# ---- hamming_secded_codec ----
hamming_secded_codec/layer_met3.png
The bar under the picture is 20 µm long.
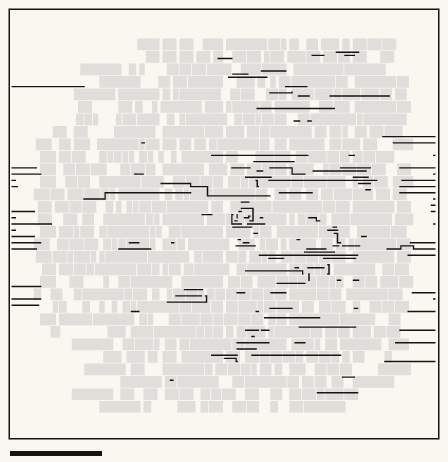

===== config.mk =====
export PLATFORM = sky130hd
export DESIGN_NAME = hamming_secded_codec
export DESIGN_NICKNAME = d
export VERILOG_FILES = /design/src/rtl/hamming_secded_codec.sv
export SDC_FILE = /design/constraint.sdc
export NUM_CORES = 1
export LEC_CHECK = 0
export CAP_MARGIN = 20
export CORE_MARGIN = 5
export CORE_UTILIZATION = 47
export CTS_CLUSTER_SIZE = 12
export DETAILED_ROUTE_END_ITERATION = 7
export GPL_ROUTABILITY_DRIVEN = 0
export PLACE_DENSITY = 0.77
export SYNTH_ARGS = -nofsm -noshare
export SYNTH_HDL_FRONTEND = slang
export SYNTH_SLANG_ARGS = --single-unit

===== constraint.sdc =====
create_clock -name clk -period 1.7 [get_ports clk]
set_input_delay 0.51 -clock clk [delete_from_list [all_inputs] [get_ports clk]]
set_output_delay 0.51 -clock clk [all_outputs]
set_load 0.005 [all_outputs]

===== src/rtl/hamming_secded_codec.sv =====
// hamming_secded_codec: two-stage pipelined Hamming SECDED encoder/decoder with
// valid/ready streaming, per-beat encode/decode mode and saturating error counters.
module hamming_secded_codec #(
    parameter int DATA_W = 4,
    parameter int CNT_W  = 16,
    localparam int PAR_W = $clog2(DATA_W + 1 + $clog2(DATA_W + 1 + $clog2(DATA_W + 1 + $clog2(DATA_W + 1)))),
    localparam int CODE_W = DATA_W + PAR_W + 1
) (
    input  logic              clk,
    input  logic              rst_n,
    input  logic              mode_in,
    input  logic              in_valid,
    output logic              in_ready,
    input  logic [CODE_W-1:0] in_data,
    output logic              out_valid,
    input  logic              out_ready,
    output logic              out_mode,
    output logic [CODE_W-1:0] out_code,
    output logic [DATA_W-1:0] out_data,
    output logic [PAR_W-1:0]  out_syndrome,
    output logic              out_err_single,
    output logic              out_err_double,
    output logic [CNT_W-1:0]  cnt_single,
    output logic [CNT_W-1:0]  cnt_double,
    input  logic              cnt_clr
);
    localparam int N = DATA_W + PAR_W;

    function automatic logic is_pow2(input int i);
        return (i & (i - 1)) == 0;
    endfunction

    function automatic logic [CODE_W-1:0] f_encode(input logic [DATA_W-1:0] d);
        logic [CODE_W-1:0] c;
        int j;
        c = '0;
        j = 0;
        for (int i = 1; i <= N; i++)
            if (!is_pow2(i)) begin
                c[i] = d[j];
                j++;
            end
        // parity slots are still zero here, so including them in the XOR is harmless
        for (int k = 0; k < PAR_W; k++)
            for (int i = 1; i <= N; i++)
                if (((i >> k) & 1) == 1) c[1 << k] = c[1 << k] ^ c[i];
        c[0] = ^c;
        return c;
    endfunction

    function automatic logic [PAR_W-1:0] f_syn(input logic [CODE_W-1:0] c);
        logic [PAR_W-1:0] s;
        s = '0;
        for (int i = 1; i <= N; i++)
            if (c[i]) s = s ^ PAR_W'(i);
        return s;
    endfunction

    function automatic logic [DATA_W-1:0] f_extract(input logic [CODE_W-1:0] c);
        logic [DATA_W-1:0] d;
        int j;
        d = '0;
        j = 0;
        for (int i = 1; i <= N; i++)
            if (!is_pow2(i)) begin
                d[j] = c[i];
                j++;
            end
        return d;
    endfunction

    logic              r_v1, r_mode1, r_par1;
    logic [CODE_W-1:0] r_code1;
    logic [PAR_W-1:0]  r_syn1;
    logic              r_v2, r_mode2, r_es2, r_ed2;
    logic [CODE_W-1:0] r_code2;
    logic [DATA_W-1:0] r_data2;
    logic [PAR_W-1:0]  r_syn2;
    logic [CNT_W-1:0]  r_cnt_s, r_cnt_d;
    logic              w_adv1, w_adv2, w_fire, w_single, w_double;
    logic [CODE_W-1:0] w_code;

    always_comb begin
        w_adv2   = !r_v2 || out_ready;
        w_adv1   = !r_v1 || w_adv2;
        w_fire   = r_v2 && out_ready && r_mode2;
        w_single = r_mode1 && r_par1 && int'(r_syn1) <= N;
        w_double = r_mode1 && (r_syn1 != '0) && (!r_par1 || int'(r_syn1) > N);
        // syndrome 0 with odd parity flips bit 0, the overall-parity bit
        w_code   = r_code1 ^ (w_single ? (CODE_W'(1) << r_syn1) : '0);
    end

    always_ff @(posedge clk or negedge rst_n) begin
        if (!rst_n) begin
            r_v1    <= 1'b0;
            r_mode1 <= 1'b0;
            r_par1  <= 1'b0;
            r_code1 <= '0;
            r_syn1  <= '0;
        end else if (w_adv1) begin
            r_v1 <= in_valid;
            if (in_valid) begin
                r_mode1 <= mode_in;
                r_code1 <= mode_in ? in_data : f_encode(in_data[DATA_W-1:0]);
                r_syn1  <= mode_in ? f_syn(in_data) : '0;
                r_par1  <= mode_in && (^in_data);
            end
        end
    end

    always_ff @(posedge clk or negedge rst_n) begin
        if (!rst_n) begin
            r_v2    <= 1'b0;
            r_mode2 <= 1'b0;
            r_code2 <= '0;
            r_data2 <= '0;
            r_syn2  <= '0;
            r_es2   <= 1'b0;
            r_ed2   <= 1'b0;
        end else if (w_adv2) begin
            r_v2 <= r_v1;
            if (r_v1) begin
                r_mode2 <= r_mode1;
                r_code2 <= w_code;
                r_data2 <= f_extract(w_code);
                r_syn2  <= r_syn1;
                r_es2   <= w_single;
                r_ed2   <= w_double;
            end
        end
    end

    always_ff @(posedge clk or negedge rst_n) begin
        if (!rst_n) begin
            r_cnt_s <= '0;
            r_cnt_d <= '0;
        end else if (cnt_clr) begin
            r_cnt_s <= '0;
            r_cnt_d <= '0;
        end else begin
            if (w_fire && r_es2 && r_cnt_s != '1) r_cnt_s <= r_cnt_s + 1'b1;
            if (w_fire && r_ed2 && r_cnt_d != '1) r_cnt_d <= r_cnt_d + 1'b1;
        end
    end

    assign in_ready       = w_adv1;
    assign out_valid      = r_v2;
    assign out_mode       = r_mode2;
    assign out_code       = r_code2;
    assign out_data       = r_data2;
    assign out_syndrome   = r_syn2;
    assign out_err_single = r_es2;
    assign out_err_double = r_ed2;
    assign cnt_single     = r_cnt_s;
    assign cnt_double     = r_cnt_d;
endmodule


# ---- pipe_skid_buffer ----
--- config.mk ---
export PLATFORM = sky130hd
export DESIGN_NAME = pipe_skid_buffer
export DESIGN_NICKNAME = d
export VERILOG_FILES = /design/src/rtl/buffer_pkg.sv /design/src/rtl/buffer_mem.sv /design/src/rtl/pipe_skid_buffer.sv
export SDC_FILE = /design/constraint.sdc
export NUM_CORES = 1
export LEC_CHECK = 0
export CAP_MARGIN = 10
export CORE_MARGIN = 2
export CORE_UTILIZATION = 43
export CTS_CLUSTER_SIZE = 24
export DETAILED_ROUTE_END_ITERATION = 7
export GPL_TIMING_DRIVEN = 0
export HOLD_SLACK_MARGIN = 0.06
export PLACE_DENSITY = 0.85
export SLEW_MARGIN = 20
export SYNTH_ARGS = -nofsm -noshare
export SYNTH_HDL_FRONTEND = slang
export SYNTH_SLANG_ARGS = --single-unit
--- constraint.sdc ---
create_clock -name ref_clk -period 4.4 [get_ports ref_clk]
set_input_delay 1.1 -clock ref_clk [delete_from_list [all_inputs] [get_ports ref_clk]]
set_output_delay 1.1 -clock ref_clk [all_outputs]
set_load 0.05 [all_outputs]
--- src/rtl/buffer_pkg.sv ---
// Shared constants and pointer helper for the pipeline-stage buffer.
package buffer_pkg;
  localparam int BUF_DEFAULT_WIDTH = 32;
  localparam int BUF_DEFAULT_DEPTH = 2;

  // Wrap by explicit compare so non-power-of-two depths work.
  function automatic int unsigned ptr_next(input int unsigned ptr, input int unsigned depth);
    return (ptr == depth - 1) ? 0 : ptr + 1;
  endfunction
endpackage

--- src/rtl/buffer_mem.sv ---
// Storage array: one synchronous write port, one asynchronous read port.
module buffer_mem
  import buffer_pkg::*;
#(
  parameter int WIDTH = BUF_DEFAULT_WIDTH,
  parameter int DEPTH = BUF_DEFAULT_DEPTH,
  parameter int AW    = $clog2(DEPTH)
) (
  input  logic             ref_clk,
  input  logic             we,
  input  logic [AW-1:0]    waddr,
  input  logic [WIDTH-1:0] wdata,
  input  logic [AW-1:0]    raddr,
  output logic [WIDTH-1:0] rdata
);
  logic [WIDTH-1:0] mem [DEPTH];

  // Contents are deliberately left uninitialised; reset only clears control.
  always_ff @(posedge ref_clk) begin
    if (we) mem[waddr] <= wdata;
  end

  assign rdata = mem[raddr];
endmodule

--- src/rtl/pipe_skid_buffer.sv ---
// FIFO stage buffer with valid/ready on both sides and synchronous flush.
module pipe_skid_buffer
  import buffer_pkg::*;
#(
  parameter int WIDTH = BUF_DEFAULT_WIDTH,
  parameter int DEPTH = BUF_DEFAULT_DEPTH
) (
  input  logic                       ref_clk,
  input  logic                       reset,
  input  logic                       flush,
  input  logic                       in_valid,
  output logic                       in_ready,
  input  logic [WIDTH-1:0]           in_data,
  output logic                       out_valid,
  input  logic                       out_ready,
  output logic [WIDTH-1:0]           out_data,
  output logic [$clog2(DEPTH+1)-1:0] count
);
  localparam int PW = $clog2(DEPTH);
  localparam int CW = $clog2(DEPTH + 1);

  logic [PW-1:0]    rdPtr, wrPtr;
  logic [CW-1:0]    cnt;
  logic [WIDTH-1:0] headData;
  logic             push, pop, squash;

  // Handshake flags come only from registered count: no out_ready -> in_ready path.
  assign in_ready  = (cnt != CW'(DEPTH));
  assign out_valid = (cnt != '0);
  assign out_data  = out_valid ? headData : '0;
  assign count     = cnt;

  assign push   = in_valid && in_ready;
  assign pop    = out_valid && out_ready;
  assign squash = reset || flush;

  buffer_mem #(.WIDTH(WIDTH), .DEPTH(DEPTH), .AW(PW)) uMem (
    .ref_clk (ref_clk),
    .we      (push && !squash),
    .waddr   (wrPtr),
    .wdata   (in_data),
    .raddr   (rdPtr),
    .rdata   (headData)
  );

  always_ff @(posedge ref_clk) begin
    if (squash) begin
      rdPtr <= '0;
      wrPtr <= '0;
      cnt   <= '0;
    end else begin
      if (push) wrPtr <= PW'(ptr_next(32'(wrPtr), DEPTH));
      if (pop)  rdPtr <= PW'(ptr_next(32'(rdPtr), DEPTH));
      case ({push, pop})
        2'b10:   cnt <= cnt + 1'b1;
        2'b01:   cnt <= cnt - 1'b1;
        default: cnt <= cnt;
      endcase
    end
  end
endmodule

# ---- gmii_rx_frame ----
==> src/rtl/eth_rx_pkg.sv <==
// eth_rx_pkg: shared types and constants for the GMII receive framer.
package eth_rx_pkg;
   typedef enum logic [1:0] {IDLE, PRE, DATA, DROP} state_t;
   localparam logic [7:0] PREAMBLE_BYTE = 8'h55;
   localparam logic [7:0] SFD_BYTE = 8'hD5;
   localparam logic [31:0] CRC_POLY = 32'hEDB88320;
   localparam logic [31:0] CRC_INIT = 32'hFFFFFFFF;
   localparam logic [31:0] CRC_RESIDUE = 32'hDEBB20E3;
   localparam int STAT_CRC = 0;
   localparam int STAT_LEN = 1;
endpackage

==> src/rtl/crc32_d8.sv <==
// crc32_d8: one-byte step of the reflected CRC-32, LSB first.
module crc32_d8
   import eth_rx_pkg::*;
(
   input  logic [7:0]  data,
   input  logic [31:0] crc,
   output logic [31:0] crc_next
);
   always_comb begin
      crc_next = crc;
      for (int i = 0; i < 8; i++)
         crc_next = {1'b0, crc_next[31:1]} ^ ((crc_next[0] ^ data[i]) ? CRC_POLY : 32'h0);
   end
endmodule

==> src/rtl/gmii_rx_frame.sv <==
// gmii_rx_frame: GMII receive framer; strips preamble/SFD and FCS, checks CRC and length.
module gmii_rx_frame
   import eth_rx_pkg::*;
#(
   parameter int MIN_LEN = 64,
   parameter int MAX_LEN = 1518,
   parameter int MAX_PRE = 7
) (
   input  logic        gmii_rx_clk,
   input  logic        rst,
   input  logic        gmii_rx_dv,
   input  logic [7:0]  gmii_rxd,
   output logic [7:0]  rx_data,
   output logic        rx_valid,
   output logic        rx_sop,
   output logic        rx_eop,
   output logic        rx_err,
   output logic [1:0]  rx_stat,
   output logic [15:0] good_cnt,
   output logic [15:0] bad_cnt
);
   localparam logic [11:0] MIN_L = 12'(MIN_LEN);
   localparam logic [11:0] MAX_L = 12'(MAX_LEN);
   localparam logic [3:0] PRE_MAX = 4'(MAX_PRE);
   localparam logic [11:0] HOLD = 12'd5;
   state_t state, state_nx;
   logic [3:0] pre_cnt;
   logic [11:0] len;
   logic [31:0] crc, crc_nx;
   logic [4:0][7:0] dl;
   logic is_pre, is_sfd, data_byte, eof;
   logic beat_d, sop_d, eop_d, good_inc, bad_inc;
   logic [1:0] stat_d;
   assign is_pre = gmii_rxd == PREAMBLE_BYTE;
   assign is_sfd = gmii_rxd == SFD_BYTE;
   assign data_byte = state == DATA && gmii_rx_dv;
   assign eof = state == DATA && !gmii_rx_dv;
   crc32_d8 u_crc (.data(gmii_rxd), .crc(crc), .crc_next(crc_nx));
   always_ff @(posedge gmii_rx_clk or posedge rst)
      if (rst) state <= IDLE;
      else state <= state_nx;
   always_comb begin
      state_nx = state;
      case (state)
         IDLE: if (gmii_rx_dv) state_nx = is_pre ? PRE : is_sfd ? DATA : DROP;
         PRE: state_nx = !gmii_rx_dv ? IDLE : is_sfd ? DATA :
                         (is_pre && pre_cnt < PRE_MAX) ? PRE : DROP;
         default: if (!gmii_rx_dv) state_nx = IDLE;
      endcase
   end
   // Five bytes are held back so the four FCS bytes never reach the output.
   always_comb begin
      stat_d = '0;
      stat_d[STAT_CRC] = crc != CRC_RESIDUE;
      stat_d[STAT_LEN] = len < MIN_L || len > MAX_L;
      beat_d = state == DATA && len >= HOLD;
      sop_d = beat_d && len == HOLD;
      eop_d = beat_d && !gmii_rx_dv;
      good_inc = eop_d && stat_d == 2'b00;
      bad_inc = eof && (len < HOLD || stat_d != 2'b00);
   end
   always_ff @(posedge gmii_rx_clk or posedge rst)
      if (rst) begin
         pre_cnt <= '0;
         len <= '0;
         crc <= CRC_INIT;
         dl <= '0;
         rx_data <= '0;
         rx_valid <= 1'b0;
         rx_sop <= 1'b0;
         rx_eop <= 1'b0;
         rx_err <= 1'b0;
         rx_stat <= '0;
         good_cnt <= '0;
         bad_cnt <= '0;
      end else begin
         pre_cnt <= state == PRE ? pre_cnt + 4'd1 : 4'd1;
         len <= data_byte ? len + {11'd0, len != 12'hFFF} : '0;
         crc <= data_byte ? crc_nx : CRC_INIT;
         if (data_byte) dl <= {dl[3:0], gmii_rxd};
         rx_data <= dl[4];
         rx_valid <= beat_d;
         rx_sop <= sop_d;
         rx_eop <= eop_d;
         rx_err <= eop_d && stat_d != 2'b00;
         rx_stat <= eop_d ? stat_d : 2'b00;
         good_cnt <= good_cnt + {15'd0, good_inc};
         bad_cnt <= bad_cnt + {15'd0, bad_inc};
      end
endmodule

==> config.mk <==
export PLATFORM = sky130hd
export DESIGN_NAME = gmii_rx_frame
export DESIGN_NICKNAME = d
export VERILOG_FILES = /design/src/rtl/eth_rx_pkg.sv /design/src/rtl/crc32_d8.sv /design/src/rtl/gmii_rx_frame.sv
export SDC_FILE = /design/constraint.sdc
export NUM_CORES = 1
export LEC_CHECK = 0
export ABC_AREA = 0
export CAP_MARGIN = 10
export CELL_PAD_IN_SITES_DETAIL_PLACEMENT = 1
export CELL_PAD_IN_SITES_GLOBAL_PLACEMENT = 2
export CORE_MARGIN = 1
export CORE_UTILIZATION = 38
export CTS_CLUSTER_SIZE = 24
export DETAILED_ROUTE_END_ITERATION = 8
export GPL_TIMING_DRIVEN = 0
export MAX_ROUTING_LAYER = met4
export PLACE_DENSITY_LB_ADDON = 0.1
export SLEW_MARGIN = 20
export SYNTH_ARGS = -nofsm -noshare
export SYNTH_HDL_FRONTEND = slang
export SYNTH_SLANG_ARGS = --single-unit
==> constraint.sdc <==
create_clock -name gmii_rx_clk -period 5.2 [get_ports gmii_rx_clk]
set_input_delay 1.04 -clock gmii_rx_clk [delete_from_list [all_inputs] [get_ports gmii_rx_clk]]
set_output_delay 1.04 -clock gmii_rx_clk [all_outputs]
set_load 0.005 [all_outputs]
hamming_secded_codec/layer_met1.png
The bar under the picture is 20 µm long.
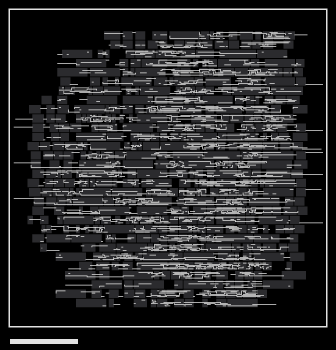
wire length on this layer: 3,960 µm
main direction: horizontal
share of all routed wire: 35%

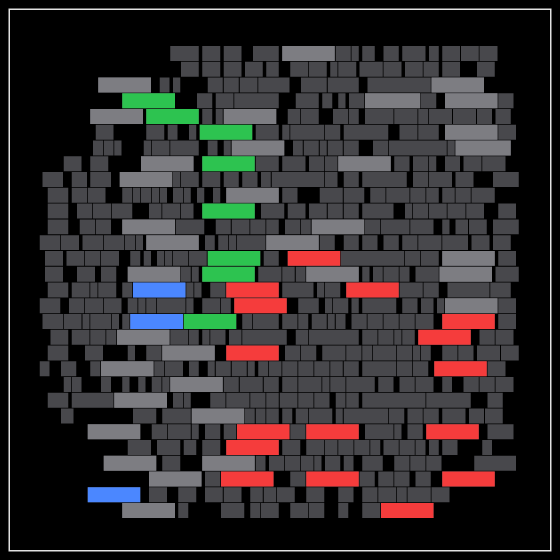
hamming_secded_codec/flops_by_reg.png
[blue] r_syn1 | flops: 3
[green] out_code | flops: 8
[red] cnt_double | flops: 16
not coloured: 34
flop share of the area: 28.7%
Power Sequential: 1.69 mW
Reg area: 1530 µm²

## Picture notes: hamming_secded_codec/layer_met3.png
share of all routed wire: 5.9%
wire length on this layer: 663 µm
nets with wire on the layer: 95
main direction: horizontal

==> flow_metrics.tcl, hamming_secded_codec <==
# yosys + openroad results
set metrics [dict create \
    status "complete, but fails checks" \
    violations "setup timing" \
    maxCapViolations 0 \
    crit_path_frequent_cell "buf_4" \
    crit_path_start_kind "flop" \
    slew_headroom_pct 73.1 \
    grt_max_degree 62 \
    tool_warnings 29 \
    crit_path_end "cnt_double[14]" \
    grt_usage_pct 22.4 \
    top_logic_kind "simple AND/OR/NAND/NOR gates" \
    path_buffers 2 \
    layout_setup_ws_ps -139 \
    synth_flops 61 \
    setup_viol 29 \
    routed.top_layer "met4" \
    yosysCellCount 338 \
    inverters 6 \
    xor_area_share_pct 6.46 \
    cts_hold_buf 0 \
    route.met2.wl_um 6090 \
    drt_iter0_drc 319 \
    antenna_found_initial 0 \
    diodes 0 \
    grt_pass1_wl_um 15500 \
    die_y_um 93.2 \
    dominant-cell-class "logic gates" \
    placed_cell_area_um2 4410 \
    synth_warnings 0 \
    cp_num_cells 7 \
    whs_ps 132 \
    buf_share_pct 29.0 \
    first_pass_iters 5 \
    cp_max_fo 4 \
    top_area_share_pct 46.9 \
    globalRoute.totalOverflow 0 \
]
[hamming_secded_codec: cells in the mapped netlist (7+ instances only)]
cell / n
a21oi_1: 21
nor2_1: 17
or4_1: 12
dfrtp_1: 61
clkbuf_1: 12
xnor2_1: 24
o31ai_1: 10
nand4_1: 9
or3_1: 10
o21ai_0: 31
nand3_1: 11
nand2_1: 36
nor3_1: 7
mux2_2: 10
[hamming_secded_codec: power by group]
part / switching (mW) / internal, mW
clock network: 0.617 / 1.01
registers: 0.105 / 1.58
logic: 0.310 / 0.371
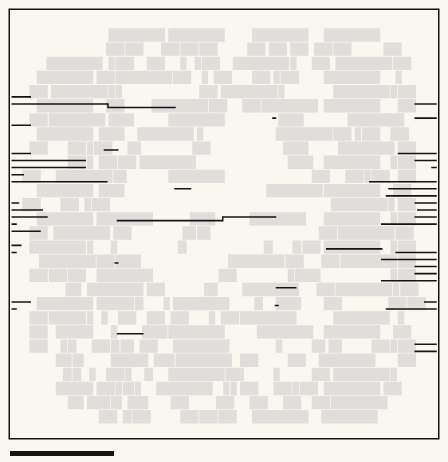
pipe_skid_buffer/layer_met3.png
The bar under the picture is 20 µm long.
wire length on this layer: 302 µm
share of all routed wire: 6.5%
nets with wire on the layer: 39
main direction: horizontal
Total Routed Length: 4630 µm
M3 GR Usage: 4.35%

==> flow_metrics.tcl, pipe_skid_buffer <==
# yosys + openroad results
set metrics [dict create \
    xor_area_share_pct 0.996 \
    clkSinkCount 69 \
    h-tree-depth 3 \
    synth_warnings 0 \
    portBuffers 72 \
    cts_setup_buffers 0 \
    via_count 1556 \
    route.met2.wl_um 2400 \
    path_buffers 2 \
    slew_headroom_pct 56.6 \
    status "complete, no violations" \
    io_pins 73 \
    totalPowerFinal_mw 1.36 \
    maxCapViolations 0 \
    clock_latency_ps 330 \
    area_growth_pct 39.8 \
    first_pass_iters 4 \
    clock.fmax_mhz 307 \
    hold_start "rdPtr" \
    cts_buffers 9 \
    diodes 0 \
    clk_pin_slew_ps 70 \
    ys_top_cells_by_area "edfxtp_1 (73%), mux2i_1 (12%), nor2_1 (5.1%), dfxtp_1 (3.8%), buf_4 (0.85%)" \
]
==> pipe_skid_buffer: report_power, final <==
part           leakage [nW]  switching [mW]  internal [mW]
registers             0.622         0.00451          0.731
logic                 0.507           0.110         0.0761
clock network        0.0905           0.207          0.234
==> pipe_skid_buffer: final cells by class <==
cell class / count / area share, %
Clock buffer: 14 / 4.41
Sequential cell: 69 / 54.8
Tap cell: 75 / 2.54
Inverter: 3 / 0.305
Buffer: 8 / 1.26
Timing Repair Buffer: 78 / 21.0
Clock inverter: 2 / 0.271
Multi-Input combinational cell: 84 / 15.4
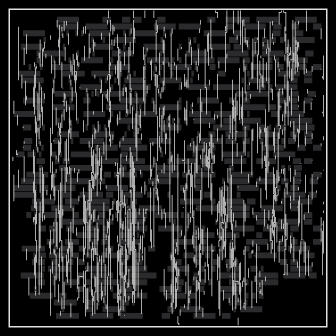
gmii_rx_frame/layer_met2.png
nets with wire on the layer: 565
wire length on this layer: 6,150 µm
main direction: vertical
DR vias: 4,016
M2 GR Usage: 28.3%
Total Routed Length: 12,800 µm

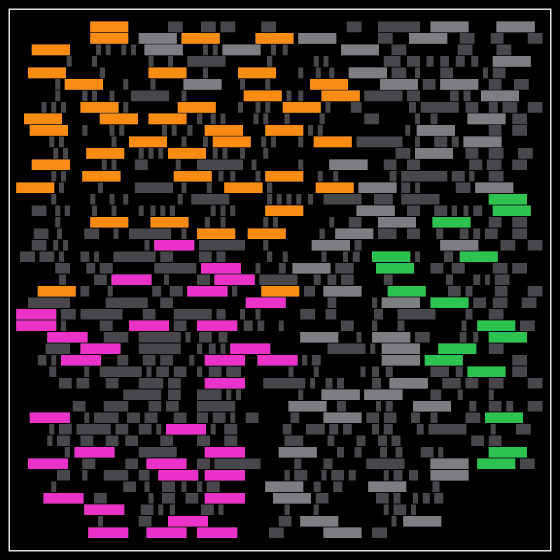
gmii_rx_frame/flops_by_reg.png
[orange] dl | flops: 40
[magenta] crc | flops: 32
[green] bad_cnt | flops: 16
not coloured: 48

==> flow_metrics.tcl, gmii_rx_frame <==
# yosys + openroad results
set metrics [dict create \
    hold_start "dl[33]" \
    area_growth_pct 25.1 \
    p_leak_nw 3.33 \
    yosysCellCount 542 \
    p_switching_uw 884 \
    nNetsFinal 636 \
    power_frac_comb_pct 19.7 \
    flop_area_um2 3440 \
    r2r_end "good_cnt[8]" \
    whs_endpoint "rx_data[1]" \
    finalCritPeriodShare_pct 61.7 \
    r2r-start "crc[16]" \
    status "complete, no violations" \
    h-tree-depth 4 \
    first_pass_iters 4 \
    fp.dieW_um 128 \
    required_ps 5490 \
    tool_warnings 26 \
    avgSynthCellArea_um2 11.1 \
    flop_cell "dfrtp_1" \
    finalWorstPathRequiredPeriod_ps 3210 \
    wl_per_cell_um 15.2 \
    sh_seq_area_pct 45.8 \
    clkPwrFrac_pct 39.9 \
    crit_path_end "good_cnt[8]" \
    maxCapViolations 0 \
    critPathArrivalTime_ps 3500 \
    dieArea_um2 16300 \
    cts_tree "done" \
    dp_hpwl_um 8980 \
    gr-usage-met1_pct 23.3 \
    buf_share_pct 8.52 \
    p_seq_mw 1.33 \
    cts_setup_buffers 0 \
    power_leader "registers" \
    top_cells_by_count "nand2_1 (159), dfrtp_1 (104), xnor2_1 (53)" \
]
[gmii_rx_frame: sequential cells by signal (all words and copies together), names as in the netlist]
signal,cells
dl,40
crc,32
bad_cnt,16
good_cnt,16
len,12
rx_data,8
pre_cnt,4
rx_stat,2
state,2
rx_eop,1
rx_err,1
rx_sop,1
rx_valid,1
[gmii_rx_frame: stage by stage]
step	TNS, ps	area (µm²)	total power, mW	setup WS [ps]	cells
floorplan	0	6010	1.80	573	542
global placement	-150080	6830	1.98	-1450	809
detailed placement	0	6870	2.00	1950	810
CTS	0	7520	3.35	1940	842
global route	0	7520	3.48	1710	842
finish	0	7520	3.30	1990	842

## Gallery

Placed standard cells.
panel A
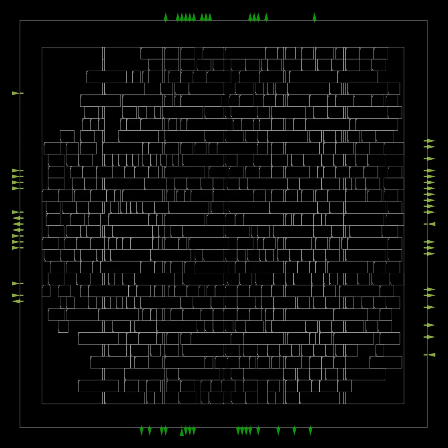
panel B
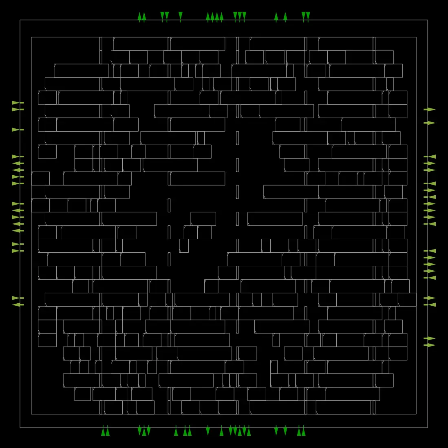
panel C
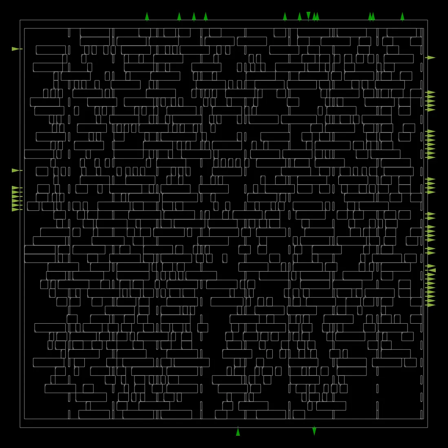
| from | picture |
|---|---|
| hamming_secded_codec | panel A |
| gmii_rx_frame | panel C |
| pipe_skid_buffer | panel B |


# ---- jk_ms_register_bank ----
jk_ms_register_bank/layer_met2.png
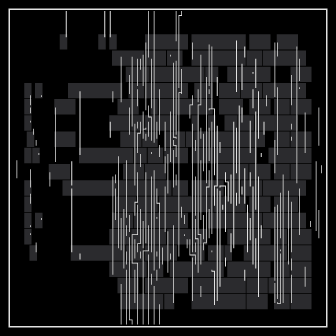

[config.mk]
export PLATFORM = sky130hd
export DESIGN_NAME = jk_ms_register_bank
export DESIGN_NICKNAME = d
export VERILOG_FILES = /design/src/rtl/jk_ms_register_bank.sv
export SDC_FILE = /design/constraint.sdc
export NUM_CORES = 1
export LEC_CHECK = 0
export ABC_AREA = 0
export CORE_MARGIN = 2
export CORE_UTILIZATION = 34
export CTS_BUF_LIST = sky130_fd_sc_hd__clkbuf_4
export DETAILED_ROUTE_END_ITERATION = 10
export GPL_ROUTABILITY_DRIVEN = 0
export GPL_TIMING_DRIVEN = 1
export PLACE_DENSITY = 0.92
export RECOVER_POWER = 100
export SLEW_MARGIN = 15
export SYNTH_ARGS = -nofsm -noshare
export SYNTH_HDL_FRONTEND = slang
export SYNTH_SLANG_ARGS = --single-unit
export TNS_END_PERCENT = 5
[constraint.sdc]
create_clock -name clk -period 1.25 [get_ports clk]
set_clock_uncertainty 0.1 [all_clocks]
set_input_delay 0.25 -clock clk [delete_from_list [all_inputs] [get_ports clk]]
set_output_delay 0.25 -clock clk [all_outputs]
set_load 0.05 [all_outputs]
[src/rtl/jk_ms_register_bank.sv]
// rtl/jk_ms_register_bank.sv - WIDTH-channel master-slave JK register bank with clear, load and optional change counter
//
// Master stage updates on the clk rising edge: clr, then load, then en-gated per-bit JK.
// Slave stage copies the master into q on the clk falling edge.
// Optional feature macro: JK_EVENT_CNT_EN (saturating slave bit-change counter on toggle_cnt).
//
// Ports:
//   clk        in   1      clock; master on posedge, slave on negedge
//   reset_n    in   1      asynchronous active-low reset
//   en         in   1      master update enable (clr/load act regardless)
//   clr        in   1      synchronous clear of master and counter
//   load       in   1      parallel load of master from d
//   d          in   WIDTH  parallel load data
//   j, k       in   WIDTH  per-channel J and K
//   master_q   out  WIDTH  master stage state
//   q          out  WIDTH  slave stage output
//   toggle_cnt out  CNT_W  slave bit-change count (0 when the feature is compiled out)

module jk_ms_register_bank #(
    parameter int WIDTH = 8,
    parameter int CNT_W = 16
) (
    input  logic             clk,
    input  logic             reset_n,
    input  logic             en,
    input  logic             clr,
    input  logic             load,
    input  logic [WIDTH-1:0] d,
    input  logic [WIDTH-1:0] j,
    input  logic [WIDTH-1:0] k,
    output logic [WIDTH-1:0] master_q,
    output logic [WIDTH-1:0] q,
    output logic [CNT_W-1:0] toggle_cnt
);

    logic [WIDTH-1:0] jk_next;

    // Per bit: 10 sets, 01 resets, 11 toggles, 00 holds.
    always_comb begin
        jk_next = (j & ~k) | (j & k & ~master_q) | (~j & ~k & master_q);
    end

    always_ff @(posedge clk or negedge reset_n) begin
        if (!reset_n) begin
            master_q <= '0;
        end else if (clr) begin
            master_q <= '0;
        end else if (load) begin
            master_q <= d;
        end else if (en) begin
            master_q <= jk_next;
        end
    end

    // Slave samples on the opposite edge, so a toggling master never races through to q.
    always_ff @(negedge clk or negedge reset_n) begin
        if (!reset_n) begin
            q <= '0;
        end else begin
            q <= master_q;
        end
    end

`ifdef JK_EVENT_CNT_EN
    localparam int PC_W  = $clog2(WIDTH + 1);
    localparam int SUM_W = ((CNT_W > PC_W) ? CNT_W : PC_W) + 1;
    localparam logic [SUM_W-1:0] CNT_MAX = SUM_W'({CNT_W{1'b1}});

    // The counter lives in the negedge domain but must read zero right after a
    // posedge clr. A toggle/ack pair carries the clear across the edges: while
    // they differ, a clear is pending, the output reads zero, and the next
    // negedge restarts accumulation from zero.
    logic             clr_tog;
    logic             clr_ack;
    logic             clr_pending;
    logic [CNT_W-1:0] cnt_acc;
    logic [SUM_W-1:0] change_cnt;
    logic [SUM_W-1:0] cnt_sum;

    always_ff @(posedge clk or negedge reset_n) begin
        if (!reset_n) begin
            clr_tog <= 1'b0;
        end else begin
            clr_tog <= clr_tog ^ clr;
        end
    end

    assign clr_pending = clr_tog ^ clr_ack;

    always_comb begin
        change_cnt = '0;
        for (int i = 0; i < WIDTH; i++) begin
            change_cnt = change_cnt + SUM_W'(master_q[i] ^ q[i]);
        end
        cnt_sum = (clr_pending ? '0 : SUM_W'(cnt_acc)) + change_cnt;
    end

    always_ff @(negedge clk or negedge reset_n) begin
        if (!reset_n) begin
            clr_ack <= 1'b0;
            cnt_acc <= '0;
        end else begin
            clr_ack <= clr_tog;
            cnt_acc <= (cnt_sum > CNT_MAX) ? {CNT_W{1'b1}} : cnt_sum[CNT_W-1:0];
        end
    end

    assign toggle_cnt = clr_pending ? '0 : cnt_acc;
`else
    assign toggle_cnt = '0;
`endif

endmodule
# ---- fir_capture_buffer ----
$ cat config.mk
export PLATFORM = sky130hd
export DESIGN_NAME = fir_capture_buffer
export DESIGN_NICKNAME = d
export VERILOG_FILES = /design/src/rtl/fir_capture_buffer.sv
export SDC_FILE = /design/constraint.sdc
export NUM_CORES = 1
export LEC_CHECK = 0
export ABC_AREA = 1
export CORE_ASPECT_RATIO = 2
export CORE_UTILIZATION = 50
export DETAILED_ROUTE_END_ITERATION = 16
export PLACE_DENSITY = 0.68
export SLEW_MARGIN = 20
export SYNTH_ARGS = -nofsm -noshare
export SYNTH_HDL_FRONTEND = slang
export SYNTH_SLANG_ARGS = --single-unit
export TNS_END_PERCENT = 1
$ cat constraint.sdc
create_clock -name clk -period 5.7 [get_ports clk]
set_clock_uncertainty 0.05 [all_clocks]
set_input_delay 0.855 -clock clk [delete_from_list [all_inputs] [get_ports clk]]
set_output_delay 0.855 -clock clk [all_outputs]
set_load 0.01 [all_outputs]
$ cat src/rtl/fir_capture_buffer.sv
`default_nettype none
// ============================================================================
// Module   : fir_capture_buffer
// Purpose  : Triggered capture of the filter output stream into a 32-entry
//            circular RAM. Freezes on a rising crossing of trig_level with
//            PRETRIG samples kept ahead of the trigger; the frozen window is
//            read back through a registered port, index 0 = oldest sample.
// Options  : CAPTURE_PEAK_EN - when defined, peak_max/peak_min track the
//            signed extremes of all samples accepted since arm; otherwise
//            both outputs are tied to zero.
// Revision : 1.0 - initial release
// ============================================================================
module fir_capture_buffer #(
  parameter int N       = 16,
  parameter int PRETRIG = 8
) (
  input  logic         clk,
  input  logic         reset,
  input  logic [N-1:0] sample_in,
  input  logic         sample_valid,
  input  logic         arm,
  input  logic [N-1:0] trig_level,
  input  logic         rd_en,
  input  logic [4:0]   rd_addr,
  output logic [N-1:0] rd_data,
  output logic         rd_valid,
  output logic         busy,
  output logic         done,
  output logic [4:0]   trig_index,
  output logic [N-1:0] peak_max,
  output logic [N-1:0] peak_min
);

  localparam logic [4:0] c_PRETRIG = PRETRIG[4:0];
  localparam logic [4:0] c_POSTCNT = 5'd31 - c_PRETRIG;

  typedef enum logic [2:0] {
    S_IDLE = 3'd0,
    S_PRE  = 3'd1,
    S_TRIG = 3'd2,
    S_POST = 3'd3,
    S_DONE = 3'd4
  } state_t;

  state_t       state_q;
  logic [N-1:0] mem_q [32];
  logic [4:0]   wr_ptr_q;
  logic [4:0]   wr_ptr_d;
  logic [4:0]   pre_cnt_q;
  logic [4:0]   post_cnt_q;
  logic [N-1:0] prev_q;
  logic         prev_valid_q;
  logic [4:0]   trig_index_q;
  logic [N-1:0] rd_data_q;
  logic         rd_valid_q;
  logic         busy_q;
  logic         done_q;

  logic         w_start;
  logic         w_accept;
  logic         w_cross;
  logic [4:0]   w_rd_phys;

  // A new capture may only be started from IDLE or DONE.
  assign w_start  = arm && (state_q == S_IDLE || state_q == S_DONE);
  assign w_accept = sample_valid &&
                    (state_q == S_PRE || state_q == S_TRIG || state_q == S_POST);
  assign w_cross  = prev_valid_q &&
                    ($signed(prev_q) <  $signed(trig_level)) &&
                    ($signed(sample_in) >= $signed(trig_level));
  assign wr_ptr_d  = wr_ptr_q + 5'd1;
  // Logical index 0 sits PRETRIG entries before the trigger sample.
  assign w_rd_phys = trig_index_q - c_PRETRIG + rd_addr;

  // Capture RAM write port; contents are intentionally not reset.
  always_ff @(posedge clk) begin
    if (w_accept) begin
      mem_q[wr_ptr_q] <= sample_in;
    end
  end

  // Capture FSM, write pointer, trigger latch and registered read port.
  always_ff @(posedge clk or negedge reset) begin
    if (!reset) begin
      state_q      <= S_IDLE;
      wr_ptr_q     <= 5'd0;
      pre_cnt_q    <= 5'd0;
      post_cnt_q   <= 5'd0;
      prev_q       <= '0;
      prev_valid_q <= 1'b0;
      trig_index_q <= 5'd0;
      rd_data_q    <= '0;
      rd_valid_q   <= 1'b0;
      busy_q       <= 1'b0;
      done_q       <= 1'b0;
    end else begin
      // Reads are served only from a frozen window; otherwise data holds.
      rd_valid_q <= 1'b0;
      if (state_q == S_DONE && rd_en) begin
        rd_data_q  <= mem_q[w_rd_phys];
        rd_valid_q <= 1'b1;
      end

      if (w_accept) begin
        wr_ptr_q     <= wr_ptr_d;
        prev_q       <= sample_in;
        prev_valid_q <= 1'b1;
      end

      case (state_q)
        S_IDLE, S_DONE: begin
          if (w_start) begin
            wr_ptr_q     <= 5'd0;
            pre_cnt_q    <= 5'd0;
            prev_valid_q <= 1'b0;
            busy_q       <= 1'b1;
            done_q       <= 1'b0;
            state_q      <= (c_PRETRIG == 5'd0) ? S_TRIG : S_PRE;
          end
        end
        S_PRE: begin
          if (w_accept) begin
            if ((pre_cnt_q + 5'd1) == c_PRETRIG) begin
              state_q <= S_TRIG;
            end
            pre_cnt_q <= pre_cnt_q + 5'd1;
          end
        end
        S_TRIG: begin
          if (w_accept && w_cross) begin
            trig_index_q <= wr_ptr_q;
            post_cnt_q   <= c_POSTCNT;
            if (c_POSTCNT == 5'd0) begin
              state_q <= S_DONE;
              busy_q  <= 1'b0;
              done_q  <= 1'b1;
            end else begin
              state_q <= S_POST;
            end
          end
        end
        S_POST: begin
          if (w_accept) begin
            post_cnt_q <= post_cnt_q - 5'd1;
            if (post_cnt_q == 5'd1) begin
              state_q <= S_DONE;
              busy_q  <= 1'b0;
              done_q  <= 1'b1;
            end
          end
        end
        default: begin
          state_q <= S_IDLE;
          busy_q  <= 1'b0;
          done_q  <= 1'b0;
        end
      endcase
    end
  end

  assign rd_data    = rd_data_q;
  assign rd_valid   = rd_valid_q;
  assign busy       = busy_q;
  assign done       = done_q;
  assign trig_index = trig_index_q;

`ifdef CAPTURE_PEAK_EN
  logic [N-1:0] peak_max_q;
  logic [N-1:0] peak_min_q;
  logic         peak_first_q;

  // Signed extremes of accepted samples; the first sample after arm seeds both.
  always_ff @(posedge clk or negedge reset) begin
    if (!reset) begin
      peak_max_q   <= '0;
      peak_min_q   <= '0;
      peak_first_q <= 1'b0;
    end else if (w_start) begin
      peak_first_q <= 1'b1;
    end else if (w_accept) begin
      peak_first_q <= 1'b0;
      if (peak_first_q || ($signed(sample_in) > $signed(peak_max_q))) begin
        peak_max_q <= sample_in;
      end
      if (peak_first_q || ($signed(sample_in) < $signed(peak_min_q))) begin
        peak_min_q <= sample_in;
      end
    end
  end

  assign peak_max = peak_max_q;
  assign peak_min = peak_min_q;
`else
  assign peak_max = '0;
  assign peak_min = '0;
`endif

endmodule
`default_nettype wire

jk_ms_register_bank/layer_met1.png
The bar under the picture is 20 µm long.
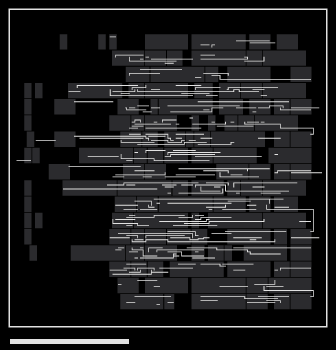
main direction: horizontal
nets with wire on the layer: 113
grt met1 use: 25.3%
DR vias: 750
Total Routed Length: 2680 µm

Notes on jk_ms_register_bank/layer_met2.png above:
longest straight run: 27.4 µm
share of all routed wire: 47%
wire length on this layer: 1,260 µm
M2 GR Usage: 33.1%

==> flow_metrics.tcl, jk_ms_register_bank <==
# yosys + openroad results
set metrics [dict create \
    inverters 1 \
    num_tap_cells 28 \
    totalPowerFinal_mw 1.56 \
    drive_gt1_share_pct 33.3 \
    tool_warnings 29 \
    cpMaxStageDelayCell "dfrtn_1" \
    rows 17 \
    cp_top_family "flip-flops" \
    setup_viol 32 \
    nMultiInputCombCells 48 \
    ys_types 12 \
    synth-edff-count 0 \
    sw_frac_of_total_pct 36.5 \
    flop_area_um2 400 \
    layout_setup_ws_ps -643 \
    antenna_found_initial 0 \
    power_frac_comb_pct 43.6 \
    violations "setup timing" \
    yosys-mux-area-fraction_pct 0 \
    grt_usage_pct 20.4 \
    lay_top_count "clkdlybuf4s50_1" \
    grt-busiest-layer "met2" \
    p_switching_uw 568 \
    p_seq_uw 591 \
    internal_power_uw 988 \
    clk_pin_slew_ps 90 \
    status "complete, but fails checks" \
    flops 16 \
    xor_area_share_pct 0 \
    top_cell "buf_4" \
    placed_cell_area_um2 1480 \
    wl_per_cell_um 17.0 \
    cts_setup_buffers 0 \
    fin_area_um2 1550 \
    path_class "flop to primary output" \
]
-- jk_ms_register_bank: through the flow --
step	setup TNS [ps]	hold WS [ps]	utilization, %	worst slack, ps
global route	-7430	337	69.2	-669
global placement	-4770	459	66.3	-300
finish	-6240	312	69.2	-643
detailed placement	-5270	479	66.3	-324
floorplan	-5730	-146	-	-376
CTS	-5830	158	69.2	-645
-- jk_ms_register_bank: state kept, by name (all words and copies together) (netlist names) --
register	cells
master_q	8
q	8
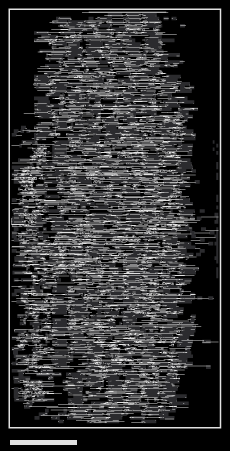
fir_capture_buffer/layer_met1.png
The bar under the picture is 50 µm long.
main direction: horizontal
nets with wire on the layer: 1,797
longest straight run: 64.4 µm
wire length on this layer: 22.3 mm

==> flow_metrics.tcl, fir_capture_buffer <==
# yosys + openroad results
set metrics [dict create \
    status "complete, no violations" \
    diodes 0 \
    cp_top_family "adder cells" \
    tool_warnings 32 \
    via_per_inst 6.13 \
    seq_area_frac_synth_pct 70.0 \
    logic_area_um2 6340 \
    coreArea_um2 47500 \
    antenna_left 0 \
    synth-async-reset-ratio_pct 10.3 \
    clock_latency_ps 580 \
    maxCapViolations 0 \
    path_class "input pin to flop" \
    synth-edff-count 512 \
    clock_buffers 58 \
    p_switching_mw 4.04 \
    flop_area_um2 16900 \
    p_seq_mw 4.98 \
    grt_setup_unrepaired "no" \
    routabilityCongestion 0.864 \
    power_leader "registers" \
    top_cells_by_count "edfxtp_1 (512), nor2_1 (228), o21ai_0 (152)" \
    h-tree-depth 2 \
    clkSinkCount 571 \
    pre_cts_slack_ps 1390 \
    p_per_area_nw_per_um2 438 \
    crit_start "rd_addr[1]" \
    final_cell_count_no_fill 2529 \
    drt_iter0_drc 1741 \
    ys_types 47 \
    dieArea_um2 49100 \
    pg_comb_mw 3.54 \
    fp.dieW_um 157 \
    grt_pass1_wl_um 97900 \
    clock.fmax_mhz 261 \
    nonClockBufferCount 135 \
    setup_viol 0 \
]
-- fir_capture_buffer: per-layer routing --
layer  track usage, %  wire length [µm]  vias up
met5                0                 0        -
met4             20.9              5800        0
met3             3.55              4850      228
met2             47.1             33400      850
met1             31.8             22300     7666
li1                 -                 -     6769
-- fir_capture_buffer: cells by family after synthesis --
group | after synthesis | synth area share (%)
flops | 571 | 70.0
simple gates | 511 | 9.09
compound gates | 347 | 9.82
buf+inv | 203 | 4.41
mux | 98 | 4.07
fa+ha+maj | 46 | 2.42
xor+xnor | 5 | 0.213
other cells | 1 | 0.0156

==> notes/layouts.md <==
Pictures saved along the way, in no particular order.

Placed standard cells.
shot_01.png
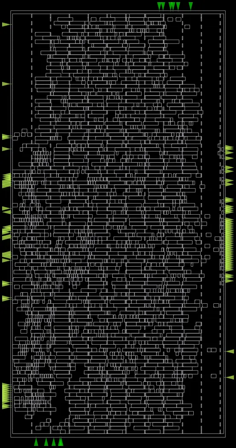
shot_02.png
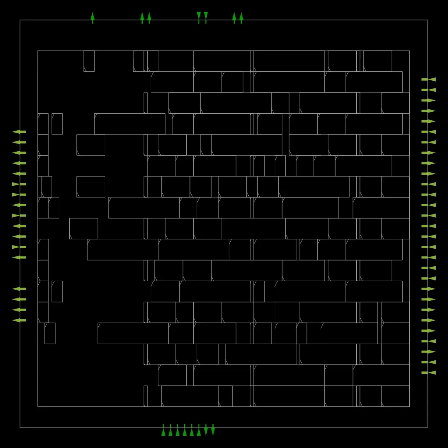
The one with the highest utilization is shot_02.png.
The one with the most sequential cells is shot_01.png.
fir_capture_buffer is shot_01.png.
jk_ms_register_bank is shot_02.png.


# ---- cam_config ----
cam_config/layer_met3.png
The bar under the picture is 20 µm long.
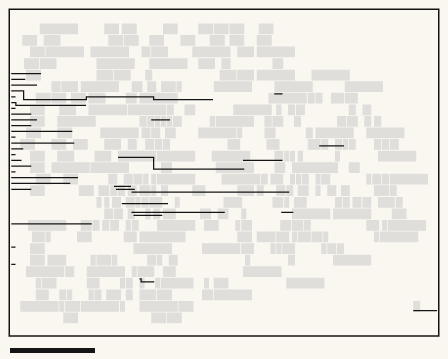

===== config.mk =====
export PLATFORM = sky130hd
export DESIGN_NAME = cam_config
export DESIGN_NICKNAME = d
export VERILOG_FILES = /design/src/rtl/cam_pkg.sv /design/src/rtl/cfg_delay_timer.sv /design/src/rtl/cam_config.sv
export SDC_FILE = /design/constraint.sdc
export NUM_CORES = 1
export LEC_CHECK = 0
export CORE_ASPECT_RATIO = 0.75
export CORE_MARGIN = 2
export CORE_UTILIZATION = 35
export CTS_BUF_LIST = sky130_fd_sc_hd__clkbuf_16
export CTS_CLUSTER_SIZE = 25
export DETAILED_ROUTE_END_ITERATION = 12
export GPL_ROUTABILITY_DRIVEN = 0
export PLACE_DENSITY = 0.55
export SLEW_MARGIN = 20
export SYNTH_ARGS = -nofsm -noshare
export SYNTH_HDL_FRONTEND = slang
export SYNTH_SLANG_ARGS = --single-unit

===== constraint.sdc =====
create_clock -name i_clk -period 2.8 [get_ports i_clk]
set_clock_uncertainty 0.1 [all_clocks]
set_input_delay 0.56 -clock i_clk [delete_from_list [all_inputs] [get_ports i_clk]]
set_output_delay 0.56 -clock i_clk [all_outputs]
set_load 0.01 [all_outputs]

===== src/rtl/cam_pkg.sv =====
// cam_pkg: shared state encoding and ROM marker words for the camera configuration sequencer
package cam_pkg;
    typedef enum logic [2:0] {
        IDLE,
        FETCH,
        DECODE,
        SEND,
        WAIT_BUSY,
        WAIT_READY,
        DELAY,
        DONE
    } state_t;

    localparam logic [15:0] ROM_END   = 16'hFFFF;
    localparam logic [15:0] ROM_DELAY = 16'hFFF0;
endpackage


===== src/rtl/cfg_delay_timer.sv =====
// cfg_delay_timer: loadable down-counter that holds at zero and flags when it gets there
module cfg_delay_timer #(
    parameter int unsigned CYCLES = 270000
) (
    input  logic i_clk,
    input  logic i_rstn,
    input  logic i_load,
    input  logic i_count,
    output logic o_zero
);
    localparam int W = (CYCLES > 1) ? $clog2(CYCLES) : 1;
    localparam logic [W-1:0] LOAD_VAL = W'(CYCLES - 1);

    logic [W-1:0] cnt_q, cnt_d;

    // reload on request, otherwise count down and stop at zero
    always_comb cnt_d = i_load ? LOAD_VAL : (i_count && cnt_q != '0) ? cnt_q - W'(1) : cnt_q;

    // counter register
    always_ff @(posedge i_clk or negedge i_rstn) begin
        if (!i_rstn) cnt_q <= '0;
        else         cnt_q <= cnt_d;
    end

    assign o_zero = cnt_q == '0;
endmodule


===== src/rtl/cam_config.sv =====
// cam_config: walks a config ROM, issuing one SCCB write per entry with delay and end markers
module cam_config
    import cam_pkg::*;
#(
    parameter int unsigned CLK_F    = 27000000,
    parameter int unsigned DELAY_MS = 10
) (
    input  logic        i_clk,
    input  logic        i_rstn,
    input  logic        i_start,
    output logic [7:0]  o_rom_addr,
    input  logic [15:0] i_rom_data,
    output logic        o_sccb_start,
    output logic [7:0]  o_sccb_addr,
    output logic [7:0]  o_sccb_data,
    input  logic        i_sccb_ready,
    output logic        o_done
);
    localparam int unsigned CYCLES = CLK_F / 1000 * DELAY_MS;

    state_t      state_q, state_d;
    logic [7:0]  rom_addr_q, rom_addr_d;
    logic [7:0]  sccb_addr_q, sccb_addr_d;
    logic [7:0]  sccb_data_q, sccb_data_d;
    logic        is_end, is_delay, start_ok, advance, last, latch, delay_zero;

    assign is_end   = i_rom_data == ROM_END;
    assign is_delay = i_rom_data == ROM_DELAY;
    assign start_ok = i_start && (state_q == IDLE || state_q == DONE);
    assign advance  = (state_q == WAIT_READY && i_sccb_ready) || (state_q == DELAY && delay_zero);
    assign last     = rom_addr_q == 8'hFF;
    assign latch    = state_q == DECODE && !is_end && !is_delay && i_sccb_ready;

    cfg_delay_timer #(.CYCLES(CYCLES)) u_delay (
        .i_clk   (i_clk),
        .i_rstn  (i_rstn),
        .i_load  (state_q == DECODE && is_delay),
        .i_count (state_q == DELAY),
        .o_zero  (delay_zero)
    );

    // state and datapath registers
    always_ff @(posedge i_clk or negedge i_rstn) begin
        if (!i_rstn) begin
            state_q     <= IDLE;
            rom_addr_q  <= '0;
            sccb_addr_q <= '0;
            sccb_data_q <= '0;
        end else begin
            state_q     <= state_d;
            rom_addr_q  <= rom_addr_d;
            sccb_addr_q <= sccb_addr_d;
            sccb_data_q <= sccb_data_d;
        end
    end

    // next state: one ROM entry per pass, waiting out the SCCB busy/ready handshake
    always_comb begin
        state_d = state_q;
        case (state_q)
            IDLE, DONE: state_d = i_start ? FETCH : state_q;
            FETCH:      state_d = DECODE;
            DECODE:     state_d = is_end ? DONE : is_delay ? DELAY : i_sccb_ready ? SEND : DECODE;
            SEND:       state_d = WAIT_BUSY;
            WAIT_BUSY:  state_d = i_sccb_ready ? WAIT_BUSY : WAIT_READY;
            WAIT_READY,
            DELAY:      state_d = advance ? (last ? DONE : FETCH) : state_q;
            default:    state_d = IDLE;
        endcase
    end

    // next datapath values: address restarts on start and saturates at 255; write payload latched in DECODE
    always_comb begin
        rom_addr_d  = start_ok ? 8'd0 : (advance && !last) ? rom_addr_q + 8'd1 : rom_addr_q;
        sccb_addr_d = latch ? i_rom_data[15:8] : sccb_addr_q;
        sccb_data_d = latch ? i_rom_data[7:0]  : sccb_data_q;
    end

    // outputs decoded from the current state
    always_comb begin
        o_sccb_start = state_q == SEND;
        o_done       = state_q == DONE;
        o_rom_addr   = rom_addr_q;
        o_sccb_addr  = sccb_addr_q;
        o_sccb_data  = sccb_data_q;
    end
endmodule


# ---- mux_81_tx_flat ----
## src/rtl/mux_81_tx_if.sv

```systemverilog
// Parallel-in / serial-out link between a word source and a 1:8 select-driven demux.
// The source side is master (start/din/pause); the transmitter is slave.
interface mux_81_tx_if;
  logic       start;
  logic [7:0] din;
  logic       pause;
  logic       d_out;
  logic [2:0] s_out;
  logic       valid;
  logic       busy;
  logic       done;

  modport master (output start, din, pause,
                  input  d_out, s_out, valid, busy, done);
  modport slave  (input  start, din, pause,
                  output d_out, s_out, valid, busy, done);
endinterface

```

## src/rtl/mux_81_tx.sv

```systemverilog
// Transmit side of the 1-to-8 select/data link: captures a byte on start and sends
// one bit per slot, each held SLOT_CYCLES unpaused cycles, with the slot index as select.
module mux_81_tx #(
  parameter int SLOT_CYCLES = 1
) (
  input  logic        clk,
  input  logic        rst_n,
  mux_81_tx_if.slave  bus
);

  typedef enum logic [1:0] {IDLE, SEND, DONE} state_t;

  localparam logic [7:0] DWELL_LAST = 8'(SLOT_CYCLES - 1);

  state_t     state_q, state_d;
  logic [7:0] frame_q, frame_d;
  logic [2:0] slot_q,  slot_d;
  logic [7:0] dwell_q, dwell_d;

  always_comb begin
    state_d = state_q;
    frame_d = frame_q;
    slot_d  = slot_q;
    dwell_d = dwell_q;
    case (state_q)
      IDLE: begin
        if (bus.start) begin
          frame_d = bus.din;
          slot_d  = 3'd0;
          dwell_d = 8'd0;
          state_d = SEND;
        end
      end
      SEND: begin
        // pause freezes both counters so the slot resumes with its remaining dwell
        if (!bus.pause) begin
          if (dwell_q == DWELL_LAST) begin
            dwell_d = 8'd0;
            if (slot_q == 3'd7) state_d = DONE;
            else                slot_d  = slot_q + 3'd1;
          end else begin
            dwell_d = dwell_q + 8'd1;
          end
        end
      end
      DONE: begin
        slot_d  = 3'd0;
        state_d = IDLE;
      end
      default: state_d = IDLE;
    endcase
  end

  always_ff @(posedge clk) begin
    if (!rst_n) begin
      state_q <= IDLE;
      frame_q <= 8'd0;
      slot_q  <= 3'd0;
      dwell_q <= 8'd0;
    end else begin
      state_q <= state_d;
      frame_q <= frame_d;
      slot_q  <= slot_d;
      dwell_q <= dwell_d;
    end
  end

  // valid follows pause combinationally so a frozen slot is never counted twice downstream
  assign bus.busy  = (state_q != IDLE);
  assign bus.done  = (state_q == DONE);
  assign bus.valid = (state_q == SEND) && !bus.pause;
  assign bus.s_out = (state_q == IDLE) ? 3'd0 : slot_q;
  assign bus.d_out = (state_q == SEND) ? frame_q[slot_q] : 1'b0;

endmodule
```

## src/flat_wrapper.sv

```systemverilog
// flat-port wrapper written by rule: the top's interface ports become plain ports
module mux_81_tx_flat 
#(
  parameter int SLOT_CYCLES = 1
)
  (clk, rst_n, bus_start, bus_din, bus_pause, bus_d_out, bus_s_out, bus_valid, bus_busy, bus_done);
  mux_81_tx_if bus_i ();
  input  logic clk;
  input  logic rst_n;
  input wire logic [$bits(bus_i.start)-1:0] bus_start;
  input wire logic [$bits(bus_i.din)-1:0] bus_din;
  input wire logic [$bits(bus_i.pause)-1:0] bus_pause;
  output wire logic [$bits(bus_i.d_out)-1:0] bus_d_out;
  output wire logic [$bits(bus_i.s_out)-1:0] bus_s_out;
  output wire logic [$bits(bus_i.valid)-1:0] bus_valid;
  output wire logic [$bits(bus_i.busy)-1:0] bus_busy;
  output wire logic [$bits(bus_i.done)-1:0] bus_done;
  assign bus_i.start = bus_start;
  assign bus_i.din = bus_din;
  assign bus_i.pause = bus_pause;
  assign bus_d_out = bus_i.d_out;
  assign bus_s_out = bus_i.s_out;
  assign bus_valid = bus_i.valid;
  assign bus_busy = bus_i.busy;
  assign bus_done = bus_i.done;
  mux_81_tx #(.SLOT_CYCLES(SLOT_CYCLES)) u_core (.clk(clk), .rst_n(rst_n), .bus(bus_i));
endmodule
```

## config.mk

```make
export PLATFORM = sky130hd
export DESIGN_NAME = mux_81_tx_flat
export DESIGN_NICKNAME = d
export VERILOG_FILES = /design/src/rtl/mux_81_tx_if.sv /design/src/rtl/mux_81_tx.sv /design/src/flat_wrapper.sv
export SDC_FILE = /design/constraint.sdc
export NUM_CORES = 1
export LEC_CHECK = 0
export ABC_AREA = 1
export CAP_MARGIN = 5
export CELL_PAD_IN_SITES_DETAIL_PLACEMENT = 1
export CELL_PAD_IN_SITES_GLOBAL_PLACEMENT = 2
export CORE_MARGIN = 4
export CORE_UTILIZATION = 28
export CTS_CLUSTER_SIZE = 28
export DETAILED_ROUTE_END_ITERATION = 8
export GPL_TIMING_DRIVEN = 0
export PLACE_DENSITY = 0.76
export SLEW_MARGIN = 20
export SYNTH_ARGS = -nofsm -noshare
export SYNTH_HDL_FRONTEND = slang
export SYNTH_SLANG_ARGS = --single-unit
```

## constraint.sdc

```tcl
create_clock -name clk -period 2.12 [get_ports clk]
set_clock_uncertainty 0.15 [all_clocks]
set_input_delay 0.212 -clock clk [delete_from_list [all_inputs] [get_ports clk]]
set_output_delay 0.212 -clock clk [all_outputs]
set_load 0.01 [all_outputs]
```

# ---- pe_packet_scheduler ----
### src/rtl/pe_pkt_pkg.sv
// Packet formats shared by the PE output scheduler and the router-side depacketizer.
// Field positions, packet widths and pack helpers live here so both ends agree.
package pe_pkt_pkg;

  localparam int PKT_MAX = 128;

  localparam int DIR_LSB      = 0;
  localparam int X_LSB        = 2;
  localparam int Y_LSB        = 5;
  localparam int TS_BIT       = 8;
  localparam int SPIKE_BIT    = 9;
  localparam int NODE_LSB     = 10;
  localparam int RES_LSB      = 14;
  localparam int CL_LSB       = 27;
  localparam int ACK_FLAG_BIT = 8;
  localparam int ACK_NODE_LSB = 9;

  typedef enum logic [1:0] {
    ST_IDLE = 2'd0,
    ST_DATA = 2'd1,
    ST_ACK  = 2'd2
  } sched_state_e;

  function automatic int pkt_w(input int filter_width);
    return 5 * filter_width + 13;
  endfunction

  function automatic int cl_w(input int filter_width);
    return 5 * filter_width - 14;
  endfunction

  // Callers cast the result down to their real packet width.
  function automatic logic [PKT_MAX-1:0] pack_data(
    input logic [PKT_MAX-1:0] conv_loc,
    input logic [12:0]        residue,
    input logic [3:0]         node,
    input logic               spike,
    input logic               ts,
    input logic [2:0]         y_hop,
    input logic [2:0]         x_hop,
    input logic [1:0]         dir
  );
    logic [PKT_MAX-1:0] p;
    p                  = conv_loc << CL_LSB;
    p[RES_LSB +: 13]   = residue;
    p[NODE_LSB +: 4]   = node;
    p[SPIKE_BIT]       = spike;
    p[TS_BIT]          = ts;
    p[Y_LSB +: 3]      = y_hop;
    p[X_LSB +: 3]      = x_hop;
    p[DIR_LSB +: 2]    = dir;
    return p;
  endfunction

  function automatic logic [PKT_MAX-1:0] pack_ack(
    input logic [3:0] node,
    input logic [2:0] y_hop,
    input logic [2:0] x_hop,
    input logic [1:0] dir
  );
    logic [PKT_MAX-1:0] p;
    p                    = '0;
    p[ACK_NODE_LSB +: 4] = node;
    p[ACK_FLAG_BIT]      = 1'b1;
    p[Y_LSB +: 3]        = y_hop;
    p[X_LSB +: 3]        = x_hop;
    p[DIR_LSB +: 2]      = dir;
    return p;
  endfunction

endpackage

### src/rtl/pe_packet_scheduler.sv
// Serialises per-location conv results onto the NoC injection port as data packets,
// closing each timestep batch with exactly one ACK packet.
module pe_packet_scheduler
  import pe_pkt_pkg::*;
#(
  parameter int           FILTER_WIDTH  = 8,
  parameter int           OUTPUT_WIDTH  = 13,
  parameter int           NUM_CONV_LOC  = 4,
  parameter logic [3:0]   PE_NODE       = 4'd0,
  parameter logic [1:0]   DIRECTION_OUT = 2'd0,
  parameter logic [2:0]   X_HOP_OUT     = 3'd0,
  parameter logic [2:0]   Y_HOP_OUT     = 3'd0,
  parameter logic [1:0]   DIRECTION_ACK = 2'd0,
  parameter logic [2:0]   X_HOP_ACK     = 3'd0,
  parameter logic [2:0]   Y_HOP_ACK     = 3'd0,
  localparam int          PKT_W         = pkt_w(FILTER_WIDTH),
  localparam int          CL_W          = cl_w(FILTER_WIDTH)
) (
  input  logic                    clk,
  input  logic                    reset,
  input  logic                    res_valid,
  output logic                    res_ready,
  input  logic [CL_W-1:0]         res_conv_loc,
  input  logic [OUTPUT_WIDTH-1:0] res_residue,
  input  logic                    res_outspike,
  input  logic                    res_timestep,
  output logic                    pkt_valid,
  input  logic                    pkt_ready,
  output logic [PKT_W-1:0]        pkt_data,
  output logic                    ts_done,
  output logic                    err_ts
);

  localparam int                CNT_W    = $clog2(NUM_CONV_LOC + 1);
  localparam logic [CNT_W-1:0]  LAST_CNT = CNT_W'(NUM_CONV_LOC);

  sched_state_e     r_state;
  logic [PKT_W-1:0] r_pkt_data;
  logic             r_pkt_valid;
  logic             r_ts_done;
  logic             r_err_ts;
  logic [CNT_W-1:0] r_loc_cnt;
  logic             r_ack_due;
  logic             r_cur_ts;

  logic             w_res_ready;
  logic             w_accept;
  logic [CNT_W-1:0] w_next_cnt;
  logic             w_last;
  logic [PKT_W-1:0] w_data_pkt;
  logic [PKT_W-1:0] w_ack_pkt;

  assign w_data_pkt = PKT_W'(pack_data(PKT_MAX'(res_conv_loc), res_residue, PE_NODE,
                                       res_outspike, res_timestep,
                                       Y_HOP_OUT, X_HOP_OUT, DIRECTION_OUT));
  assign w_ack_pkt  = PKT_W'(pack_ack(PE_NODE, Y_HOP_ACK, X_HOP_ACK, DIRECTION_ACK));

  // A pending ACK blocks new results so it directly follows its batch's last packet.
  always_comb begin
    w_res_ready = 1'b0;
    if (reset) begin
      w_res_ready = 1'b0;
    end else if (r_state == ST_IDLE) begin
      w_res_ready = 1'b1;
    end else if (r_state == ST_DATA) begin
      w_res_ready = pkt_ready && !r_ack_due;
    end else begin
      w_res_ready = 1'b0;
    end
  end

  assign w_accept   = res_valid && w_res_ready;
  assign w_next_cnt = r_loc_cnt + {{(CNT_W-1){1'b0}}, 1'b1};
  assign w_last     = (w_next_cnt == LAST_CNT);

  always_ff @(posedge clk) begin
    if (reset) begin
      r_state     <= ST_IDLE;
      r_pkt_data  <= '0;
      r_pkt_valid <= 1'b0;
      r_ts_done   <= 1'b0;
      r_err_ts    <= 1'b0;
      r_loc_cnt   <= '0;
      r_ack_due   <= 1'b0;
      r_cur_ts    <= 1'b0;
    end else begin
      r_ts_done <= 1'b0;
      if (w_accept) begin
        if (r_loc_cnt == '0) begin
          r_cur_ts <= res_timestep;
        end else if (res_timestep != r_cur_ts) begin
          r_err_ts <= 1'b1;
        end
        r_loc_cnt <= w_last ? '0 : w_next_cnt;
      end
      if (w_accept && w_last) begin
        r_ack_due <= 1'b1;
      end else if (r_state == ST_DATA && pkt_ready && r_ack_due) begin
        r_ack_due <= 1'b0;
      end
      case (r_state)
        ST_IDLE: begin
          if (w_accept) begin
            r_pkt_data  <= w_data_pkt;
            r_pkt_valid <= 1'b1;
            r_state     <= ST_DATA;
          end
        end
        ST_DATA: begin
          if (pkt_ready) begin
            if (r_ack_due) begin
              r_pkt_data <= w_ack_pkt;
              r_state    <= ST_ACK;
            end else if (w_accept) begin
              r_pkt_data <= w_data_pkt;
            end else begin
              r_pkt_valid <= 1'b0;
              r_state     <= ST_IDLE;
            end
          end
        end
        ST_ACK: begin
          if (pkt_ready) begin
            r_ts_done   <= 1'b1;
            r_pkt_valid <= 1'b0;
            r_state     <= ST_IDLE;
          end
        end
        default: begin
          r_pkt_valid <= 1'b0;
          r_state     <= ST_IDLE;
        end
      endcase
    end
  end

  assign res_ready = w_res_ready;
  assign pkt_valid = r_pkt_valid;
  assign pkt_data  = r_pkt_data;
  assign ts_done   = r_ts_done;
  assign err_ts    = r_err_ts;

endmodule

### config.mk
export PLATFORM = sky130hd
export DESIGN_NAME = pe_packet_scheduler
export DESIGN_NICKNAME = d
export VERILOG_FILES = /design/src/rtl/pe_pkt_pkg.sv /design/src/rtl/pe_packet_scheduler.sv
export SDC_FILE = /design/constraint.sdc
export NUM_CORES = 1
export LEC_CHECK = 0
export CAP_MARGIN = 20
export CORE_ASPECT_RATIO = 0.9
export CORE_MARGIN = 2
export CORE_UTILIZATION = 25
export DETAILED_ROUTE_END_ITERATION = 8
export GPL_TIMING_DRIVEN = 0
export PLACE_DENSITY_LB_ADDON = 0.15
export SYNTH_ARGS = -nofsm -noshare
export SYNTH_HDL_FRONTEND = slang
export SYNTH_SLANG_ARGS = --single-unit
### constraint.sdc
create_clock -name clk -period 1.9 [get_ports clk]
set_input_delay 0.38 -clock clk [delete_from_list [all_inputs] [get_ports clk]]
set_output_delay 0.38 -clock clk [all_outputs]
set_load 0.05 [all_outputs]
# ---- stream_reducer ----
## config.mk

```make
export PLATFORM = sky130hd
export DESIGN_NAME = stream_reducer
export DESIGN_NICKNAME = d
export VERILOG_FILES = /design/src/rtl/stream_reducer.sv
export SDC_FILE = /design/constraint.sdc
export NUM_CORES = 1
export LEC_CHECK = 0
export CAP_MARGIN = 20
export CELL_PAD_IN_SITES_DETAIL_PLACEMENT = 0
export CELL_PAD_IN_SITES_GLOBAL_PLACEMENT = 1
export CORE_AREA = 2 2 132 134
export DETAILED_ROUTE_END_ITERATION = 8
export DIE_AREA = 0 0 134 136
export PLACE_DENSITY_LB_ADDON = 0.1
export SLEW_MARGIN = 20
export SYNTH_ARGS = -nofsm -noshare
export SYNTH_HDL_FRONTEND = slang
export SYNTH_SLANG_ARGS = --single-unit
```

## constraint.sdc

```tcl
create_clock -name clk_i -period 6.35 [get_ports clk_i]
set_clock_uncertainty 0.2 [all_clocks]
set_input_delay 0.9525 -clock clk_i [delete_from_list [all_inputs] [get_ports clk_i]]
set_output_delay 0.9525 -clock clk_i [all_outputs]
set_load 0.02 [all_outputs]
```

## src/rtl/stream_reducer.sv

```systemverilog
// Stream reducer: launches an upstream generator, folds every accepted data beat
// into sum/count/max, then holds the result on a valid/ready output port.
module stream_reducer #(
    parameter int WIDTH     = 32,
    parameter int CNT_WIDTH = 32
) (
    input  logic                 clk_i,
    input  logic                 reset_i,
    input  logic                 start_i,
    output logic                 gen_start_o,
    input  logic                 in_valid_i,
    input  logic                 in_done_i,
    input  logic [WIDTH-1:0]     in_data_i,
    output logic                 in_ready_o,
    output logic                 out_valid_o,
    input  logic                 out_ready_i,
    output logic [WIDTH-1:0]     out_sum_o,
    output logic [CNT_WIDTH-1:0] out_count_o,
    output logic [WIDTH-1:0]     out_max_o,
    output logic                 overflow_o,
    output logic                 busy_o
);

    typedef enum logic [1:0] {IDLE, LAUNCH, COLLECT, REPORT} state_t;

    state_t               state_q;
    logic                 gen_start_q;
    logic                 in_ready_q;
    logic                 out_valid_q;
    logic                 overflow_q;
    logic                 busy_q;
    logic [WIDTH-1:0]     sum_q;
    logic [CNT_WIDTH-1:0] cnt_q;
    logic [WIDTH-1:0]     max_q;

    logic [WIDTH:0]       add_d;
    logic [WIDTH-1:0]     sum_d;
    logic                 carry_d;
    logic [CNT_WIDTH-1:0] cnt_d;
    logic [WIDTH-1:0]     max_d;
    logic                 beat_acc;

    // in_ready_q is only ever set in COLLECT, so acceptance needs no state decode.
    always_comb begin
        add_d    = {1'b0, sum_q} + {1'b0, in_data_i};
        sum_d    = add_d[WIDTH-1:0];
        carry_d  = add_d[WIDTH];
        cnt_d    = (&cnt_q) ? cnt_q : cnt_q + {{(CNT_WIDTH-1){1'b0}}, 1'b1};
        max_d    = (in_data_i > max_q) ? in_data_i : max_q;
        beat_acc = in_ready_q && in_valid_i;
    end

    always_ff @(posedge clk_i) begin
        if (reset_i) begin
            state_q     <= IDLE;
            gen_start_q <= 1'b0;
            in_ready_q  <= 1'b0;
            out_valid_q <= 1'b0;
            overflow_q  <= 1'b0;
            busy_q      <= 1'b0;
            sum_q       <= '0;
            cnt_q       <= '0;
            max_q       <= '0;
        end else begin
            gen_start_q <= 1'b0;
            case (state_q)
                IDLE: begin
                    if (start_i) begin
                        state_q     <= LAUNCH;
                        gen_start_q <= 1'b1;
                        busy_q      <= 1'b1;
                    end
                end
                LAUNCH: begin
                    sum_q      <= '0;
                    cnt_q      <= '0;
                    max_q      <= '0;
                    overflow_q <= 1'b0;
                    in_ready_q <= 1'b1;
                    state_q    <= COLLECT;
                end
                COLLECT: begin
                    if (beat_acc) begin
                        if (in_done_i) begin
                            in_ready_q  <= 1'b0;
                            out_valid_q <= 1'b1;
                            state_q     <= REPORT;
                        end else begin
                            sum_q      <= sum_d;
                            overflow_q <= overflow_q | carry_d;
                            cnt_q      <= cnt_d;
                            max_q      <= max_d;
                        end
                    end
                end
                REPORT: begin
                    // start is deliberately not looked at here, even on the exit cycle.
                    if (out_ready_i) begin
                        out_valid_q <= 1'b0;
                        busy_q      <= 1'b0;
                        state_q     <= IDLE;
                    end
                end
                default: begin
                    state_q    <= IDLE;
                    in_ready_q <= 1'b0;
                    busy_q     <= 1'b0;
                end
            endcase
        end
    end

    assign gen_start_o = gen_start_q;
    assign in_ready_o  = in_ready_q;
    assign out_valid_o = out_valid_q;
    assign out_sum_o   = sum_q;
    assign out_count_o = cnt_q;
    assign out_max_o   = max_q;
    assign overflow_o  = overflow_q;
    assign busy_o      = busy_q;

endmodule
```

# ---- fifo_write_arbiter ----
**config.mk**
```make
export PLATFORM = sky130hd
export DESIGN_NAME = fifo_write_arbiter
export DESIGN_NICKNAME = d
export VERILOG_FILES = /design/src/rtl/fifo_write_arbiter.sv
export SDC_FILE = /design/constraint.sdc
export NUM_CORES = 1
export LEC_CHECK = 0
export CELL_PAD_IN_SITES_DETAIL_PLACEMENT = 0
export CELL_PAD_IN_SITES_GLOBAL_PLACEMENT = 2
export CORE_ASPECT_RATIO = 1.25
export CORE_UTILIZATION = 43
export CTS_BUF_LIST = sky130_fd_sc_hd__clkbuf_2 sky130_fd_sc_hd__clkbuf_4 sky130_fd_sc_hd__clkbuf_8
export DETAILED_ROUTE_END_ITERATION = 8
export DONT_BUFFER_PORTS = 1
export PLACE_DENSITY_LB_ADDON = 0.1
export SETUP_SLACK_MARGIN = 0.2
export SYNTH_ARGS = -nofsm -noshare
export SYNTH_HDL_FRONTEND = slang
export SYNTH_SLANG_ARGS = --single-unit
```
**constraint.sdc**
```tcl
create_clock -name wclk -period 3.9 [get_ports wclk]
set_input_delay 0.39 -clock wclk [delete_from_list [all_inputs] [get_ports wclk]]
set_output_delay 0.39 -clock wclk [all_outputs]
set_load 0.05 [all_outputs]
```
**src/rtl/fifo_write_arbiter.sv**
```systemverilog
// Round-robin burst arbiter sharing one FIFO write port among NUM_REQ requesters (wclk domain).
// Define FIFO_WARB_STATS_EN to add per-requester word counters and a stall counter.
module fifo_write_arbiter #(
   parameter int NUM_REQ       = 4,
   parameter int DATA_W        = 32,
   parameter int FIFO_DEPTH    = 32,
   parameter int MAX_BURST     = 8,
   parameter int AFULL_DEFAULT = 20
) (
   input  logic                         wclk,
   input  logic                         hw_rst,
   input  logic                         sw_rst,
   input  logic [NUM_REQ-1:0]           req,
   input  logic [NUM_REQ*DATA_W-1:0]    req_data,
   input  logic [NUM_REQ-1:0]           req_last,
   output logic [NUM_REQ-1:0]           gnt,
   input  logic [4:0]                   afull_cfg,
   input  logic                         wfull,
   input  logic [5:0]                   wr_level,
   output logic [DATA_W-1:0]            wdata,
   output logic                         write_enable,
   output logic [4:0]                   afull_value,
   output logic [$clog2(NUM_REQ)-1:0]   owner,
   output logic                         busy
`ifdef FIFO_WARB_STATS_EN
   ,
   output logic [NUM_REQ*16-1:0]        stat_words,
   output logic [15:0]                  stat_stalls
`endif
);

   localparam int OW = $clog2(NUM_REQ);
   localparam int CW = $clog2(MAX_BURST + 1);
   localparam logic [CW-1:0] MAXB  = CW'(MAX_BURST);
   localparam logic [6:0]    DEPTH = 7'(FIFO_DEPTH);

   typedef enum logic {IDLE, BURST} state_t;

   state_t              state;
   logic [OW-1:0]       rr_ptr;
   logic [OW-1:0]       pick;
   logic [OW-1:0]       rr_nxt;
   logic [CW-1:0]       count;
   logic [CW-1:0]       cnt_inc;
   logic [6:0]          lvl_sum;
   logic                space;
   logic                xfer;
   logic [DATA_W-1:0]   owner_data;

   // The word sitting in the output register counts against capacity too.
   assign lvl_sum    = {1'b0, wr_level} + {6'b0, write_enable};
   assign space      = !wfull && (lvl_sum < DEPTH);
   assign busy       = (state == BURST);
   assign xfer       = busy && req[owner] && space;
   assign owner_data = req_data[owner*DATA_W +: DATA_W];
   assign cnt_inc    = count + 1'b1;
   assign rr_nxt     = (owner == OW'(NUM_REQ - 1)) ? '0 : owner + 1'b1;

   // Scan downward so the lowest offset from rr_ptr wins.
   always_comb begin
      pick = '0;
      for (int k = NUM_REQ - 1; k >= 0; k--) begin
         if (req[(int'(rr_ptr) + k) % NUM_REQ])
            pick = OW'((int'(rr_ptr) + k) % NUM_REQ);
      end
   end

   always_comb begin
      gnt = '0;
      if (busy)
         gnt[owner] = space;
   end

   always_ff @(posedge wclk or negedge hw_rst) begin
      if (!hw_rst) begin
         state        <= IDLE;
         write_enable <= 1'b0;
         wdata        <= '0;
         owner        <= '0;
         afull_value  <= 5'(AFULL_DEFAULT);
         rr_ptr       <= '0;
         count        <= '0;
      end else if (sw_rst) begin
         state        <= IDLE;
         write_enable <= 1'b0;
         count        <= '0;
         rr_ptr       <= '0;
      end else begin
         case (state)
            IDLE: begin
               write_enable <= 1'b0;
               afull_value  <= afull_cfg;
               if (|req) begin
                  owner <= pick;
                  count <= '0;
                  state <= BURST;
               end
            end
            BURST: begin
               if (xfer) begin
                  wdata        <= owner_data;
                  write_enable <= 1'b1;
                  count        <= cnt_inc;
                  if (req_last[owner] || (cnt_inc == MAXB)) begin
                     state  <= IDLE;
                     rr_ptr <= rr_nxt;
                  end
               end else begin
                  write_enable <= 1'b0;
                  // A requester that drops valid while it could have written gives up the port.
                  if (!req[owner] && space) begin
                     state  <= IDLE;
                     rr_ptr <= rr_nxt;
                  end
               end
            end
            default: state <= IDLE;
         endcase
      end
   end

`ifdef FIFO_WARB_STATS_EN
   for (genvar i = 0; i < NUM_REQ; i++) begin : g_stat
      always_ff @(posedge wclk or negedge hw_rst) begin
         if (!hw_rst)
            stat_words[i*16 +: 16] <= '0;
         else if (sw_rst)
            stat_words[i*16 +: 16] <= '0;
         else if (xfer && (owner == OW'(i)) && (stat_words[i*16 +: 16] != 16'hFFFF))
            stat_words[i*16 +: 16] <= stat_words[i*16 +: 16] + 1'b1;
      end
   end

   always_ff @(posedge wclk or negedge hw_rst) begin
      if (!hw_rst)
         stat_stalls <= '0;
      else if (sw_rst)
         stat_stalls <= '0;
      else if (busy && req[owner] && !space && (stat_stalls != 16'hFFFF))
         stat_stalls <= stat_stalls + 1'b1;
   end
`endif

endmodule

```
pe_packet_scheduler/layer_met2.png
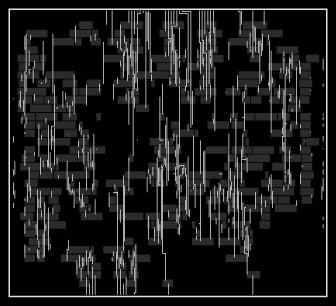
nets with wire on the layer: 306
wire length on this layer: 2,480 µm
share of all routed wire: 42%
main direction: vertical
longest straight run: 37.9 µm
M2 GR Usage: 19.3%
Total Routed Length: 5960 µm

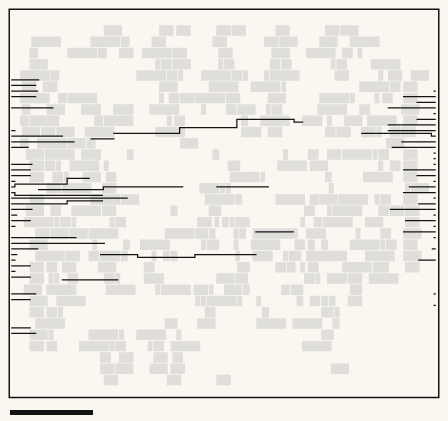
pe_packet_scheduler/layer_met3.png
The bar under the picture is 20 µm long.
share of all routed wire: 9.6%
longest straight run: 27.8 µm
nets with wire on the layer: 66

==> flow_metrics.tcl, pe_packet_scheduler <==
# yosys + openroad results
set metrics [dict create \
    grt_pass1_vias 1965 \
    sw_frac_of_total_pct 27.1 \
    diodes 0 \
    io_pins 102 \
    clkPwrFrac_pct 36.8 \
    lay_top_cells "dfxtp_1 (63), clkdlybuf4s50_1 (57), nor2_1 (47), a22oi_1 (40), dlymetal6s2s_1 (39)" \
    p_seq_mw 1.40 \
    power_leader "registers" \
    path_buffers 1 \
    dp_hpwl_um 4200 \
    r2r_end "pkt_data[7]" \
    status "complete, no violations" \
    wl_met3_um 573 \
    whs_ps 454 \
    xor_area_share_pct 0.790 \
    finalCritPeriodShare_pct 97.6 \
    top_cell "dfxtp_1" \
    drc 0 \
    synth_warnings 0 \
    top_cells_by_count "dfxtp_1 (63), nor2_1 (47), a22oi_1 (40)" \
    grt-busiest-layer "met2" \
    cp_max_fo 2 \
    path_class "flop to primary output" \
    synth_area_um2 2220 \
    ys_sh_simple_pct 14.9 \
    clockBufferDepth 2 \
    drt_iter0_drc 40 \
    cp-end-kind "primary output" \
    max_stage_delay_ps 810 \
    layout_setup_ws_ps 46.2 \
]
## pe_packet_scheduler: worst min path at each step
stage | startpoint | end | slack [ps] | depth (start not counted)
2_1_floorplan | r_ack_due | r_state[1] | 500 | 2
3_3_place_gp | pkt_data[2] | pkt_data[2] | 440 | 1
3_5_place_dp | pkt_data[2] | pkt_data[2] | 450 | 1
4_1_cts | pkt_data[10] | pkt_data[10] | 460 | 1
5_1_grt | pkt_data[2] | pkt_data[2] | 480 | 1
6_report | pkt_data[2] | pkt_data[2] | 450 | 1
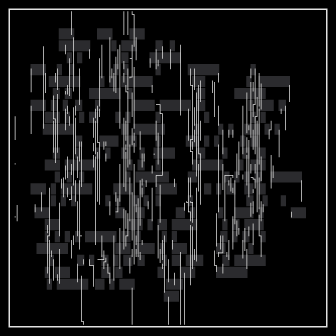
mux_81_tx_flat/layer_met2.png
main direction: vertical
longest straight run: 22.8 µm

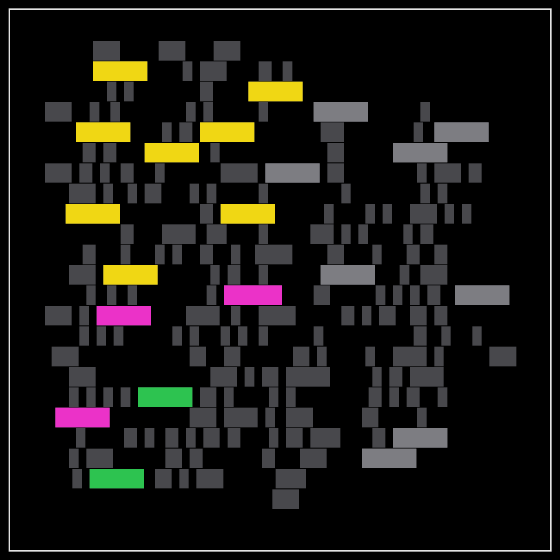
mux_81_tx_flat/flops_by_reg.png
[yellow] u_core.frame_q | flops: 8
[magenta] u_core.slot_q | flops: 3
[green] u_core.state_q | flops: 2
not coloured: 8
final core occ: 36.1%
Reg area: 422 µm²
flop share of the area: 29.2%

==> flow_metrics.tcl, mux_81_tx_flat <==
# yosys + openroad results
set metrics [dict create \
    wl_met3_um 80 \
    lay_top_cells "nor2_1 (39), nand2_1 (24), dfxtp_1 (20), clkdlybuf4s50_1 (17), inv_1 (14)" \
    crit_path_start_kind "flop" \
    path_class "flop to primary output" \
    io_pins 19 \
    synth-edff-count 0 \
    whs_ps 339 \
    tool_warnings 27 \
    adder_share_pct 4.35 \
    met3_usage_pct 2.63 \
    coreArea_um2 4000 \
    antenna_left 0 \
    h-tree-depth 1 \
    avgSynthCellArea_um2 6.93 \
    max_stage_delay_ps 550 \
    via_per_inst 4.74 \
    yosys-mux-area-fraction_pct 0 \
    die_y_um 72.1 \
    power_leader "registers" \
    clock_buffers 3 \
    tightest_slew_ps 497 \
    grt_pass1_vias 1183 \
    synth_area_um2 1150 \
    status "complete, no violations" \
    wirelength_um 3000 \
]
-- mux_81_tx_flat: stage by stage --
step / setup slack [ps] / util (%) / power, mW / area (µm²)
floorplan: 587 / - / 0.571 / 1150
global placement: 237 / 34.8 / 0.644 / 1390
detailed placement: 242 / 34.8 / 0.653 / 1390
CTS: 33.8 / 36.0 / 0.934 / 1440
global route: 184 / 36.1 / 0.978 / 1440
finish: 270 / 36.1 / 0.919 / 1440
-- mux_81_tx_flat: worst register-to-register path, stage by stage (launching register included) --
cell and delay (ps):
dfxtp_1 370, ha_1 210, ha_1 190, o21ai_0 410, nand3_2 170, nand2_1 100
inv_1 40, nor2_1 80
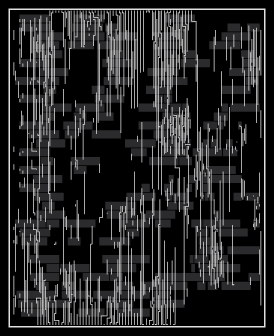
fifo_write_arbiter/layer_met2.png
share of all routed wire: 57%
nets with wire on the layer: 333
longest straight run: 51.8 µm
wire length on this layer: 4,040 µm
main direction: vertical
Total Routed Length: 7050 µm
M2 GR Usage: 35.5%

==> flow_metrics.tcl, fifo_write_arbiter <==
# yosys + openroad results
set metrics [dict create \
    status "complete, no violations" \
    io_pins 196 \
    lay_top_count "dfrtp_1" \
    hold_viol 0 \
    setup_viol 0 \
    xor_area_share_pct 0.285 \
    crit_path_end "gnt[3]" \
    top_area_share_pct 36.7 \
    rows 34 \
    pre_cts_slack_ps 1370 \
    hp-class "input pin to flop" \
    flop_cell "dfrtp_1" \
    cts_resized 0 \
    reg.largest.list "wdata x32, afull_value x5, count x4" \
    cts_hold_buf 2 \
    final_cell_count_no_fill 287 \
    largest_reg_flops 32 \
    whs_endpoint "afull_value[2]" \
    cp-end-kind "primary output" \
    yosysCellCount 194 \
    sw_frac_of_total_pct 50.9 \
    grt_max_degree 48 \
    top_logic_kind "multiplexers" \
    clock.fmax_mhz 381 \
    crit_start "busy" \
    synth-edff-count 0 \
    required_ps 3510 \
    synth_flops 47 \
    clk_share_pct 2.39 \
    path_buffers 0 \
    cts_buffers 5 \
    drc 0 \
    antenna_left 0 \
    path_class "flop to primary output" \
    coreArea_um2 6930 \
    grt_usage_pct 18.7 \
    grt_setup_unrepaired "no" \
    syn-num-nets 350 \
    placed_cell_area_um2 3060 \
    whs_ps 247 \
    nMultiInputCombCells 129 \
    top_cell "dfrtp_1" \
    cts_setup_buffers 0 \
    comb_area_share_pct 54.2 \
    top_cells_by_count "dfrtp_1 (45), mux2_2 (35), mux4_1 (22)" \
]
[fifo_write_arbiter: per-layer routing]
metal	up-vias	part of all wire [%]
met5	-	0
met4	0	1.7
met3	8	9.2
met2	113	57
met1	951	32
li1	784	-
[fifo_write_arbiter: power groups by stage]
| stage | Combinational, mW | Sequential (mW) | Clock, mW |
|---|---|---|---|
| after floorplan | 0.443 | 1.41 | 0 |
| after global placement | 0.463 | 1.45 | 0 |
| final | 0.491 | 1.44 | 0.285 |
| after global routing | 0.534 | 1.47 | 0.311 |
| after detailed placement | 0.485 | 1.46 | 0 |
| after CTS | 0.500 | 1.45 | 0.292 |
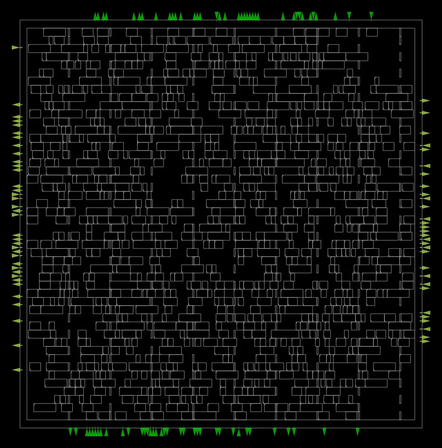
stream_reducer/placement.png
final core occ: 51.2%
fin cells: 1,198

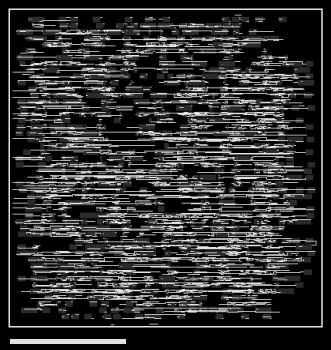
stream_reducer/layer_met1.png
The bar under the picture is 50 µm long.
nets with wire on the layer: 972
share of all routed wire: 49%
main direction: horizontal
longest straight run: 46.0 µm
wire length on this layer: 10,300 µm
grt met1 use: 31.9%
DR vias: 6,584
Total Routed Length: 21,200 µm

==> flow_metrics.tcl, stream_reducer <==
# yosys + openroad results
set metrics [dict create \
    slew_headroom_pct 34.1 \
    internal_power_mw 1.19 \
    synth-edff-count 0 \
    syn-num-nets 962 \
    io_pins 139 \
    placed_cell_area_um2 8340 \
    met3_usage_pct 3.95 \
    power_leader "registers" \
    hp-class "flop to flop" \
    buf_share_pct 16.4 \
    synth_flops 103 \
    finalCritPeriodShare_pct 60.8 \
    clockBufferDepth 2 \
    diodes 0 \
    clock.fmax_mhz 259 \
    ys_chip_area_um2 6790 \
    cts_resized 0 \
    flop_area_um2 2060 \
    lay_top_cells "clkdlybuf4s50_1 (137), dfxtp_1 (103), a21oi_1 (100), nand2_1 (71), ha_1 (70)" \
    hold_start "out_sum_o[19]" \
    cts_setup_buffers 0 \
    logic_area_um2 4390 \
    drc 0 \
    status "complete, no violations" \
    num_tap_cells 225 \
    route.met2.wl_um 9320 \
    yosysCellCount 853 \
    routabilityCongestion 0.838 \
    antenna_found_initial 0 \
    first_pass_iters 5 \
]
## stream_reducer: cells by family after synthesis
family	count (synthesis)	synth area share [%]
adders and majority gates	71	13.2
muxes	3	0.443
xor gates and xnor gates	50	6.45
AOI/OAI and AO/OA	254	23.4
and+or+nand+nor	279	20.8
DFF	103	30.4
buffers and inverters	93	5.26
## stream_reducer: critical path, cell delays in order
cell             delay [ps]
clkdlybuf4s50_1         550
ha_1                    390
nand4_1                 140
nor4_1                  460
o21a_1                  250
o2111a_1                520
buf_4                   370
o211ai_1                120
a21oi_1                 180
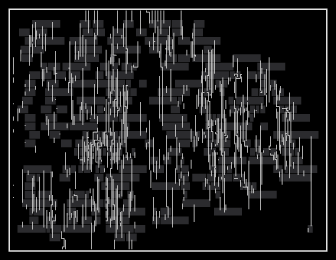
cam_config/layer_met2.png
share of all routed wire: 41%
wire length on this layer: 2,370 µm
nets with wire on the layer: 267

## Picture notes: cam_config/layer_met3.png
main direction: horizontal
wire length on this layer: 340 µm

==> flow_metrics.tcl, cam_config <==
# yosys + openroad results
set metrics [dict create \
    sw_frac_of_total_pct 29.2 \
    hold_viol 0 \
    met3_usage_pct 4.50 \
    synth-edff-count 0 \
    peakVddDrop_uv 376 \
    routed.top_layer "met4" \
    clk_share_pct 5.87 \
    dieArea_um2 7700 \
    cts_hold_buf 0 \
    status "complete, no violations" \
    flop_cell "dfrtp_1" \
    reg2reg_depth 6 \
    fp.dieW_um 101 \
    grt_pass1_wl_um 9760 \
    p_per_area_nw_per_um2 802 \
    regMostFlops "u_delay.cnt_q" \
    cpMaxStageDelayCell "or4_4" \
    p_switching_uw 752 \
    antenna_left 0 \
    area_growth_pct 31.1 \
    seq_power_share_pct 38.3 \
    drc 0 \
    required_ps 2880 \
    synth_area_um2 2450 \
    clock.fmax_mhz 418 \
    slew_headroom_pct 53.5 \
    grt_max_degree 30 \
    avgSynthCellArea_um2 9.81 \
    gr-usage-met1_pct 26.5 \
]
==> cam_config: metrics by stage <==
step / total power, mW / instances / setup WS, ps / hold slack [ps] / area, µm²
6_report: 2.58 / 386 / 405 / 105 / 3220
5_1_grt: 2.75 / 386 / 247 / 139 / 3220
4_1_cts: 2.61 / 386 / 400 / 121 / 3220
3_5_place_dp: 1.83 / 378 / 319 / 394 / 3030
3_3_place_gp: 1.84 / 378 / 341 / 382 / 3030
2_1_floorplan: 1.43 / 250 / 528 / 164 / 2450

# ---- fetch_unit ----
fetch_unit/placement.png
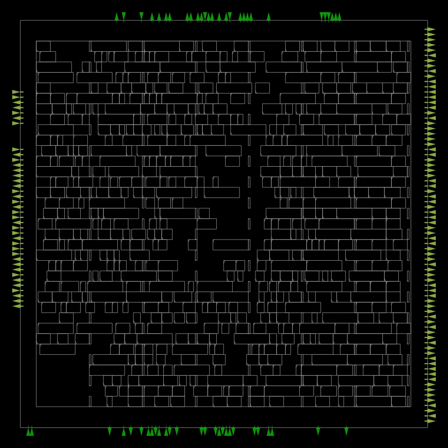

File: src/rtl/cpu_types_pkg.sv
// ----------------------------------------------------------------------------
// cpu_types_pkg
// Types and constants shared by the fetch stage and its helpers.
//   word_t        : 32-bit machine word
//   fetch_state_t : fetch sequencer states
//   PC_STEP       : byte distance between consecutive instructions
// ----------------------------------------------------------------------------
package cpu_types_pkg;

    typedef logic [31:0] word_t;

    typedef enum logic [1:0] {
        IDLE   = 2'd0,
        FETCH  = 2'd1,
        HALTED = 2'd2
    } fetch_state_t;

    localparam int unsigned PC_STEP = 4;

endpackage

File: src/rtl/fetch_prefetch_buf.sv
// ----------------------------------------------------------------------------
// fetch_prefetch_buf
// One-entry holding buffer for a word fetched while decode is stalled.
// Ports:
//   clk_i, rst_ni : clock, asynchronous active-low reset
//   load_i        : capture data_i/npc_i into the entry
//   data_i, npc_i : fetched word and its address + 4
//   flush_i       : discard the entry (redirect / halt); wins over load_i
//   take_i        : entry has been moved into IF/ID
//   data_o, npc_o, valid_o : entry contents
// ----------------------------------------------------------------------------
module fetch_prefetch_buf
    import cpu_types_pkg::*;
#(
    parameter int unsigned W = 32
) (
    input  logic         clk_i,
    input  logic         rst_ni,
    input  logic         load_i,
    input  logic [W-1:0] data_i,
    input  logic [W-1:0] npc_i,
    input  logic         flush_i,
    input  logic         take_i,
    output logic [W-1:0] data_o,
    output logic [W-1:0] npc_o,
    output logic         valid_o
);

    logic [W-1:0] data_q, data_d;
    logic [W-1:0] npc_q, npc_d;
    logic         valid_q, valid_d;

    always_comb begin
        data_d  = data_q;
        npc_d   = npc_q;
        valid_d = valid_q;
        if (flush_i) begin
            valid_d = 1'b0;
        end else if (load_i) begin
            data_d  = data_i;
            npc_d   = npc_i;
            valid_d = 1'b1;
        end else if (take_i) begin
            valid_d = 1'b0;
        end
    end

    always_ff @(posedge clk_i or negedge rst_ni) begin
        if (!rst_ni) begin
            data_q  <= '0;
            npc_q   <= '0;
            valid_q <= 1'b0;
        end else begin
            data_q  <= data_d;
            npc_q   <= npc_d;
            valid_q <= valid_d;
        end
    end

    assign data_o  = data_q;
    assign npc_o   = npc_q;
    assign valid_o = valid_q;

endmodule

File: src/rtl/fetch_unit.sv
// ----------------------------------------------------------------------------
// fetch_unit
// Instruction-fetch stage: owns the PC, requests words from instruction
// memory with an iREN/ihit handshake and holds each returned word in a
// registered IF/ID register feeding decode.
// Optional feature macro: FETCH_PREFETCH_EN (one-entry prefetch buffer that
// keeps fetching one word ahead during a decode stall).
// Ports:
//   CLK, nRST        : clock, asynchronous active-low reset
//   iREN, iaddr      : instruction read request / address (= PC)
//   ihit, iload      : memory response strobe and data
//   stall            : decode cannot consume the held instruction
//   redirect, redirect_pc : jump/branch target load and flush
//   halt             : decode saw HALT in imemload
//   imemload, npc    : held instruction and its address + 4
//   instr_valid      : imemload is live
//   halted           : sticky halt indication
// ----------------------------------------------------------------------------
module fetch_unit
    import cpu_types_pkg::*;
#(
    parameter int unsigned          WORD_W  = 32,
    parameter logic [WORD_W-1:0]    PC_INIT = '0
) (
    input  logic              CLK,
    input  logic              nRST,
    output logic              iREN,
    output logic [WORD_W-1:0] iaddr,
    input  logic              ihit,
    input  logic [WORD_W-1:0] iload,
    input  logic              stall,
    input  logic              redirect,
    input  logic [WORD_W-1:0] redirect_pc,
    input  logic              halt,
    output logic [WORD_W-1:0] imemload,
    output logic [WORD_W-1:0] npc,
    output logic              instr_valid,
    output logic              halted
);

    fetch_state_t      state_q, state_d;
    logic [WORD_W-1:0] pc_q, pc_d;
    logic [WORD_W-1:0] ir_q, ir_d;
    logic [WORD_W-1:0] npc_q, npc_d;
    logic              valid_q, valid_d;
    logic              iren;
    logic [WORD_W-1:0] pc_inc;

    logic              buf_load, buf_flush, buf_take;
    logic              buf_valid;
    logic [WORD_W-1:0] buf_data, buf_npc;

    assign pc_inc = pc_q + WORD_W'(PC_STEP);

`ifdef FETCH_PREFETCH_EN
    localparam bit PREF_EN = 1'b1;

    fetch_prefetch_buf #(
        .W (WORD_W)
    ) u_pbuf (
        .clk_i   (CLK),
        .rst_ni  (nRST),
        .load_i  (buf_load),
        .data_i  (iload),
        .npc_i   (pc_inc),
        .flush_i (buf_flush),
        .take_i  (buf_take),
        .data_o  (buf_data),
        .npc_o   (buf_npc),
        .valid_o (buf_valid)
    );
`else
    localparam bit PREF_EN = 1'b0;

    logic buf_unused;
    assign buf_unused = ^{buf_load, buf_flush, buf_take};
    assign buf_valid  = 1'b0;
    assign buf_data   = '0;
    assign buf_npc    = '0;
`endif

    always_comb begin
        state_d   = state_q;
        pc_d      = pc_q;
        ir_d      = ir_q;
        npc_d     = npc_q;
        valid_d   = valid_q;
        iren      = 1'b0;
        buf_load  = 1'b0;
        buf_flush = 1'b0;
        buf_take  = 1'b0;
        unique case (state_q)
            IDLE: begin
                state_d = FETCH;
            end
            FETCH: begin
                // With the buffer, requests continue through a stall until the
                // buffer is full; without it, a stalled held word blocks fetch.
                iren = PREF_EN ? !buf_valid : !(valid_q && stall);
                if (halt && valid_q) begin
                    state_d   = HALTED;
                    valid_d   = 1'b0;
                    buf_flush = 1'b1;
                end else if (redirect && valid_q) begin
                    pc_d      = {redirect_pc[WORD_W-1:2], 2'b00};
                    valid_d   = 1'b0;
                    buf_flush = 1'b1;
                end else if (ihit && iren) begin
                    pc_d = pc_inc;
                    if (valid_q && stall) begin
                        buf_load = 1'b1;
                    end else begin
                        ir_d    = iload;
                        npc_d   = pc_inc;
                        valid_d = 1'b1;
                    end
                end else if (valid_q && !stall) begin
                    if (buf_valid) begin
                        ir_d     = buf_data;
                        npc_d    = buf_npc;
                        buf_take = 1'b1;
                    end else begin
                        valid_d = 1'b0;
                    end
                end
            end
            HALTED: begin
            end
            default: begin
                state_d = IDLE;
            end
        endcase
    end

    always_ff @(posedge CLK or negedge nRST) begin
        if (!nRST) begin
            state_q <= IDLE;
            pc_q    <= PC_INIT;
            ir_q    <= '0;
            npc_q   <= '0;
            valid_q <= 1'b0;
        end else begin
            state_q <= state_d;
            pc_q    <= pc_d;
            ir_q    <= ir_d;
            npc_q   <= npc_d;
            valid_q <= valid_d;
        end
    end

    assign iREN        = iren;
    assign iaddr       = pc_q;
    assign imemload    = ir_q;
    assign npc         = npc_q;
    assign instr_valid = valid_q;
    assign halted      = (state_q == HALTED);

endmodule

File: config.mk
export PLATFORM = sky130hd
export DESIGN_NAME = fetch_unit
export DESIGN_NICKNAME = d
export VERILOG_FILES = /design/src/rtl/cpu_types_pkg.sv /design/src/rtl/fetch_prefetch_buf.sv /design/src/rtl/fetch_unit.sv
export SDC_FILE = /design/constraint.sdc
export NUM_CORES = 1
export LEC_CHECK = 0
export CORE_MARGIN = 4
export CORE_UTILIZATION = 48
export CTS_CLUSTER_SIZE = 25
export DETAILED_ROUTE_END_ITERATION = 12
export GPL_TIMING_DRIVEN = 1
export MAX_ROUTING_LAYER = met4
export PLACE_DENSITY = 0.82
export SYNTH_ARGS = -nofsm -noshare
export SYNTH_HDL_FRONTEND = slang
export SYNTH_SLANG_ARGS = --single-unit
File: constraint.sdc
create_clock -name CLK -period 4.5 [get_ports CLK]
set_input_delay 0.9 -clock CLK [delete_from_list [all_inputs] [get_ports CLK]]
set_output_delay 0.9 -clock CLK [all_outputs]
set_load 0.02 [all_outputs]
# ---- cordic_arbiter_flat ----
--- src/rtl/cordic_pkg.sv ---
// Shared types and defaults for the cordic arbiter slice.
// Holds the FSM state encoding and the default datapath width and timeout.
package cordic_pkg;

    typedef enum logic [1:0] {
        S_IDLE  = 2'd0,
        S_ISSUE = 2'd1,
        S_WAIT  = 2'd2,
        S_RESP  = 2'd3
    } state_t;

    localparam int W_DEF       = 16;
    localparam int TIMEOUT_DEF = 20;

endpackage

--- src/rtl/cordic_arbiter_if.sv ---
// Client-side and core-side signals of the cordic arbiter.
// The master modport is the environment (clients + core); slave is the arbiter.
interface cordic_arbiter_if
    import cordic_pkg::*;
#(
    parameter int N_REQ = 4,
    parameter int W     = W_DEF
) ();
    logic [N_REQ-1:0]   req;
    logic [N_REQ*W-1:0] theta_in;
    logic [N_REQ-1:0]   ack;
    logic [N_REQ-1:0]   rsp_vld;
    logic [W-1:0]       rsp_cos;
    logic               rsp_err;
    logic               busy;
    logic               cord_bgn;
    logic [W-1:0]       cord_theta;
    logic [W-1:0]       cord_cos;
    logic               cord_fin;

    modport master (
        output req, theta_in, cord_cos, cord_fin,
        input  ack, rsp_vld, rsp_cos, rsp_err, busy, cord_bgn, cord_theta
    );

    modport slave (
        input  req, theta_in, cord_cos, cord_fin,
        output ack, rsp_vld, rsp_cos, rsp_err, busy, cord_bgn, cord_theta
    );
endinterface

--- src/rtl/cordic_arbiter_rr_pick.sv ---
// Combinational round-robin picker: first set request after the last owner,
// wrapping around; o_any flags that at least one request is present.
module rr_pick #(
    parameter int N_REQ = 4,
    parameter int LW    = $clog2(N_REQ)
) (
    input  logic [N_REQ-1:0] i_req,
    input  logic [LW-1:0]    i_last,
    output logic [LW-1:0]    o_grant,
    output logic             o_any
);
    logic [LW-1:0] w_idx;

    // Scan from farthest to nearest so the nearest candidate after i_last wins.
    always_comb begin
        o_grant = '0;
        o_any   = 1'b0;
        w_idx   = '0;
        for (int k = N_REQ - 1; k >= 0; k--) begin
            w_idx = LW'((int'(i_last) + 1 + k) % N_REQ);
            if (i_req[w_idx]) begin
                o_grant = w_idx;
                o_any   = 1'b1;
            end
        end
    end
endmodule

--- src/rtl/cordic_arbiter.sv ---
// Shares one cordic core among N_REQ clients, one transaction at a time,
// with round-robin grant and a WAIT timeout that reports an error response.
module cordic_arbiter
    import cordic_pkg::*;
#(
    parameter int N_REQ   = 4,
    parameter int W       = W_DEF,
    parameter int TIMEOUT = TIMEOUT_DEF
) (
    input logic             clk,
    input logic             rst_b,
    cordic_arbiter_if.slave bus
);
    localparam int LW = $clog2(N_REQ);
    localparam int CW = $clog2(TIMEOUT);

    state_t           r_state, w_state_nxt;
    logic [LW-1:0]    r_owner, r_last, w_grant;
    logic             w_any;
    logic [CW-1:0]    r_cnt;
    logic             w_timeout;
    logic [N_REQ-1:0] r_ack, r_rsp_vld;
    logic             r_rsp_err, r_cord_bgn;
    logic [W-1:0]     r_rsp_cos, r_cord_theta;

    rr_pick #(.N_REQ(N_REQ), .LW(LW)) u_pick (
        .i_req   (bus.req),
        .i_last  (r_last),
        .o_grant (w_grant),
        .o_any   (w_any)
    );

    assign w_timeout = (r_cnt == CW'(TIMEOUT - 1));

    always_ff @(posedge clk) begin
        if (rst_b) r_state <= S_IDLE;
        else       r_state <= w_state_nxt;
    end

    always_comb begin
        w_state_nxt = r_state;
        case (r_state)
            S_IDLE:  if (w_any) w_state_nxt = S_ISSUE;
            S_ISSUE: w_state_nxt = S_WAIT;
            S_WAIT:  if (bus.cord_fin || w_timeout) w_state_nxt = S_RESP;
            S_RESP:  w_state_nxt = S_IDLE;
            default: w_state_nxt = S_IDLE;
        endcase
    end

    // Pulsed outputs are loaded on the edge entering the state they belong to.
    always_ff @(posedge clk) begin
        if (rst_b) begin
            r_owner      <= '0;
            r_last       <= LW'(N_REQ - 1);
            r_cnt        <= '0;
            r_ack        <= '0;
            r_rsp_vld    <= '0;
            r_rsp_err    <= 1'b0;
            r_rsp_cos    <= '0;
            r_cord_bgn   <= 1'b0;
            r_cord_theta <= '0;
        end else begin
            r_ack      <= '0;
            r_rsp_vld  <= '0;
            r_cord_bgn <= 1'b0;
            case (r_state)
                S_IDLE: if (w_any) begin
                    r_owner      <= w_grant;
                    r_cord_theta <= bus.theta_in[w_grant*W +: W];
                    r_ack        <= N_REQ'(1) << w_grant;
                    r_cord_bgn   <= 1'b1;
                end
                S_ISSUE: r_cnt <= '0;
                S_WAIT: begin
                    r_cnt <= r_cnt + 1'b1;
                    // fin takes priority over a coinciding timeout
                    if (bus.cord_fin) begin
                        r_rsp_cos <= bus.cord_cos;
                        r_rsp_err <= 1'b0;
                        r_rsp_vld <= N_REQ'(1) << r_owner;
                    end else if (w_timeout) begin
                        r_rsp_cos <= '0;
                        r_rsp_err <= 1'b1;
                        r_rsp_vld <= N_REQ'(1) << r_owner;
                    end
                end
                S_RESP: r_last <= r_owner;
                default: ;
            endcase
        end
    end

    assign bus.ack        = r_ack;
    assign bus.rsp_vld    = r_rsp_vld;
    assign bus.rsp_cos    = r_rsp_cos;
    assign bus.rsp_err    = r_rsp_err;
    assign bus.busy       = (r_state != S_IDLE);
    assign bus.cord_bgn   = r_cord_bgn;
    assign bus.cord_theta = r_cord_theta;
endmodule

--- src/flat_wrapper.sv ---
// flat-port wrapper written by rule: the top's interface ports become plain ports
module cordic_arbiter_flat import cordic_pkg::*;
#(
    parameter int N_REQ   = 4,
    parameter int W       = W_DEF,
    parameter int TIMEOUT = TIMEOUT_DEF
)
  (clk, rst_b, bus_req, bus_theta_in, bus_cord_cos, bus_cord_fin, bus_ack, bus_rsp_vld, bus_rsp_cos, bus_rsp_err, bus_busy, bus_cord_bgn, bus_cord_theta);
  cordic_arbiter_if #(.N_REQ(N_REQ), .W(W)) bus_i ();
  input logic clk;
  input logic rst_b;
  input wire logic [$bits(bus_i.req)-1:0] bus_req;
  input wire logic [$bits(bus_i.theta_in)-1:0] bus_theta_in;
  input wire logic [$bits(bus_i.cord_cos)-1:0] bus_cord_cos;
  input wire logic [$bits(bus_i.cord_fin)-1:0] bus_cord_fin;
  output wire logic [$bits(bus_i.ack)-1:0] bus_ack;
  output wire logic [$bits(bus_i.rsp_vld)-1:0] bus_rsp_vld;
  output wire logic [$bits(bus_i.rsp_cos)-1:0] bus_rsp_cos;
  output wire logic [$bits(bus_i.rsp_err)-1:0] bus_rsp_err;
  output wire logic [$bits(bus_i.busy)-1:0] bus_busy;
  output wire logic [$bits(bus_i.cord_bgn)-1:0] bus_cord_bgn;
  output wire logic [$bits(bus_i.cord_theta)-1:0] bus_cord_theta;
  assign bus_i.req = bus_req;
  assign bus_i.theta_in = bus_theta_in;
  assign bus_i.cord_cos = bus_cord_cos;
  assign bus_i.cord_fin = bus_cord_fin;
  assign bus_ack = bus_i.ack;
  assign bus_rsp_vld = bus_i.rsp_vld;
  assign bus_rsp_cos = bus_i.rsp_cos;
  assign bus_rsp_err = bus_i.rsp_err;
  assign bus_busy = bus_i.busy;
  assign bus_cord_bgn = bus_i.cord_bgn;
  assign bus_cord_theta = bus_i.cord_theta;
  cordic_arbiter #(.N_REQ(N_REQ), .W(W), .TIMEOUT(TIMEOUT)) u_core (.clk(clk), .rst_b(rst_b), .bus(bus_i));
endmodule
--- config.mk ---
export PLATFORM = sky130hd
export DESIGN_NAME = cordic_arbiter_flat
export DESIGN_NICKNAME = d
export VERILOG_FILES = /design/src/rtl/cordic_pkg.sv /design/src/rtl/cordic_arbiter_if.sv /design/src/rtl/cordic_arbiter_rr_pick.sv /design/src/rtl/cordic_arbiter.sv /design/src/flat_wrapper.sv
export SDC_FILE = /design/constraint.sdc
export NUM_CORES = 1
export LEC_CHECK = 0
export CORE_ASPECT_RATIO = 1.25
export CORE_MARGIN = 2
export CORE_UTILIZATION = 43
export CTS_BUF_LIST = sky130_fd_sc_hd__clkbuf_4
export DETAILED_ROUTE_END_ITERATION = 10
export GPL_TIMING_DRIVEN = 0
export PLACE_DENSITY = 0.88
export SYNTH_ARGS = -nofsm -noshare
export SYNTH_HDL_FRONTEND = slang
export SYNTH_HIERARCHICAL = 1
export SYNTH_SLANG_ARGS = --single-unit
--- constraint.sdc ---
create_clock -name clk -period 2.65 [get_ports clk]
set_input_delay 0.265 -clock clk [delete_from_list [all_inputs] [get_ports clk]]
set_output_delay 0.265 -clock clk [all_outputs]
set_load 0.005 [all_outputs]

==> notes/layouts.md <==
Pictures saved along the way, in no particular order.

M1 wires.
The bar under the picture is 20 µm long.
(a)
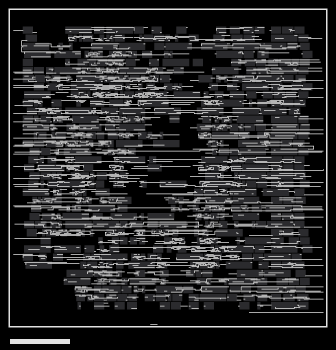
(b)
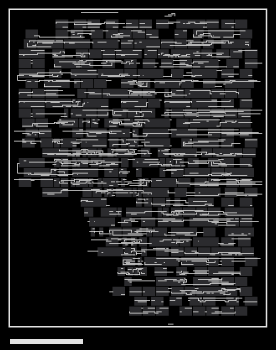
- (b) = cordic_arbiter_flat
- (a) = fetch_unit
- largest die: (a)

fetch_unit/flops_by_reg.png
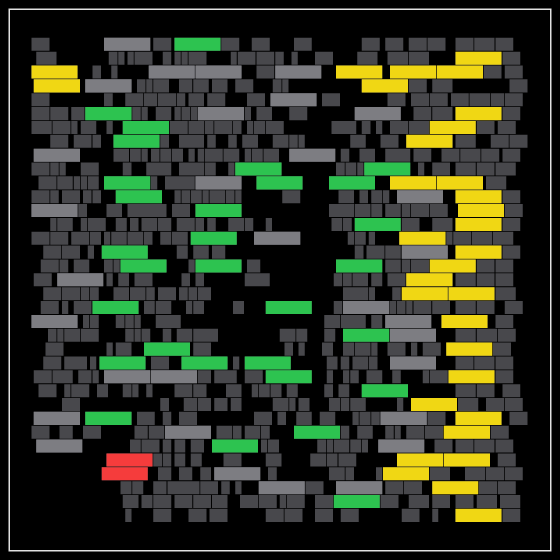
[red] state_q | flops: 2
[green] iaddr | flops: 30
[yellow] imemload | flops: 32 | where: a vertical strip on the right

Notes on fetch_unit/placement.png above:
Tap Count: 129
final core occ: 69.8%

==> flow_metrics.tcl, fetch_unit <==
# yosys + openroad results
set metrics [dict create \
    top_logic_kind "AND-OR/OR-AND gates" \
    via_count 3989 \
    power_frac_comb_pct 53.7 \
    num-fill-cells 702 \
    syn_inst 446 \
    status "complete, no violations" \
    flops 95 \
    yosys.area.top_type "dfrtp_1" \
    setup_tns_ps 0 \
    clock_buffers 12 \
    grt_usage_pct 23.2 \
    h-tree-depth 3 \
    synth_warnings 0 \
    clk_share_pct 2.84 \
    cts_hold_buf 0 \
    required_ps 3600 \
    p_switching_mw 2.04 \
    finalCritPeriodShare_pct 68.4 \
    pre_cts_slack_ps 1400 \
    reg2reg_depth 6 \
    antenna_left 0 \
    slew_headroom_pct 34.6 \
    comb_area_share_pct 32.3 \
    lay_top_cells "clkdlybuf4s50_1 (161), dfrtp_1 (95), nand2_1 (54), o21ai_0 (44), mux2_2 (33)" \
]
fetch_unit: final timing paths:
kind	slack, ps	endpoint	start
max in group asynchronous	2950	iaddr[30]	nRST
worst min-delay path	450	state_q[0]	state_q[1]
worst min register to register	450	state_q[0]	state_q[1]
worst max register to register	2310	iaddr[30]	iaddr[2]
worst max-delay path	1420	iREN	stall
min in group asynchronous	670	imemload[1]	nRST
fetch_unit: worst max-delay path, stage by stage:
cell	delay (ps)
clkdlybuf4s50_1	460
a21boi_0	190
clkdlybuf4s50_1	630
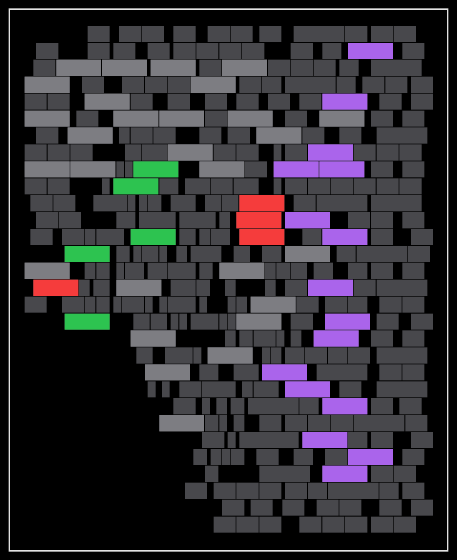
cordic_arbiter_flat/flops_by_reg.png
[purple] u_core/bus.cord_theta | flops: 16
[red] u_core/bus.rsp_vld | flops: 4
[green] u_core/r_cnt | flops: 5

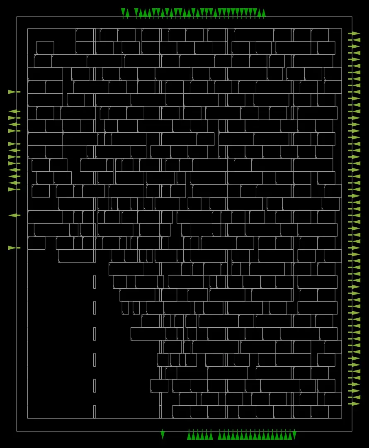
cordic_arbiter_flat/placement.png
Tap Count: 64
# rows: 30
final core occ: 70.4%
core area: 5370 µm²
flop count: 53

==> flow_metrics.tcl, cordic_arbiter_flat <==
# yosys + openroad results
set metrics [dict create \
    via_per_inst 5.56 \
    antenna_found_initial 0 \
    peakVddDrop_uv 478 \
    totalPowerFinal_mw 2.53 \
    sh_seq_area_pct 28.1 \
    whs_endpoint "u_core/bus.rsp_cos[8]" \
    powerClk_uw 332 \
    diodes 0 \
    fin_area_um2 3780 \
    status "complete, no violations" \
    hold_start "bus_cord_cos[8]" \
    drt_iter0_drc 106 \
    cts-root-buf "clkbuf_4" \
    place_inst 386 \
    synth-async-reset-ratio_pct 0 \
    h-tree-depth 2 \
    cp_top_family "buffers and inverters" \
    crit_path_frequent_cell "a21oi_1" \
    cts_hold_buf 0 \
    clock_buffers 5 \
    sw_frac_of_total_pct 31.6 \
    r2r_end "u_core/bus.cord_theta[4]" \
    clkSinkCount 53 \
    cpMaxStageDelayCell "clkbuf_1" \
    cts_resized 0 \
    power_leader "combinational logic" \
    required_ps 2910 \
    top_cells_by_count "dfxtp_1 (53), a22o_1 (16), a32o_1 (16)" \
]
## cordic_arbiter_flat: worst reg2reg max path, cell delays in order (launching register included)
cell      delay, ps
dfxtp_1         390
a21oi_1         150
a31oi_1          50
a21oi_1         260
clkbuf_1        470
mux4_2          410
a22o_1          210
## cordic_arbiter_flat: registers in the layout (all words and copies together), names as in the netlist
signal,count
u_core/bus.cord_bgn,1
u_core/bus.cord_theta,16
u_core/r_last,2
u_core/r_owner,2
u_core/bus.ack,4
u_core/r_state,2
u_core/r_cnt,5
u_core/bus.rsp_vld,4
u_core/bus.rsp_err,1
u_core/bus.rsp_cos,16

# ---- mem_bus_arbiter ----
mem_bus_arbiter/layer_met1.png
The bar under the picture is 20 µm long.
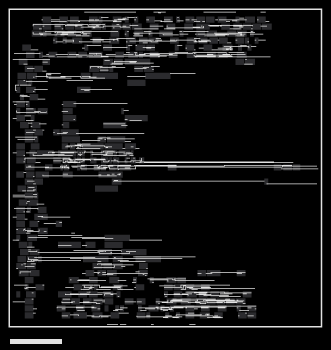

$ cat config.mk
export PLATFORM = sky130hd
export DESIGN_NAME = mem_bus_arbiter
export DESIGN_NICKNAME = d
export VERILOG_FILES = /design/src/rtl/mem_bus_arbiter.sv
export SDC_FILE = /design/constraint.sdc
export NUM_CORES = 1
export LEC_CHECK = 0
export CAP_MARGIN = 0
export CORE_AREA = 2 2 118 120
export CTS_CLUSTER_SIZE = 14
export DETAILED_ROUTE_END_ITERATION = 16
export DIE_AREA = 0 0 120 122
export PLACE_DENSITY = 0.65
export SLEW_MARGIN = 20
export SYNTH_ARGS = -nofsm -noshare
export SYNTH_HDL_FRONTEND = slang
export SYNTH_SLANG_ARGS = --single-unit
$ cat constraint.sdc
create_clock -name clk -period 1.99 [get_ports clk]
set_input_delay 0.2985 -clock clk [delete_from_list [all_inputs] [get_ports clk]]
set_output_delay 0.2985 -clock clk [all_outputs]
set_load 0.01 [all_outputs]
$ cat src/rtl/mem_bus_arbiter.sv
// Two-master arbiter: I-cache and D-cache miss ports share one memory bus, one read in flight.
// Latency: zero added cycles on both the request path and the response path.
// Backpressure: memory ready reaches the granted side only; the other side sees ready=0 and holds.
module mem_bus_arbiter #(
  parameter bit PRIORITY_D = 1'b0,
  parameter int ADDR_W     = 32,
  parameter int DATA_W     = 32
) (
  input  logic              clk,
  input  logic              reset,
  // I-cache bus port
  input  logic              ireq_in_valid,
  input  logic [ADDR_W-1:0] ireq_in_addr,
  input  logic              ireq_in_wen,
  input  logic [DATA_W-1:0] ireq_in_wdata,
  output logic              ireq_in_ready,
  output logic              iresp_in_valid,
  output logic [DATA_W-1:0] iresp_in_rdata,
  // D-cache bus port
  input  logic              dreq_in_valid,
  input  logic [ADDR_W-1:0] dreq_in_addr,
  input  logic              dreq_in_wen,
  input  logic [DATA_W-1:0] dreq_in_wdata,
  output logic              dreq_in_ready,
  output logic              dresp_in_valid,
  output logic [DATA_W-1:0] dresp_in_rdata,
  // Memory controller port
  output logic              memreq_valid,
  output logic [ADDR_W-1:0] memreq_addr,
  output logic              memreq_wen,
  output logic [DATA_W-1:0] memreq_wdata,
  input  logic              memreq_ready,
  input  logic              memresp_valid,
  input  logic [DATA_W-1:0] memresp_rdata
);

  typedef enum logic [1:0] {
    IDLE   = 2'd0,
    WAIT_I = 2'd1,
    WAIT_D = 2'd2
  } state_t;

  state_t state;
  state_t state_nxt;
  logic   last_grant_d;  // 1: D side won the most recent accepted request
  logic   sel_d;         // 1: D side is the current candidate for the bus
  logic   accept;

  // Pick a side: a lone requester wins; a tie goes to D in priority mode, else to the side that did not win last
  always_comb begin
    sel_d = 1'b0;
    if (ireq_in_valid && dreq_in_valid) begin
      sel_d = PRIORITY_D ? 1'b1 : !last_grant_d;
    end else begin
      sel_d = dreq_in_valid;
    end
  end

  assign accept = !reset && (state == IDLE) && memreq_valid && memreq_ready;

  // State and grant history; the D-side reset value hands the first round-robin tie to I
  always_ff @(posedge clk) begin
    if (reset) begin
      state        <= IDLE;
      last_grant_d <= 1'b1;
    end else begin
      state <= state_nxt;
      if (accept) begin
        last_grant_d <= sel_d;
      end
    end
  end

  // Reads park the FSM until memory answers; posted writes leave it in IDLE
  always_comb begin
    state_nxt = state;
    case (state)
      IDLE: begin
        if (accept && !memreq_wen) begin
          state_nxt = sel_d ? WAIT_D : WAIT_I;
        end
      end
      WAIT_I, WAIT_D: begin
        if (memresp_valid) begin
          state_nxt = IDLE;
        end
      end
      default: state_nxt = IDLE;
    endcase
  end

  // Combinational request mux and response steering, all quiet while reset is high
  always_comb begin
    memreq_valid   = 1'b0;
    ireq_in_ready  = 1'b0;
    dreq_in_ready  = 1'b0;
    iresp_in_valid = 1'b0;
    dresp_in_valid = 1'b0;
    memreq_addr    = sel_d ? dreq_in_addr  : ireq_in_addr;
    memreq_wen     = sel_d ? dreq_in_wen   : ireq_in_wen;
    memreq_wdata   = sel_d ? dreq_in_wdata : ireq_in_wdata;
    iresp_in_rdata = memresp_rdata;
    dresp_in_rdata = memresp_rdata;
    if (!reset) begin
      if (state == IDLE) begin
        memreq_valid  = sel_d ? dreq_in_valid : ireq_in_valid;
        ireq_in_ready = !sel_d && ireq_in_valid && memreq_ready;
        dreq_in_ready = sel_d && memreq_ready;
      end
      iresp_in_valid = (state == WAIT_I) && memresp_valid;
      dresp_in_valid = (state == WAIT_D) && memresp_valid;
    end
  end

  // A response with no read outstanding means the memory side is out of step
  a_no_stray_resp : assert property (@(posedge clk) disable iff (reset)
    !((state == IDLE) && memresp_valid))
    else $fatal(1, "mem_bus_arbiter : unexpected resp");

  // The state register must only ever hold one of the three encodings
  a_known_state : assert property (@(posedge clk) disable iff (reset)
    state inside {IDLE, WAIT_I, WAIT_D})
    else $fatal(1, "mem_bus_arbiter : unknown state");

endmodule

# ---- uart_link_bridge ----
**config.mk**
```make
export PLATFORM = sky130hd
export DESIGN_NAME = uart_link_bridge
export DESIGN_NICKNAME = d
export VERILOG_FILES = /design/src/rtl/uart_link_pkg.sv /design/src/rtl/sync_fifo.sv /design/src/rtl/uart_link_bridge.sv
export SDC_FILE = /design/constraint.sdc
export NUM_CORES = 1
export LEC_CHECK = 0
export CAP_MARGIN = 20
export CORE_MARGIN = 2
export CORE_UTILIZATION = 40
export DETAILED_ROUTE_END_ITERATION = 10
export HOLD_SLACK_MARGIN = 0.03
export PLACE_DENSITY_LB_ADDON = 0.12
export REMOVE_ABC_BUFFERS = 1
export SLEW_MARGIN = 20
export SYNTH_ARGS = -nofsm -noshare
export SYNTH_HDL_FRONTEND = slang
export SYNTH_HIERARCHICAL = 1
export SYNTH_SLANG_ARGS = --single-unit
```
**constraint.sdc**
```tcl
create_clock -name i_hwclk -period 5.4 [get_ports i_hwclk]
set_input_delay 1.62 -clock i_hwclk [delete_from_list [all_inputs] [get_ports i_hwclk]]
set_output_delay 1.62 -clock i_hwclk [all_outputs]
set_load 0.02 [all_outputs]
```
**src/rtl/uart_link_pkg.sv**
```systemverilog
// Shared constants and FSM state types for the CPU-side UART byte link.

package uart_link_pkg;

    localparam logic ADDR_DATA   = 1'b0;
    localparam logic ADDR_STATUS = 1'b1;

    // STATUS register bit positions
    localparam int unsigned ST_RX_NEMPTY = 0;
    localparam int unsigned ST_TX_FULL   = 1;
    localparam int unsigned ST_TX_EMPTY  = 2;
    localparam int unsigned ST_RX_FULL   = 3;
    localparam int unsigned ST_TX_BUSY   = 4;
    localparam int unsigned ST_TXDROP    = 5;
    localparam int unsigned ST_RXOVF     = 6;

    typedef enum logic [1:0] {
        TX_IDLE,
        TX_SENT,
        TX_DRAIN
    } tx_state_t;

    typedef enum logic {
        RX_IDLE,
        RX_ACK
    } rx_state_t;

endpackage

```
**src/rtl/sync_fifo.sv**
```systemverilog
// Single-clock FIFO with combinational head; a push on full is accepted when
// the same cycle also pops.

module sync_fifo #(
    parameter int unsigned WIDTH = 8,
    parameter int unsigned DEPTH = 8
) (
    input  logic             i_clk,
    input  logic             i_reset,
    input  logic             i_push,
    input  logic             i_pop,
    input  logic [WIDTH-1:0] i_din,
    output logic [WIDTH-1:0] o_dout,
    output logic             o_full,
    output logic             o_empty
);

    localparam int unsigned AW = $clog2(DEPTH);

    logic [WIDTH-1:0] r_mem [DEPTH];
    logic [AW:0]      r_wptr;
    logic [AW:0]      r_rptr;
    logic             w_do_push;
    logic             w_do_pop;

    // Pointers carry one wrap bit so full and empty are distinguishable.
    assign o_empty   = (r_wptr == r_rptr);
    assign o_full    = (r_wptr[AW-1:0] == r_rptr[AW-1:0]) && (r_wptr[AW] != r_rptr[AW]);
    assign w_do_pop  = i_pop & ~o_empty;
    assign w_do_push = i_push & (~o_full | w_do_pop);
    assign o_dout    = r_mem[r_rptr[AW-1:0]];

    always_ff @(posedge i_clk) begin
        if (i_reset) begin
            r_wptr <= '0;
            r_rptr <= '0;
        end else begin
            if (w_do_push) begin
                r_wptr <= r_wptr + 1'b1;
            end
            if (w_do_pop) begin
                r_rptr <= r_rptr + 1'b1;
            end
        end
    end

    always_ff @(posedge i_clk) begin
        if (w_do_push) begin
            r_mem[r_wptr[AW-1:0]] <= i_din;
        end
    end

endmodule

```
**src/rtl/uart_link_bridge.sv**
```systemverilog
// CPU-side end of the UART byte link: bus-facing TX/RX FIFOs, STATUS register and
// the two handshake FSMs towards the serclk-domain UART core.

module uart_link_bridge
    import uart_link_pkg::*;
#(
    parameter int unsigned FIFO_DEPTH  = 8,
    parameter int unsigned SYNC_STAGES = 2
) (
    input  logic       i_hwclk,
    input  logic       i_reset,
    input  logic       i_addr,
    input  logic       i_wen,
    input  logic       i_ren,
    input  logic [7:0] i_wdata,
    output logic [7:0] o_rdata,
    output logic [7:0] o_txdata,
    output logic       o_txclk,
    input  logic       i_txready,
    input  logic [7:0] i_rxdata,
    input  logic       i_rxready,
    output logic       o_rxclk
);

    logic [SYNC_STAGES-1:0] r_txr_sync;
    logic [SYNC_STAGES-1:0] r_rxr_sync;
    logic                   w_txr_s;
    logic                   w_rxr_s;

    logic      w_wr_data;
    logic      w_wr_status;
    logic      w_rd_data;
    logic      w_rd_status;

    logic [7:0] w_tx_head;
    logic       w_tx_full;
    logic       w_tx_empty;
    logic       w_tx_pop;
    logic [7:0] w_rx_head;
    logic       w_rx_full;
    logic       w_rx_empty;
    logic       w_rx_push;

    tx_state_t  r_tx_state;
    tx_state_t  w_tx_state_nxt;
    logic       w_tx_launch;
    logic [7:0] r_txdata;
    logic       r_txclk;

    rx_state_t  r_rx_state;
    rx_state_t  w_rx_state_nxt;
    logic       w_rx_can_take;
    logic       w_rx_stall;
    logic       w_rx_ack_done;
    logic       r_rx_stalled;
    logic       r_rxclk;

    logic       r_txdrop;
    logic       r_rxovf;
    logic       w_txdrop_set;
    logic       w_rxovf_set;
    logic [7:0] w_status;
    logic [7:0] r_rdata;

    assign w_txr_s = r_txr_sync[SYNC_STAGES-1];
    assign w_rxr_s = r_rxr_sync[SYNC_STAGES-1];

    always_ff @(posedge i_hwclk) begin
        if (i_reset) begin
            r_txr_sync <= '0;
            r_rxr_sync <= '0;
        end else begin
            r_txr_sync <= {r_txr_sync[SYNC_STAGES-2:0], i_txready};
            r_rxr_sync <= {r_rxr_sync[SYNC_STAGES-2:0], i_rxready};
        end
    end

    assign w_wr_data   = i_wen & (i_addr == ADDR_DATA);
    assign w_wr_status = i_wen & (i_addr == ADDR_STATUS);
    assign w_rd_data   = i_ren & (i_addr == ADDR_DATA);
    assign w_rd_status = i_ren & (i_addr == ADDR_STATUS);

    sync_fifo #(
        .WIDTH (8),
        .DEPTH (FIFO_DEPTH)
    ) u_tx_fifo (
        .i_clk   (i_hwclk),
        .i_reset (i_reset),
        .i_push  (w_wr_data),
        .i_pop   (w_tx_pop),
        .i_din   (i_wdata),
        .o_dout  (w_tx_head),
        .o_full  (w_tx_full),
        .o_empty (w_tx_empty)
    );

    sync_fifo #(
        .WIDTH (8),
        .DEPTH (FIFO_DEPTH)
    ) u_rx_fifo (
        .i_clk   (i_hwclk),
        .i_reset (i_reset),
        .i_push  (w_rx_push),
        .i_pop   (w_rd_data),
        .i_din   (i_rxdata),
        .o_dout  (w_rx_head),
        .o_full  (w_rx_full),
        .o_empty (w_rx_empty)
    );

    // TX FSM: the head byte stays in the FIFO until the UART drops txready.
    always_comb begin
        w_tx_state_nxt = r_tx_state;
        w_tx_launch    = 1'b0;
        w_tx_pop       = 1'b0;
        unique case (r_tx_state)
            TX_IDLE: begin
                if (!w_tx_empty && w_txr_s) begin
                    w_tx_launch    = 1'b1;
                    w_tx_state_nxt = TX_SENT;
                end
            end
            TX_SENT: begin
                if (!w_txr_s) begin
                    w_tx_pop       = 1'b1;
                    w_tx_state_nxt = TX_DRAIN;
                end
            end
            TX_DRAIN: begin
                if (w_txr_s) begin
                    w_tx_state_nxt = TX_IDLE;
                end
            end
            default: w_tx_state_nxt = TX_IDLE;
        endcase
    end

    always_ff @(posedge i_hwclk) begin
        if (i_reset) begin
            r_tx_state <= TX_IDLE;
            r_txdata   <= '0;
            r_txclk    <= 1'b0;
        end else begin
            r_tx_state <= w_tx_state_nxt;
            if (w_tx_launch) begin
                r_txdata <= w_tx_head;
                r_txclk  <= 1'b1;
            end else if (w_tx_pop) begin
                r_txclk  <= 1'b0;
            end
        end
    end

    // A bus pop in the same cycle frees a slot, so a full RX FIFO can still take the byte.
    assign w_rx_can_take = ~w_rx_full | w_rd_data;

    always_comb begin
        w_rx_state_nxt = r_rx_state;
        w_rx_push      = 1'b0;
        w_rx_stall     = 1'b0;
        w_rx_ack_done  = 1'b0;
        unique case (r_rx_state)
            RX_IDLE: begin
                if (w_rxr_s) begin
                    if (w_rx_can_take) begin
                        w_rx_push      = 1'b1;
                        w_rx_state_nxt = RX_ACK;
                    end else begin
                        w_rx_stall     = 1'b1;
                    end
                end
            end
            RX_ACK: begin
                if (!w_rxr_s) begin
                    w_rx_ack_done  = 1'b1;
                    w_rx_state_nxt = RX_IDLE;
                end
            end
            default: w_rx_state_nxt = RX_IDLE;
        endcase
    end

    always_ff @(posedge i_hwclk) begin
        if (i_reset) begin
            r_rx_state   <= RX_IDLE;
            r_rxclk      <= 1'b0;
            r_rx_stalled <= 1'b0;
        end else begin
            r_rx_state   <= w_rx_state_nxt;
            r_rx_stalled <= w_rx_stall;
            if (w_rx_push) begin
                r_rxclk <= 1'b1;
            end else if (w_rx_ack_done) begin
                r_rxclk <= 1'b0;
            end
        end
    end

    // RXOVF fires only on the first cycle a given byte stalls.
    assign w_txdrop_set = w_wr_data & w_tx_full & ~w_tx_pop;
    assign w_rxovf_set  = w_rx_stall & ~r_rx_stalled;

    always_ff @(posedge i_hwclk) begin
        if (i_reset) begin
            r_txdrop <= 1'b0;
            r_rxovf  <= 1'b0;
        end else begin
            r_txdrop <= w_txdrop_set | (r_txdrop & ~w_wr_status);
            r_rxovf  <= w_rxovf_set | (r_rxovf & ~w_wr_status);
        end
    end

    always_comb begin
        w_status               = '0;
        w_status[ST_RX_NEMPTY] = ~w_rx_empty;
        w_status[ST_TX_FULL]   = w_tx_full;
        w_status[ST_TX_EMPTY]  = w_tx_empty;
        w_status[ST_RX_FULL]   = w_rx_full;
        w_status[ST_TX_BUSY]   = (r_tx_state != TX_IDLE);
        w_status[ST_TXDROP]    = r_txdrop;
        w_status[ST_RXOVF]     = r_rxovf;
    end

    always_ff @(posedge i_hwclk) begin
        if (i_reset) begin
            r_rdata <= '0;
        end else if (w_rd_data) begin
            r_rdata <= w_rx_empty ? 8'h00 : w_rx_head;
        end else if (w_rd_status) begin
            r_rdata <= w_status;
        end
    end

    assign o_rdata  = r_rdata;
    assign o_txdata = r_txdata;
    assign o_txclk  = r_txclk;
    assign o_rxclk  = r_rxclk;

endmodule

```

## Gallery

Metal 2.
image #1
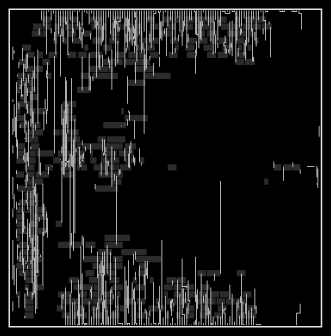
image #2
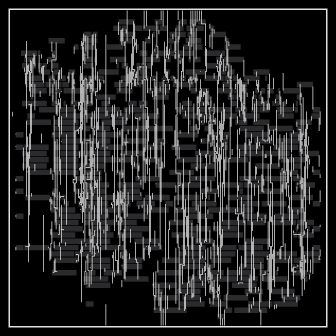
Image #2 is uart_link_bridge.
Image #1 is mem_bus_arbiter.

uart_link_bridge/by_instance.png
The bar under the picture is 50 µm long.
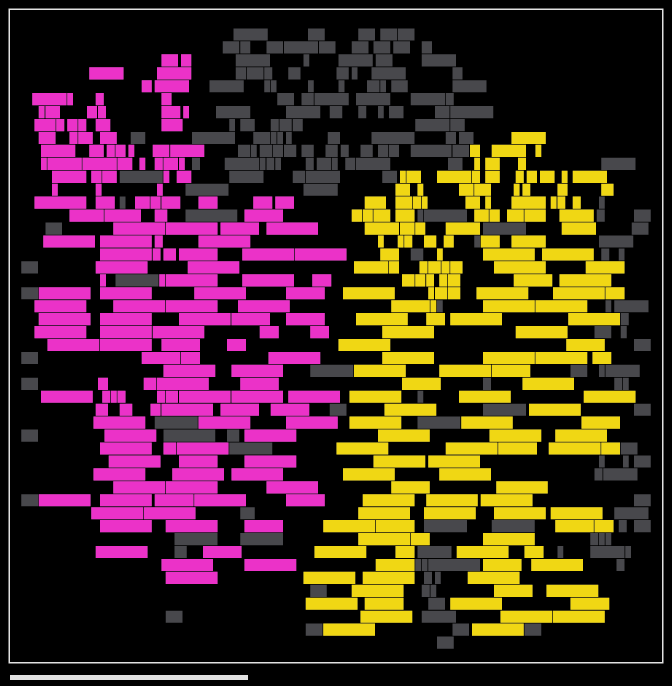
[yellow] u_tx_fifo | cells: 161
[magenta] u_rx_fifo | cells: 160
final core occ: 48.0%
fin cells: 729
die area: 18,800 µm²

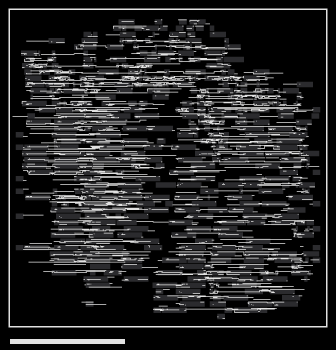
uart_link_bridge/layer_met1.png
The bar under the picture is 50 µm long.
wire length on this layer: 6,390 µm
nets with wire on the layer: 480
grt met1 use: 21.4%
DR vias: 3,836
Total Routed Length: 14,000 µm

==> flow_metrics.tcl, uart_link_bridge <==
# yosys + openroad results
set metrics [dict create \
    via_per_inst 5.26 \
    synth_area_um2 7080 \
    ys_types 47 \
    synth-edff-count 128 \
    antenna_left 0 \
    cp_max_fo 15 \
    fin_skew_ps 10.6 \
    ys_chip_area_um2 7080 \
    grt_pass1_vias 3866 \
    synth_flops 178 \
    wl_met3_um 447 \
    adder_share_pct 0.707 \
    xor_area_share_pct 1.61 \
    dominant-cell-class "sequential cells" \
    status "complete, no violations" \
    portBuffers 40 \
]
[uart_link_bridge: sequential cells by signal, summed over array words and instances (netlist names), named ones only]
name              flops
u_rx_fifo/r_wptr      4
r_rxr_sync            2
u_tx_fifo/r_wptr      4
o_rdata               8
o_rxclk               1
r_txdrop              1
r_rxovf               1
u_rx_fifo/r_rptr      4
o_txdata              8
r_txr_sync            2
r_rx_state            1
r_tx_state            2
u_rx_fifo/r_mem      64
u_tx_fifo/r_mem      64
o_txclk               1
u_tx_fifo/r_rptr      4
r_rx_stalled          1
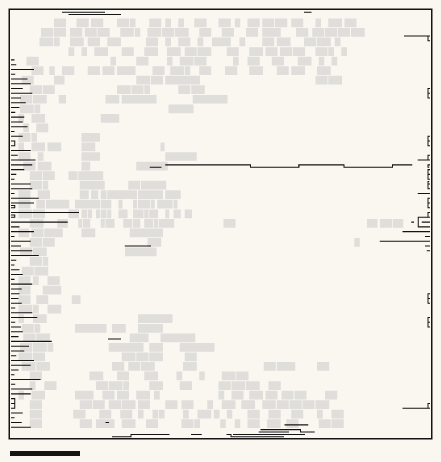
mem_bus_arbiter/layer_met3.png
The bar under the picture is 20 µm long.
nets with wire on the layer: 94
share of all routed wire: 7.8%
wire length on this layer: 588 µm

## Picture notes: mem_bus_arbiter/layer_met1.png
nets with wire on the layer: 415
longest straight run: 58.4 µm
DR vias: 1,759
Total Routed Length: 7500 µm
grt met1 use: 11.9%

==> flow_metrics.tcl, mem_bus_arbiter <==
# yosys + openroad results
set metrics [dict create \
    dieArea_um2 14600 \
    grt_usage_pct 9.50 \
    first_pass_iters 2 \
    reg2reg_depth 8 \
    nMultiInputCombCells 90 \
    crit_path_frequent_cell "buf_6" \
    layout_setup_ws_ps 18.9 \
    p_per_area_nw_per_um2 360 \
    dominant-cell-class "buffers" \
    pg_comb_uw 906 \
    cpMaxStageDelayCell "dfxtp_4" \
    r2r-start "last_grant_d" \
    synth_flops 3 \
    final_cell_count_no_fill 517 \
    power_leader "combinational logic" \
    final_util_pct 26.8 \
    fp.dieW_um 120 \
    r2r_end "state[0]" \
    clock_latency_ps 220 \
    p_switching_uw 366 \
    cts-root-buf "clkbuf_16" \
    avgSynthCellArea_um2 9.05 \
    p_seq_uw 72.9 \
    synth-async-reset-ratio_pct 0 \
    coreArea_um2 13500 \
    diodes 0 \
    tightest_slew_ps 250 \
    antenna_left 0 \
    status "complete, no violations" \
    flop_cell "dfxtp_1" \
    path_class "flop to primary output" \
    pre_cts_slack_ps -500 \
    drive_gt1_share_pct 49.6 \
    area_growth_pct 137 \
    grt_max_degree 17 \
    route.met2.wl_um 3660 \
]
[mem_bus_arbiter: state kept, by name (all words and copies together), names as in the netlist]
name,cells
last_grant_d,1
state,2
[mem_bus_arbiter: layout by cell type, fill, tap and decap left out, drive strengths merged, types with 2 or more instances in the layout]
master / netlist / routed
ha: 3 / 3
mux2: 65 / 65
inv: 5 / 5
clkdlybuf4s50: 0 / 133
dlygate4sd2: 0 / 6
mux2i: 2 / 2
dfxtp: 3 / 3
nor2b: 2 / 2
nand3: 2 / 2
nor2: 2 / 2
clkbuf: 0 / 10
and3: 3 / 3
nand2: 5 / 5
buf: 71 / 90

# ---- vga_640x480 ----
--- config.mk ---
export PLATFORM = sky130hd
export DESIGN_NAME = vga_640x480
export DESIGN_NICKNAME = d
export VERILOG_FILES = /design/src/rtl/vga_pkg.sv /design/src/rtl/vga_timing.sv /design/src/rtl/vga_640x480.sv
export SDC_FILE = /design/constraint.sdc
export NUM_CORES = 1
export LEC_CHECK = 0
export ABC_AREA = 1
export CAP_MARGIN = 0
export CORE_MARGIN = 4
export CORE_UTILIZATION = 30
export CTS_CLUSTER_SIZE = 8
export DETAILED_ROUTE_END_ITERATION = 8
export GPL_TIMING_DRIVEN = 0
export HOLD_SLACK_MARGIN = 0.02
export PLACE_DENSITY = 0.49
export SYNTH_ARGS = -nofsm -noshare
export SYNTH_HDL_FRONTEND = slang
export SYNTH_SLANG_ARGS = --single-unit
--- constraint.sdc ---
create_clock -name clk -period 5.4 [get_ports clk]
set_input_delay 0.81 -clock clk [delete_from_list [all_inputs] [get_ports clk]]
set_output_delay 0.81 -clock clk [all_outputs]
set_load 0.05 [all_outputs]
--- src/rtl/vga_pkg.sv ---
// Shared constants, types and small arithmetic helpers for the 640x480 air-hockey engine.
package vga_pkg;

    typedef logic signed [10:0] coord_t;

    typedef struct packed {
        logic [2:0] r;
        logic [2:0] g;
        logic [1:0] b;
    } rgb_t;

    typedef enum logic [1:0] {
        StIdle    = 2'd0,
        StPlay    = 2'd1,
        StPause   = 2'd2,
        StIdleAlt = 2'd3
    } game_state_e;

    localparam logic [9:0] H_ACTIVE     = 10'd640;
    localparam logic [9:0] H_SYNC_START = 10'd656;
    localparam logic [9:0] H_SYNC_END   = 10'd751;
    localparam logic [9:0] H_TOTAL      = 10'd800;
    localparam logic [9:0] V_ACTIVE     = 10'd480;
    localparam logic [9:0] V_SYNC_START = 10'd490;
    localparam logic [9:0] V_SYNC_END   = 10'd491;
    localparam logic [9:0] V_TOTAL      = 10'd525;

    localparam coord_t MALLET_HALF = 11'sd8;
    localparam coord_t PUCK_HALF   = 11'sd4;
    localparam coord_t COLLIDE_R   = 11'sd12;

    localparam logic [9:0] JOY_LO = 10'd448;
    localparam logic [9:0] JOY_HI = 10'd575;
    localparam coord_t     STEP   = 11'sd2;

    localparam coord_t M1_X0   = 11'sd160;
    localparam coord_t M1_Y0   = 11'sd240;
    localparam coord_t M2_X0   = 11'sd480;
    localparam coord_t M2_Y0   = 11'sd240;
    localparam coord_t PUCK_X0 = 11'sd320;
    localparam coord_t PUCK_Y0 = 11'sd240;

    localparam coord_t M1_X_MIN = 11'sd8;
    localparam coord_t M1_X_MAX = 11'sd311;
    localparam coord_t M2_X_MIN = 11'sd328;
    localparam coord_t M2_X_MAX = 11'sd631;
    localparam coord_t M_Y_MIN  = 11'sd8;
    localparam coord_t M_Y_MAX  = 11'sd471;
    localparam coord_t P_MIN    = 11'sd4;
    localparam coord_t P_X_MAX  = 11'sd635;
    localparam coord_t P_Y_MAX  = 11'sd475;

    localparam logic [9:0] CENTRE_L = 10'd319;
    localparam logic [9:0] CENTRE_R = 10'd320;

    localparam rgb_t RGB_BLACK = 8'b000_000_00;
    localparam rgb_t RGB_WHITE = 8'b111_111_11;
    localparam rgb_t RGB_RED   = 8'b111_000_00;
    localparam rgb_t RGB_BLUE  = 8'b000_000_11;

    function automatic coord_t abs_c(input coord_t v);
        return v[10] ? -v : v;
    endfunction

    function automatic coord_t clamp_c(input coord_t v, input coord_t lo, input coord_t hi);
        if (v < lo) return lo;
        if (v > hi) return hi;
        return v;
    endfunction

    // Joystick y is inverted: pushing up (high reading) moves the mallet towards row 0.
    function automatic coord_t joy_step(input logic [9:0] j, input logic invert);
        coord_t s;
        s = '0;
        if (j > JOY_HI)      s = STEP;
        else if (j < JOY_LO) s = -STEP;
        return invert ? -s : s;
    endfunction

    function automatic coord_t bounce_dir(input coord_t p, input coord_t m, input coord_t v);
        if (p > m) return STEP;
        if (p < m) return -STEP;
        return v;
    endfunction

endpackage

--- src/rtl/vga_timing.sv ---
// 25 MHz pixel enable, 800x525 raster counters, registered syncs and the end-of-frame tick.
module vga_timing
    import vga_pkg::*;
(
    input  logic       clk,
    input  logic       rst_n,
    output logic       pe,
    output logic [9:0] hc,
    output logic [9:0] vc,
    output logic       active,
    output logic       hsync,
    output logic       vsync,
    output logic       frame_tick
);

    logic [1:0] div_q;
    logic [9:0] hc_q, hc_d;
    logic [9:0] vc_q, vc_d;
    logic       hsync_q, vsync_q;

    assign pe = (div_q == 2'd3);

    always_comb begin
        hc_d = hc_q;
        vc_d = vc_q;
        if (pe) begin
            if (hc_q == H_TOTAL - 10'd1) begin
                hc_d = '0;
                vc_d = (vc_q == V_TOTAL - 10'd1) ? '0 : vc_q + 10'd1;
            end else begin
                hc_d = hc_q + 10'd1;
            end
        end
    end

    // Counters load every clk (holding between enables) so their value is always hc_d/vc_d.
    always_ff @(posedge clk or negedge rst_n) begin
        if (!rst_n) begin
            div_q   <= '0;
            hc_q    <= '0;
            vc_q    <= '0;
            hsync_q <= 1'b1;
            vsync_q <= 1'b1;
        end else begin
            div_q <= div_q + 2'd1;
            hc_q  <= hc_d;
            vc_q  <= vc_d;
            if (pe) begin
                hsync_q <= !((hc_q >= H_SYNC_START) && (hc_q <= H_SYNC_END));
                vsync_q <= !((vc_q >= V_SYNC_START) && (vc_q <= V_SYNC_END));
            end
        end
    end

    assign hc         = hc_q;
    assign vc         = vc_q;
    assign hsync      = hsync_q;
    assign vsync      = vsync_q;
    assign active     = (hc_q < H_ACTIVE) && (vc_q < V_ACTIVE);
    assign frame_tick = pe && (hc_q == H_TOTAL - 10'd1) && (vc_q == V_ACTIVE - 10'd1);

endmodule

--- src/rtl/vga_640x480.sv ---
// Air-hockey game engine: per-frame mallet/puck physics and the registered pixel colour mux.
module vga_640x480
    import vga_pkg::*;
(
    input  logic       clk,
    input  logic       clr,
    input  logic [9:0] joy_x_1,
    input  logic [9:0] joy_y_1,
    input  logic [9:0] joy_x_2,
    input  logic [9:0] joy_y_2,
    input  logic [1:0] state,
    output logic       hsync,
    output logic       vsync,
    output logic [2:0] red,
    output logic [2:0] green,
    output logic [1:0] blue,
    output logic [9:0] dot_x_1,
    output logic [9:0] dot_y_1,
    output logic [9:0] dot_x_2,
    output logic [9:0] dot_y_2,
    output logic [9:0] puck_x,
    output logic [9:0] puck_y,
    output logic       collide1,
    output logic       collide2
);

    logic       pe, active, frame_tick;
    logic [9:0] hc, vc;

    vga_timing u_timing (
        .clk        (clk),
        .rst_n      (clr),
        .pe         (pe),
        .hc         (hc),
        .vc         (vc),
        .active     (active),
        .hsync      (hsync),
        .vsync      (vsync),
        .frame_tick (frame_tick)
    );

    game_state_e st;
    assign st = game_state_e'(state);

    coord_t m1x_q, m1y_q, m2x_q, m2y_q, px_q, py_q, vx_q, vy_q;
    coord_t m1x_d, m1y_d, m2x_d, m2y_d, px_d, py_d, vx_d, vy_d;
    logic   c1_q, c2_q, c1_d, c2_d;

    coord_t p_m1x, p_m1y, p_m2x, p_m2y, p_px, p_py, p_vx, p_vy;
    logic   p_c1, p_c2;

    always_comb begin
        p_m1x = clamp_c(m1x_q + joy_step(joy_x_1, 1'b0), M1_X_MIN, M1_X_MAX);
        p_m1y = clamp_c(m1y_q + joy_step(joy_y_1, 1'b1), M_Y_MIN, M_Y_MAX);
        p_m2x = clamp_c(m2x_q + joy_step(joy_x_2, 1'b0), M2_X_MIN, M2_X_MAX);
        p_m2y = clamp_c(m2y_q + joy_step(joy_y_2, 1'b1), M_Y_MIN, M_Y_MAX);
        p_px  = px_q + vx_q;
        p_py  = py_q + vy_q;
        p_c1  = (abs_c(p_px - p_m1x) < COLLIDE_R) && (abs_c(p_py - p_m1y) < COLLIDE_R);
        p_c2  = (abs_c(p_px - p_m2x) < COLLIDE_R) && (abs_c(p_py - p_m2y) < COLLIDE_R);
        p_vx  = vx_q;
        p_vy  = vy_q;
        if (p_c1) begin
            p_vx = STEP;
            p_vy = bounce_dir(p_py, p_m1y, p_vy);
        end
        if (p_c2) begin
            p_vx = -STEP;
            p_vy = bounce_dir(p_py, p_m2y, p_vy);
        end
        // Walls are resolved last so they override any mallet deflection on their axis.
        if (p_px <= P_MIN) begin
            p_px = P_MIN;
            p_vx = STEP;
        end else if (p_px >= P_X_MAX) begin
            p_px = P_X_MAX;
            p_vx = -STEP;
        end
        if (p_py <= P_MIN) begin
            p_py = P_MIN;
            p_vy = STEP;
        end else if (p_py >= P_Y_MAX) begin
            p_py = P_Y_MAX;
            p_vy = -STEP;
        end
    end

    always_comb begin
        m1x_d = m1x_q;
        m1y_d = m1y_q;
        m2x_d = m2x_q;
        m2y_d = m2y_q;
        px_d  = px_q;
        py_d  = py_q;
        vx_d  = vx_q;
        vy_d  = vy_q;
        c1_d  = c1_q;
        c2_d  = c2_q;
        if (frame_tick) begin
            unique case (st)
                StIdle, StIdleAlt: begin
                    m1x_d = M1_X0;
                    m1y_d = M1_Y0;
                    m2x_d = M2_X0;
                    m2y_d = M2_Y0;
                    px_d  = PUCK_X0;
                    py_d  = PUCK_Y0;
                    vx_d  = STEP;
                    vy_d  = STEP;
                    c1_d  = 1'b0;
                    c2_d  = 1'b0;
                end
                StPlay: begin
                    m1x_d = p_m1x;
                    m1y_d = p_m1y;
                    m2x_d = p_m2x;
                    m2y_d = p_m2y;
                    px_d  = p_px;
                    py_d  = p_py;
                    vx_d  = p_vx;
                    vy_d  = p_vy;
                    c1_d  = p_c1;
                    c2_d  = p_c2;
                end
                StPause: begin
                end
            endcase
        end
    end

    coord_t hpos, vpos;
    logic   in_puck, in_m1, in_m2, in_centre;
    rgb_t   rgb_d, rgb_q;

    assign hpos      = coord_t'({1'b0, hc});
    assign vpos      = coord_t'({1'b0, vc});
    assign in_puck   = (abs_c(hpos - px_q) < PUCK_HALF) && (abs_c(vpos - py_q) < PUCK_HALF);
    assign in_m1     = (abs_c(hpos - m1x_q) <= MALLET_HALF) && (abs_c(vpos - m1y_q) <= MALLET_HALF);
    assign in_m2     = (abs_c(hpos - m2x_q) <= MALLET_HALF) && (abs_c(vpos - m2y_q) <= MALLET_HALF);
    assign in_centre = (hc >= CENTRE_L) && (hc <= CENTRE_R);

    always_comb begin
        rgb_d = RGB_BLACK;
        if (active) begin
            if (in_puck)        rgb_d = RGB_WHITE;
            else if (in_m1)     rgb_d = RGB_RED;
            else if (in_m2)     rgb_d = RGB_BLUE;
            else if (in_centre) rgb_d = RGB_WHITE;
        end
    end

    always_ff @(posedge clk or negedge clr) begin
        if (!clr) begin
            m1x_q <= M1_X0;
            m1y_q <= M1_Y0;
            m2x_q <= M2_X0;
            m2y_q <= M2_Y0;
            px_q  <= PUCK_X0;
            py_q  <= PUCK_Y0;
            vx_q  <= STEP;
            vy_q  <= STEP;
            c1_q  <= 1'b0;
            c2_q  <= 1'b0;
            rgb_q <= RGB_BLACK;
        end else begin
            m1x_q <= m1x_d;
            m1y_q <= m1y_d;
            m2x_q <= m2x_d;
            m2y_q <= m2y_d;
            px_q  <= px_d;
            py_q  <= py_d;
            vx_q  <= vx_d;
            vy_q  <= vy_d;
            c1_q  <= c1_d;
            c2_q  <= c2_d;
            if (pe) rgb_q <= rgb_d;
        end
    end

    assign red      = rgb_q.r;
    assign green    = rgb_q.g;
    assign blue     = rgb_q.b;
    assign dot_x_1  = m1x_q[9:0];
    assign dot_y_1  = m1y_q[9:0];
    assign dot_x_2  = m2x_q[9:0];
    assign dot_y_2  = m2y_q[9:0];
    assign puck_x   = px_q[9:0];
    assign puck_y   = py_q[9:0];
    assign collide1 = c1_q;
    assign collide2 = c2_q;

endmodule

# ---- int_sequencer ----
===== config.mk =====
export PLATFORM = sky130hd
export DESIGN_NAME = int_sequencer
export DESIGN_NICKNAME = d
export VERILOG_FILES = /design/src/rtl/int_sequencer.sv
export SDC_FILE = /design/constraint.sdc
export NUM_CORES = 1
export LEC_CHECK = 0
export CORE_AREA = 2 2 51 53
export CTS_CLUSTER_DIAMETER = 30
export DETAILED_ROUTE_END_ITERATION = 12
export DIE_AREA = 0 0 53 55
export PLACE_DENSITY = 0.79
export SLEW_MARGIN = 15
export SYNTH_ARGS = -nofsm -noshare
export SYNTH_HDL_FRONTEND = slang
export SYNTH_SLANG_ARGS = --single-unit

===== constraint.sdc =====
create_clock -name clk -period 2.75 [get_ports clk]
set_input_delay 0.4125 -clock clk [delete_from_list [all_inputs] [get_ports clk]]
set_output_delay 0.4125 -clock clk [all_outputs]
set_load 0.005 [all_outputs]

===== src/rtl/int_sequencer.sv =====
// Interrupt/reset sequencer for the cpu6502 core: latches RST/NMI/IRQ requests,
// arbitrates at opcode fetch, and supplies the vector and pushed B bit for the BRK sequence.
module int_sequencer #(
  parameter int         NUM_IRQ      = 4,
  parameter int         VECTORED     = 0,
  parameter logic [7:0] VEC_HI       = 8'hFF,
  parameter logic [7:0] RST_VEC_LO   = 8'hFC,
  parameter logic [7:0] NMI_VEC_LO   = 8'hFA,
  parameter logic [7:0] IRQ_VEC_LO   = 8'hFE,
  parameter logic [7:0] VEC_TABLE_LO = 8'hE0
) (
  input  logic               clk,
  input  logic               reset_n,
  input  logic               nmi,
  input  logic [NUM_IRQ-1:0] irq_src,
  input  logic [NUM_IRQ-1:0] irq_mask,
  input  logic               i_flag,
  input  logic               fetch,
  input  logic               brk_op,
  input  logic               vec_req,
  output logic               take_int,
  output logic [7:0]         vec_lo,
  output logic [7:0]         vec_hi,
  output logic               b_flag,
  output logic               int_ack,
  output logic [3:0]         ack_src
);

  typedef enum logic {S_IDLE, S_SEQ} state_t;
  typedef enum logic [1:0] {K_BRK, K_RST, K_NMI, K_IRQ} kind_t;

  state_t     state_q, state_d;
  kind_t      kind_q, kind_d, kind_eff;
  logic [2:0] idx_q, idx_d, win_idx;
  logic       rst_pend_q, rst_pend_d;
  logic       nmi_pend_q, nmi_pend_d;
  logic       nmi_last_q;
  logic       b_flag_q, b_flag_d;
  logic       int_ack_q, int_ack_d;
  logic [3:0] ack_src_q, ack_src_d;
  logic [7:0] vec_lo_q, vec_lo_d, vec_sel;
  logic [NUM_IRQ-1:0] irq_req;
  logic       irq_act, nmi_set, any_req, commit;

  assign irq_req = irq_src & irq_mask;
  assign irq_act = (|irq_req) & ~i_flag;
  assign nmi_set = nmi & ~nmi_last_q;
  assign any_req = rst_pend_q | nmi_pend_q | irq_act;
  assign commit  = (state_q == S_SEQ) && vec_req;

  // Lowest set index wins: scan downward so the last hit is the smallest.
  always_comb begin
    win_idx = 3'd0;
    for (int i = NUM_IRQ - 1; i >= 0; i--)
      if (irq_req[i]) win_idx = 3'(i);
  end

  // A pending NMI takes over an in-flight BRK/IRQ sequence until the vector is committed.
  always_comb begin
    kind_eff = kind_q;
    if (state_q == S_SEQ && (kind_q == K_BRK || kind_q == K_IRQ) && nmi_pend_q)
      kind_eff = K_NMI;
  end

  always_comb begin
    vec_sel = IRQ_VEC_LO;
    case (kind_eff)
      K_RST:   vec_sel = RST_VEC_LO;
      K_NMI:   vec_sel = NMI_VEC_LO;
      K_BRK:   vec_sel = IRQ_VEC_LO;
      K_IRQ:   vec_sel = (VECTORED != 0) ? 8'(VEC_TABLE_LO + {4'b0, idx_q, 1'b0})
                                         : IRQ_VEC_LO;
      default: vec_sel = IRQ_VEC_LO;
    endcase
  end

  assign take_int = (state_q == S_IDLE) && fetch && any_req;
  assign vec_lo   = (state_q == S_SEQ) ? vec_sel : vec_lo_q;
  assign vec_hi   = VEC_HI;
  assign b_flag   = b_flag_q;
  assign int_ack  = int_ack_q;
  assign ack_src  = ack_src_q;

  always_comb begin
    state_d    = state_q;
    kind_d     = kind_q;
    idx_d      = idx_q;
    rst_pend_d = rst_pend_q;
    nmi_pend_d = nmi_pend_q;
    b_flag_d   = b_flag_q;
    int_ack_d  = 1'b0;
    ack_src_d  = ack_src_q;
    vec_lo_d   = vec_lo_q;
    case (state_q)
      S_IDLE: begin
        if (fetch) begin
          if (any_req) begin
            state_d  = S_SEQ;
            b_flag_d = 1'b0;
            if (rst_pend_q)      kind_d = K_RST;
            else if (nmi_pend_q) kind_d = K_NMI;
            else begin
              kind_d = K_IRQ;
              idx_d  = win_idx;
            end
          end
        end else if (brk_op) begin
          state_d  = S_SEQ;
          kind_d   = K_BRK;
          b_flag_d = 1'b1;
        end
      end
      S_SEQ: begin
        kind_d   = kind_eff;
        vec_lo_d = vec_sel;
        if (vec_req) begin
          state_d   = S_IDLE;
          int_ack_d = 1'b1;
          case (kind_eff)
            K_BRK:   ack_src_d = 4'd0;
            K_RST:   ack_src_d = 4'd1;
            K_NMI:   ack_src_d = 4'd2;
            default: ack_src_d = {1'b1, idx_q};
          endcase
          if (kind_eff == K_RST) rst_pend_d = 1'b0;
          if (kind_eff == K_NMI) nmi_pend_d = 1'b0;
        end
      end
      default: state_d = S_IDLE;
    endcase
    // A fresh edge always wins over a same-cycle commit clear.
    if (nmi_set) nmi_pend_d = 1'b1;
  end

  always_ff @(posedge clk or negedge reset_n) begin
    if (!reset_n) begin
      state_q    <= S_IDLE;
      kind_q     <= K_RST;
      idx_q      <= 3'd0;
      rst_pend_q <= 1'b1;
      nmi_pend_q <= 1'b0;
      nmi_last_q <= 1'b0;
      b_flag_q   <= 1'b0;
      int_ack_q  <= 1'b0;
      ack_src_q  <= 4'd1;
      vec_lo_q   <= RST_VEC_LO;
    end else begin
      state_q    <= state_d;
      kind_q     <= kind_d;
      idx_q      <= idx_d;
      rst_pend_q <= rst_pend_d;
      nmi_pend_q <= nmi_pend_d;
      nmi_last_q <= nmi;
      b_flag_q   <= b_flag_d;
      int_ack_q  <= int_ack_d;
      ack_src_q  <= ack_src_d;
      vec_lo_q   <= vec_lo_d;
    end
  end

  // Unused upper commit-path check keeps commit meaningful for readers of waveforms.
  logic unused_commit;
  assign unused_commit = commit;

endmodule


# ---- wheel_config ----
**src/rtl/wheel_pkg.sv**
```systemverilog
// Shared constants and state type for the wheel-circumference entry unit.
package wheel_pkg;
  localparam int PI_W    = 24;
  localparam int PI_FRAC = 22;
  localparam logic [PI_W-1:0] PI_Q22 = 24'hC90FDB;  // pi in Q2.22

  typedef enum logic [2:0] {
    ST_IDLE,
    ST_EDIT,
    ST_CONVERT,
    ST_MULT,
    ST_COMMIT
  } wc_state_t;
endpackage

```
**src/rtl/wheel_config_mult.sv**
```systemverilog
// Sequential shift-add multiplier: one multiplier bit per cycle, LSB first,
// fixed BW-cycle latency after start_i.
module shift_add_mult
  import wheel_pkg::*;
#(
  parameter int AW = 10,
  parameter int BW = PI_W
) (
  input  logic             clock,
  input  logic             nRst,
  input  logic             start_i,
  input  logic [AW-1:0]    a_i,
  input  logic [BW-1:0]    b_i,
  output logic             done_o,
  output logic [AW+BW-1:0] product_o
);
  localparam int PW    = AW + BW;
  localparam int CNT_W = $clog2(BW);

  logic [PW-1:0]    mcand_q, mcand_d, prod_q, prod_d;
  logic [BW-1:0]    mplier_q, mplier_d;
  logic [CNT_W-1:0] cnt_q, cnt_d;
  logic             busy_q, busy_d;

  always_comb begin
    mcand_d  = mcand_q;
    mplier_d = mplier_q;
    prod_d   = prod_q;
    cnt_d    = cnt_q;
    busy_d   = busy_q;
    if (start_i) begin
      mcand_d  = PW'(a_i);
      mplier_d = b_i;
      prod_d   = '0;
      cnt_d    = CNT_W'(BW - 1);
      busy_d   = 1'b1;
    end else if (busy_q) begin
      if (mplier_q[0]) prod_d = prod_q + mcand_q;
      mcand_d  = mcand_q << 1;
      mplier_d = mplier_q >> 1;
      if (cnt_q == '0) busy_d = 1'b0;
      else             cnt_d  = cnt_q - CNT_W'(1);
    end
  end

  always_ff @(posedge clock or negedge nRst) begin
    if (!nRst) begin
      mcand_q  <= '0;
      mplier_q <= '0;
      prod_q   <= '0;
      cnt_q    <= '0;
      busy_q   <= 1'b0;
    end else begin
      mcand_q  <= mcand_d;
      mplier_q <= mplier_d;
      prod_q   <= prod_d;
      cnt_q    <= cnt_d;
      busy_q   <= busy_d;
    end
  end

  // done marks the cycle whose edge performs the final partial-product add
  assign done_o    = busy_q && (cnt_q == '0);
  assign product_o = prod_q;
endmodule

```
**src/rtl/wheel_config.sv**
```systemverilog
// Wheel diameter entry (BCD digits) and circumference = floor(dia * pi).
// state      | meaning
// IDLE       | working digits track committed digits; wait for ws_en
// EDIT       | buttons edit digit[cursor] / advance cursor / cancel
// CONVERT    | BCD to binary, one digit per cycle, MSD first
// MULT       | shift-add dia * PI_Q22, 24 cycles
// COMMIT     | latch saturated circumference and committed digits
module wheel_config
  import wheel_pkg::*;
#(
  parameter int          NDIGITS      = 3,
  parameter int          OUT_W        = 32,
  parameter int unsigned DEFAULT_CIRC = 2136
) (
  input  logic                         clock,
  input  logic                         nRst,
  input  logic                         nTrip,
  input  logic                         nMode,
  input  logic                         ws_en,
  output logic [4*NDIGITS-1:0]         digits,
  output logic [$clog2(NDIGITS+1)-1:0] cursor,
  output logic                         editing,
  output logic [OUT_W-1:0]             perimeter,
  output logic                         ready,
  output logic                         err
);
  localparam int DW    = $clog2(10**NDIGITS);
  localparam int PW    = DW + PI_W;
  localparam int SW    = PW - PI_FRAC;
  localparam int CW    = (SW > OUT_W) ? SW : OUT_W;
  localparam int CUR_W = $clog2(NDIGITS+1);

  wc_state_t                   state_q, state_d;
  logic                        trip_q, trip_q2, mode_q, mode_q2;
  logic [NDIGITS-1:0][3:0]     dig_q, dig_d, cdig_q, cdig_d;
  logic [CUR_W-1:0]            cursor_q, cursor_d, conv_q, conv_d, sel;
  logic [DW-1:0]               dia_q, dia_d, dia_next;
  logic [OUT_W-1:0]            perim_q, perim_d, perim_sat;
  logic                        err_q, err_d;
  logic                        trip_press, mode_press, cancel;
  logic                        mult_start, mult_done;
  logic [PW-1:0]               product;
  logic [CW-1:0]               shr_w;

  assign trip_press = !trip_q && trip_q2;
  assign mode_press = !mode_q && mode_q2;
  assign cancel     = !trip_q && !mode_q && (trip_press || mode_press);

  // digit 0 (MSD) lives in the top packed element
  assign sel      = CUR_W'(NDIGITS - 1) - cursor_q;
  assign dia_next = (dia_q * DW'(10)) + DW'(dig_q[conv_q]);

  assign shr_w     = CW'(product >> PI_FRAC);
  assign perim_sat = (shr_w > CW'({OUT_W{1'b1}})) ? '1 : OUT_W'(shr_w);

  shift_add_mult #(.AW(DW), .BW(PI_W)) u_mult (
    .clock     (clock),
    .nRst      (nRst),
    .start_i   (mult_start),
    .a_i       (dia_next),
    .b_i       (PI_Q22),
    .done_o    (mult_done),
    .product_o (product)
  );

  always_comb begin
    state_d    = state_q;
    dig_d      = dig_q;
    cdig_d     = cdig_q;
    cursor_d   = cursor_q;
    conv_d     = conv_q;
    dia_d      = dia_q;
    perim_d    = perim_q;
    err_d      = 1'b0;
    mult_start = 1'b0;
    case (state_q)
      ST_IDLE: begin
        dig_d = cdig_q;
        if (ws_en) begin
          state_d  = ST_EDIT;
          cursor_d = '0;
        end
      end
      ST_EDIT: begin
        if (cancel) begin
          dig_d   = cdig_q;
          state_d = ST_IDLE;
        end else begin
          if (trip_press) dig_d[sel] = (dig_q[sel] == 4'd9) ? 4'd0 : dig_q[sel] + 4'd1;
          if (mode_press) begin
            if (cursor_q < CUR_W'(NDIGITS - 1)) begin
              cursor_d = cursor_q + CUR_W'(1);
            end else begin
              state_d = ST_CONVERT;
              conv_d  = CUR_W'(NDIGITS - 1);
              dia_d   = '0;
            end
          end
        end
      end
      ST_CONVERT: begin
        dia_d = dia_next;
        if (conv_q == '0) begin
          if (dia_next == '0) begin
            err_d   = 1'b1;
            dig_d   = cdig_q;
            state_d = ST_IDLE;
          end else begin
            mult_start = 1'b1;
            state_d    = ST_MULT;
          end
        end else begin
          conv_d = conv_q - CUR_W'(1);
        end
      end
      ST_MULT: if (mult_done) state_d = ST_COMMIT;
      ST_COMMIT: begin
        perim_d = perim_sat;
        cdig_d  = dig_q;
        state_d = ST_IDLE;
      end
      default: state_d = ST_IDLE;
    endcase
  end

  always_ff @(posedge clock or negedge nRst) begin
    if (!nRst) begin
      state_q  <= ST_IDLE;
      trip_q   <= 1'b1;
      trip_q2  <= 1'b1;
      mode_q   <= 1'b1;
      mode_q2  <= 1'b1;
      dig_q    <= '0;
      cdig_q   <= '0;
      cursor_q <= '0;
      conv_q   <= '0;
      dia_q    <= '0;
      perim_q  <= OUT_W'(DEFAULT_CIRC);
      err_q    <= 1'b0;
    end else begin
      state_q  <= state_d;
      trip_q   <= nTrip;
      trip_q2  <= trip_q;
      mode_q   <= nMode;
      mode_q2  <= mode_q;
      dig_q    <= dig_d;
      cdig_q   <= cdig_d;
      cursor_q <= cursor_d;
      conv_q   <= conv_d;
      dia_q    <= dia_d;
      perim_q  <= perim_d;
      err_q    <= err_d;
    end
  end

  assign digits    = dig_q;
  assign cursor    = cursor_q;
  assign editing   = (state_q == ST_EDIT);
  assign perimeter = perim_q;
  assign ready     = !(state_q inside {ST_CONVERT, ST_MULT, ST_COMMIT});
  assign err       = err_q;
endmodule

```
**config.mk**
```make
export PLATFORM = sky130hd
export DESIGN_NAME = wheel_config
export DESIGN_NICKNAME = d
export VERILOG_FILES = /design/src/rtl/wheel_pkg.sv /design/src/rtl/wheel_config_mult.sv /design/src/rtl/wheel_config.sv
export SDC_FILE = /design/constraint.sdc
export NUM_CORES = 1
export LEC_CHECK = 0
export CORE_AREA = 5 5 167 169
export DETAILED_ROUTE_END_ITERATION = 10
export DIE_AREA = 0 0 172 174
export PLACE_DENSITY = 0.6
export SLEW_MARGIN = 20
export SYNTH_ARGS = -nofsm -noshare
export SYNTH_HDL_FRONTEND = slang
export SYNTH_SLANG_ARGS = --single-unit
```
**constraint.sdc**
```tcl
create_clock -name clock -period 4.4 [get_ports clock]
set_clock_uncertainty 0.05 [all_clocks]
set_input_delay 0.66 -clock clock [delete_from_list [all_inputs] [get_ports clock]]
set_output_delay 0.66 -clock clock [all_outputs]
set_load 0.05 [all_outputs]
```
# ---- spike_train_decoder ----
**config.mk**
```make
export PLATFORM = sky130hd
export DESIGN_NAME = spike_train_decoder
export DESIGN_NICKNAME = d
export VERILOG_FILES = /design/src/rtl/mtf_pkg.sv /design/src/rtl/spike_burst_fsm.sv /design/src/rtl/spike_train_decoder.sv
export SDC_FILE = /design/constraint.sdc
export NUM_CORES = 1
export LEC_CHECK = 0
export ABC_AREA = 1
export ABC_CLOCK_PERIOD_IN_PS = 1400
export CORE_MARGIN = 10
export CORE_UTILIZATION = 40
export DETAILED_ROUTE_END_ITERATION = 12
export GPL_TIMING_DRIVEN = 0
export PLACE_DENSITY = 0.62
export SYNTH_ARGS = -nofsm -noshare
export SYNTH_HDL_FRONTEND = slang
export SYNTH_SLANG_ARGS = --single-unit
```
**constraint.sdc**
```tcl
create_clock -name clk -period 1.4 [get_ports clk]
set_input_delay 0.14 -clock clk [delete_from_list [all_inputs] [get_ports clk]]
set_output_delay 0.14 -clock clk [all_outputs]
set_load 0.005 [all_outputs]
```
**src/rtl/mtf_pkg.sv**
```systemverilog
// Shared types and widths for the MTF neuron spike post-processing stage.
package mtf_pkg;

  localparam int unsigned RATE_W            = 8;
  localparam int unsigned BURST_LEN_W       = 8;
  localparam int unsigned PERIOD_W          = 16;
  localparam int unsigned WIN_W             = 16;
  localparam int unsigned GAP_W             = 8;
  localparam int unsigned WINDOW_CYCLES_DEF = 1000;
  localparam int unsigned GAP_CYCLES_DEF    = 64;

  typedef enum logic {
    QUIET = 1'b0,
    BURST = 1'b1
  } burst_state_t;

  // Increment an 8-bit counter, sticking at all-ones.
  function automatic logic [7:0] sat_inc8(input logic [7:0] v);
    return (v == 8'hFF) ? v : v + 8'd1;
  endfunction

endpackage

```
**src/rtl/spike_burst_fsm.sv**
```systemverilog
// Burst detector: tracks burst length, inter-spike gap and start-to-start period.
module spike_burst_fsm
  import mtf_pkg::*;
#(
  parameter int unsigned GAP_CYCLES = GAP_CYCLES_DEF
) (
  input  logic                   clk,
  input  logic                   reset,
  input  logic                   spike,
  output logic                   burst_active,
  output logic                   burst_done,
  output logic [BURST_LEN_W-1:0] burst_len,
  output logic [PERIOD_W-1:0]    burst_period
);

  // Gap counter value on the cycle that completes the silent run.
  localparam logic [GAP_W-1:0]    GAP_LAST   = GAP_W'(GAP_CYCLES - 1);
  localparam logic [PERIOD_W-1:0] PERIOD_MAX = '1;

  burst_state_t           state;
  logic [BURST_LEN_W-1:0] len_cnt;
  logic [GAP_W-1:0]       gap_cnt;
  logic [PERIOD_W-1:0]    period_cnt;
  logic [PERIOD_W-1:0]    pending_period;

  // Burst state machine with its counters and registered result outputs.
  always_ff @(posedge clk) begin
    if (reset) begin
      state          <= QUIET;
      len_cnt        <= '0;
      gap_cnt        <= '0;
      period_cnt     <= PERIOD_MAX;
      pending_period <= PERIOD_MAX;
      burst_active   <= 1'b0;
      burst_done     <= 1'b0;
      burst_len      <= '0;
      burst_period   <= PERIOD_MAX;
    end else begin
      burst_done <= 1'b0;
      if (period_cnt != PERIOD_MAX) begin
        period_cnt <= period_cnt + PERIOD_W'(1);
      end
      case (state)
        QUIET: begin
          if (spike) begin
            state          <= BURST;
            burst_active   <= 1'b1;
            len_cnt        <= BURST_LEN_W'(1);
            gap_cnt        <= '0;
            pending_period <= period_cnt;
            period_cnt     <= PERIOD_W'(1);
          end
        end
        BURST: begin
          if (spike) begin
            len_cnt <= sat_inc8(len_cnt);
            gap_cnt <= '0;
          end else if (gap_cnt == GAP_LAST) begin
            state        <= QUIET;
            burst_active <= 1'b0;
            burst_done   <= 1'b1;
            burst_len    <= len_cnt;
            burst_period <= pending_period;
            gap_cnt      <= '0;
          end else begin
            gap_cnt <= gap_cnt + GAP_W'(1);
          end
        end
      endcase
    end
  end

endmodule

```
**src/rtl/spike_train_decoder.sv**
```systemverilog
// Converts the neuron spike stream into windowed firing rate and burst metrics.
module spike_train_decoder
  import mtf_pkg::*;
#(
  parameter int unsigned WINDOW_CYCLES = WINDOW_CYCLES_DEF,
  parameter int unsigned GAP_CYCLES    = GAP_CYCLES_DEF
) (
  input  logic                   clk,
  input  logic                   reset,
  input  logic                   spike,
  output logic [RATE_W-1:0]      rate,
  output logic                   rate_valid,
  input  logic                   rate_ready,
  output logic                   rate_overrun,
  output logic                   burst_active,
  output logic                   burst_done,
  output logic [BURST_LEN_W-1:0] burst_len,
  output logic [PERIOD_W-1:0]    burst_period
);

  localparam logic [WIN_W-1:0] WIN_LAST = WIN_W'(WINDOW_CYCLES - 1);

  logic [WIN_W-1:0]  win_cnt;
  logic [RATE_W-1:0] spike_cnt;
  logic              win_last_c;
  logic              handshake_c;
  logic [RATE_W-1:0] cnt_next_c;

  // Window end, accepted sample, and the count including this cycle's spike.
  always_comb begin
    win_last_c  = (win_cnt == WIN_LAST);
    handshake_c = rate_valid && rate_ready;
    cnt_next_c  = spike ? sat_inc8(spike_cnt) : spike_cnt;
  end

  // Window counter and per-window spike count.
  always_ff @(posedge clk) begin
    if (reset) begin
      win_cnt   <= '0;
      spike_cnt <= '0;
    end else if (win_last_c) begin
      win_cnt   <= '0;
      spike_cnt <= '0;
    end else begin
      win_cnt   <= win_cnt + WIN_W'(1);
      spike_cnt <= cnt_next_c;
    end
  end

  // Rate sample buffer with valid/ready handshake and sticky overrun.
  always_ff @(posedge clk) begin
    if (reset) begin
      rate         <= '0;
      rate_valid   <= 1'b0;
      rate_overrun <= 1'b0;
    end else if (win_last_c) begin
      rate       <= cnt_next_c;
      rate_valid <= 1'b1;
      if (rate_valid && !rate_ready) begin
        rate_overrun <= 1'b1;
      end
    end else if (handshake_c) begin
      rate_valid <= 1'b0;
    end
  end

  spike_burst_fsm #(
    .GAP_CYCLES(GAP_CYCLES)
  ) u_burst (
    .clk         (clk),
    .reset       (reset),
    .spike       (spike),
    .burst_active(burst_active),
    .burst_done  (burst_done),
    .burst_len   (burst_len),
    .burst_period(burst_period)
  );

endmodule

```

==> notes/layouts.md <==
Pictures saved along the way, in no particular order.

M1 wires.
Plate I
The bar under the picture is 50 µm long.
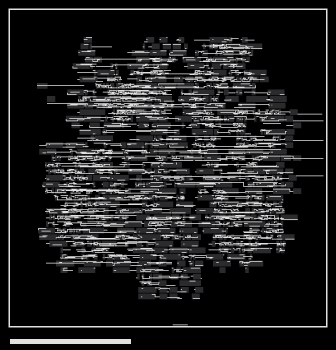
Plate II
The bar under the picture is 50 µm long.
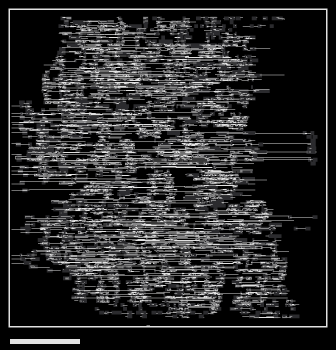
Plate III
The bar under the picture is 20 µm long.
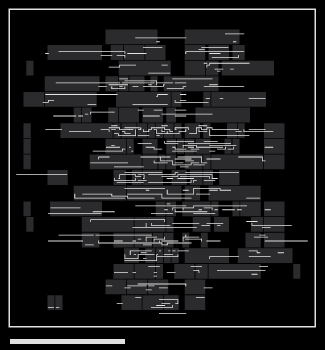
Plate IV
The bar under the picture is 50 µm long.
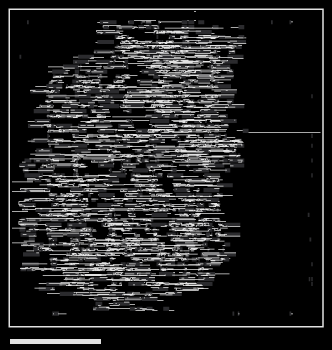
The one with the smallest die is Plate III.
spike_train_decoder: Plate I
vga_640x480: Plate II
wheel_config: Plate IV
int_sequencer: Plate III

int_sequencer/layer_met3.png
The bar under the picture is 20 µm long.
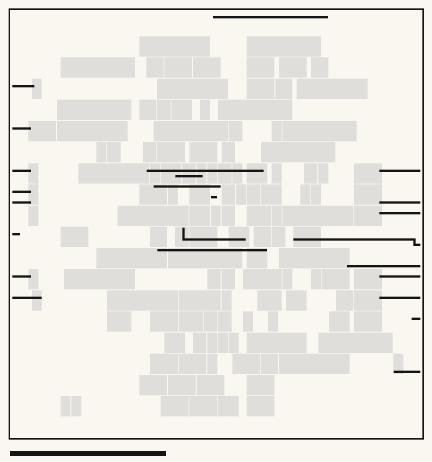
main direction: horizontal
share of all routed wire: 7.2%
M3 GR Usage: 2.69%
DR vias: 761
Total Routed Length: 1880 µm

==> flow_metrics.tcl, int_sequencer <==
# yosys + openroad results
set metrics [dict create \
    status "complete, no violations" \
    coreArea_um2 2360 \
    cp_num_cells 5 \
    synth-async-reset-ratio_pct 100 \
    r2r_slack_ps 1200 \
    required_ps 2340 \
    num_tap_cells 30 \
    path_class "flop to primary output" \
    sw_frac_of_total_pct 33.4 \
    clockBufferDepth 2 \
    wl_met3_um 135 \
    yosys.area.top_type "dfrtp_1" \
    power_leader "registers" \
    synth_area_um2 1030 \
    layout_setup_ws_ps 416 \
    drc 0 \
    adder_share_pct 0 \
    finalCritPeriodShare_pct 84.9 \
    max_stage_delay_ps 680 \
    top_cell "dfrtp_1" \
    p_seq_uw 485 \
    grt-busiest-layer "met2" \
    fin_skew_ps 2.70 \
    lay_top_count "clkdlybuf4s50_1" \
    cts_hold_buf 0 \
    first_pass_iters 4 \
    dominant-cell-class "sequential cells" \
    clock.fmax_mhz 428 \
]
-- int_sequencer: sequential cells by signal (all words and copies together), names as in the netlist --
signal / cells
ack_src: 3
b_flag: 1
idx_q: 2
int_ack: 1
kind_q: 2
nmi_last_q: 1
nmi_pend_q: 1
rst_pend_q: 1
state_q: 1
vec_lo_q: 8
-- int_sequencer: stage by stage --
step	instances	utilization [%]	hold slack, ps
finish	159	55.6	429
global route	159	55.6	492
CTS	159	55.6	438
detailed placement	155	54.4	422
global placement	155	54.4	409
floorplan	108	-	117
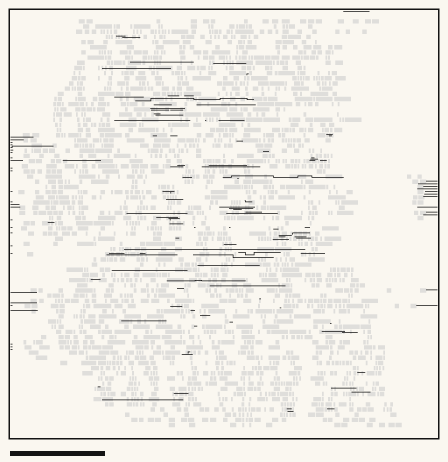
vga_640x480/layer_met3.png
The bar under the picture is 50 µm long.
wire length on this layer: 1,470 µm
main direction: horizontal
nets with wire on the layer: 113
longest straight run: 95.0 µm
share of all routed wire: 3.3%
Total Routed Length: 44,100 µm
DR vias: 13,700
M3 GR Usage: 1.73%

==> flow_metrics.tcl, vga_640x480 <==
# yosys + openroad results
set metrics [dict create \
    crit_start "joy_x_2[7]" \
    syn_inst 2021 \
    post_synth_ao_oa_area_fraction_pct 16.5 \
    globalRoute.totalOverflow 0 \
    status "complete, but fails checks" \
    synth-async-reset-ratio_pct 100 \
    buf_share_pct 11.7 \
    area_growth_pct 24.6 \
    setup_tns_ps -6650 \
    layout_setup_ws_ps -578 \
    slew_headroom_pct 35.7 \
    die_y_um 225 \
    drc 0 \
    nonClockBufferCount 240 \
    h-tree-depth 3 \
    sw_frac_of_total_pct 43.0 \
    setup_viol 14 \
    final_cell_count_no_fill 2809 \
    cp_max_fo 5 \
    cts_resized 151 \
    p_switching_mw 1.51 \
    internal_power_mw 1.99 \
    placed_cell_area_um2 16000 \
    violations "setup timing" \
    grt_setup_unrepaired "yes" \
    clkPwrFrac_pct 21.1 \
    drive_gt1_share_pct 18.8 \
    top_logic_kind "simple AND/OR/NAND/NOR gates" \
    dominant-cell-class "logic gates" \
    r2r-start "m2x_q[1]" \
    ys_top_cells_by_area "dfrtp_1 (15%), ha_1 (14%), nand2_1 (10%), inv_1 (8.9%), xor2_1 (6.8%)" \
    cts-root-buf "clkbuf_16" \
]
## vga_640x480: sequential cells by signal (all words and copies together) (netlist names)
name and flops:
m1y_q 11, blue 1, u_timing.hc 10, m1x_q 11, py_q 11, vy_q 11, m2y_q 11, green 1
u_timing.hsync 1, m2x_q 11, u_timing.div_q 2, u_timing.vc 10, u_timing.vsync 1, px_q 11, collide1 1, collide2 1
red 1, vx_q 1
## vga_640x480: metal layers
layer  vias to the layer above  global-route usage [%]  part of all wire, %
met2                       222                    28.2                   46
met5                         -                       0                    0
met1                      6484                    24.4                   49
met4                         0                    3.34                  1.6
met3                        36                    1.73                  3.3
li1                       6976                       -                    -
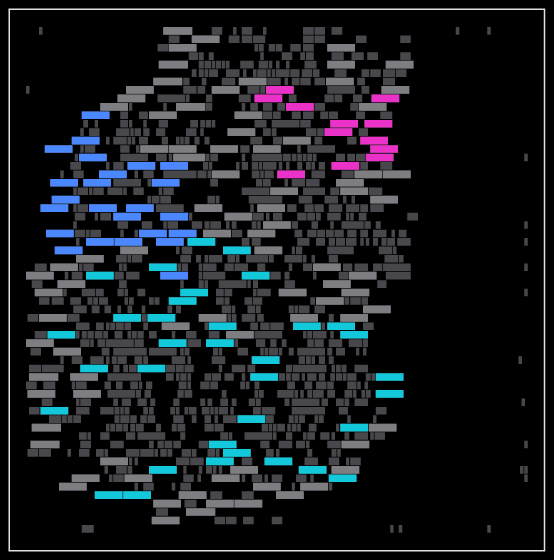
wheel_config/flops_by_reg.png
[blue] u_mult.mplier_q | flops: 24
[magenta] digits | flops: 12
[cyan] u_mult.product_o | flops: 34
Power Sequential: 2.11 mW
Reg area: 3890 µm²
final core occ: 39.1%
flop share of the area: 37.7%

==> flow_metrics.tcl, wheel_config <==
# yosys + openroad results
set metrics [dict create \
    ys_sh_simple_pct 13.2 \
    drive_gt1_share_pct 9.64 \
    grt_pass1_wl_um 34000 \
    status "complete, no violations" \
    top_logic_kind "AND-OR/OR-AND gates" \
    routed.top_layer "met4" \
    pre_cts_slack_ps 341 \
    synth-edff-count 0 \
    tool_warnings 30 \
    final_cell_count_no_fill 1275 \
    gr-usage-met1_pct 20.0 \
    clk_pin_slew_ps 70 \
    dieArea_um2 29900 \
    peakVddDrop_uv 306 \
    nonClockBufferCount 42 \
    dominant-cell-class "logic gates" \
    ys_top_cells_by_area "dfrtp_1 (41%), ha_1 (7.6%), mux2i_1 (7.2%), nand2_1 (3.9%), nor2_1 (3.4%)" \
    cp-end-kind "flop" \
    synth_area_um2 9020 \
    seq_power_share_pct 33.7 \
    wirelength_um 19700 \
    rows 60 \
    r2r_slack_ps 280 \
    via_count 6665 \
    place_inst 1243 \
    whs_ps 218 \
]
-- wheel_config: registers in the layout, summed over array words and instances (netlist names), 2 cells and up --
name              cells
cdig_q               12
u_mult.cnt_q          5
u_mult.mcand_q       34
perimeter            12
cursor                2
dia_q                 9
u_mult.mplier_q      24
conv_q                2
state_q               3
u_mult.product_o     34
digits               12
-- wheel_config: critical path, delay by kind of cell, from the launching register on --
kind | cells | cell delay [ps]
compound gates | 4 | 940
simple gates | 3 | 1420
flops | 1 | 530
xor+xnor | 1 | 190
fa+ha+maj | 2 | 630
mux | 1 | 240
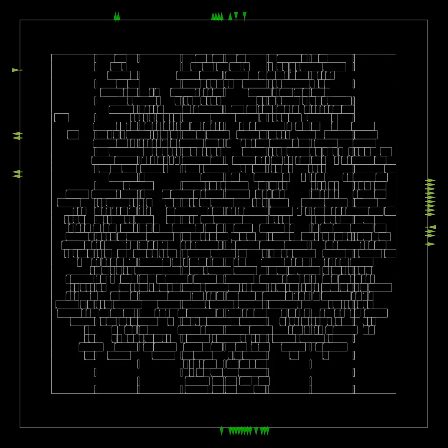
spike_train_decoder/placement.png
Tap Count: 147
fin cells: 907
final core occ: 54.7%
flop count: 109
# rows: 40

==> flow_metrics.tcl, spike_train_decoder <==
# yosys + openroad results
set metrics [dict create \
    top_cells_by_count "nand2_1 (183), dfxtp_1 (109), nor2_1 (83)" \
    cpMaxStageDelayCell "clkdlybuf4s50_1" \
    via_count 4540 \
    grt-busiest-layer "met2" \
    logic_area_um2 2790 \
    wl_per_cell_um 13.6 \
    violations "setup timing" \
    yosysCellCount 675 \
    clkSinkCount 109 \
    buf_share_pct 12.4 \
    clk_share_pct 4.59 \
    cts-root-buf "clkbuf_16" \
    flop_cell "dfxtp_1" \
    hold_start "spike" \
    seq_area_frac_synth_pct 44.6 \
    avgSynthCellArea_um2 7.25 \
    num-fill-cells 1125 \
    cts_setup_buffers 8 \
    crit_start "u_burst.burst_period[11]" \
    nMultiInputCombCells 480 \
    finalCritPeriodShare_pct 100 \
    grt_setup_unrepaired "yes" \
    tool_warnings 28 \
    status "complete, but fails checks" \
    ys_sh_simple_pct 35.9 \
    area_growth_pct 34.2 \
    met1Wirelength_um 5420 \
    setup_viol 1 \
    fp.dieW_um 131 \
    cp_num_cells 1 \
    io_pins 40 \
    clk_pin_slew_ps 70 \
    top_area_share_pct 44.6 \
    required_ps 1260 \
    clock_latency_ps 350 \
    setup_tns_ps -4.65 \
    first_pass_iters 5 \
    tightest_slew_ps 829 \
    layout_setup_ws_ps -4.65 \
    top_logic_kind "simple AND/OR/NAND/NOR gates" \
    holdPathStages 3 \
    slew_viol_final 0 \
    r2r_end "u_burst.burst_period[7]" \
    sh_seq_area_pct 34.0 \
    adder_share_pct 1.28 \
]
==> spike_train_decoder: metrics by stage <==
stage | utilization [%] | cells | setup WS (ps) | area (µm²)
finish | 54.7 | 907 | -4.65 | 6570
global route | 54.7 | 907 | -70.7 | 6570
CTS | 50.2 | 884 | -16.0 | 6020
detailed placement | 45.5 | 859 | -325 | 5460
global placement | 45.5 | 859 | -252 | 5460
floorplan | - | 675 | 7.38 | 4910
==> spike_train_decoder: power by group <==
group          switching, mW  internal, mW
registers              0.118          3.22
logic                  0.500         0.301
clock network           1.14          1.43

# ---- adder_tree_feeder ----
adder_tree_feeder/flops_by_reg.png
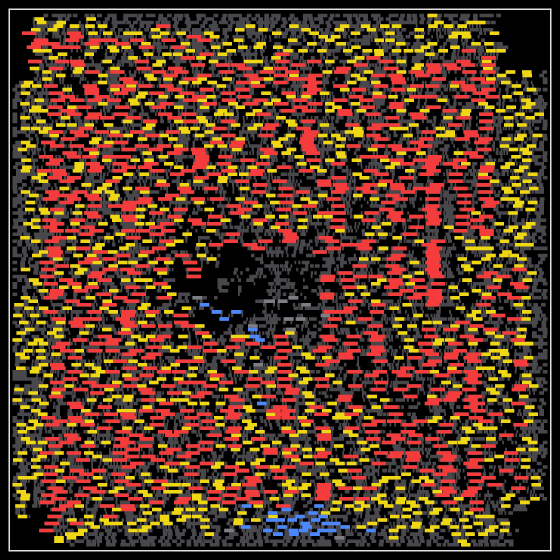

File: src/rtl/adder_tree_feeder_pkg.sv
// Shared geometry for the adder tree and its feeder: operand width, lane count,
// tree latency, count width and the lane-to-bit-offset helper.
package adder_tree_feeder_pkg;

    localparam int unsigned DATA_W   = 32;
    localparam int unsigned NUM_OPS  = 32;
    localparam int unsigned TREE_LAT = 5;
    localparam int unsigned CNT_W    = $clog2(NUM_OPS) + 1;
    localparam int unsigned IDX_W    = $clog2(NUM_OPS);

    function automatic int unsigned lane_offset(input int unsigned lane);
        return DATA_W * lane;
    endfunction

endpackage

File: src/rtl/feeder_valid_delay.sv
// Fixed-depth shift register that carries {valid, count} alongside the adder
// tree, cleared synchronously so in-flight sets are dropped on reset.
module feeder_valid_delay #(
    parameter int unsigned WIDTH = 1,
    parameter int unsigned DEPTH = 1
) (
    input  logic             clk,
    input  logic             reset,
    input  logic [WIDTH-1:0] d,
    output logic [WIDTH-1:0] q
);

    logic [WIDTH-1:0] stage [DEPTH];

    always_ff @(posedge clk) begin
        if (reset) begin
            for (int unsigned k = 0; k < DEPTH; k++) begin
                stage[k] <= '0;
            end
        end else begin
            stage[0] <= d;
            for (int unsigned k = 1; k < DEPTH; k++) begin
                stage[k] <= stage[k-1];
            end
        end
    end

    assign q = stage[DEPTH-1];

endmodule

File: src/rtl/adder_tree_feeder.sv
// Serial-to-parallel operand assembler for the 32-operand adder tree, with a
// latency-matched valid/count side channel for the sum consumer.
module adder_tree_feeder
    import adder_tree_feeder_pkg::*;
(
    input  logic                      clk,
    input  logic                      reset,
    input  logic [DATA_W-1:0]         in_data,
    input  logic                      in_valid,
    input  logic                      in_last,
    output logic                      in_ready,
    output logic [NUM_OPS*DATA_W-1:0] out_ops,
    output logic                      out_valid,
    output logic [CNT_W-1:0]          out_count,
    output logic                      sum_valid,
    output logic [CNT_W-1:0]          sum_count
);

    logic [DATA_W-1:0]         fill_buf [NUM_OPS];
    logic [IDX_W-1:0]          idx;
    logic                      accept;
    logic                      close_set;
    logic [NUM_OPS*DATA_W-1:0] set_next;
    logic [CNT_W:0]            delay_q;

    assign accept    = in_valid & in_ready;
    assign close_set = accept & (in_last | (idx == IDX_W'(NUM_OPS - 1)));

    // The closing word bypasses the buffer so the set leaves on the same edge.
    always_comb begin
        set_next = '0;
        for (int unsigned j = 0; j < NUM_OPS; j++) begin
            if (j < 32'(idx)) begin
                set_next[lane_offset(j) +: DATA_W] = fill_buf[j];
            end else if (j == 32'(idx)) begin
                set_next[lane_offset(j) +: DATA_W] = in_data;
            end
        end
    end

    always_ff @(posedge clk) begin
        if (reset) begin
            in_ready  <= 1'b0;
            idx       <= '0;
            out_ops   <= '0;
            out_valid <= 1'b0;
            out_count <= '0;
            for (int unsigned j = 0; j < NUM_OPS; j++) begin
                fill_buf[j] <= '0;
            end
        end else begin
            in_ready  <= 1'b1;
            out_valid <= 1'b0;
            if (accept) begin
                fill_buf[idx] <= in_data;
                if (close_set) begin
                    out_ops   <= set_next;
                    out_count <= CNT_W'(idx) + CNT_W'(1);
                    out_valid <= 1'b1;
                    idx       <= '0;
                end else begin
                    idx <= idx + IDX_W'(1);
                end
            end
        end
    end

    feeder_valid_delay #(
        .WIDTH (CNT_W + 1),
        .DEPTH (TREE_LAT)
    ) u_valid_delay (
        .clk   (clk),
        .reset (reset),
        .d     ({out_valid, out_count}),
        .q     (delay_q)
    );

    assign {sum_valid, sum_count} = delay_q;

endmodule

File: config.mk
export PLATFORM = sky130hd
export DESIGN_NAME = adder_tree_feeder
export DESIGN_NICKNAME = d
export VERILOG_FILES = /design/src/rtl/adder_tree_feeder_pkg.sv /design/src/rtl/feeder_valid_delay.sv /design/src/rtl/adder_tree_feeder.sv
export SDC_FILE = /design/constraint.sdc
export NUM_CORES = 2
export LEC_CHECK = 0
export ABC_AREA = 1
export CORE_MARGIN = 1.5
export CORE_UTILIZATION = 50
export DETAILED_ROUTE_END_ITERATION = 7
export MAX_ROUTING_LAYER = met4
export PLACE_DENSITY_LB_ADDON = 0.1
export RECOVER_POWER = 50
export SYNTH_ARGS = -nofsm -noshare
export SYNTH_HDL_FRONTEND = slang
export SYNTH_HIERARCHICAL = 1
export SYNTH_SLANG_ARGS = --single-unit
File: constraint.sdc
create_clock -name clk -period 4.7 [get_ports clk]
set_clock_uncertainty 0.15 [all_clocks]
set_input_delay 0.94 -clock clk [delete_from_list [all_inputs] [get_ports clk]]
set_output_delay 0.94 -clock clk [all_outputs]
set_load 0.02 [all_outputs]
# ---- reduce_engine_flat ----
`config.mk`:
```
export PLATFORM = sky130hd
export DESIGN_NAME = reduce_engine_flat
export DESIGN_NICKNAME = d
export VERILOG_FILES = /design/src/rtl/reduce_engine_pkg.sv /design/src/rtl/reduce_engine_if.sv /design/src/rtl/reduce_engine_min_nonzero4.sv /design/src/rtl/reduce_engine.sv /design/src/flat_wrapper.sv
export SDC_FILE = /design/constraint.sdc
export NUM_CORES = 1
export LEC_CHECK = 0
export ABC_AREA = 1
export CORE_MARGIN = 1
export CORE_UTILIZATION = 50
export CTS_CLUSTER_DIAMETER = 80
export DETAILED_ROUTE_END_ITERATION = 12
export PLACE_DENSITY = 0.72
export SLEW_MARGIN = 20
export SYNTH_ARGS = -nofsm -noshare
export SYNTH_HDL_FRONTEND = slang
export SYNTH_SLANG_ARGS = --single-unit
export TNS_END_PERCENT = 30
```
`constraint.sdc`:
```
create_clock -name clk -period 7.7 [get_ports clk]
set_clock_uncertainty 0.05 [all_clocks]
set_input_delay 1.54 -clock clk [delete_from_list [all_inputs] [get_ports clk]]
set_output_delay 1.54 -clock clk [all_outputs]
set_load 0.01 [all_outputs]
```
`src/rtl/reduce_engine_pkg.sv`:
```
// Shared definitions for the reduce engine: FSM state encoding, default
// operand width, round counter width and a small population-count helper.
package reduce_engine_pkg;

  localparam int WIDTH_DEFAULT = 32;
  localparam int ROUND_W       = 3;

  typedef enum logic [2:0] {
    IDLE,
    CHECK,
    MIN,
    SUB,
    DONE
  } state_t;

  // Number of set flags among four; used to count nonzero operand registers.
  function automatic logic [2:0] count_ones4(input logic [3:0] flags);
    return {2'b00, flags[0]} + {2'b00, flags[1]} +
           {2'b00, flags[2]} + {2'b00, flags[3]};
  endfunction

endpackage

```
`src/rtl/reduce_engine_if.sv`:
```
// Bundle of the reduce engine's load / result handshake signals.
//   master : operand source and result consumer (drives in_valid, in_data, out_ready)
//   slave  : the engine (drives in_ready, a0..a3, out_valid, rounds, all_zero)
interface reduce_engine_if
  import reduce_engine_pkg::*;
#(
  parameter int WIDTH = WIDTH_DEFAULT
) ();

  logic               in_valid;
  logic [WIDTH-1:0]   in_data;
  logic               in_ready;
  logic [WIDTH-1:0]   a0;
  logic [WIDTH-1:0]   a1;
  logic [WIDTH-1:0]   a2;
  logic [WIDTH-1:0]   a3;
  logic               out_valid;
  logic               out_ready;
  logic [ROUND_W-1:0] rounds;
  logic               all_zero;

  modport master (
    output in_valid, in_data, out_ready,
    input  in_ready, a0, a1, a2, a3, out_valid, rounds, all_zero
  );

  modport slave (
    input  in_valid, in_data, out_ready,
    output in_ready, a0, a1, a2, a3, out_valid, rounds, all_zero
  );

endinterface

```
`src/rtl/reduce_engine_min_nonzero4.sv`:
```
// Combinational minimum over the nonzero members of four operands.
// Zero operands are excluded; if all four are zero the output is zero.
//   d0..d3 : operands
//   m      : smallest nonzero operand (or zero)
module min_nonzero4 #(
  parameter int WIDTH = 32
) (
  input  logic [WIDTH-1:0] d0,
  input  logic [WIDTH-1:0] d1,
  input  logic [WIDTH-1:0] d2,
  input  logic [WIDTH-1:0] d3,
  output logic [WIDTH-1:0] m
);

  logic [WIDTH-1:0] d [4];
  logic             found;

  assign d[0] = d0;
  assign d[1] = d1;
  assign d[2] = d2;
  assign d[3] = d3;

  // NOTE: every output of a combinational block gets a default first so no
  // path leaves it unassigned and no latch is inferred.
  always_comb begin
    m     = '0;
    found = 1'b0;
    for (int i = 0; i < 4; i++) begin
      if (d[i] != '0 && (!found || d[i] < m)) begin
        m     = d[i];
        found = 1'b1;
      end
    end
  end

endmodule

```
`src/rtl/reduce_engine.sv`:
```
// Reduce engine: loads four operand words, then repeatedly subtracts the
// smallest nonzero operand from every nonzero operand until at most one
// nonzero operand remains. Each round is CHECK, MIN, SUB (3 cycles).
//   clk   : clock, rising edge
//   rst_n : asynchronous active-low reset
//   bus   : slave side of reduce_engine_if
//           in_valid/in_data/in_ready : operand load handshake (IDLE only)
//           a0..a3                    : operand registers
//           out_valid/out_ready       : result handshake (DONE)
//           rounds                    : subtraction rounds for this result
//           all_zero                  : result is all zero (with out_valid)
module reduce_engine
  import reduce_engine_pkg::*;
#(
  parameter int WIDTH = WIDTH_DEFAULT
) (
  input  logic           clk,
  input  logic           rst_n,
  reduce_engine_if.slave bus
);

  state_t             state;
  logic [1:0]         cnt;
  logic [WIDTH-1:0]   regs [4];
  logic [WIDTH-1:0]   m;
  logic [ROUND_W-1:0] rounds;
  logic               out_valid;
  logic               all_zero;

  logic [3:0]         nz;
  logic [2:0]         nz_count;
  logic [WIDTH-1:0]   min_val;

  always_comb begin
    nz = '0;
    for (int i = 0; i < 4; i++) nz[i] = (regs[i] != '0);
  end

  assign nz_count = count_ones4(nz);

  min_nonzero4 #(.WIDTH(WIDTH)) u_min (
    .d0 (regs[0]),
    .d1 (regs[1]),
    .d2 (regs[2]),
    .d3 (regs[3]),
    .m  (min_val)
  );

  // NOTE: all state is updated with non-blocking assignments so every
  // register samples pre-edge values regardless of statement order.
  always_ff @(posedge clk or negedge rst_n) begin
    if (!rst_n) begin
      state     <= IDLE;
      cnt       <= '0;
      m         <= '0;
      rounds    <= '0;
      out_valid <= 1'b0;
      all_zero  <= 1'b0;
      // NOTE: the four operand registers are ordinary flops feeding the
      // downstream decoder, so they are reset like any other state.
      for (int i = 0; i < 4; i++) regs[i] <= '0;
    end else begin
      case (state)
        IDLE: begin
          if (bus.in_valid) begin
            regs[cnt] <= bus.in_data;
            cnt       <= cnt + 2'd1;
            if (cnt == 2'd3) begin
              cnt    <= '0;
              rounds <= '0;
              state  <= CHECK;
            end
          end
        end

        CHECK: begin
          if (nz_count <= 3'd1) begin
            out_valid <= 1'b1;
            all_zero  <= (nz_count == 3'd0);
            state     <= DONE;
          end else begin
            state <= MIN;
          end
        end

        MIN: begin
          m     <= min_val;
          state <= SUB;
        end

        SUB: begin
          // m is the smallest nonzero value, so r - m never underflows and
          // every register equal to m drops to zero in this same round.
          for (int i = 0; i < 4; i++) begin
            if (nz[i]) regs[i] <= regs[i] - m;
          end
          if (rounds != '1) rounds <= rounds + 1'b1;
          state <= CHECK;
        end

        DONE: begin
          if (bus.out_ready) begin
            out_valid <= 1'b0;
            all_zero  <= 1'b0;
            state     <= IDLE;
          end
        end

        default: state <= IDLE;
      endcase
    end
  end

  assign bus.in_ready  = (state == IDLE);
  assign bus.a0        = regs[0];
  assign bus.a1        = regs[1];
  assign bus.a2        = regs[2];
  assign bus.a3        = regs[3];
  assign bus.out_valid = out_valid;
  assign bus.rounds    = rounds;
  assign bus.all_zero  = all_zero;

endmodule

```
`src/flat_wrapper.sv`:
```
// flat-port wrapper written by rule: the top's interface ports become plain ports
module reduce_engine_flat import reduce_engine_pkg::*;
#(
  parameter int WIDTH = WIDTH_DEFAULT
)
  (clk, rst_n, bus_in_valid, bus_in_data, bus_out_ready, bus_in_ready, bus_a0, bus_a1, bus_a2, bus_a3, bus_out_valid, bus_rounds, bus_all_zero);
  reduce_engine_if #(.WIDTH(WIDTH)) bus_i ();
  input  logic clk;
  input  logic rst_n;
  input wire logic [$bits(bus_i.in_valid)-1:0] bus_in_valid;
  input wire logic [$bits(bus_i.in_data)-1:0] bus_in_data;
  input wire logic [$bits(bus_i.out_ready)-1:0] bus_out_ready;
  output wire logic [$bits(bus_i.in_ready)-1:0] bus_in_ready;
  output wire logic [$bits(bus_i.a0)-1:0] bus_a0;
  output wire logic [$bits(bus_i.a1)-1:0] bus_a1;
  output wire logic [$bits(bus_i.a2)-1:0] bus_a2;
  output wire logic [$bits(bus_i.a3)-1:0] bus_a3;
  output wire logic [$bits(bus_i.out_valid)-1:0] bus_out_valid;
  output wire logic [$bits(bus_i.rounds)-1:0] bus_rounds;
  output wire logic [$bits(bus_i.all_zero)-1:0] bus_all_zero;
  assign bus_i.in_valid = bus_in_valid;
  assign bus_i.in_data = bus_in_data;
  assign bus_i.out_ready = bus_out_ready;
  assign bus_in_ready = bus_i.in_ready;
  assign bus_a0 = bus_i.a0;
  assign bus_a1 = bus_i.a1;
  assign bus_a2 = bus_i.a2;
  assign bus_a3 = bus_i.a3;
  assign bus_out_valid = bus_i.out_valid;
  assign bus_rounds = bus_i.rounds;
  assign bus_all_zero = bus_i.all_zero;
  reduce_engine #(.WIDTH(WIDTH)) u_core (.clk(clk), .rst_n(rst_n), .bus(bus_i));
endmodule
```
# ---- param_updown_counter_flat ----
[src/rtl/param_updown_counter_if.sv]
// rtl/param_updown_counter_if.sv - control/status bundle for the parametrised up/down counter

interface param_updown_counter_if #(
    parameter int WIDTH = 4
);
    logic             En;
    logic             UpOrDown;
    logic             Load;
    logic [WIDTH-1:0] LoadVal;
    logic [WIDTH-1:0] Step;
    logic             ClrErr;
    logic [WIDTH-1:0] Count;
    logic             Wrap;
    logic             Tc;
    logic             CarryOut;
    logic             Err;

    // Side that drives the controls and observes the count.
    modport master (
        output En,
        output UpOrDown,
        output Load,
        output LoadVal,
        output Step,
        output ClrErr,
        input  Count,
        input  Wrap,
        input  Tc,
        input  CarryOut,
        input  Err
    );

    // The counter itself.
    modport slave (
        input  En,
        input  UpOrDown,
        input  Load,
        input  LoadVal,
        input  Step,
        input  ClrErr,
        output Count,
        output Wrap,
        output Tc,
        output CarryOut,
        output Err
    );
endinterface

[src/rtl/param_updown_counter.sv]
// rtl/param_updown_counter.sv - modulo-N up/down counter with step, load, wrap/saturate and sticky error

module param_updown_counter #(
    parameter int WIDTH    = 4,
    parameter int MODULUS  = 10,
    parameter int SATURATE = 0
) (
    input  logic                  Clk,
    input  logic                  reset_n,
    param_updown_counter_if.slave bus
);

    // A modulus outside 2..2^WIDTH cannot be represented; refuse to elaborate.
    generate
        if (MODULUS < 2 || longint'(MODULUS) > (longint'(1) << WIDTH)) begin : g_bad_modulus
            $error("param_updown_counter: MODULUS must satisfy 2 <= MODULUS <= 2**WIDTH");
        end
    endgenerate

    // Arithmetic is done one bit wider than the count so sums never overflow.
    localparam logic [WIDTH:0]   MOD_EXT = (WIDTH+1)'(MODULUS);
    localparam logic [WIDTH:0]   MAX_EXT = MOD_EXT - (WIDTH+1)'(1);
    localparam logic [WIDTH-1:0] MAX_CNT = MAX_EXT[WIDTH-1:0];

    logic [WIDTH-1:0] count_q;
    logic             wrap_q;
    logic             err_q;

    logic [WIDTH-1:0] count_d;
    logic             wrap_d;
    logic             err_set;

    logic [WIDTH:0]   count_ext;
    logic [WIDTH:0]   step_ext;
    logic [WIDTH:0]   load_ext;
    logic [WIDTH:0]   sum_up;
    logic [WIDTH-1:0] up_wrapped;
    logic [WIDTH-1:0] down_wrapped;

    // Next-state selection: Load beats En beats hold. A zero step falls
    // through the up/down paths as a hold with no crossing.
    always_comb begin
        count_ext    = {1'b0, count_q};
        step_ext     = {1'b0, bus.Step};
        load_ext     = {1'b0, bus.LoadVal};
        sum_up       = count_ext + step_ext;
        up_wrapped   = WIDTH'(sum_up - MOD_EXT);
        down_wrapped = WIDTH'(count_ext + MOD_EXT - step_ext);

        count_d = count_q;
        wrap_d  = 1'b0;
        err_set = 1'b0;

        if (bus.Load) begin
            if (load_ext < MOD_EXT) begin
                count_d = bus.LoadVal;
            end else begin
                count_d = MAX_CNT;
                err_set = 1'b1;
            end
        end else if (bus.En) begin
            if (step_ext >= MOD_EXT) begin
                // A step this large has no meaning in the count range; hold and flag it.
                err_set = 1'b1;
            end else if (bus.UpOrDown) begin
                if (sum_up <= MAX_EXT) begin
                    count_d = sum_up[WIDTH-1:0];
                end else begin
                    wrap_d  = 1'b1;
                    count_d = (SATURATE != 0) ? MAX_CNT : up_wrapped;
                end
            end else begin
                if (count_ext >= step_ext) begin
                    count_d = WIDTH'(count_ext - step_ext);
                end else begin
                    wrap_d  = 1'b1;
                    count_d = (SATURATE != 0) ? '0 : down_wrapped;
                end
            end
        end
    end

    // State registers; Err is sticky and a new error outranks a same-cycle clear.
    always_ff @(posedge Clk or negedge reset_n) begin
        if (!reset_n) begin
            count_q <= '0;
            wrap_q  <= 1'b0;
            err_q   <= 1'b0;
        end else begin
            count_q <= count_d;
            wrap_q  <= wrap_d;
            err_q   <= err_set | (err_q & ~bus.ClrErr);
        end
    end

    // Terminal count looks at the boundary in the current direction of travel.
    always_comb begin
        bus.Tc = bus.UpOrDown ? (count_q == MAX_CNT) : (count_q == '0);
    end

    // Cascade enable is only meaningful for unit steps, where Tc marks the wrap edge.
    always_comb begin
        bus.CarryOut = bus.Tc & bus.En & (bus.Step == WIDTH'(1));
    end

    assign bus.Count = count_q;
    assign bus.Wrap  = wrap_q;
    assign bus.Err   = err_q;

endmodule

[src/flat_wrapper.sv]
// flat-port wrapper written by rule: the top's interface ports become plain ports
module param_updown_counter_flat 
#(
    parameter int WIDTH    = 4,
    parameter int MODULUS  = 10,
    parameter int SATURATE = 0
)
  (Clk, reset_n, bus_En, bus_UpOrDown, bus_Load, bus_LoadVal, bus_Step, bus_ClrErr, bus_Count, bus_Wrap, bus_Tc, bus_CarryOut, bus_Err);
  param_updown_counter_if #(.WIDTH(WIDTH)) bus_i ();
  input  logic Clk;
  input  logic reset_n;
  input wire logic [$bits(bus_i.En)-1:0] bus_En;
  input wire logic [$bits(bus_i.UpOrDown)-1:0] bus_UpOrDown;
  input wire logic [$bits(bus_i.Load)-1:0] bus_Load;
  input wire logic [$bits(bus_i.LoadVal)-1:0] bus_LoadVal;
  input wire logic [$bits(bus_i.Step)-1:0] bus_Step;
  input wire logic [$bits(bus_i.ClrErr)-1:0] bus_ClrErr;
  output wire logic [$bits(bus_i.Count)-1:0] bus_Count;
  output wire logic [$bits(bus_i.Wrap)-1:0] bus_Wrap;
  output wire logic [$bits(bus_i.Tc)-1:0] bus_Tc;
  output wire logic [$bits(bus_i.CarryOut)-1:0] bus_CarryOut;
  output wire logic [$bits(bus_i.Err)-1:0] bus_Err;
  assign bus_i.En = bus_En;
  assign bus_i.UpOrDown = bus_UpOrDown;
  assign bus_i.Load = bus_Load;
  assign bus_i.LoadVal = bus_LoadVal;
  assign bus_i.Step = bus_Step;
  assign bus_i.ClrErr = bus_ClrErr;
  assign bus_Count = bus_i.Count;
  assign bus_Wrap = bus_i.Wrap;
  assign bus_Tc = bus_i.Tc;
  assign bus_CarryOut = bus_i.CarryOut;
  assign bus_Err = bus_i.Err;
  param_updown_counter #(.WIDTH(WIDTH), .MODULUS(MODULUS), .SATURATE(SATURATE)) u_core (.Clk(Clk), .reset_n(reset_n), .bus(bus_i));
endmodule
[config.mk]
export PLATFORM = sky130hd
export DESIGN_NAME = param_updown_counter_flat
export DESIGN_NICKNAME = d
export VERILOG_FILES = /design/src/rtl/param_updown_counter_if.sv /design/src/rtl/param_updown_counter.sv /design/src/flat_wrapper.sv
export SDC_FILE = /design/constraint.sdc
export NUM_CORES = 1
export LEC_CHECK = 0
export CAP_MARGIN = 10
export CORE_UTILIZATION = 51
export CTS_BUF_LIST = sky130_fd_sc_hd__clkbuf_4
export CTS_CLUSTER_DIAMETER = 100
export CTS_CLUSTER_SIZE = 40
export DETAILED_ROUTE_END_ITERATION = 6
export PLACE_DENSITY = 0.8
export SLEW_MARGIN = 10
export SYNTH_ARGS = -nofsm -noshare
export SYNTH_HDL_FRONTEND = slang
export SYNTH_SLANG_ARGS = --single-unit
[constraint.sdc]
create_clock -name Clk -period 5.1 [get_ports Clk]
set_input_delay 0.765 -clock Clk [delete_from_list [all_inputs] [get_ports Clk]]
set_output_delay 0.765 -clock Clk [all_outputs]
set_load 0.05 [all_outputs]
# ---- mult_m_seq_flat ----
`config.mk`:
```
export PLATFORM = sky130hd
export DESIGN_NAME = mult_m_seq_flat
export DESIGN_NICKNAME = d
export VERILOG_FILES = /design/src/rtl/matrix_pkg.sv /design/src/rtl/mult_m_seq_if.sv /design/src/rtl/mult_m_seq_mac.sv /design/src/rtl/mult_m_seq.sv /design/src/flat_wrapper.sv
export SDC_FILE = /design/constraint.sdc
export NUM_CORES = 2
export LEC_CHECK = 0
export CAP_MARGIN = 10
export CORE_ASPECT_RATIO = 1.4
export CORE_MARGIN = 2
export CORE_UTILIZATION = 55
export CTS_CLUSTER_SIZE = 14
export DETAILED_ROUTE_END_ITERATION = 7
export PLACE_DENSITY = 0.84
export SETUP_SLACK_MARGIN = 0.05
export SKIP_LAST_GASP = 1
export SLEW_MARGIN = 20
export SYNTH_ARGS = -nofsm -noshare
export SYNTH_HDL_FRONTEND = slang
export SYNTH_SLANG_ARGS = --single-unit
```
`constraint.sdc`:
```
create_clock -name clk -period 11.26 [get_ports clk]
set_clock_uncertainty 0.15 [all_clocks]
set_input_delay 2.252 -clock clk [delete_from_list [all_inputs] [get_ports clk]]
set_output_delay 2.252 -clock clk [all_outputs]
set_load 0.02 [all_outputs]
```
`src/rtl/matrix_pkg.sv`:
```
// matrix_pkg: FSM states, accumulator sizing, operand slice offsets and the element fit function.
// MULT_SAT_EN selects saturating results; otherwise final elements wrap to W bits.
package matrix_pkg;
  typedef enum logic [2:0] {IDLE, LOAD, MAC, WRITE, FINISH} state_t;
  function automatic int accw(input int w, input int n);
    return 2*w + $clog2(n);
  endfunction
  function automatic int rm_off(input int i, input int j, input int n, input int w);
    return (n*n-1-(i*n+j))*w;
  endfunction
  function automatic int cm_off(input int i, input int j, input int n, input int w);
    return (n*n-1-(j*n+i))*w;
  endfunction
  function automatic logic out_of_range(input logic signed [63:0] v, input int w);
    return v > ((64'sd1 <<< (w-1)) - 64'sd1) || v < -(64'sd1 <<< (w-1));
  endfunction
  function automatic logic signed [63:0] fit(input logic signed [63:0] v, input int w);
`ifdef MULT_SAT_EN
    logic signed [63:0] mx, mn;
    mx = (64'sd1 <<< (w-1)) - 64'sd1;
    mn = -(64'sd1 <<< (w-1));
    return v > mx ? mx : v < mn ? mn : v;
`else
    return v & ((64'sd1 <<< w) - 64'sd1);
`endif
  endfunction
endpackage

```
`src/rtl/mult_m_seq_if.sv`:
```
// mult_m_seq_if: start/busy/done handshake, operand matrices and result bus of mult_m_seq.
interface mult_m_seq_if #(parameter int N = 5, parameter int W = 8);
  logic start;
  logic [$clog2(N+1)-1:0] size;
  logic [N*N*W-1:0] lin, col, n_out;
  logic busy, done, ovf;
  modport master(output start, size, lin, col, input busy, done, n_out, ovf);
  modport slave(input start, size, lin, col, output busy, done, n_out, ovf);
endinterface

```
`src/rtl/mult_m_seq_mac.sv`:
```
// mac_elem: signed W x W multiply into an ACCW-bit accumulator with clear and enable.
module mac_elem #(parameter int W = 8, parameter int ACCW = 19) (
  input  logic clk,
  input  logic rst,
  input  logic clr,
  input  logic en,
  input  logic signed [W-1:0] a,
  input  logic signed [W-1:0] b,
  output logic signed [ACCW-1:0] acc
);
  logic signed [2*W-1:0] prod;
  logic signed [ACCW-1:0] acc_d, acc_q;
  always_comb begin
    prod = a * b;
    acc_d = clr ? '0 : en ? acc_q + ACCW'(prod) : acc_q;
  end
  always_ff @(posedge clk or negedge rst)
    if (!rst) acc_q <= '0;
    else acc_q <= acc_d;
  assign acc = acc_q;
endmodule

```
`src/rtl/mult_m_seq.sv`:
```
// mult_m_seq: sequential m x m signed matrix multiply over one shared MAC, start/busy/done handshake.
// Final elements wrap, or saturate when MULT_SAT_EN is defined; ovf flags any out-of-range element.
module mult_m_seq import matrix_pkg::*; #(parameter int N = 5, parameter int W = 8) (
  input logic clk,
  input logic rst,
  mult_m_seq_if.slave bus
);
  localparam int ACCW = accw(W, N);
  localparam int SW = $clog2(N+1);
  localparam int MW = N*N*W;
  state_t state_d, state_q;
  logic [MW-1:0] lin_d, lin_q, col_d, col_q, res_d, res_q, n_out_d, n_out_q;
  logic [SW-1:0] m_d, m_q, i_d, i_q, j_d, j_q, k_d, k_q;
  logic busy_d, busy_q, done_d, done_q, ovf_d, ovf_q, ovf_acc_d, ovf_acc_q;
  logic last_i, last_j, last_k;
  logic signed [W-1:0] a, b;
  logic signed [ACCW-1:0] acc;
  logic signed [63:0] wide, fitv;
  mac_elem #(.W(W), .ACCW(ACCW)) u_mac (
    .clk(clk), .rst(rst),
    .clr(state_q == LOAD || state_q == WRITE), .en(state_q == MAC),
    .a(a), .b(b), .acc(acc)
  );
  always_comb begin
    state_d = state_q;
    lin_d = lin_q;
    col_d = col_q;
    res_d = res_q;
    n_out_d = n_out_q;
    m_d = m_q;
    i_d = i_q;
    j_d = j_q;
    k_d = k_q;
    busy_d = busy_q;
    done_d = 1'b0;
    ovf_d = ovf_q;
    ovf_acc_d = ovf_acc_q;
    last_i = i_q == m_q - SW'(1);
    last_j = j_q == m_q - SW'(1);
    last_k = k_q == m_q - SW'(1);
    a = lin_q[rm_off(int'(i_q), int'(k_q), N, W) +: W];
    b = col_q[cm_off(int'(k_q), int'(j_q), N, W) +: W];
    wide = 64'(acc);
    fitv = fit(wide, W);
    case (state_q)
      IDLE: if (bus.start) begin
        state_d = LOAD;
        lin_d = bus.lin;
        col_d = bus.col;
        m_d = (bus.size == '0 || int'(bus.size) > N) ? SW'(N) : bus.size;
        busy_d = 1'b1;
        ovf_d = 1'b0;
      end
      LOAD: begin
        state_d = MAC;
        i_d = '0;
        j_d = '0;
        k_d = '0;
        res_d = '0;
        ovf_acc_d = 1'b0;
      end
      MAC: begin
        k_d = last_k ? '0 : k_q + SW'(1);
        state_d = last_k ? WRITE : MAC;
      end
      WRITE: begin
        res_d[rm_off(int'(i_q), int'(j_q), N, W) +: W] = fitv[W-1:0];
        ovf_acc_d = ovf_acc_q | out_of_range(wide, W);
        j_d = last_j ? '0 : j_q + SW'(1);
        i_d = last_j ? (last_i ? '0 : i_q + SW'(1)) : i_q;
        state_d = (last_i && last_j) ? FINISH : MAC;
      end
      FINISH: begin
        state_d = IDLE;
        n_out_d = res_q;
        ovf_d = ovf_acc_q;
        done_d = 1'b1;
        busy_d = 1'b0;
      end
      default: state_d = IDLE;
    endcase
  end
  always_ff @(posedge clk or negedge rst)
    if (!rst) begin
      state_q <= IDLE;
      lin_q <= '0;
      col_q <= '0;
      res_q <= '0;
      n_out_q <= '0;
      m_q <= '0;
      i_q <= '0;
      j_q <= '0;
      k_q <= '0;
      busy_q <= 1'b0;
      done_q <= 1'b0;
      ovf_q <= 1'b0;
      ovf_acc_q <= 1'b0;
    end else begin
      state_q <= state_d;
      lin_q <= lin_d;
      col_q <= col_d;
      res_q <= res_d;
      n_out_q <= n_out_d;
      m_q <= m_d;
      i_q <= i_d;
      j_q <= j_d;
      k_q <= k_d;
      busy_q <= busy_d;
      done_q <= done_d;
      ovf_q <= ovf_d;
      ovf_acc_q <= ovf_acc_d;
    end
  assign bus.busy = busy_q;
  assign bus.done = done_q;
  assign bus.n_out = n_out_q;
  assign bus.ovf = ovf_q;
endmodule

```
`src/flat_wrapper.sv`:
```
// flat-port wrapper written by rule: the top's interface ports become plain ports
module mult_m_seq_flat import matrix_pkg::*;
#(parameter int N = 5, parameter int W = 8)
  (clk, rst, bus_start, bus_size, bus_lin, bus_col, bus_busy, bus_done, bus_n_out, bus_ovf);
  mult_m_seq_if #(.N(N), .W(W)) bus_i ();
  input logic clk;
  input logic rst;
  input wire logic [$bits(bus_i.start)-1:0] bus_start;
  input wire logic [$bits(bus_i.size)-1:0] bus_size;
  input wire logic [$bits(bus_i.lin)-1:0] bus_lin;
  input wire logic [$bits(bus_i.col)-1:0] bus_col;
  output wire logic [$bits(bus_i.busy)-1:0] bus_busy;
  output wire logic [$bits(bus_i.done)-1:0] bus_done;
  output wire logic [$bits(bus_i.n_out)-1:0] bus_n_out;
  output wire logic [$bits(bus_i.ovf)-1:0] bus_ovf;
  assign bus_i.start = bus_start;
  assign bus_i.size = bus_size;
  assign bus_i.lin = bus_lin;
  assign bus_i.col = bus_col;
  assign bus_busy = bus_i.busy;
  assign bus_done = bus_i.done;
  assign bus_n_out = bus_i.n_out;
  assign bus_ovf = bus_i.ovf;
  mult_m_seq #(.N(N), .W(W)) u_core (.clk(clk), .rst(rst), .bus(bus_i));
endmodule
```

==> notes/layouts.md <==
Pictures saved along the way, in no particular order.

The metal 3 layer.
picture 1
The bar under the picture is 50 µm long.
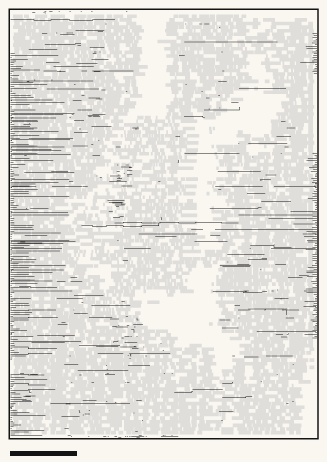
picture 2
The bar under the picture is 100 µm long.
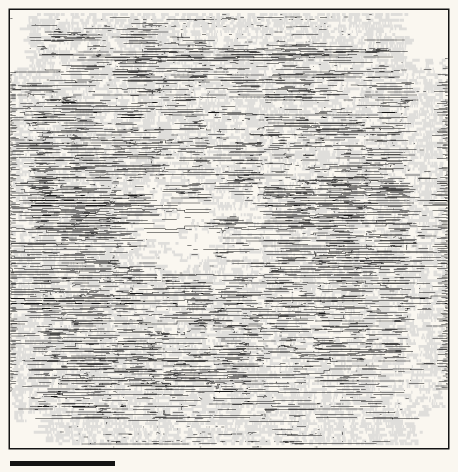
picture 3
The bar under the picture is 10 µm long.
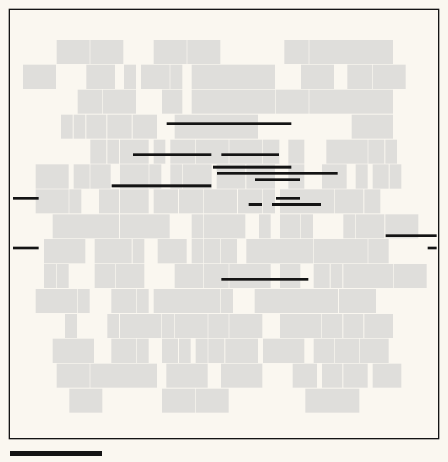
picture 4
The bar under the picture is 50 µm long.
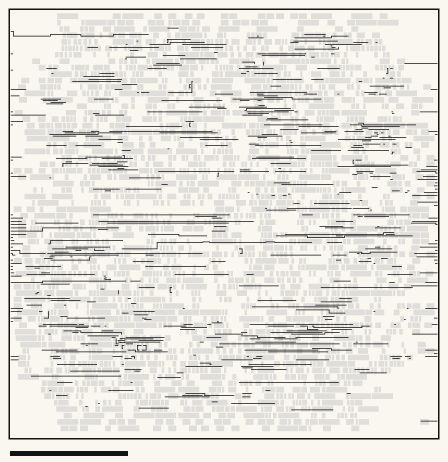
reduce_engine_flat is picture 4.
mult_m_seq_flat is picture 1.
param_updown_counter_flat is picture 3.
adder_tree_feeder is picture 2.

param_updown_counter_flat/layer_met2.png
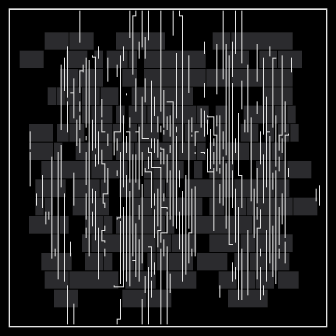
main direction: vertical
nets with wire on the layer: 148
share of all routed wire: 50%
longest straight run: 28.9 µm
DR vias: 941
M2 GR Usage: 40.3%
Total Routed Length: 2480 µm

==> flow_metrics.tcl, param_updown_counter_flat <==
# yosys + openroad results
set metrics [dict create \
    ys_sh_simple_pct 16.1 \
    ys_top_cells_by_area "dfrtp_1 (15%), ha_1 (15%), fa_1 (7.8%), inv_1 (7.0%), xor2_1 (4.3%)" \
    logic_area_um2 781 \
    fin_skew_ps 7.80 \
    cts_tree "done" \
    flops 6 \
    r2r-start "u_core.bus.Count[1]" \
    final_util_pct 70.3 \
    first_pass_iters 4 \
    wl_met3_um 92 \
    grt_usage_pct 25.7 \
    antenna_left 0 \
    lay_top_cells "clkdlybuf4s50_1 (21), inv_1 (19), ha_1 (12)" \
    grt_pass1_wl_um 3920 \
    globalRoute.totalOverflow 0 \
    clkSinkCount 6 \
    status "complete, no violations" \
    crit_start "bus_UpOrDown" \
    path_class "input pin to primary output" \
    tool_warnings 34 \
    fp-utilization_pct 56.7 \
    grt_max_degree 16 \
    area_growth_pct 24.0 \
    adder_share_pct 22.5 \
    cts_hold_buf 0 \
    routed.top_layer "met4" \
    r2r_slack_ps 2390 \
    hp-class "flop to flop" \
    dieArea_um2 2180 \
    yosysCellCount 120 \
    synth-async-reset-ratio_pct 100 \
    clk_share_pct 1.78 \
    inverters 19 \
]
## param_updown_counter_flat: worst max path at each step
stage | endpoint | slack, ps | depth (start not counted)
2_1_floorplan | bus_CarryOut | 1320 | 5
3_3_place_gp | bus_CarryOut | 1470 | 6
3_5_place_dp | bus_CarryOut | 1430 | 6
4_1_cts | bus_CarryOut | 1420 | 6
5_1_grt | bus_CarryOut | 1330 | 6
6_report | bus_CarryOut | 1360 | 6
## param_updown_counter_flat: per-layer routing
layer / vias up / GRT usage (%)
li1: 475 / -
met1: 439 / 36.9
met2: 25 / 40.3
met3: 2 / 2.31
met4: 0 / 9.71
met5: - / 0
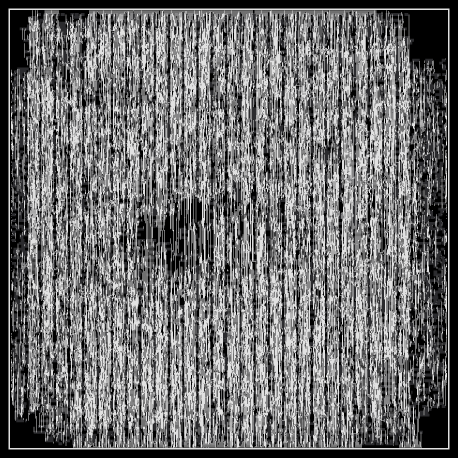
adder_tree_feeder/layer_met2.png
longest straight run: 169 µm
main direction: vertical
wire length on this layer: 169 mm
share of all routed wire: 43%

About adder_tree_feeder/flops_by_reg.png:
[blue] u_valid_delay/stage | flops: 35
[yellow] out_ops | flops: 1,024 | where: all over the die
[red] fill_buf | flops: 992 | where: all over the die
Reg area: 51,300 µm²
flop share of the area: 48.9%

==> flow_metrics.tcl, adder_tree_feeder <==
# yosys + openroad results
set metrics [dict create \
    cp-end-kind "flop" \
    dp_hpwl_um 246000 \
    top_logic_kind "simple AND/OR/NAND/NOR gates" \
    nNetsFinal 10800 \
    synth_flops 2064 \
    globalRoute.totalOverflow 0 \
    clock_buffers 334 \
    slew_viol_final 810 \
    wl_met3_um 49900 \
    inverters 592 \
    maxCapViolations 17 \
    rows 151 \
    clockBufferDepth 3 \
    violations "DRC, capacitance limit, slew limit" \
    flops 2064 \
    via_count 80400 \
    status "complete, but fails checks" \
    fp-utilization_pct 50.4 \
    grt-busiest-layer "met2" \
    antenna_left 0 \
    r2r_end "fill_buf[0][25]" \
    required_ps 5050 \
    critPathArrivalTime_ps 4520 \
    nMultiInputCombCells 6482 \
    placed_cell_area_um2 97900 \
    finalWorstPathRequiredPeriod_ps 4170 \
    reg2reg_depth 7 \
    drc 1 \
    tightest_slew_ps 2470 \
    avgSynthCellArea_um2 8.48 \
    crit_path_start_kind "flop" \
    buf_share_pct 12.5 \
    use_met2_pct 64.3 \
]
==> adder_tree_feeder: worst max-delay path, cell delays in order (launching register included) <==
cell and delay [ps]:
dfxtp_1 460, inv_1 480, ha_4 600, clkbuf_2 950, nand2_1 200, buf_4 310
o21ai_2 150, buf_4 420
==> adder_tree_feeder: state kept, by name, indices dropped and copies added (netlist names) <==
name,cells
fill_buf,992
idx,5
out_valid,1
in_ready,1
out_ops,1024
u_valid_delay/stage,35
out_count,6
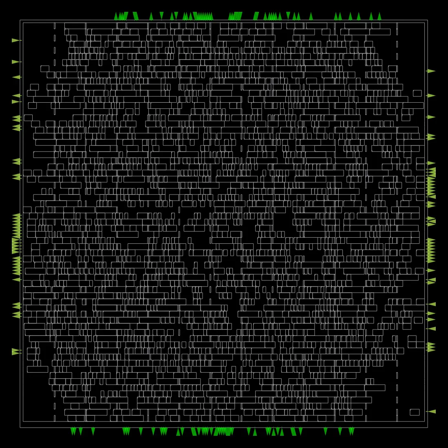
reduce_engine_flat/placement.png
final core occ: 59.2%
core area: 31,500 µm²
flop count: 170
fin cells: 2,744

==> flow_metrics.tcl, reduce_engine_flat <==
# yosys + openroad results
set metrics [dict create \
    grt_pass1_vias 16100 \
    top_cell "nand2_1" \
    r2r-start "u_core.bus.a1[31]" \
    inverters 229 \
    cpMaxStageDelayCell "dfrtp_1" \
    ys_sh_simple_pct 18.2 \
    dominant-cell-class "logic gates" \
    slew_headroom_pct 38.9 \
    h-tree-depth 4 \
    slew_viol_final 0 \
    top_area_share_pct 26.6 \
    place_inst 2712 \
    seq_area_frac_synth_pct 26.6 \
    setup_viol 0 \
    status "complete, no violations" \
    lay_top_cells "nand2_1 (437), a21oi_1 (357), ha_1 (227), inv_1 (224), o21ai_0 (218)" \
    routabilityCongestion 0.991 \
    adder_share_pct 18.4 \
    comb_area_share_pct 56.7 \
    finalWorstPathRequiredPeriod_ps 6950 \
    logic_area_um2 10600 \
    drt_iter0_drc 1692 \
    area_growth_pct 16.7 \
    grt_max_degree 64 \
    grt_pass1_wl_um 90800 \
    num-fill-cells 2923 \
    cts-root-buf "clkbuf_16" \
    io_pins 170 \
    route.met2.wl_um 26200 \
    cts_setup_buffers 0 \
    top_cells_by_count "nand2_1 (437), a21oi_1 (357), ha_1 (227)" \
    whs_endpoint "u_core.bus.out_valid" \
    crit_path_end "u_core.m[6]" \
    crit_path_start_kind "flop" \
    synth-edff-count 0 \
    use_met2_pct 56.2 \
    fp.dieW_um 181 \
    clk_pin_slew_ps 70 \
]
-- reduce_engine_flat: state kept, by name, summed over array words and instances (netlist names) --
register              cells
u_core.bus.a0            32
u_core.bus.a1            32
u_core.bus.a2            32
u_core.bus.a3            32
u_core.m                 32
u_core.bus.rounds         3
u_core.state              3
u_core.cnt                2
u_core.bus.all_zero       1
u_core.bus.out_valid      1
-- reduce_engine_flat: worst max-delay path, delay by kind of cell (launching register included) --
kind / cells / cell delay [ps]
and+or+nand+nor: 25 / 4440
AOI/OAI and AO/OA: 6 / 850
DFF: 1 / 460
adders and majority gates: 3 / 1000
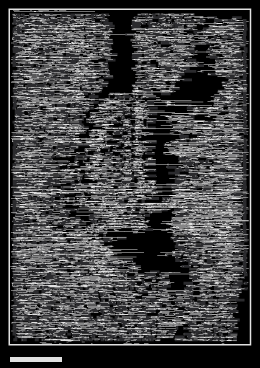
mult_m_seq_flat/layer_met1.png
The bar under the picture is 50 µm long.
main direction: horizontal
wire length on this layer: 39.6 mm

==> flow_metrics.tcl, mult_m_seq_flat <==
# yosys + openroad results
set metrics [dict create \
    cts_hold_buf 0 \
    cp_num_cells 31 \
    clock_buffers 111 \
    syn-num-nets 3514 \
    place_inst 4401 \
    grt_pass1_wl_um 159000 \
    rows 116 \
    met3_usage_pct 6.24 \
    via_per_inst 5.67 \
    status "complete, no violations" \
    avgSynthCellArea_um2 13.3 \
    critPathArrivalTime_ps 9980 \
    cp_max_fo 18 \
    cp_top_family "adder cells" \
    synth_warnings 0 \
    grt_usage_pct 27.8 \
]
[mult_m_seq_flat: worst max path at each step]
stage / slack [ps] / endpoint / from
3_3_place_gp: 1710 / u_core.u_mac.acc[17] / u_core.j_q[2]
2_1_floorplan: 3060 / u_core.u_mac.acc[17] / u_core.i_q[0]
3_5_place_dp: 1620 / u_core.u_mac.acc[17] / u_core.j_q[2]
5_1_grt: 950 / u_core.u_mac.acc[18] / u_core.j_q[2]
6_report: 1660 / u_core.u_mac.acc[17] / u_core.j_q[2]
4_1_cts: 1570 / u_core.u_mac.acc[17] / u_core.j_q[2]


==> screenshots <==
Placed standard cells.
panel A
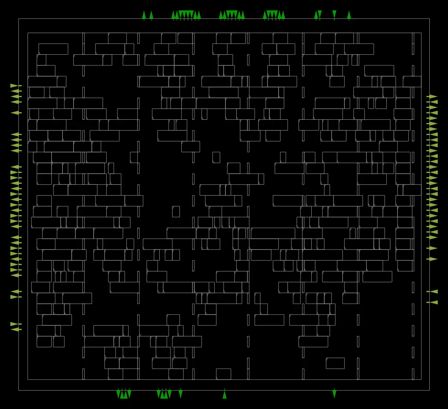
panel B
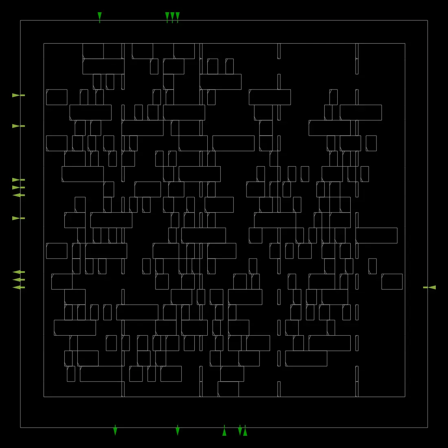
panel C
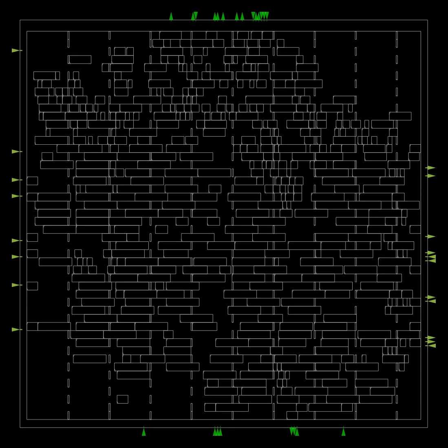
panel D
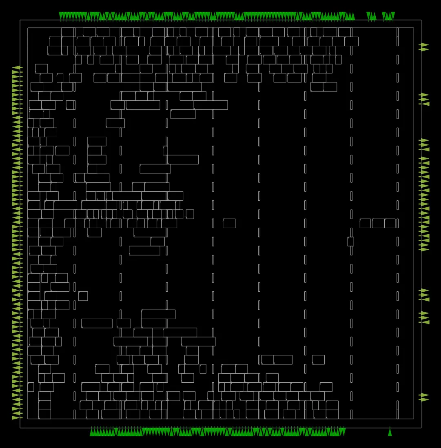
panel E
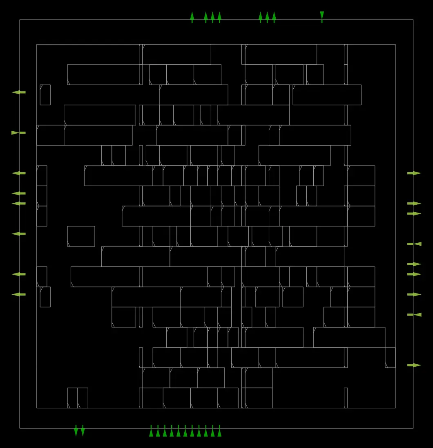
panel F
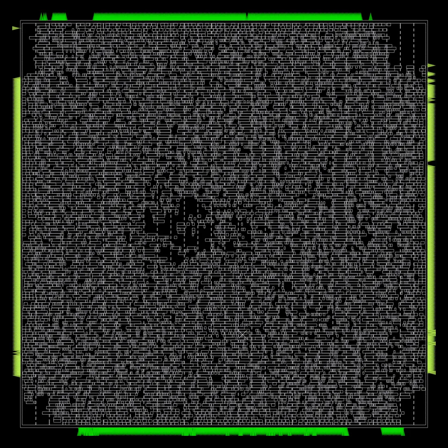
- most sequential cells: panel F
- fewest sequential cells: panel D
- panel A = pe_packet_scheduler
- panel B = mux_81_tx_flat
- panel D = mem_bus_arbiter
- panel C = uart_link_bridge
- panel E = int_sequencer
- panel F = adder_tree_feeder


==> screenshots <==
A small window of the routed layout.
(a)
Window x 18 to 48, y 18 to 48 µm. Cells in grey, sequential cells in the stronger grey; small squares are vias.
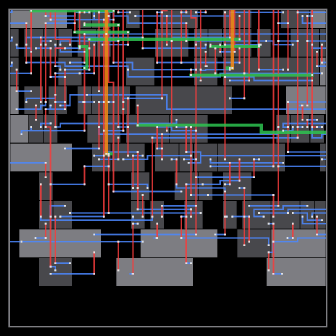
(b)
Window x 15 to 45, y 16 to 46 µm. Cells in grey, sequential cells in the stronger grey; small squares are vias.
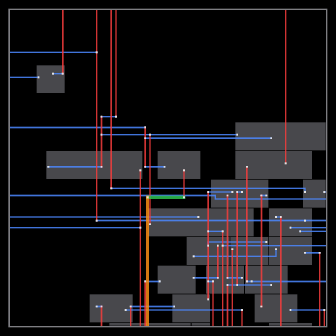
(c)
Window x 0 to 30, y 0 to 30 µm. Cells in grey, sequential cells in the stronger grey; small squares are vias.
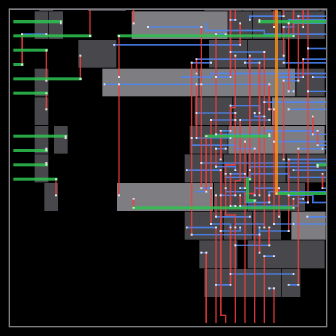
(d)
Window x 0 to 30, y 0 to 30 µm. Cells in grey, sequential cells in the stronger grey; small squares are vias.
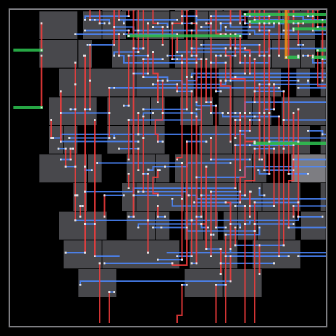
(e)
Window x 30 to 60, y 30 to 60 µm. Cells in grey, sequential cells in the stronger grey; small squares are vias.
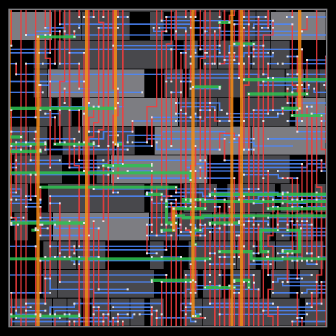
(f)
Window x 41 to 71, y 41 to 71 µm. Cells in grey, sequential cells in the stronger grey; small squares are vias.
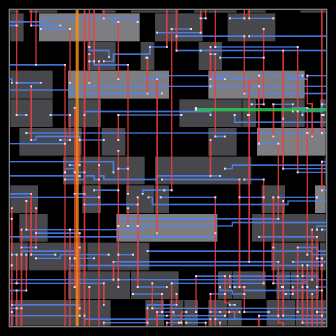
jk_ms_register_bank -> (c)
vga_640x480 -> (f)
param_updown_counter_flat -> (d)
mem_bus_arbiter -> (b)
spike_train_decoder -> (a)
reduce_engine_flat -> (e)

Key to (e):
[orange] metal 4
[red] metal 2
[green] metal 3
[blue] metal 1
most frequent: nand2_1 (17), a21oi_1 (15), inv_1 (12)
netlist names of flops here include: u_core.m (3), u_core.bus.a3 (2)
sequential cells in the window: 7
cells with their middle in the window: 86

Power and IR drop assume default switching activity.
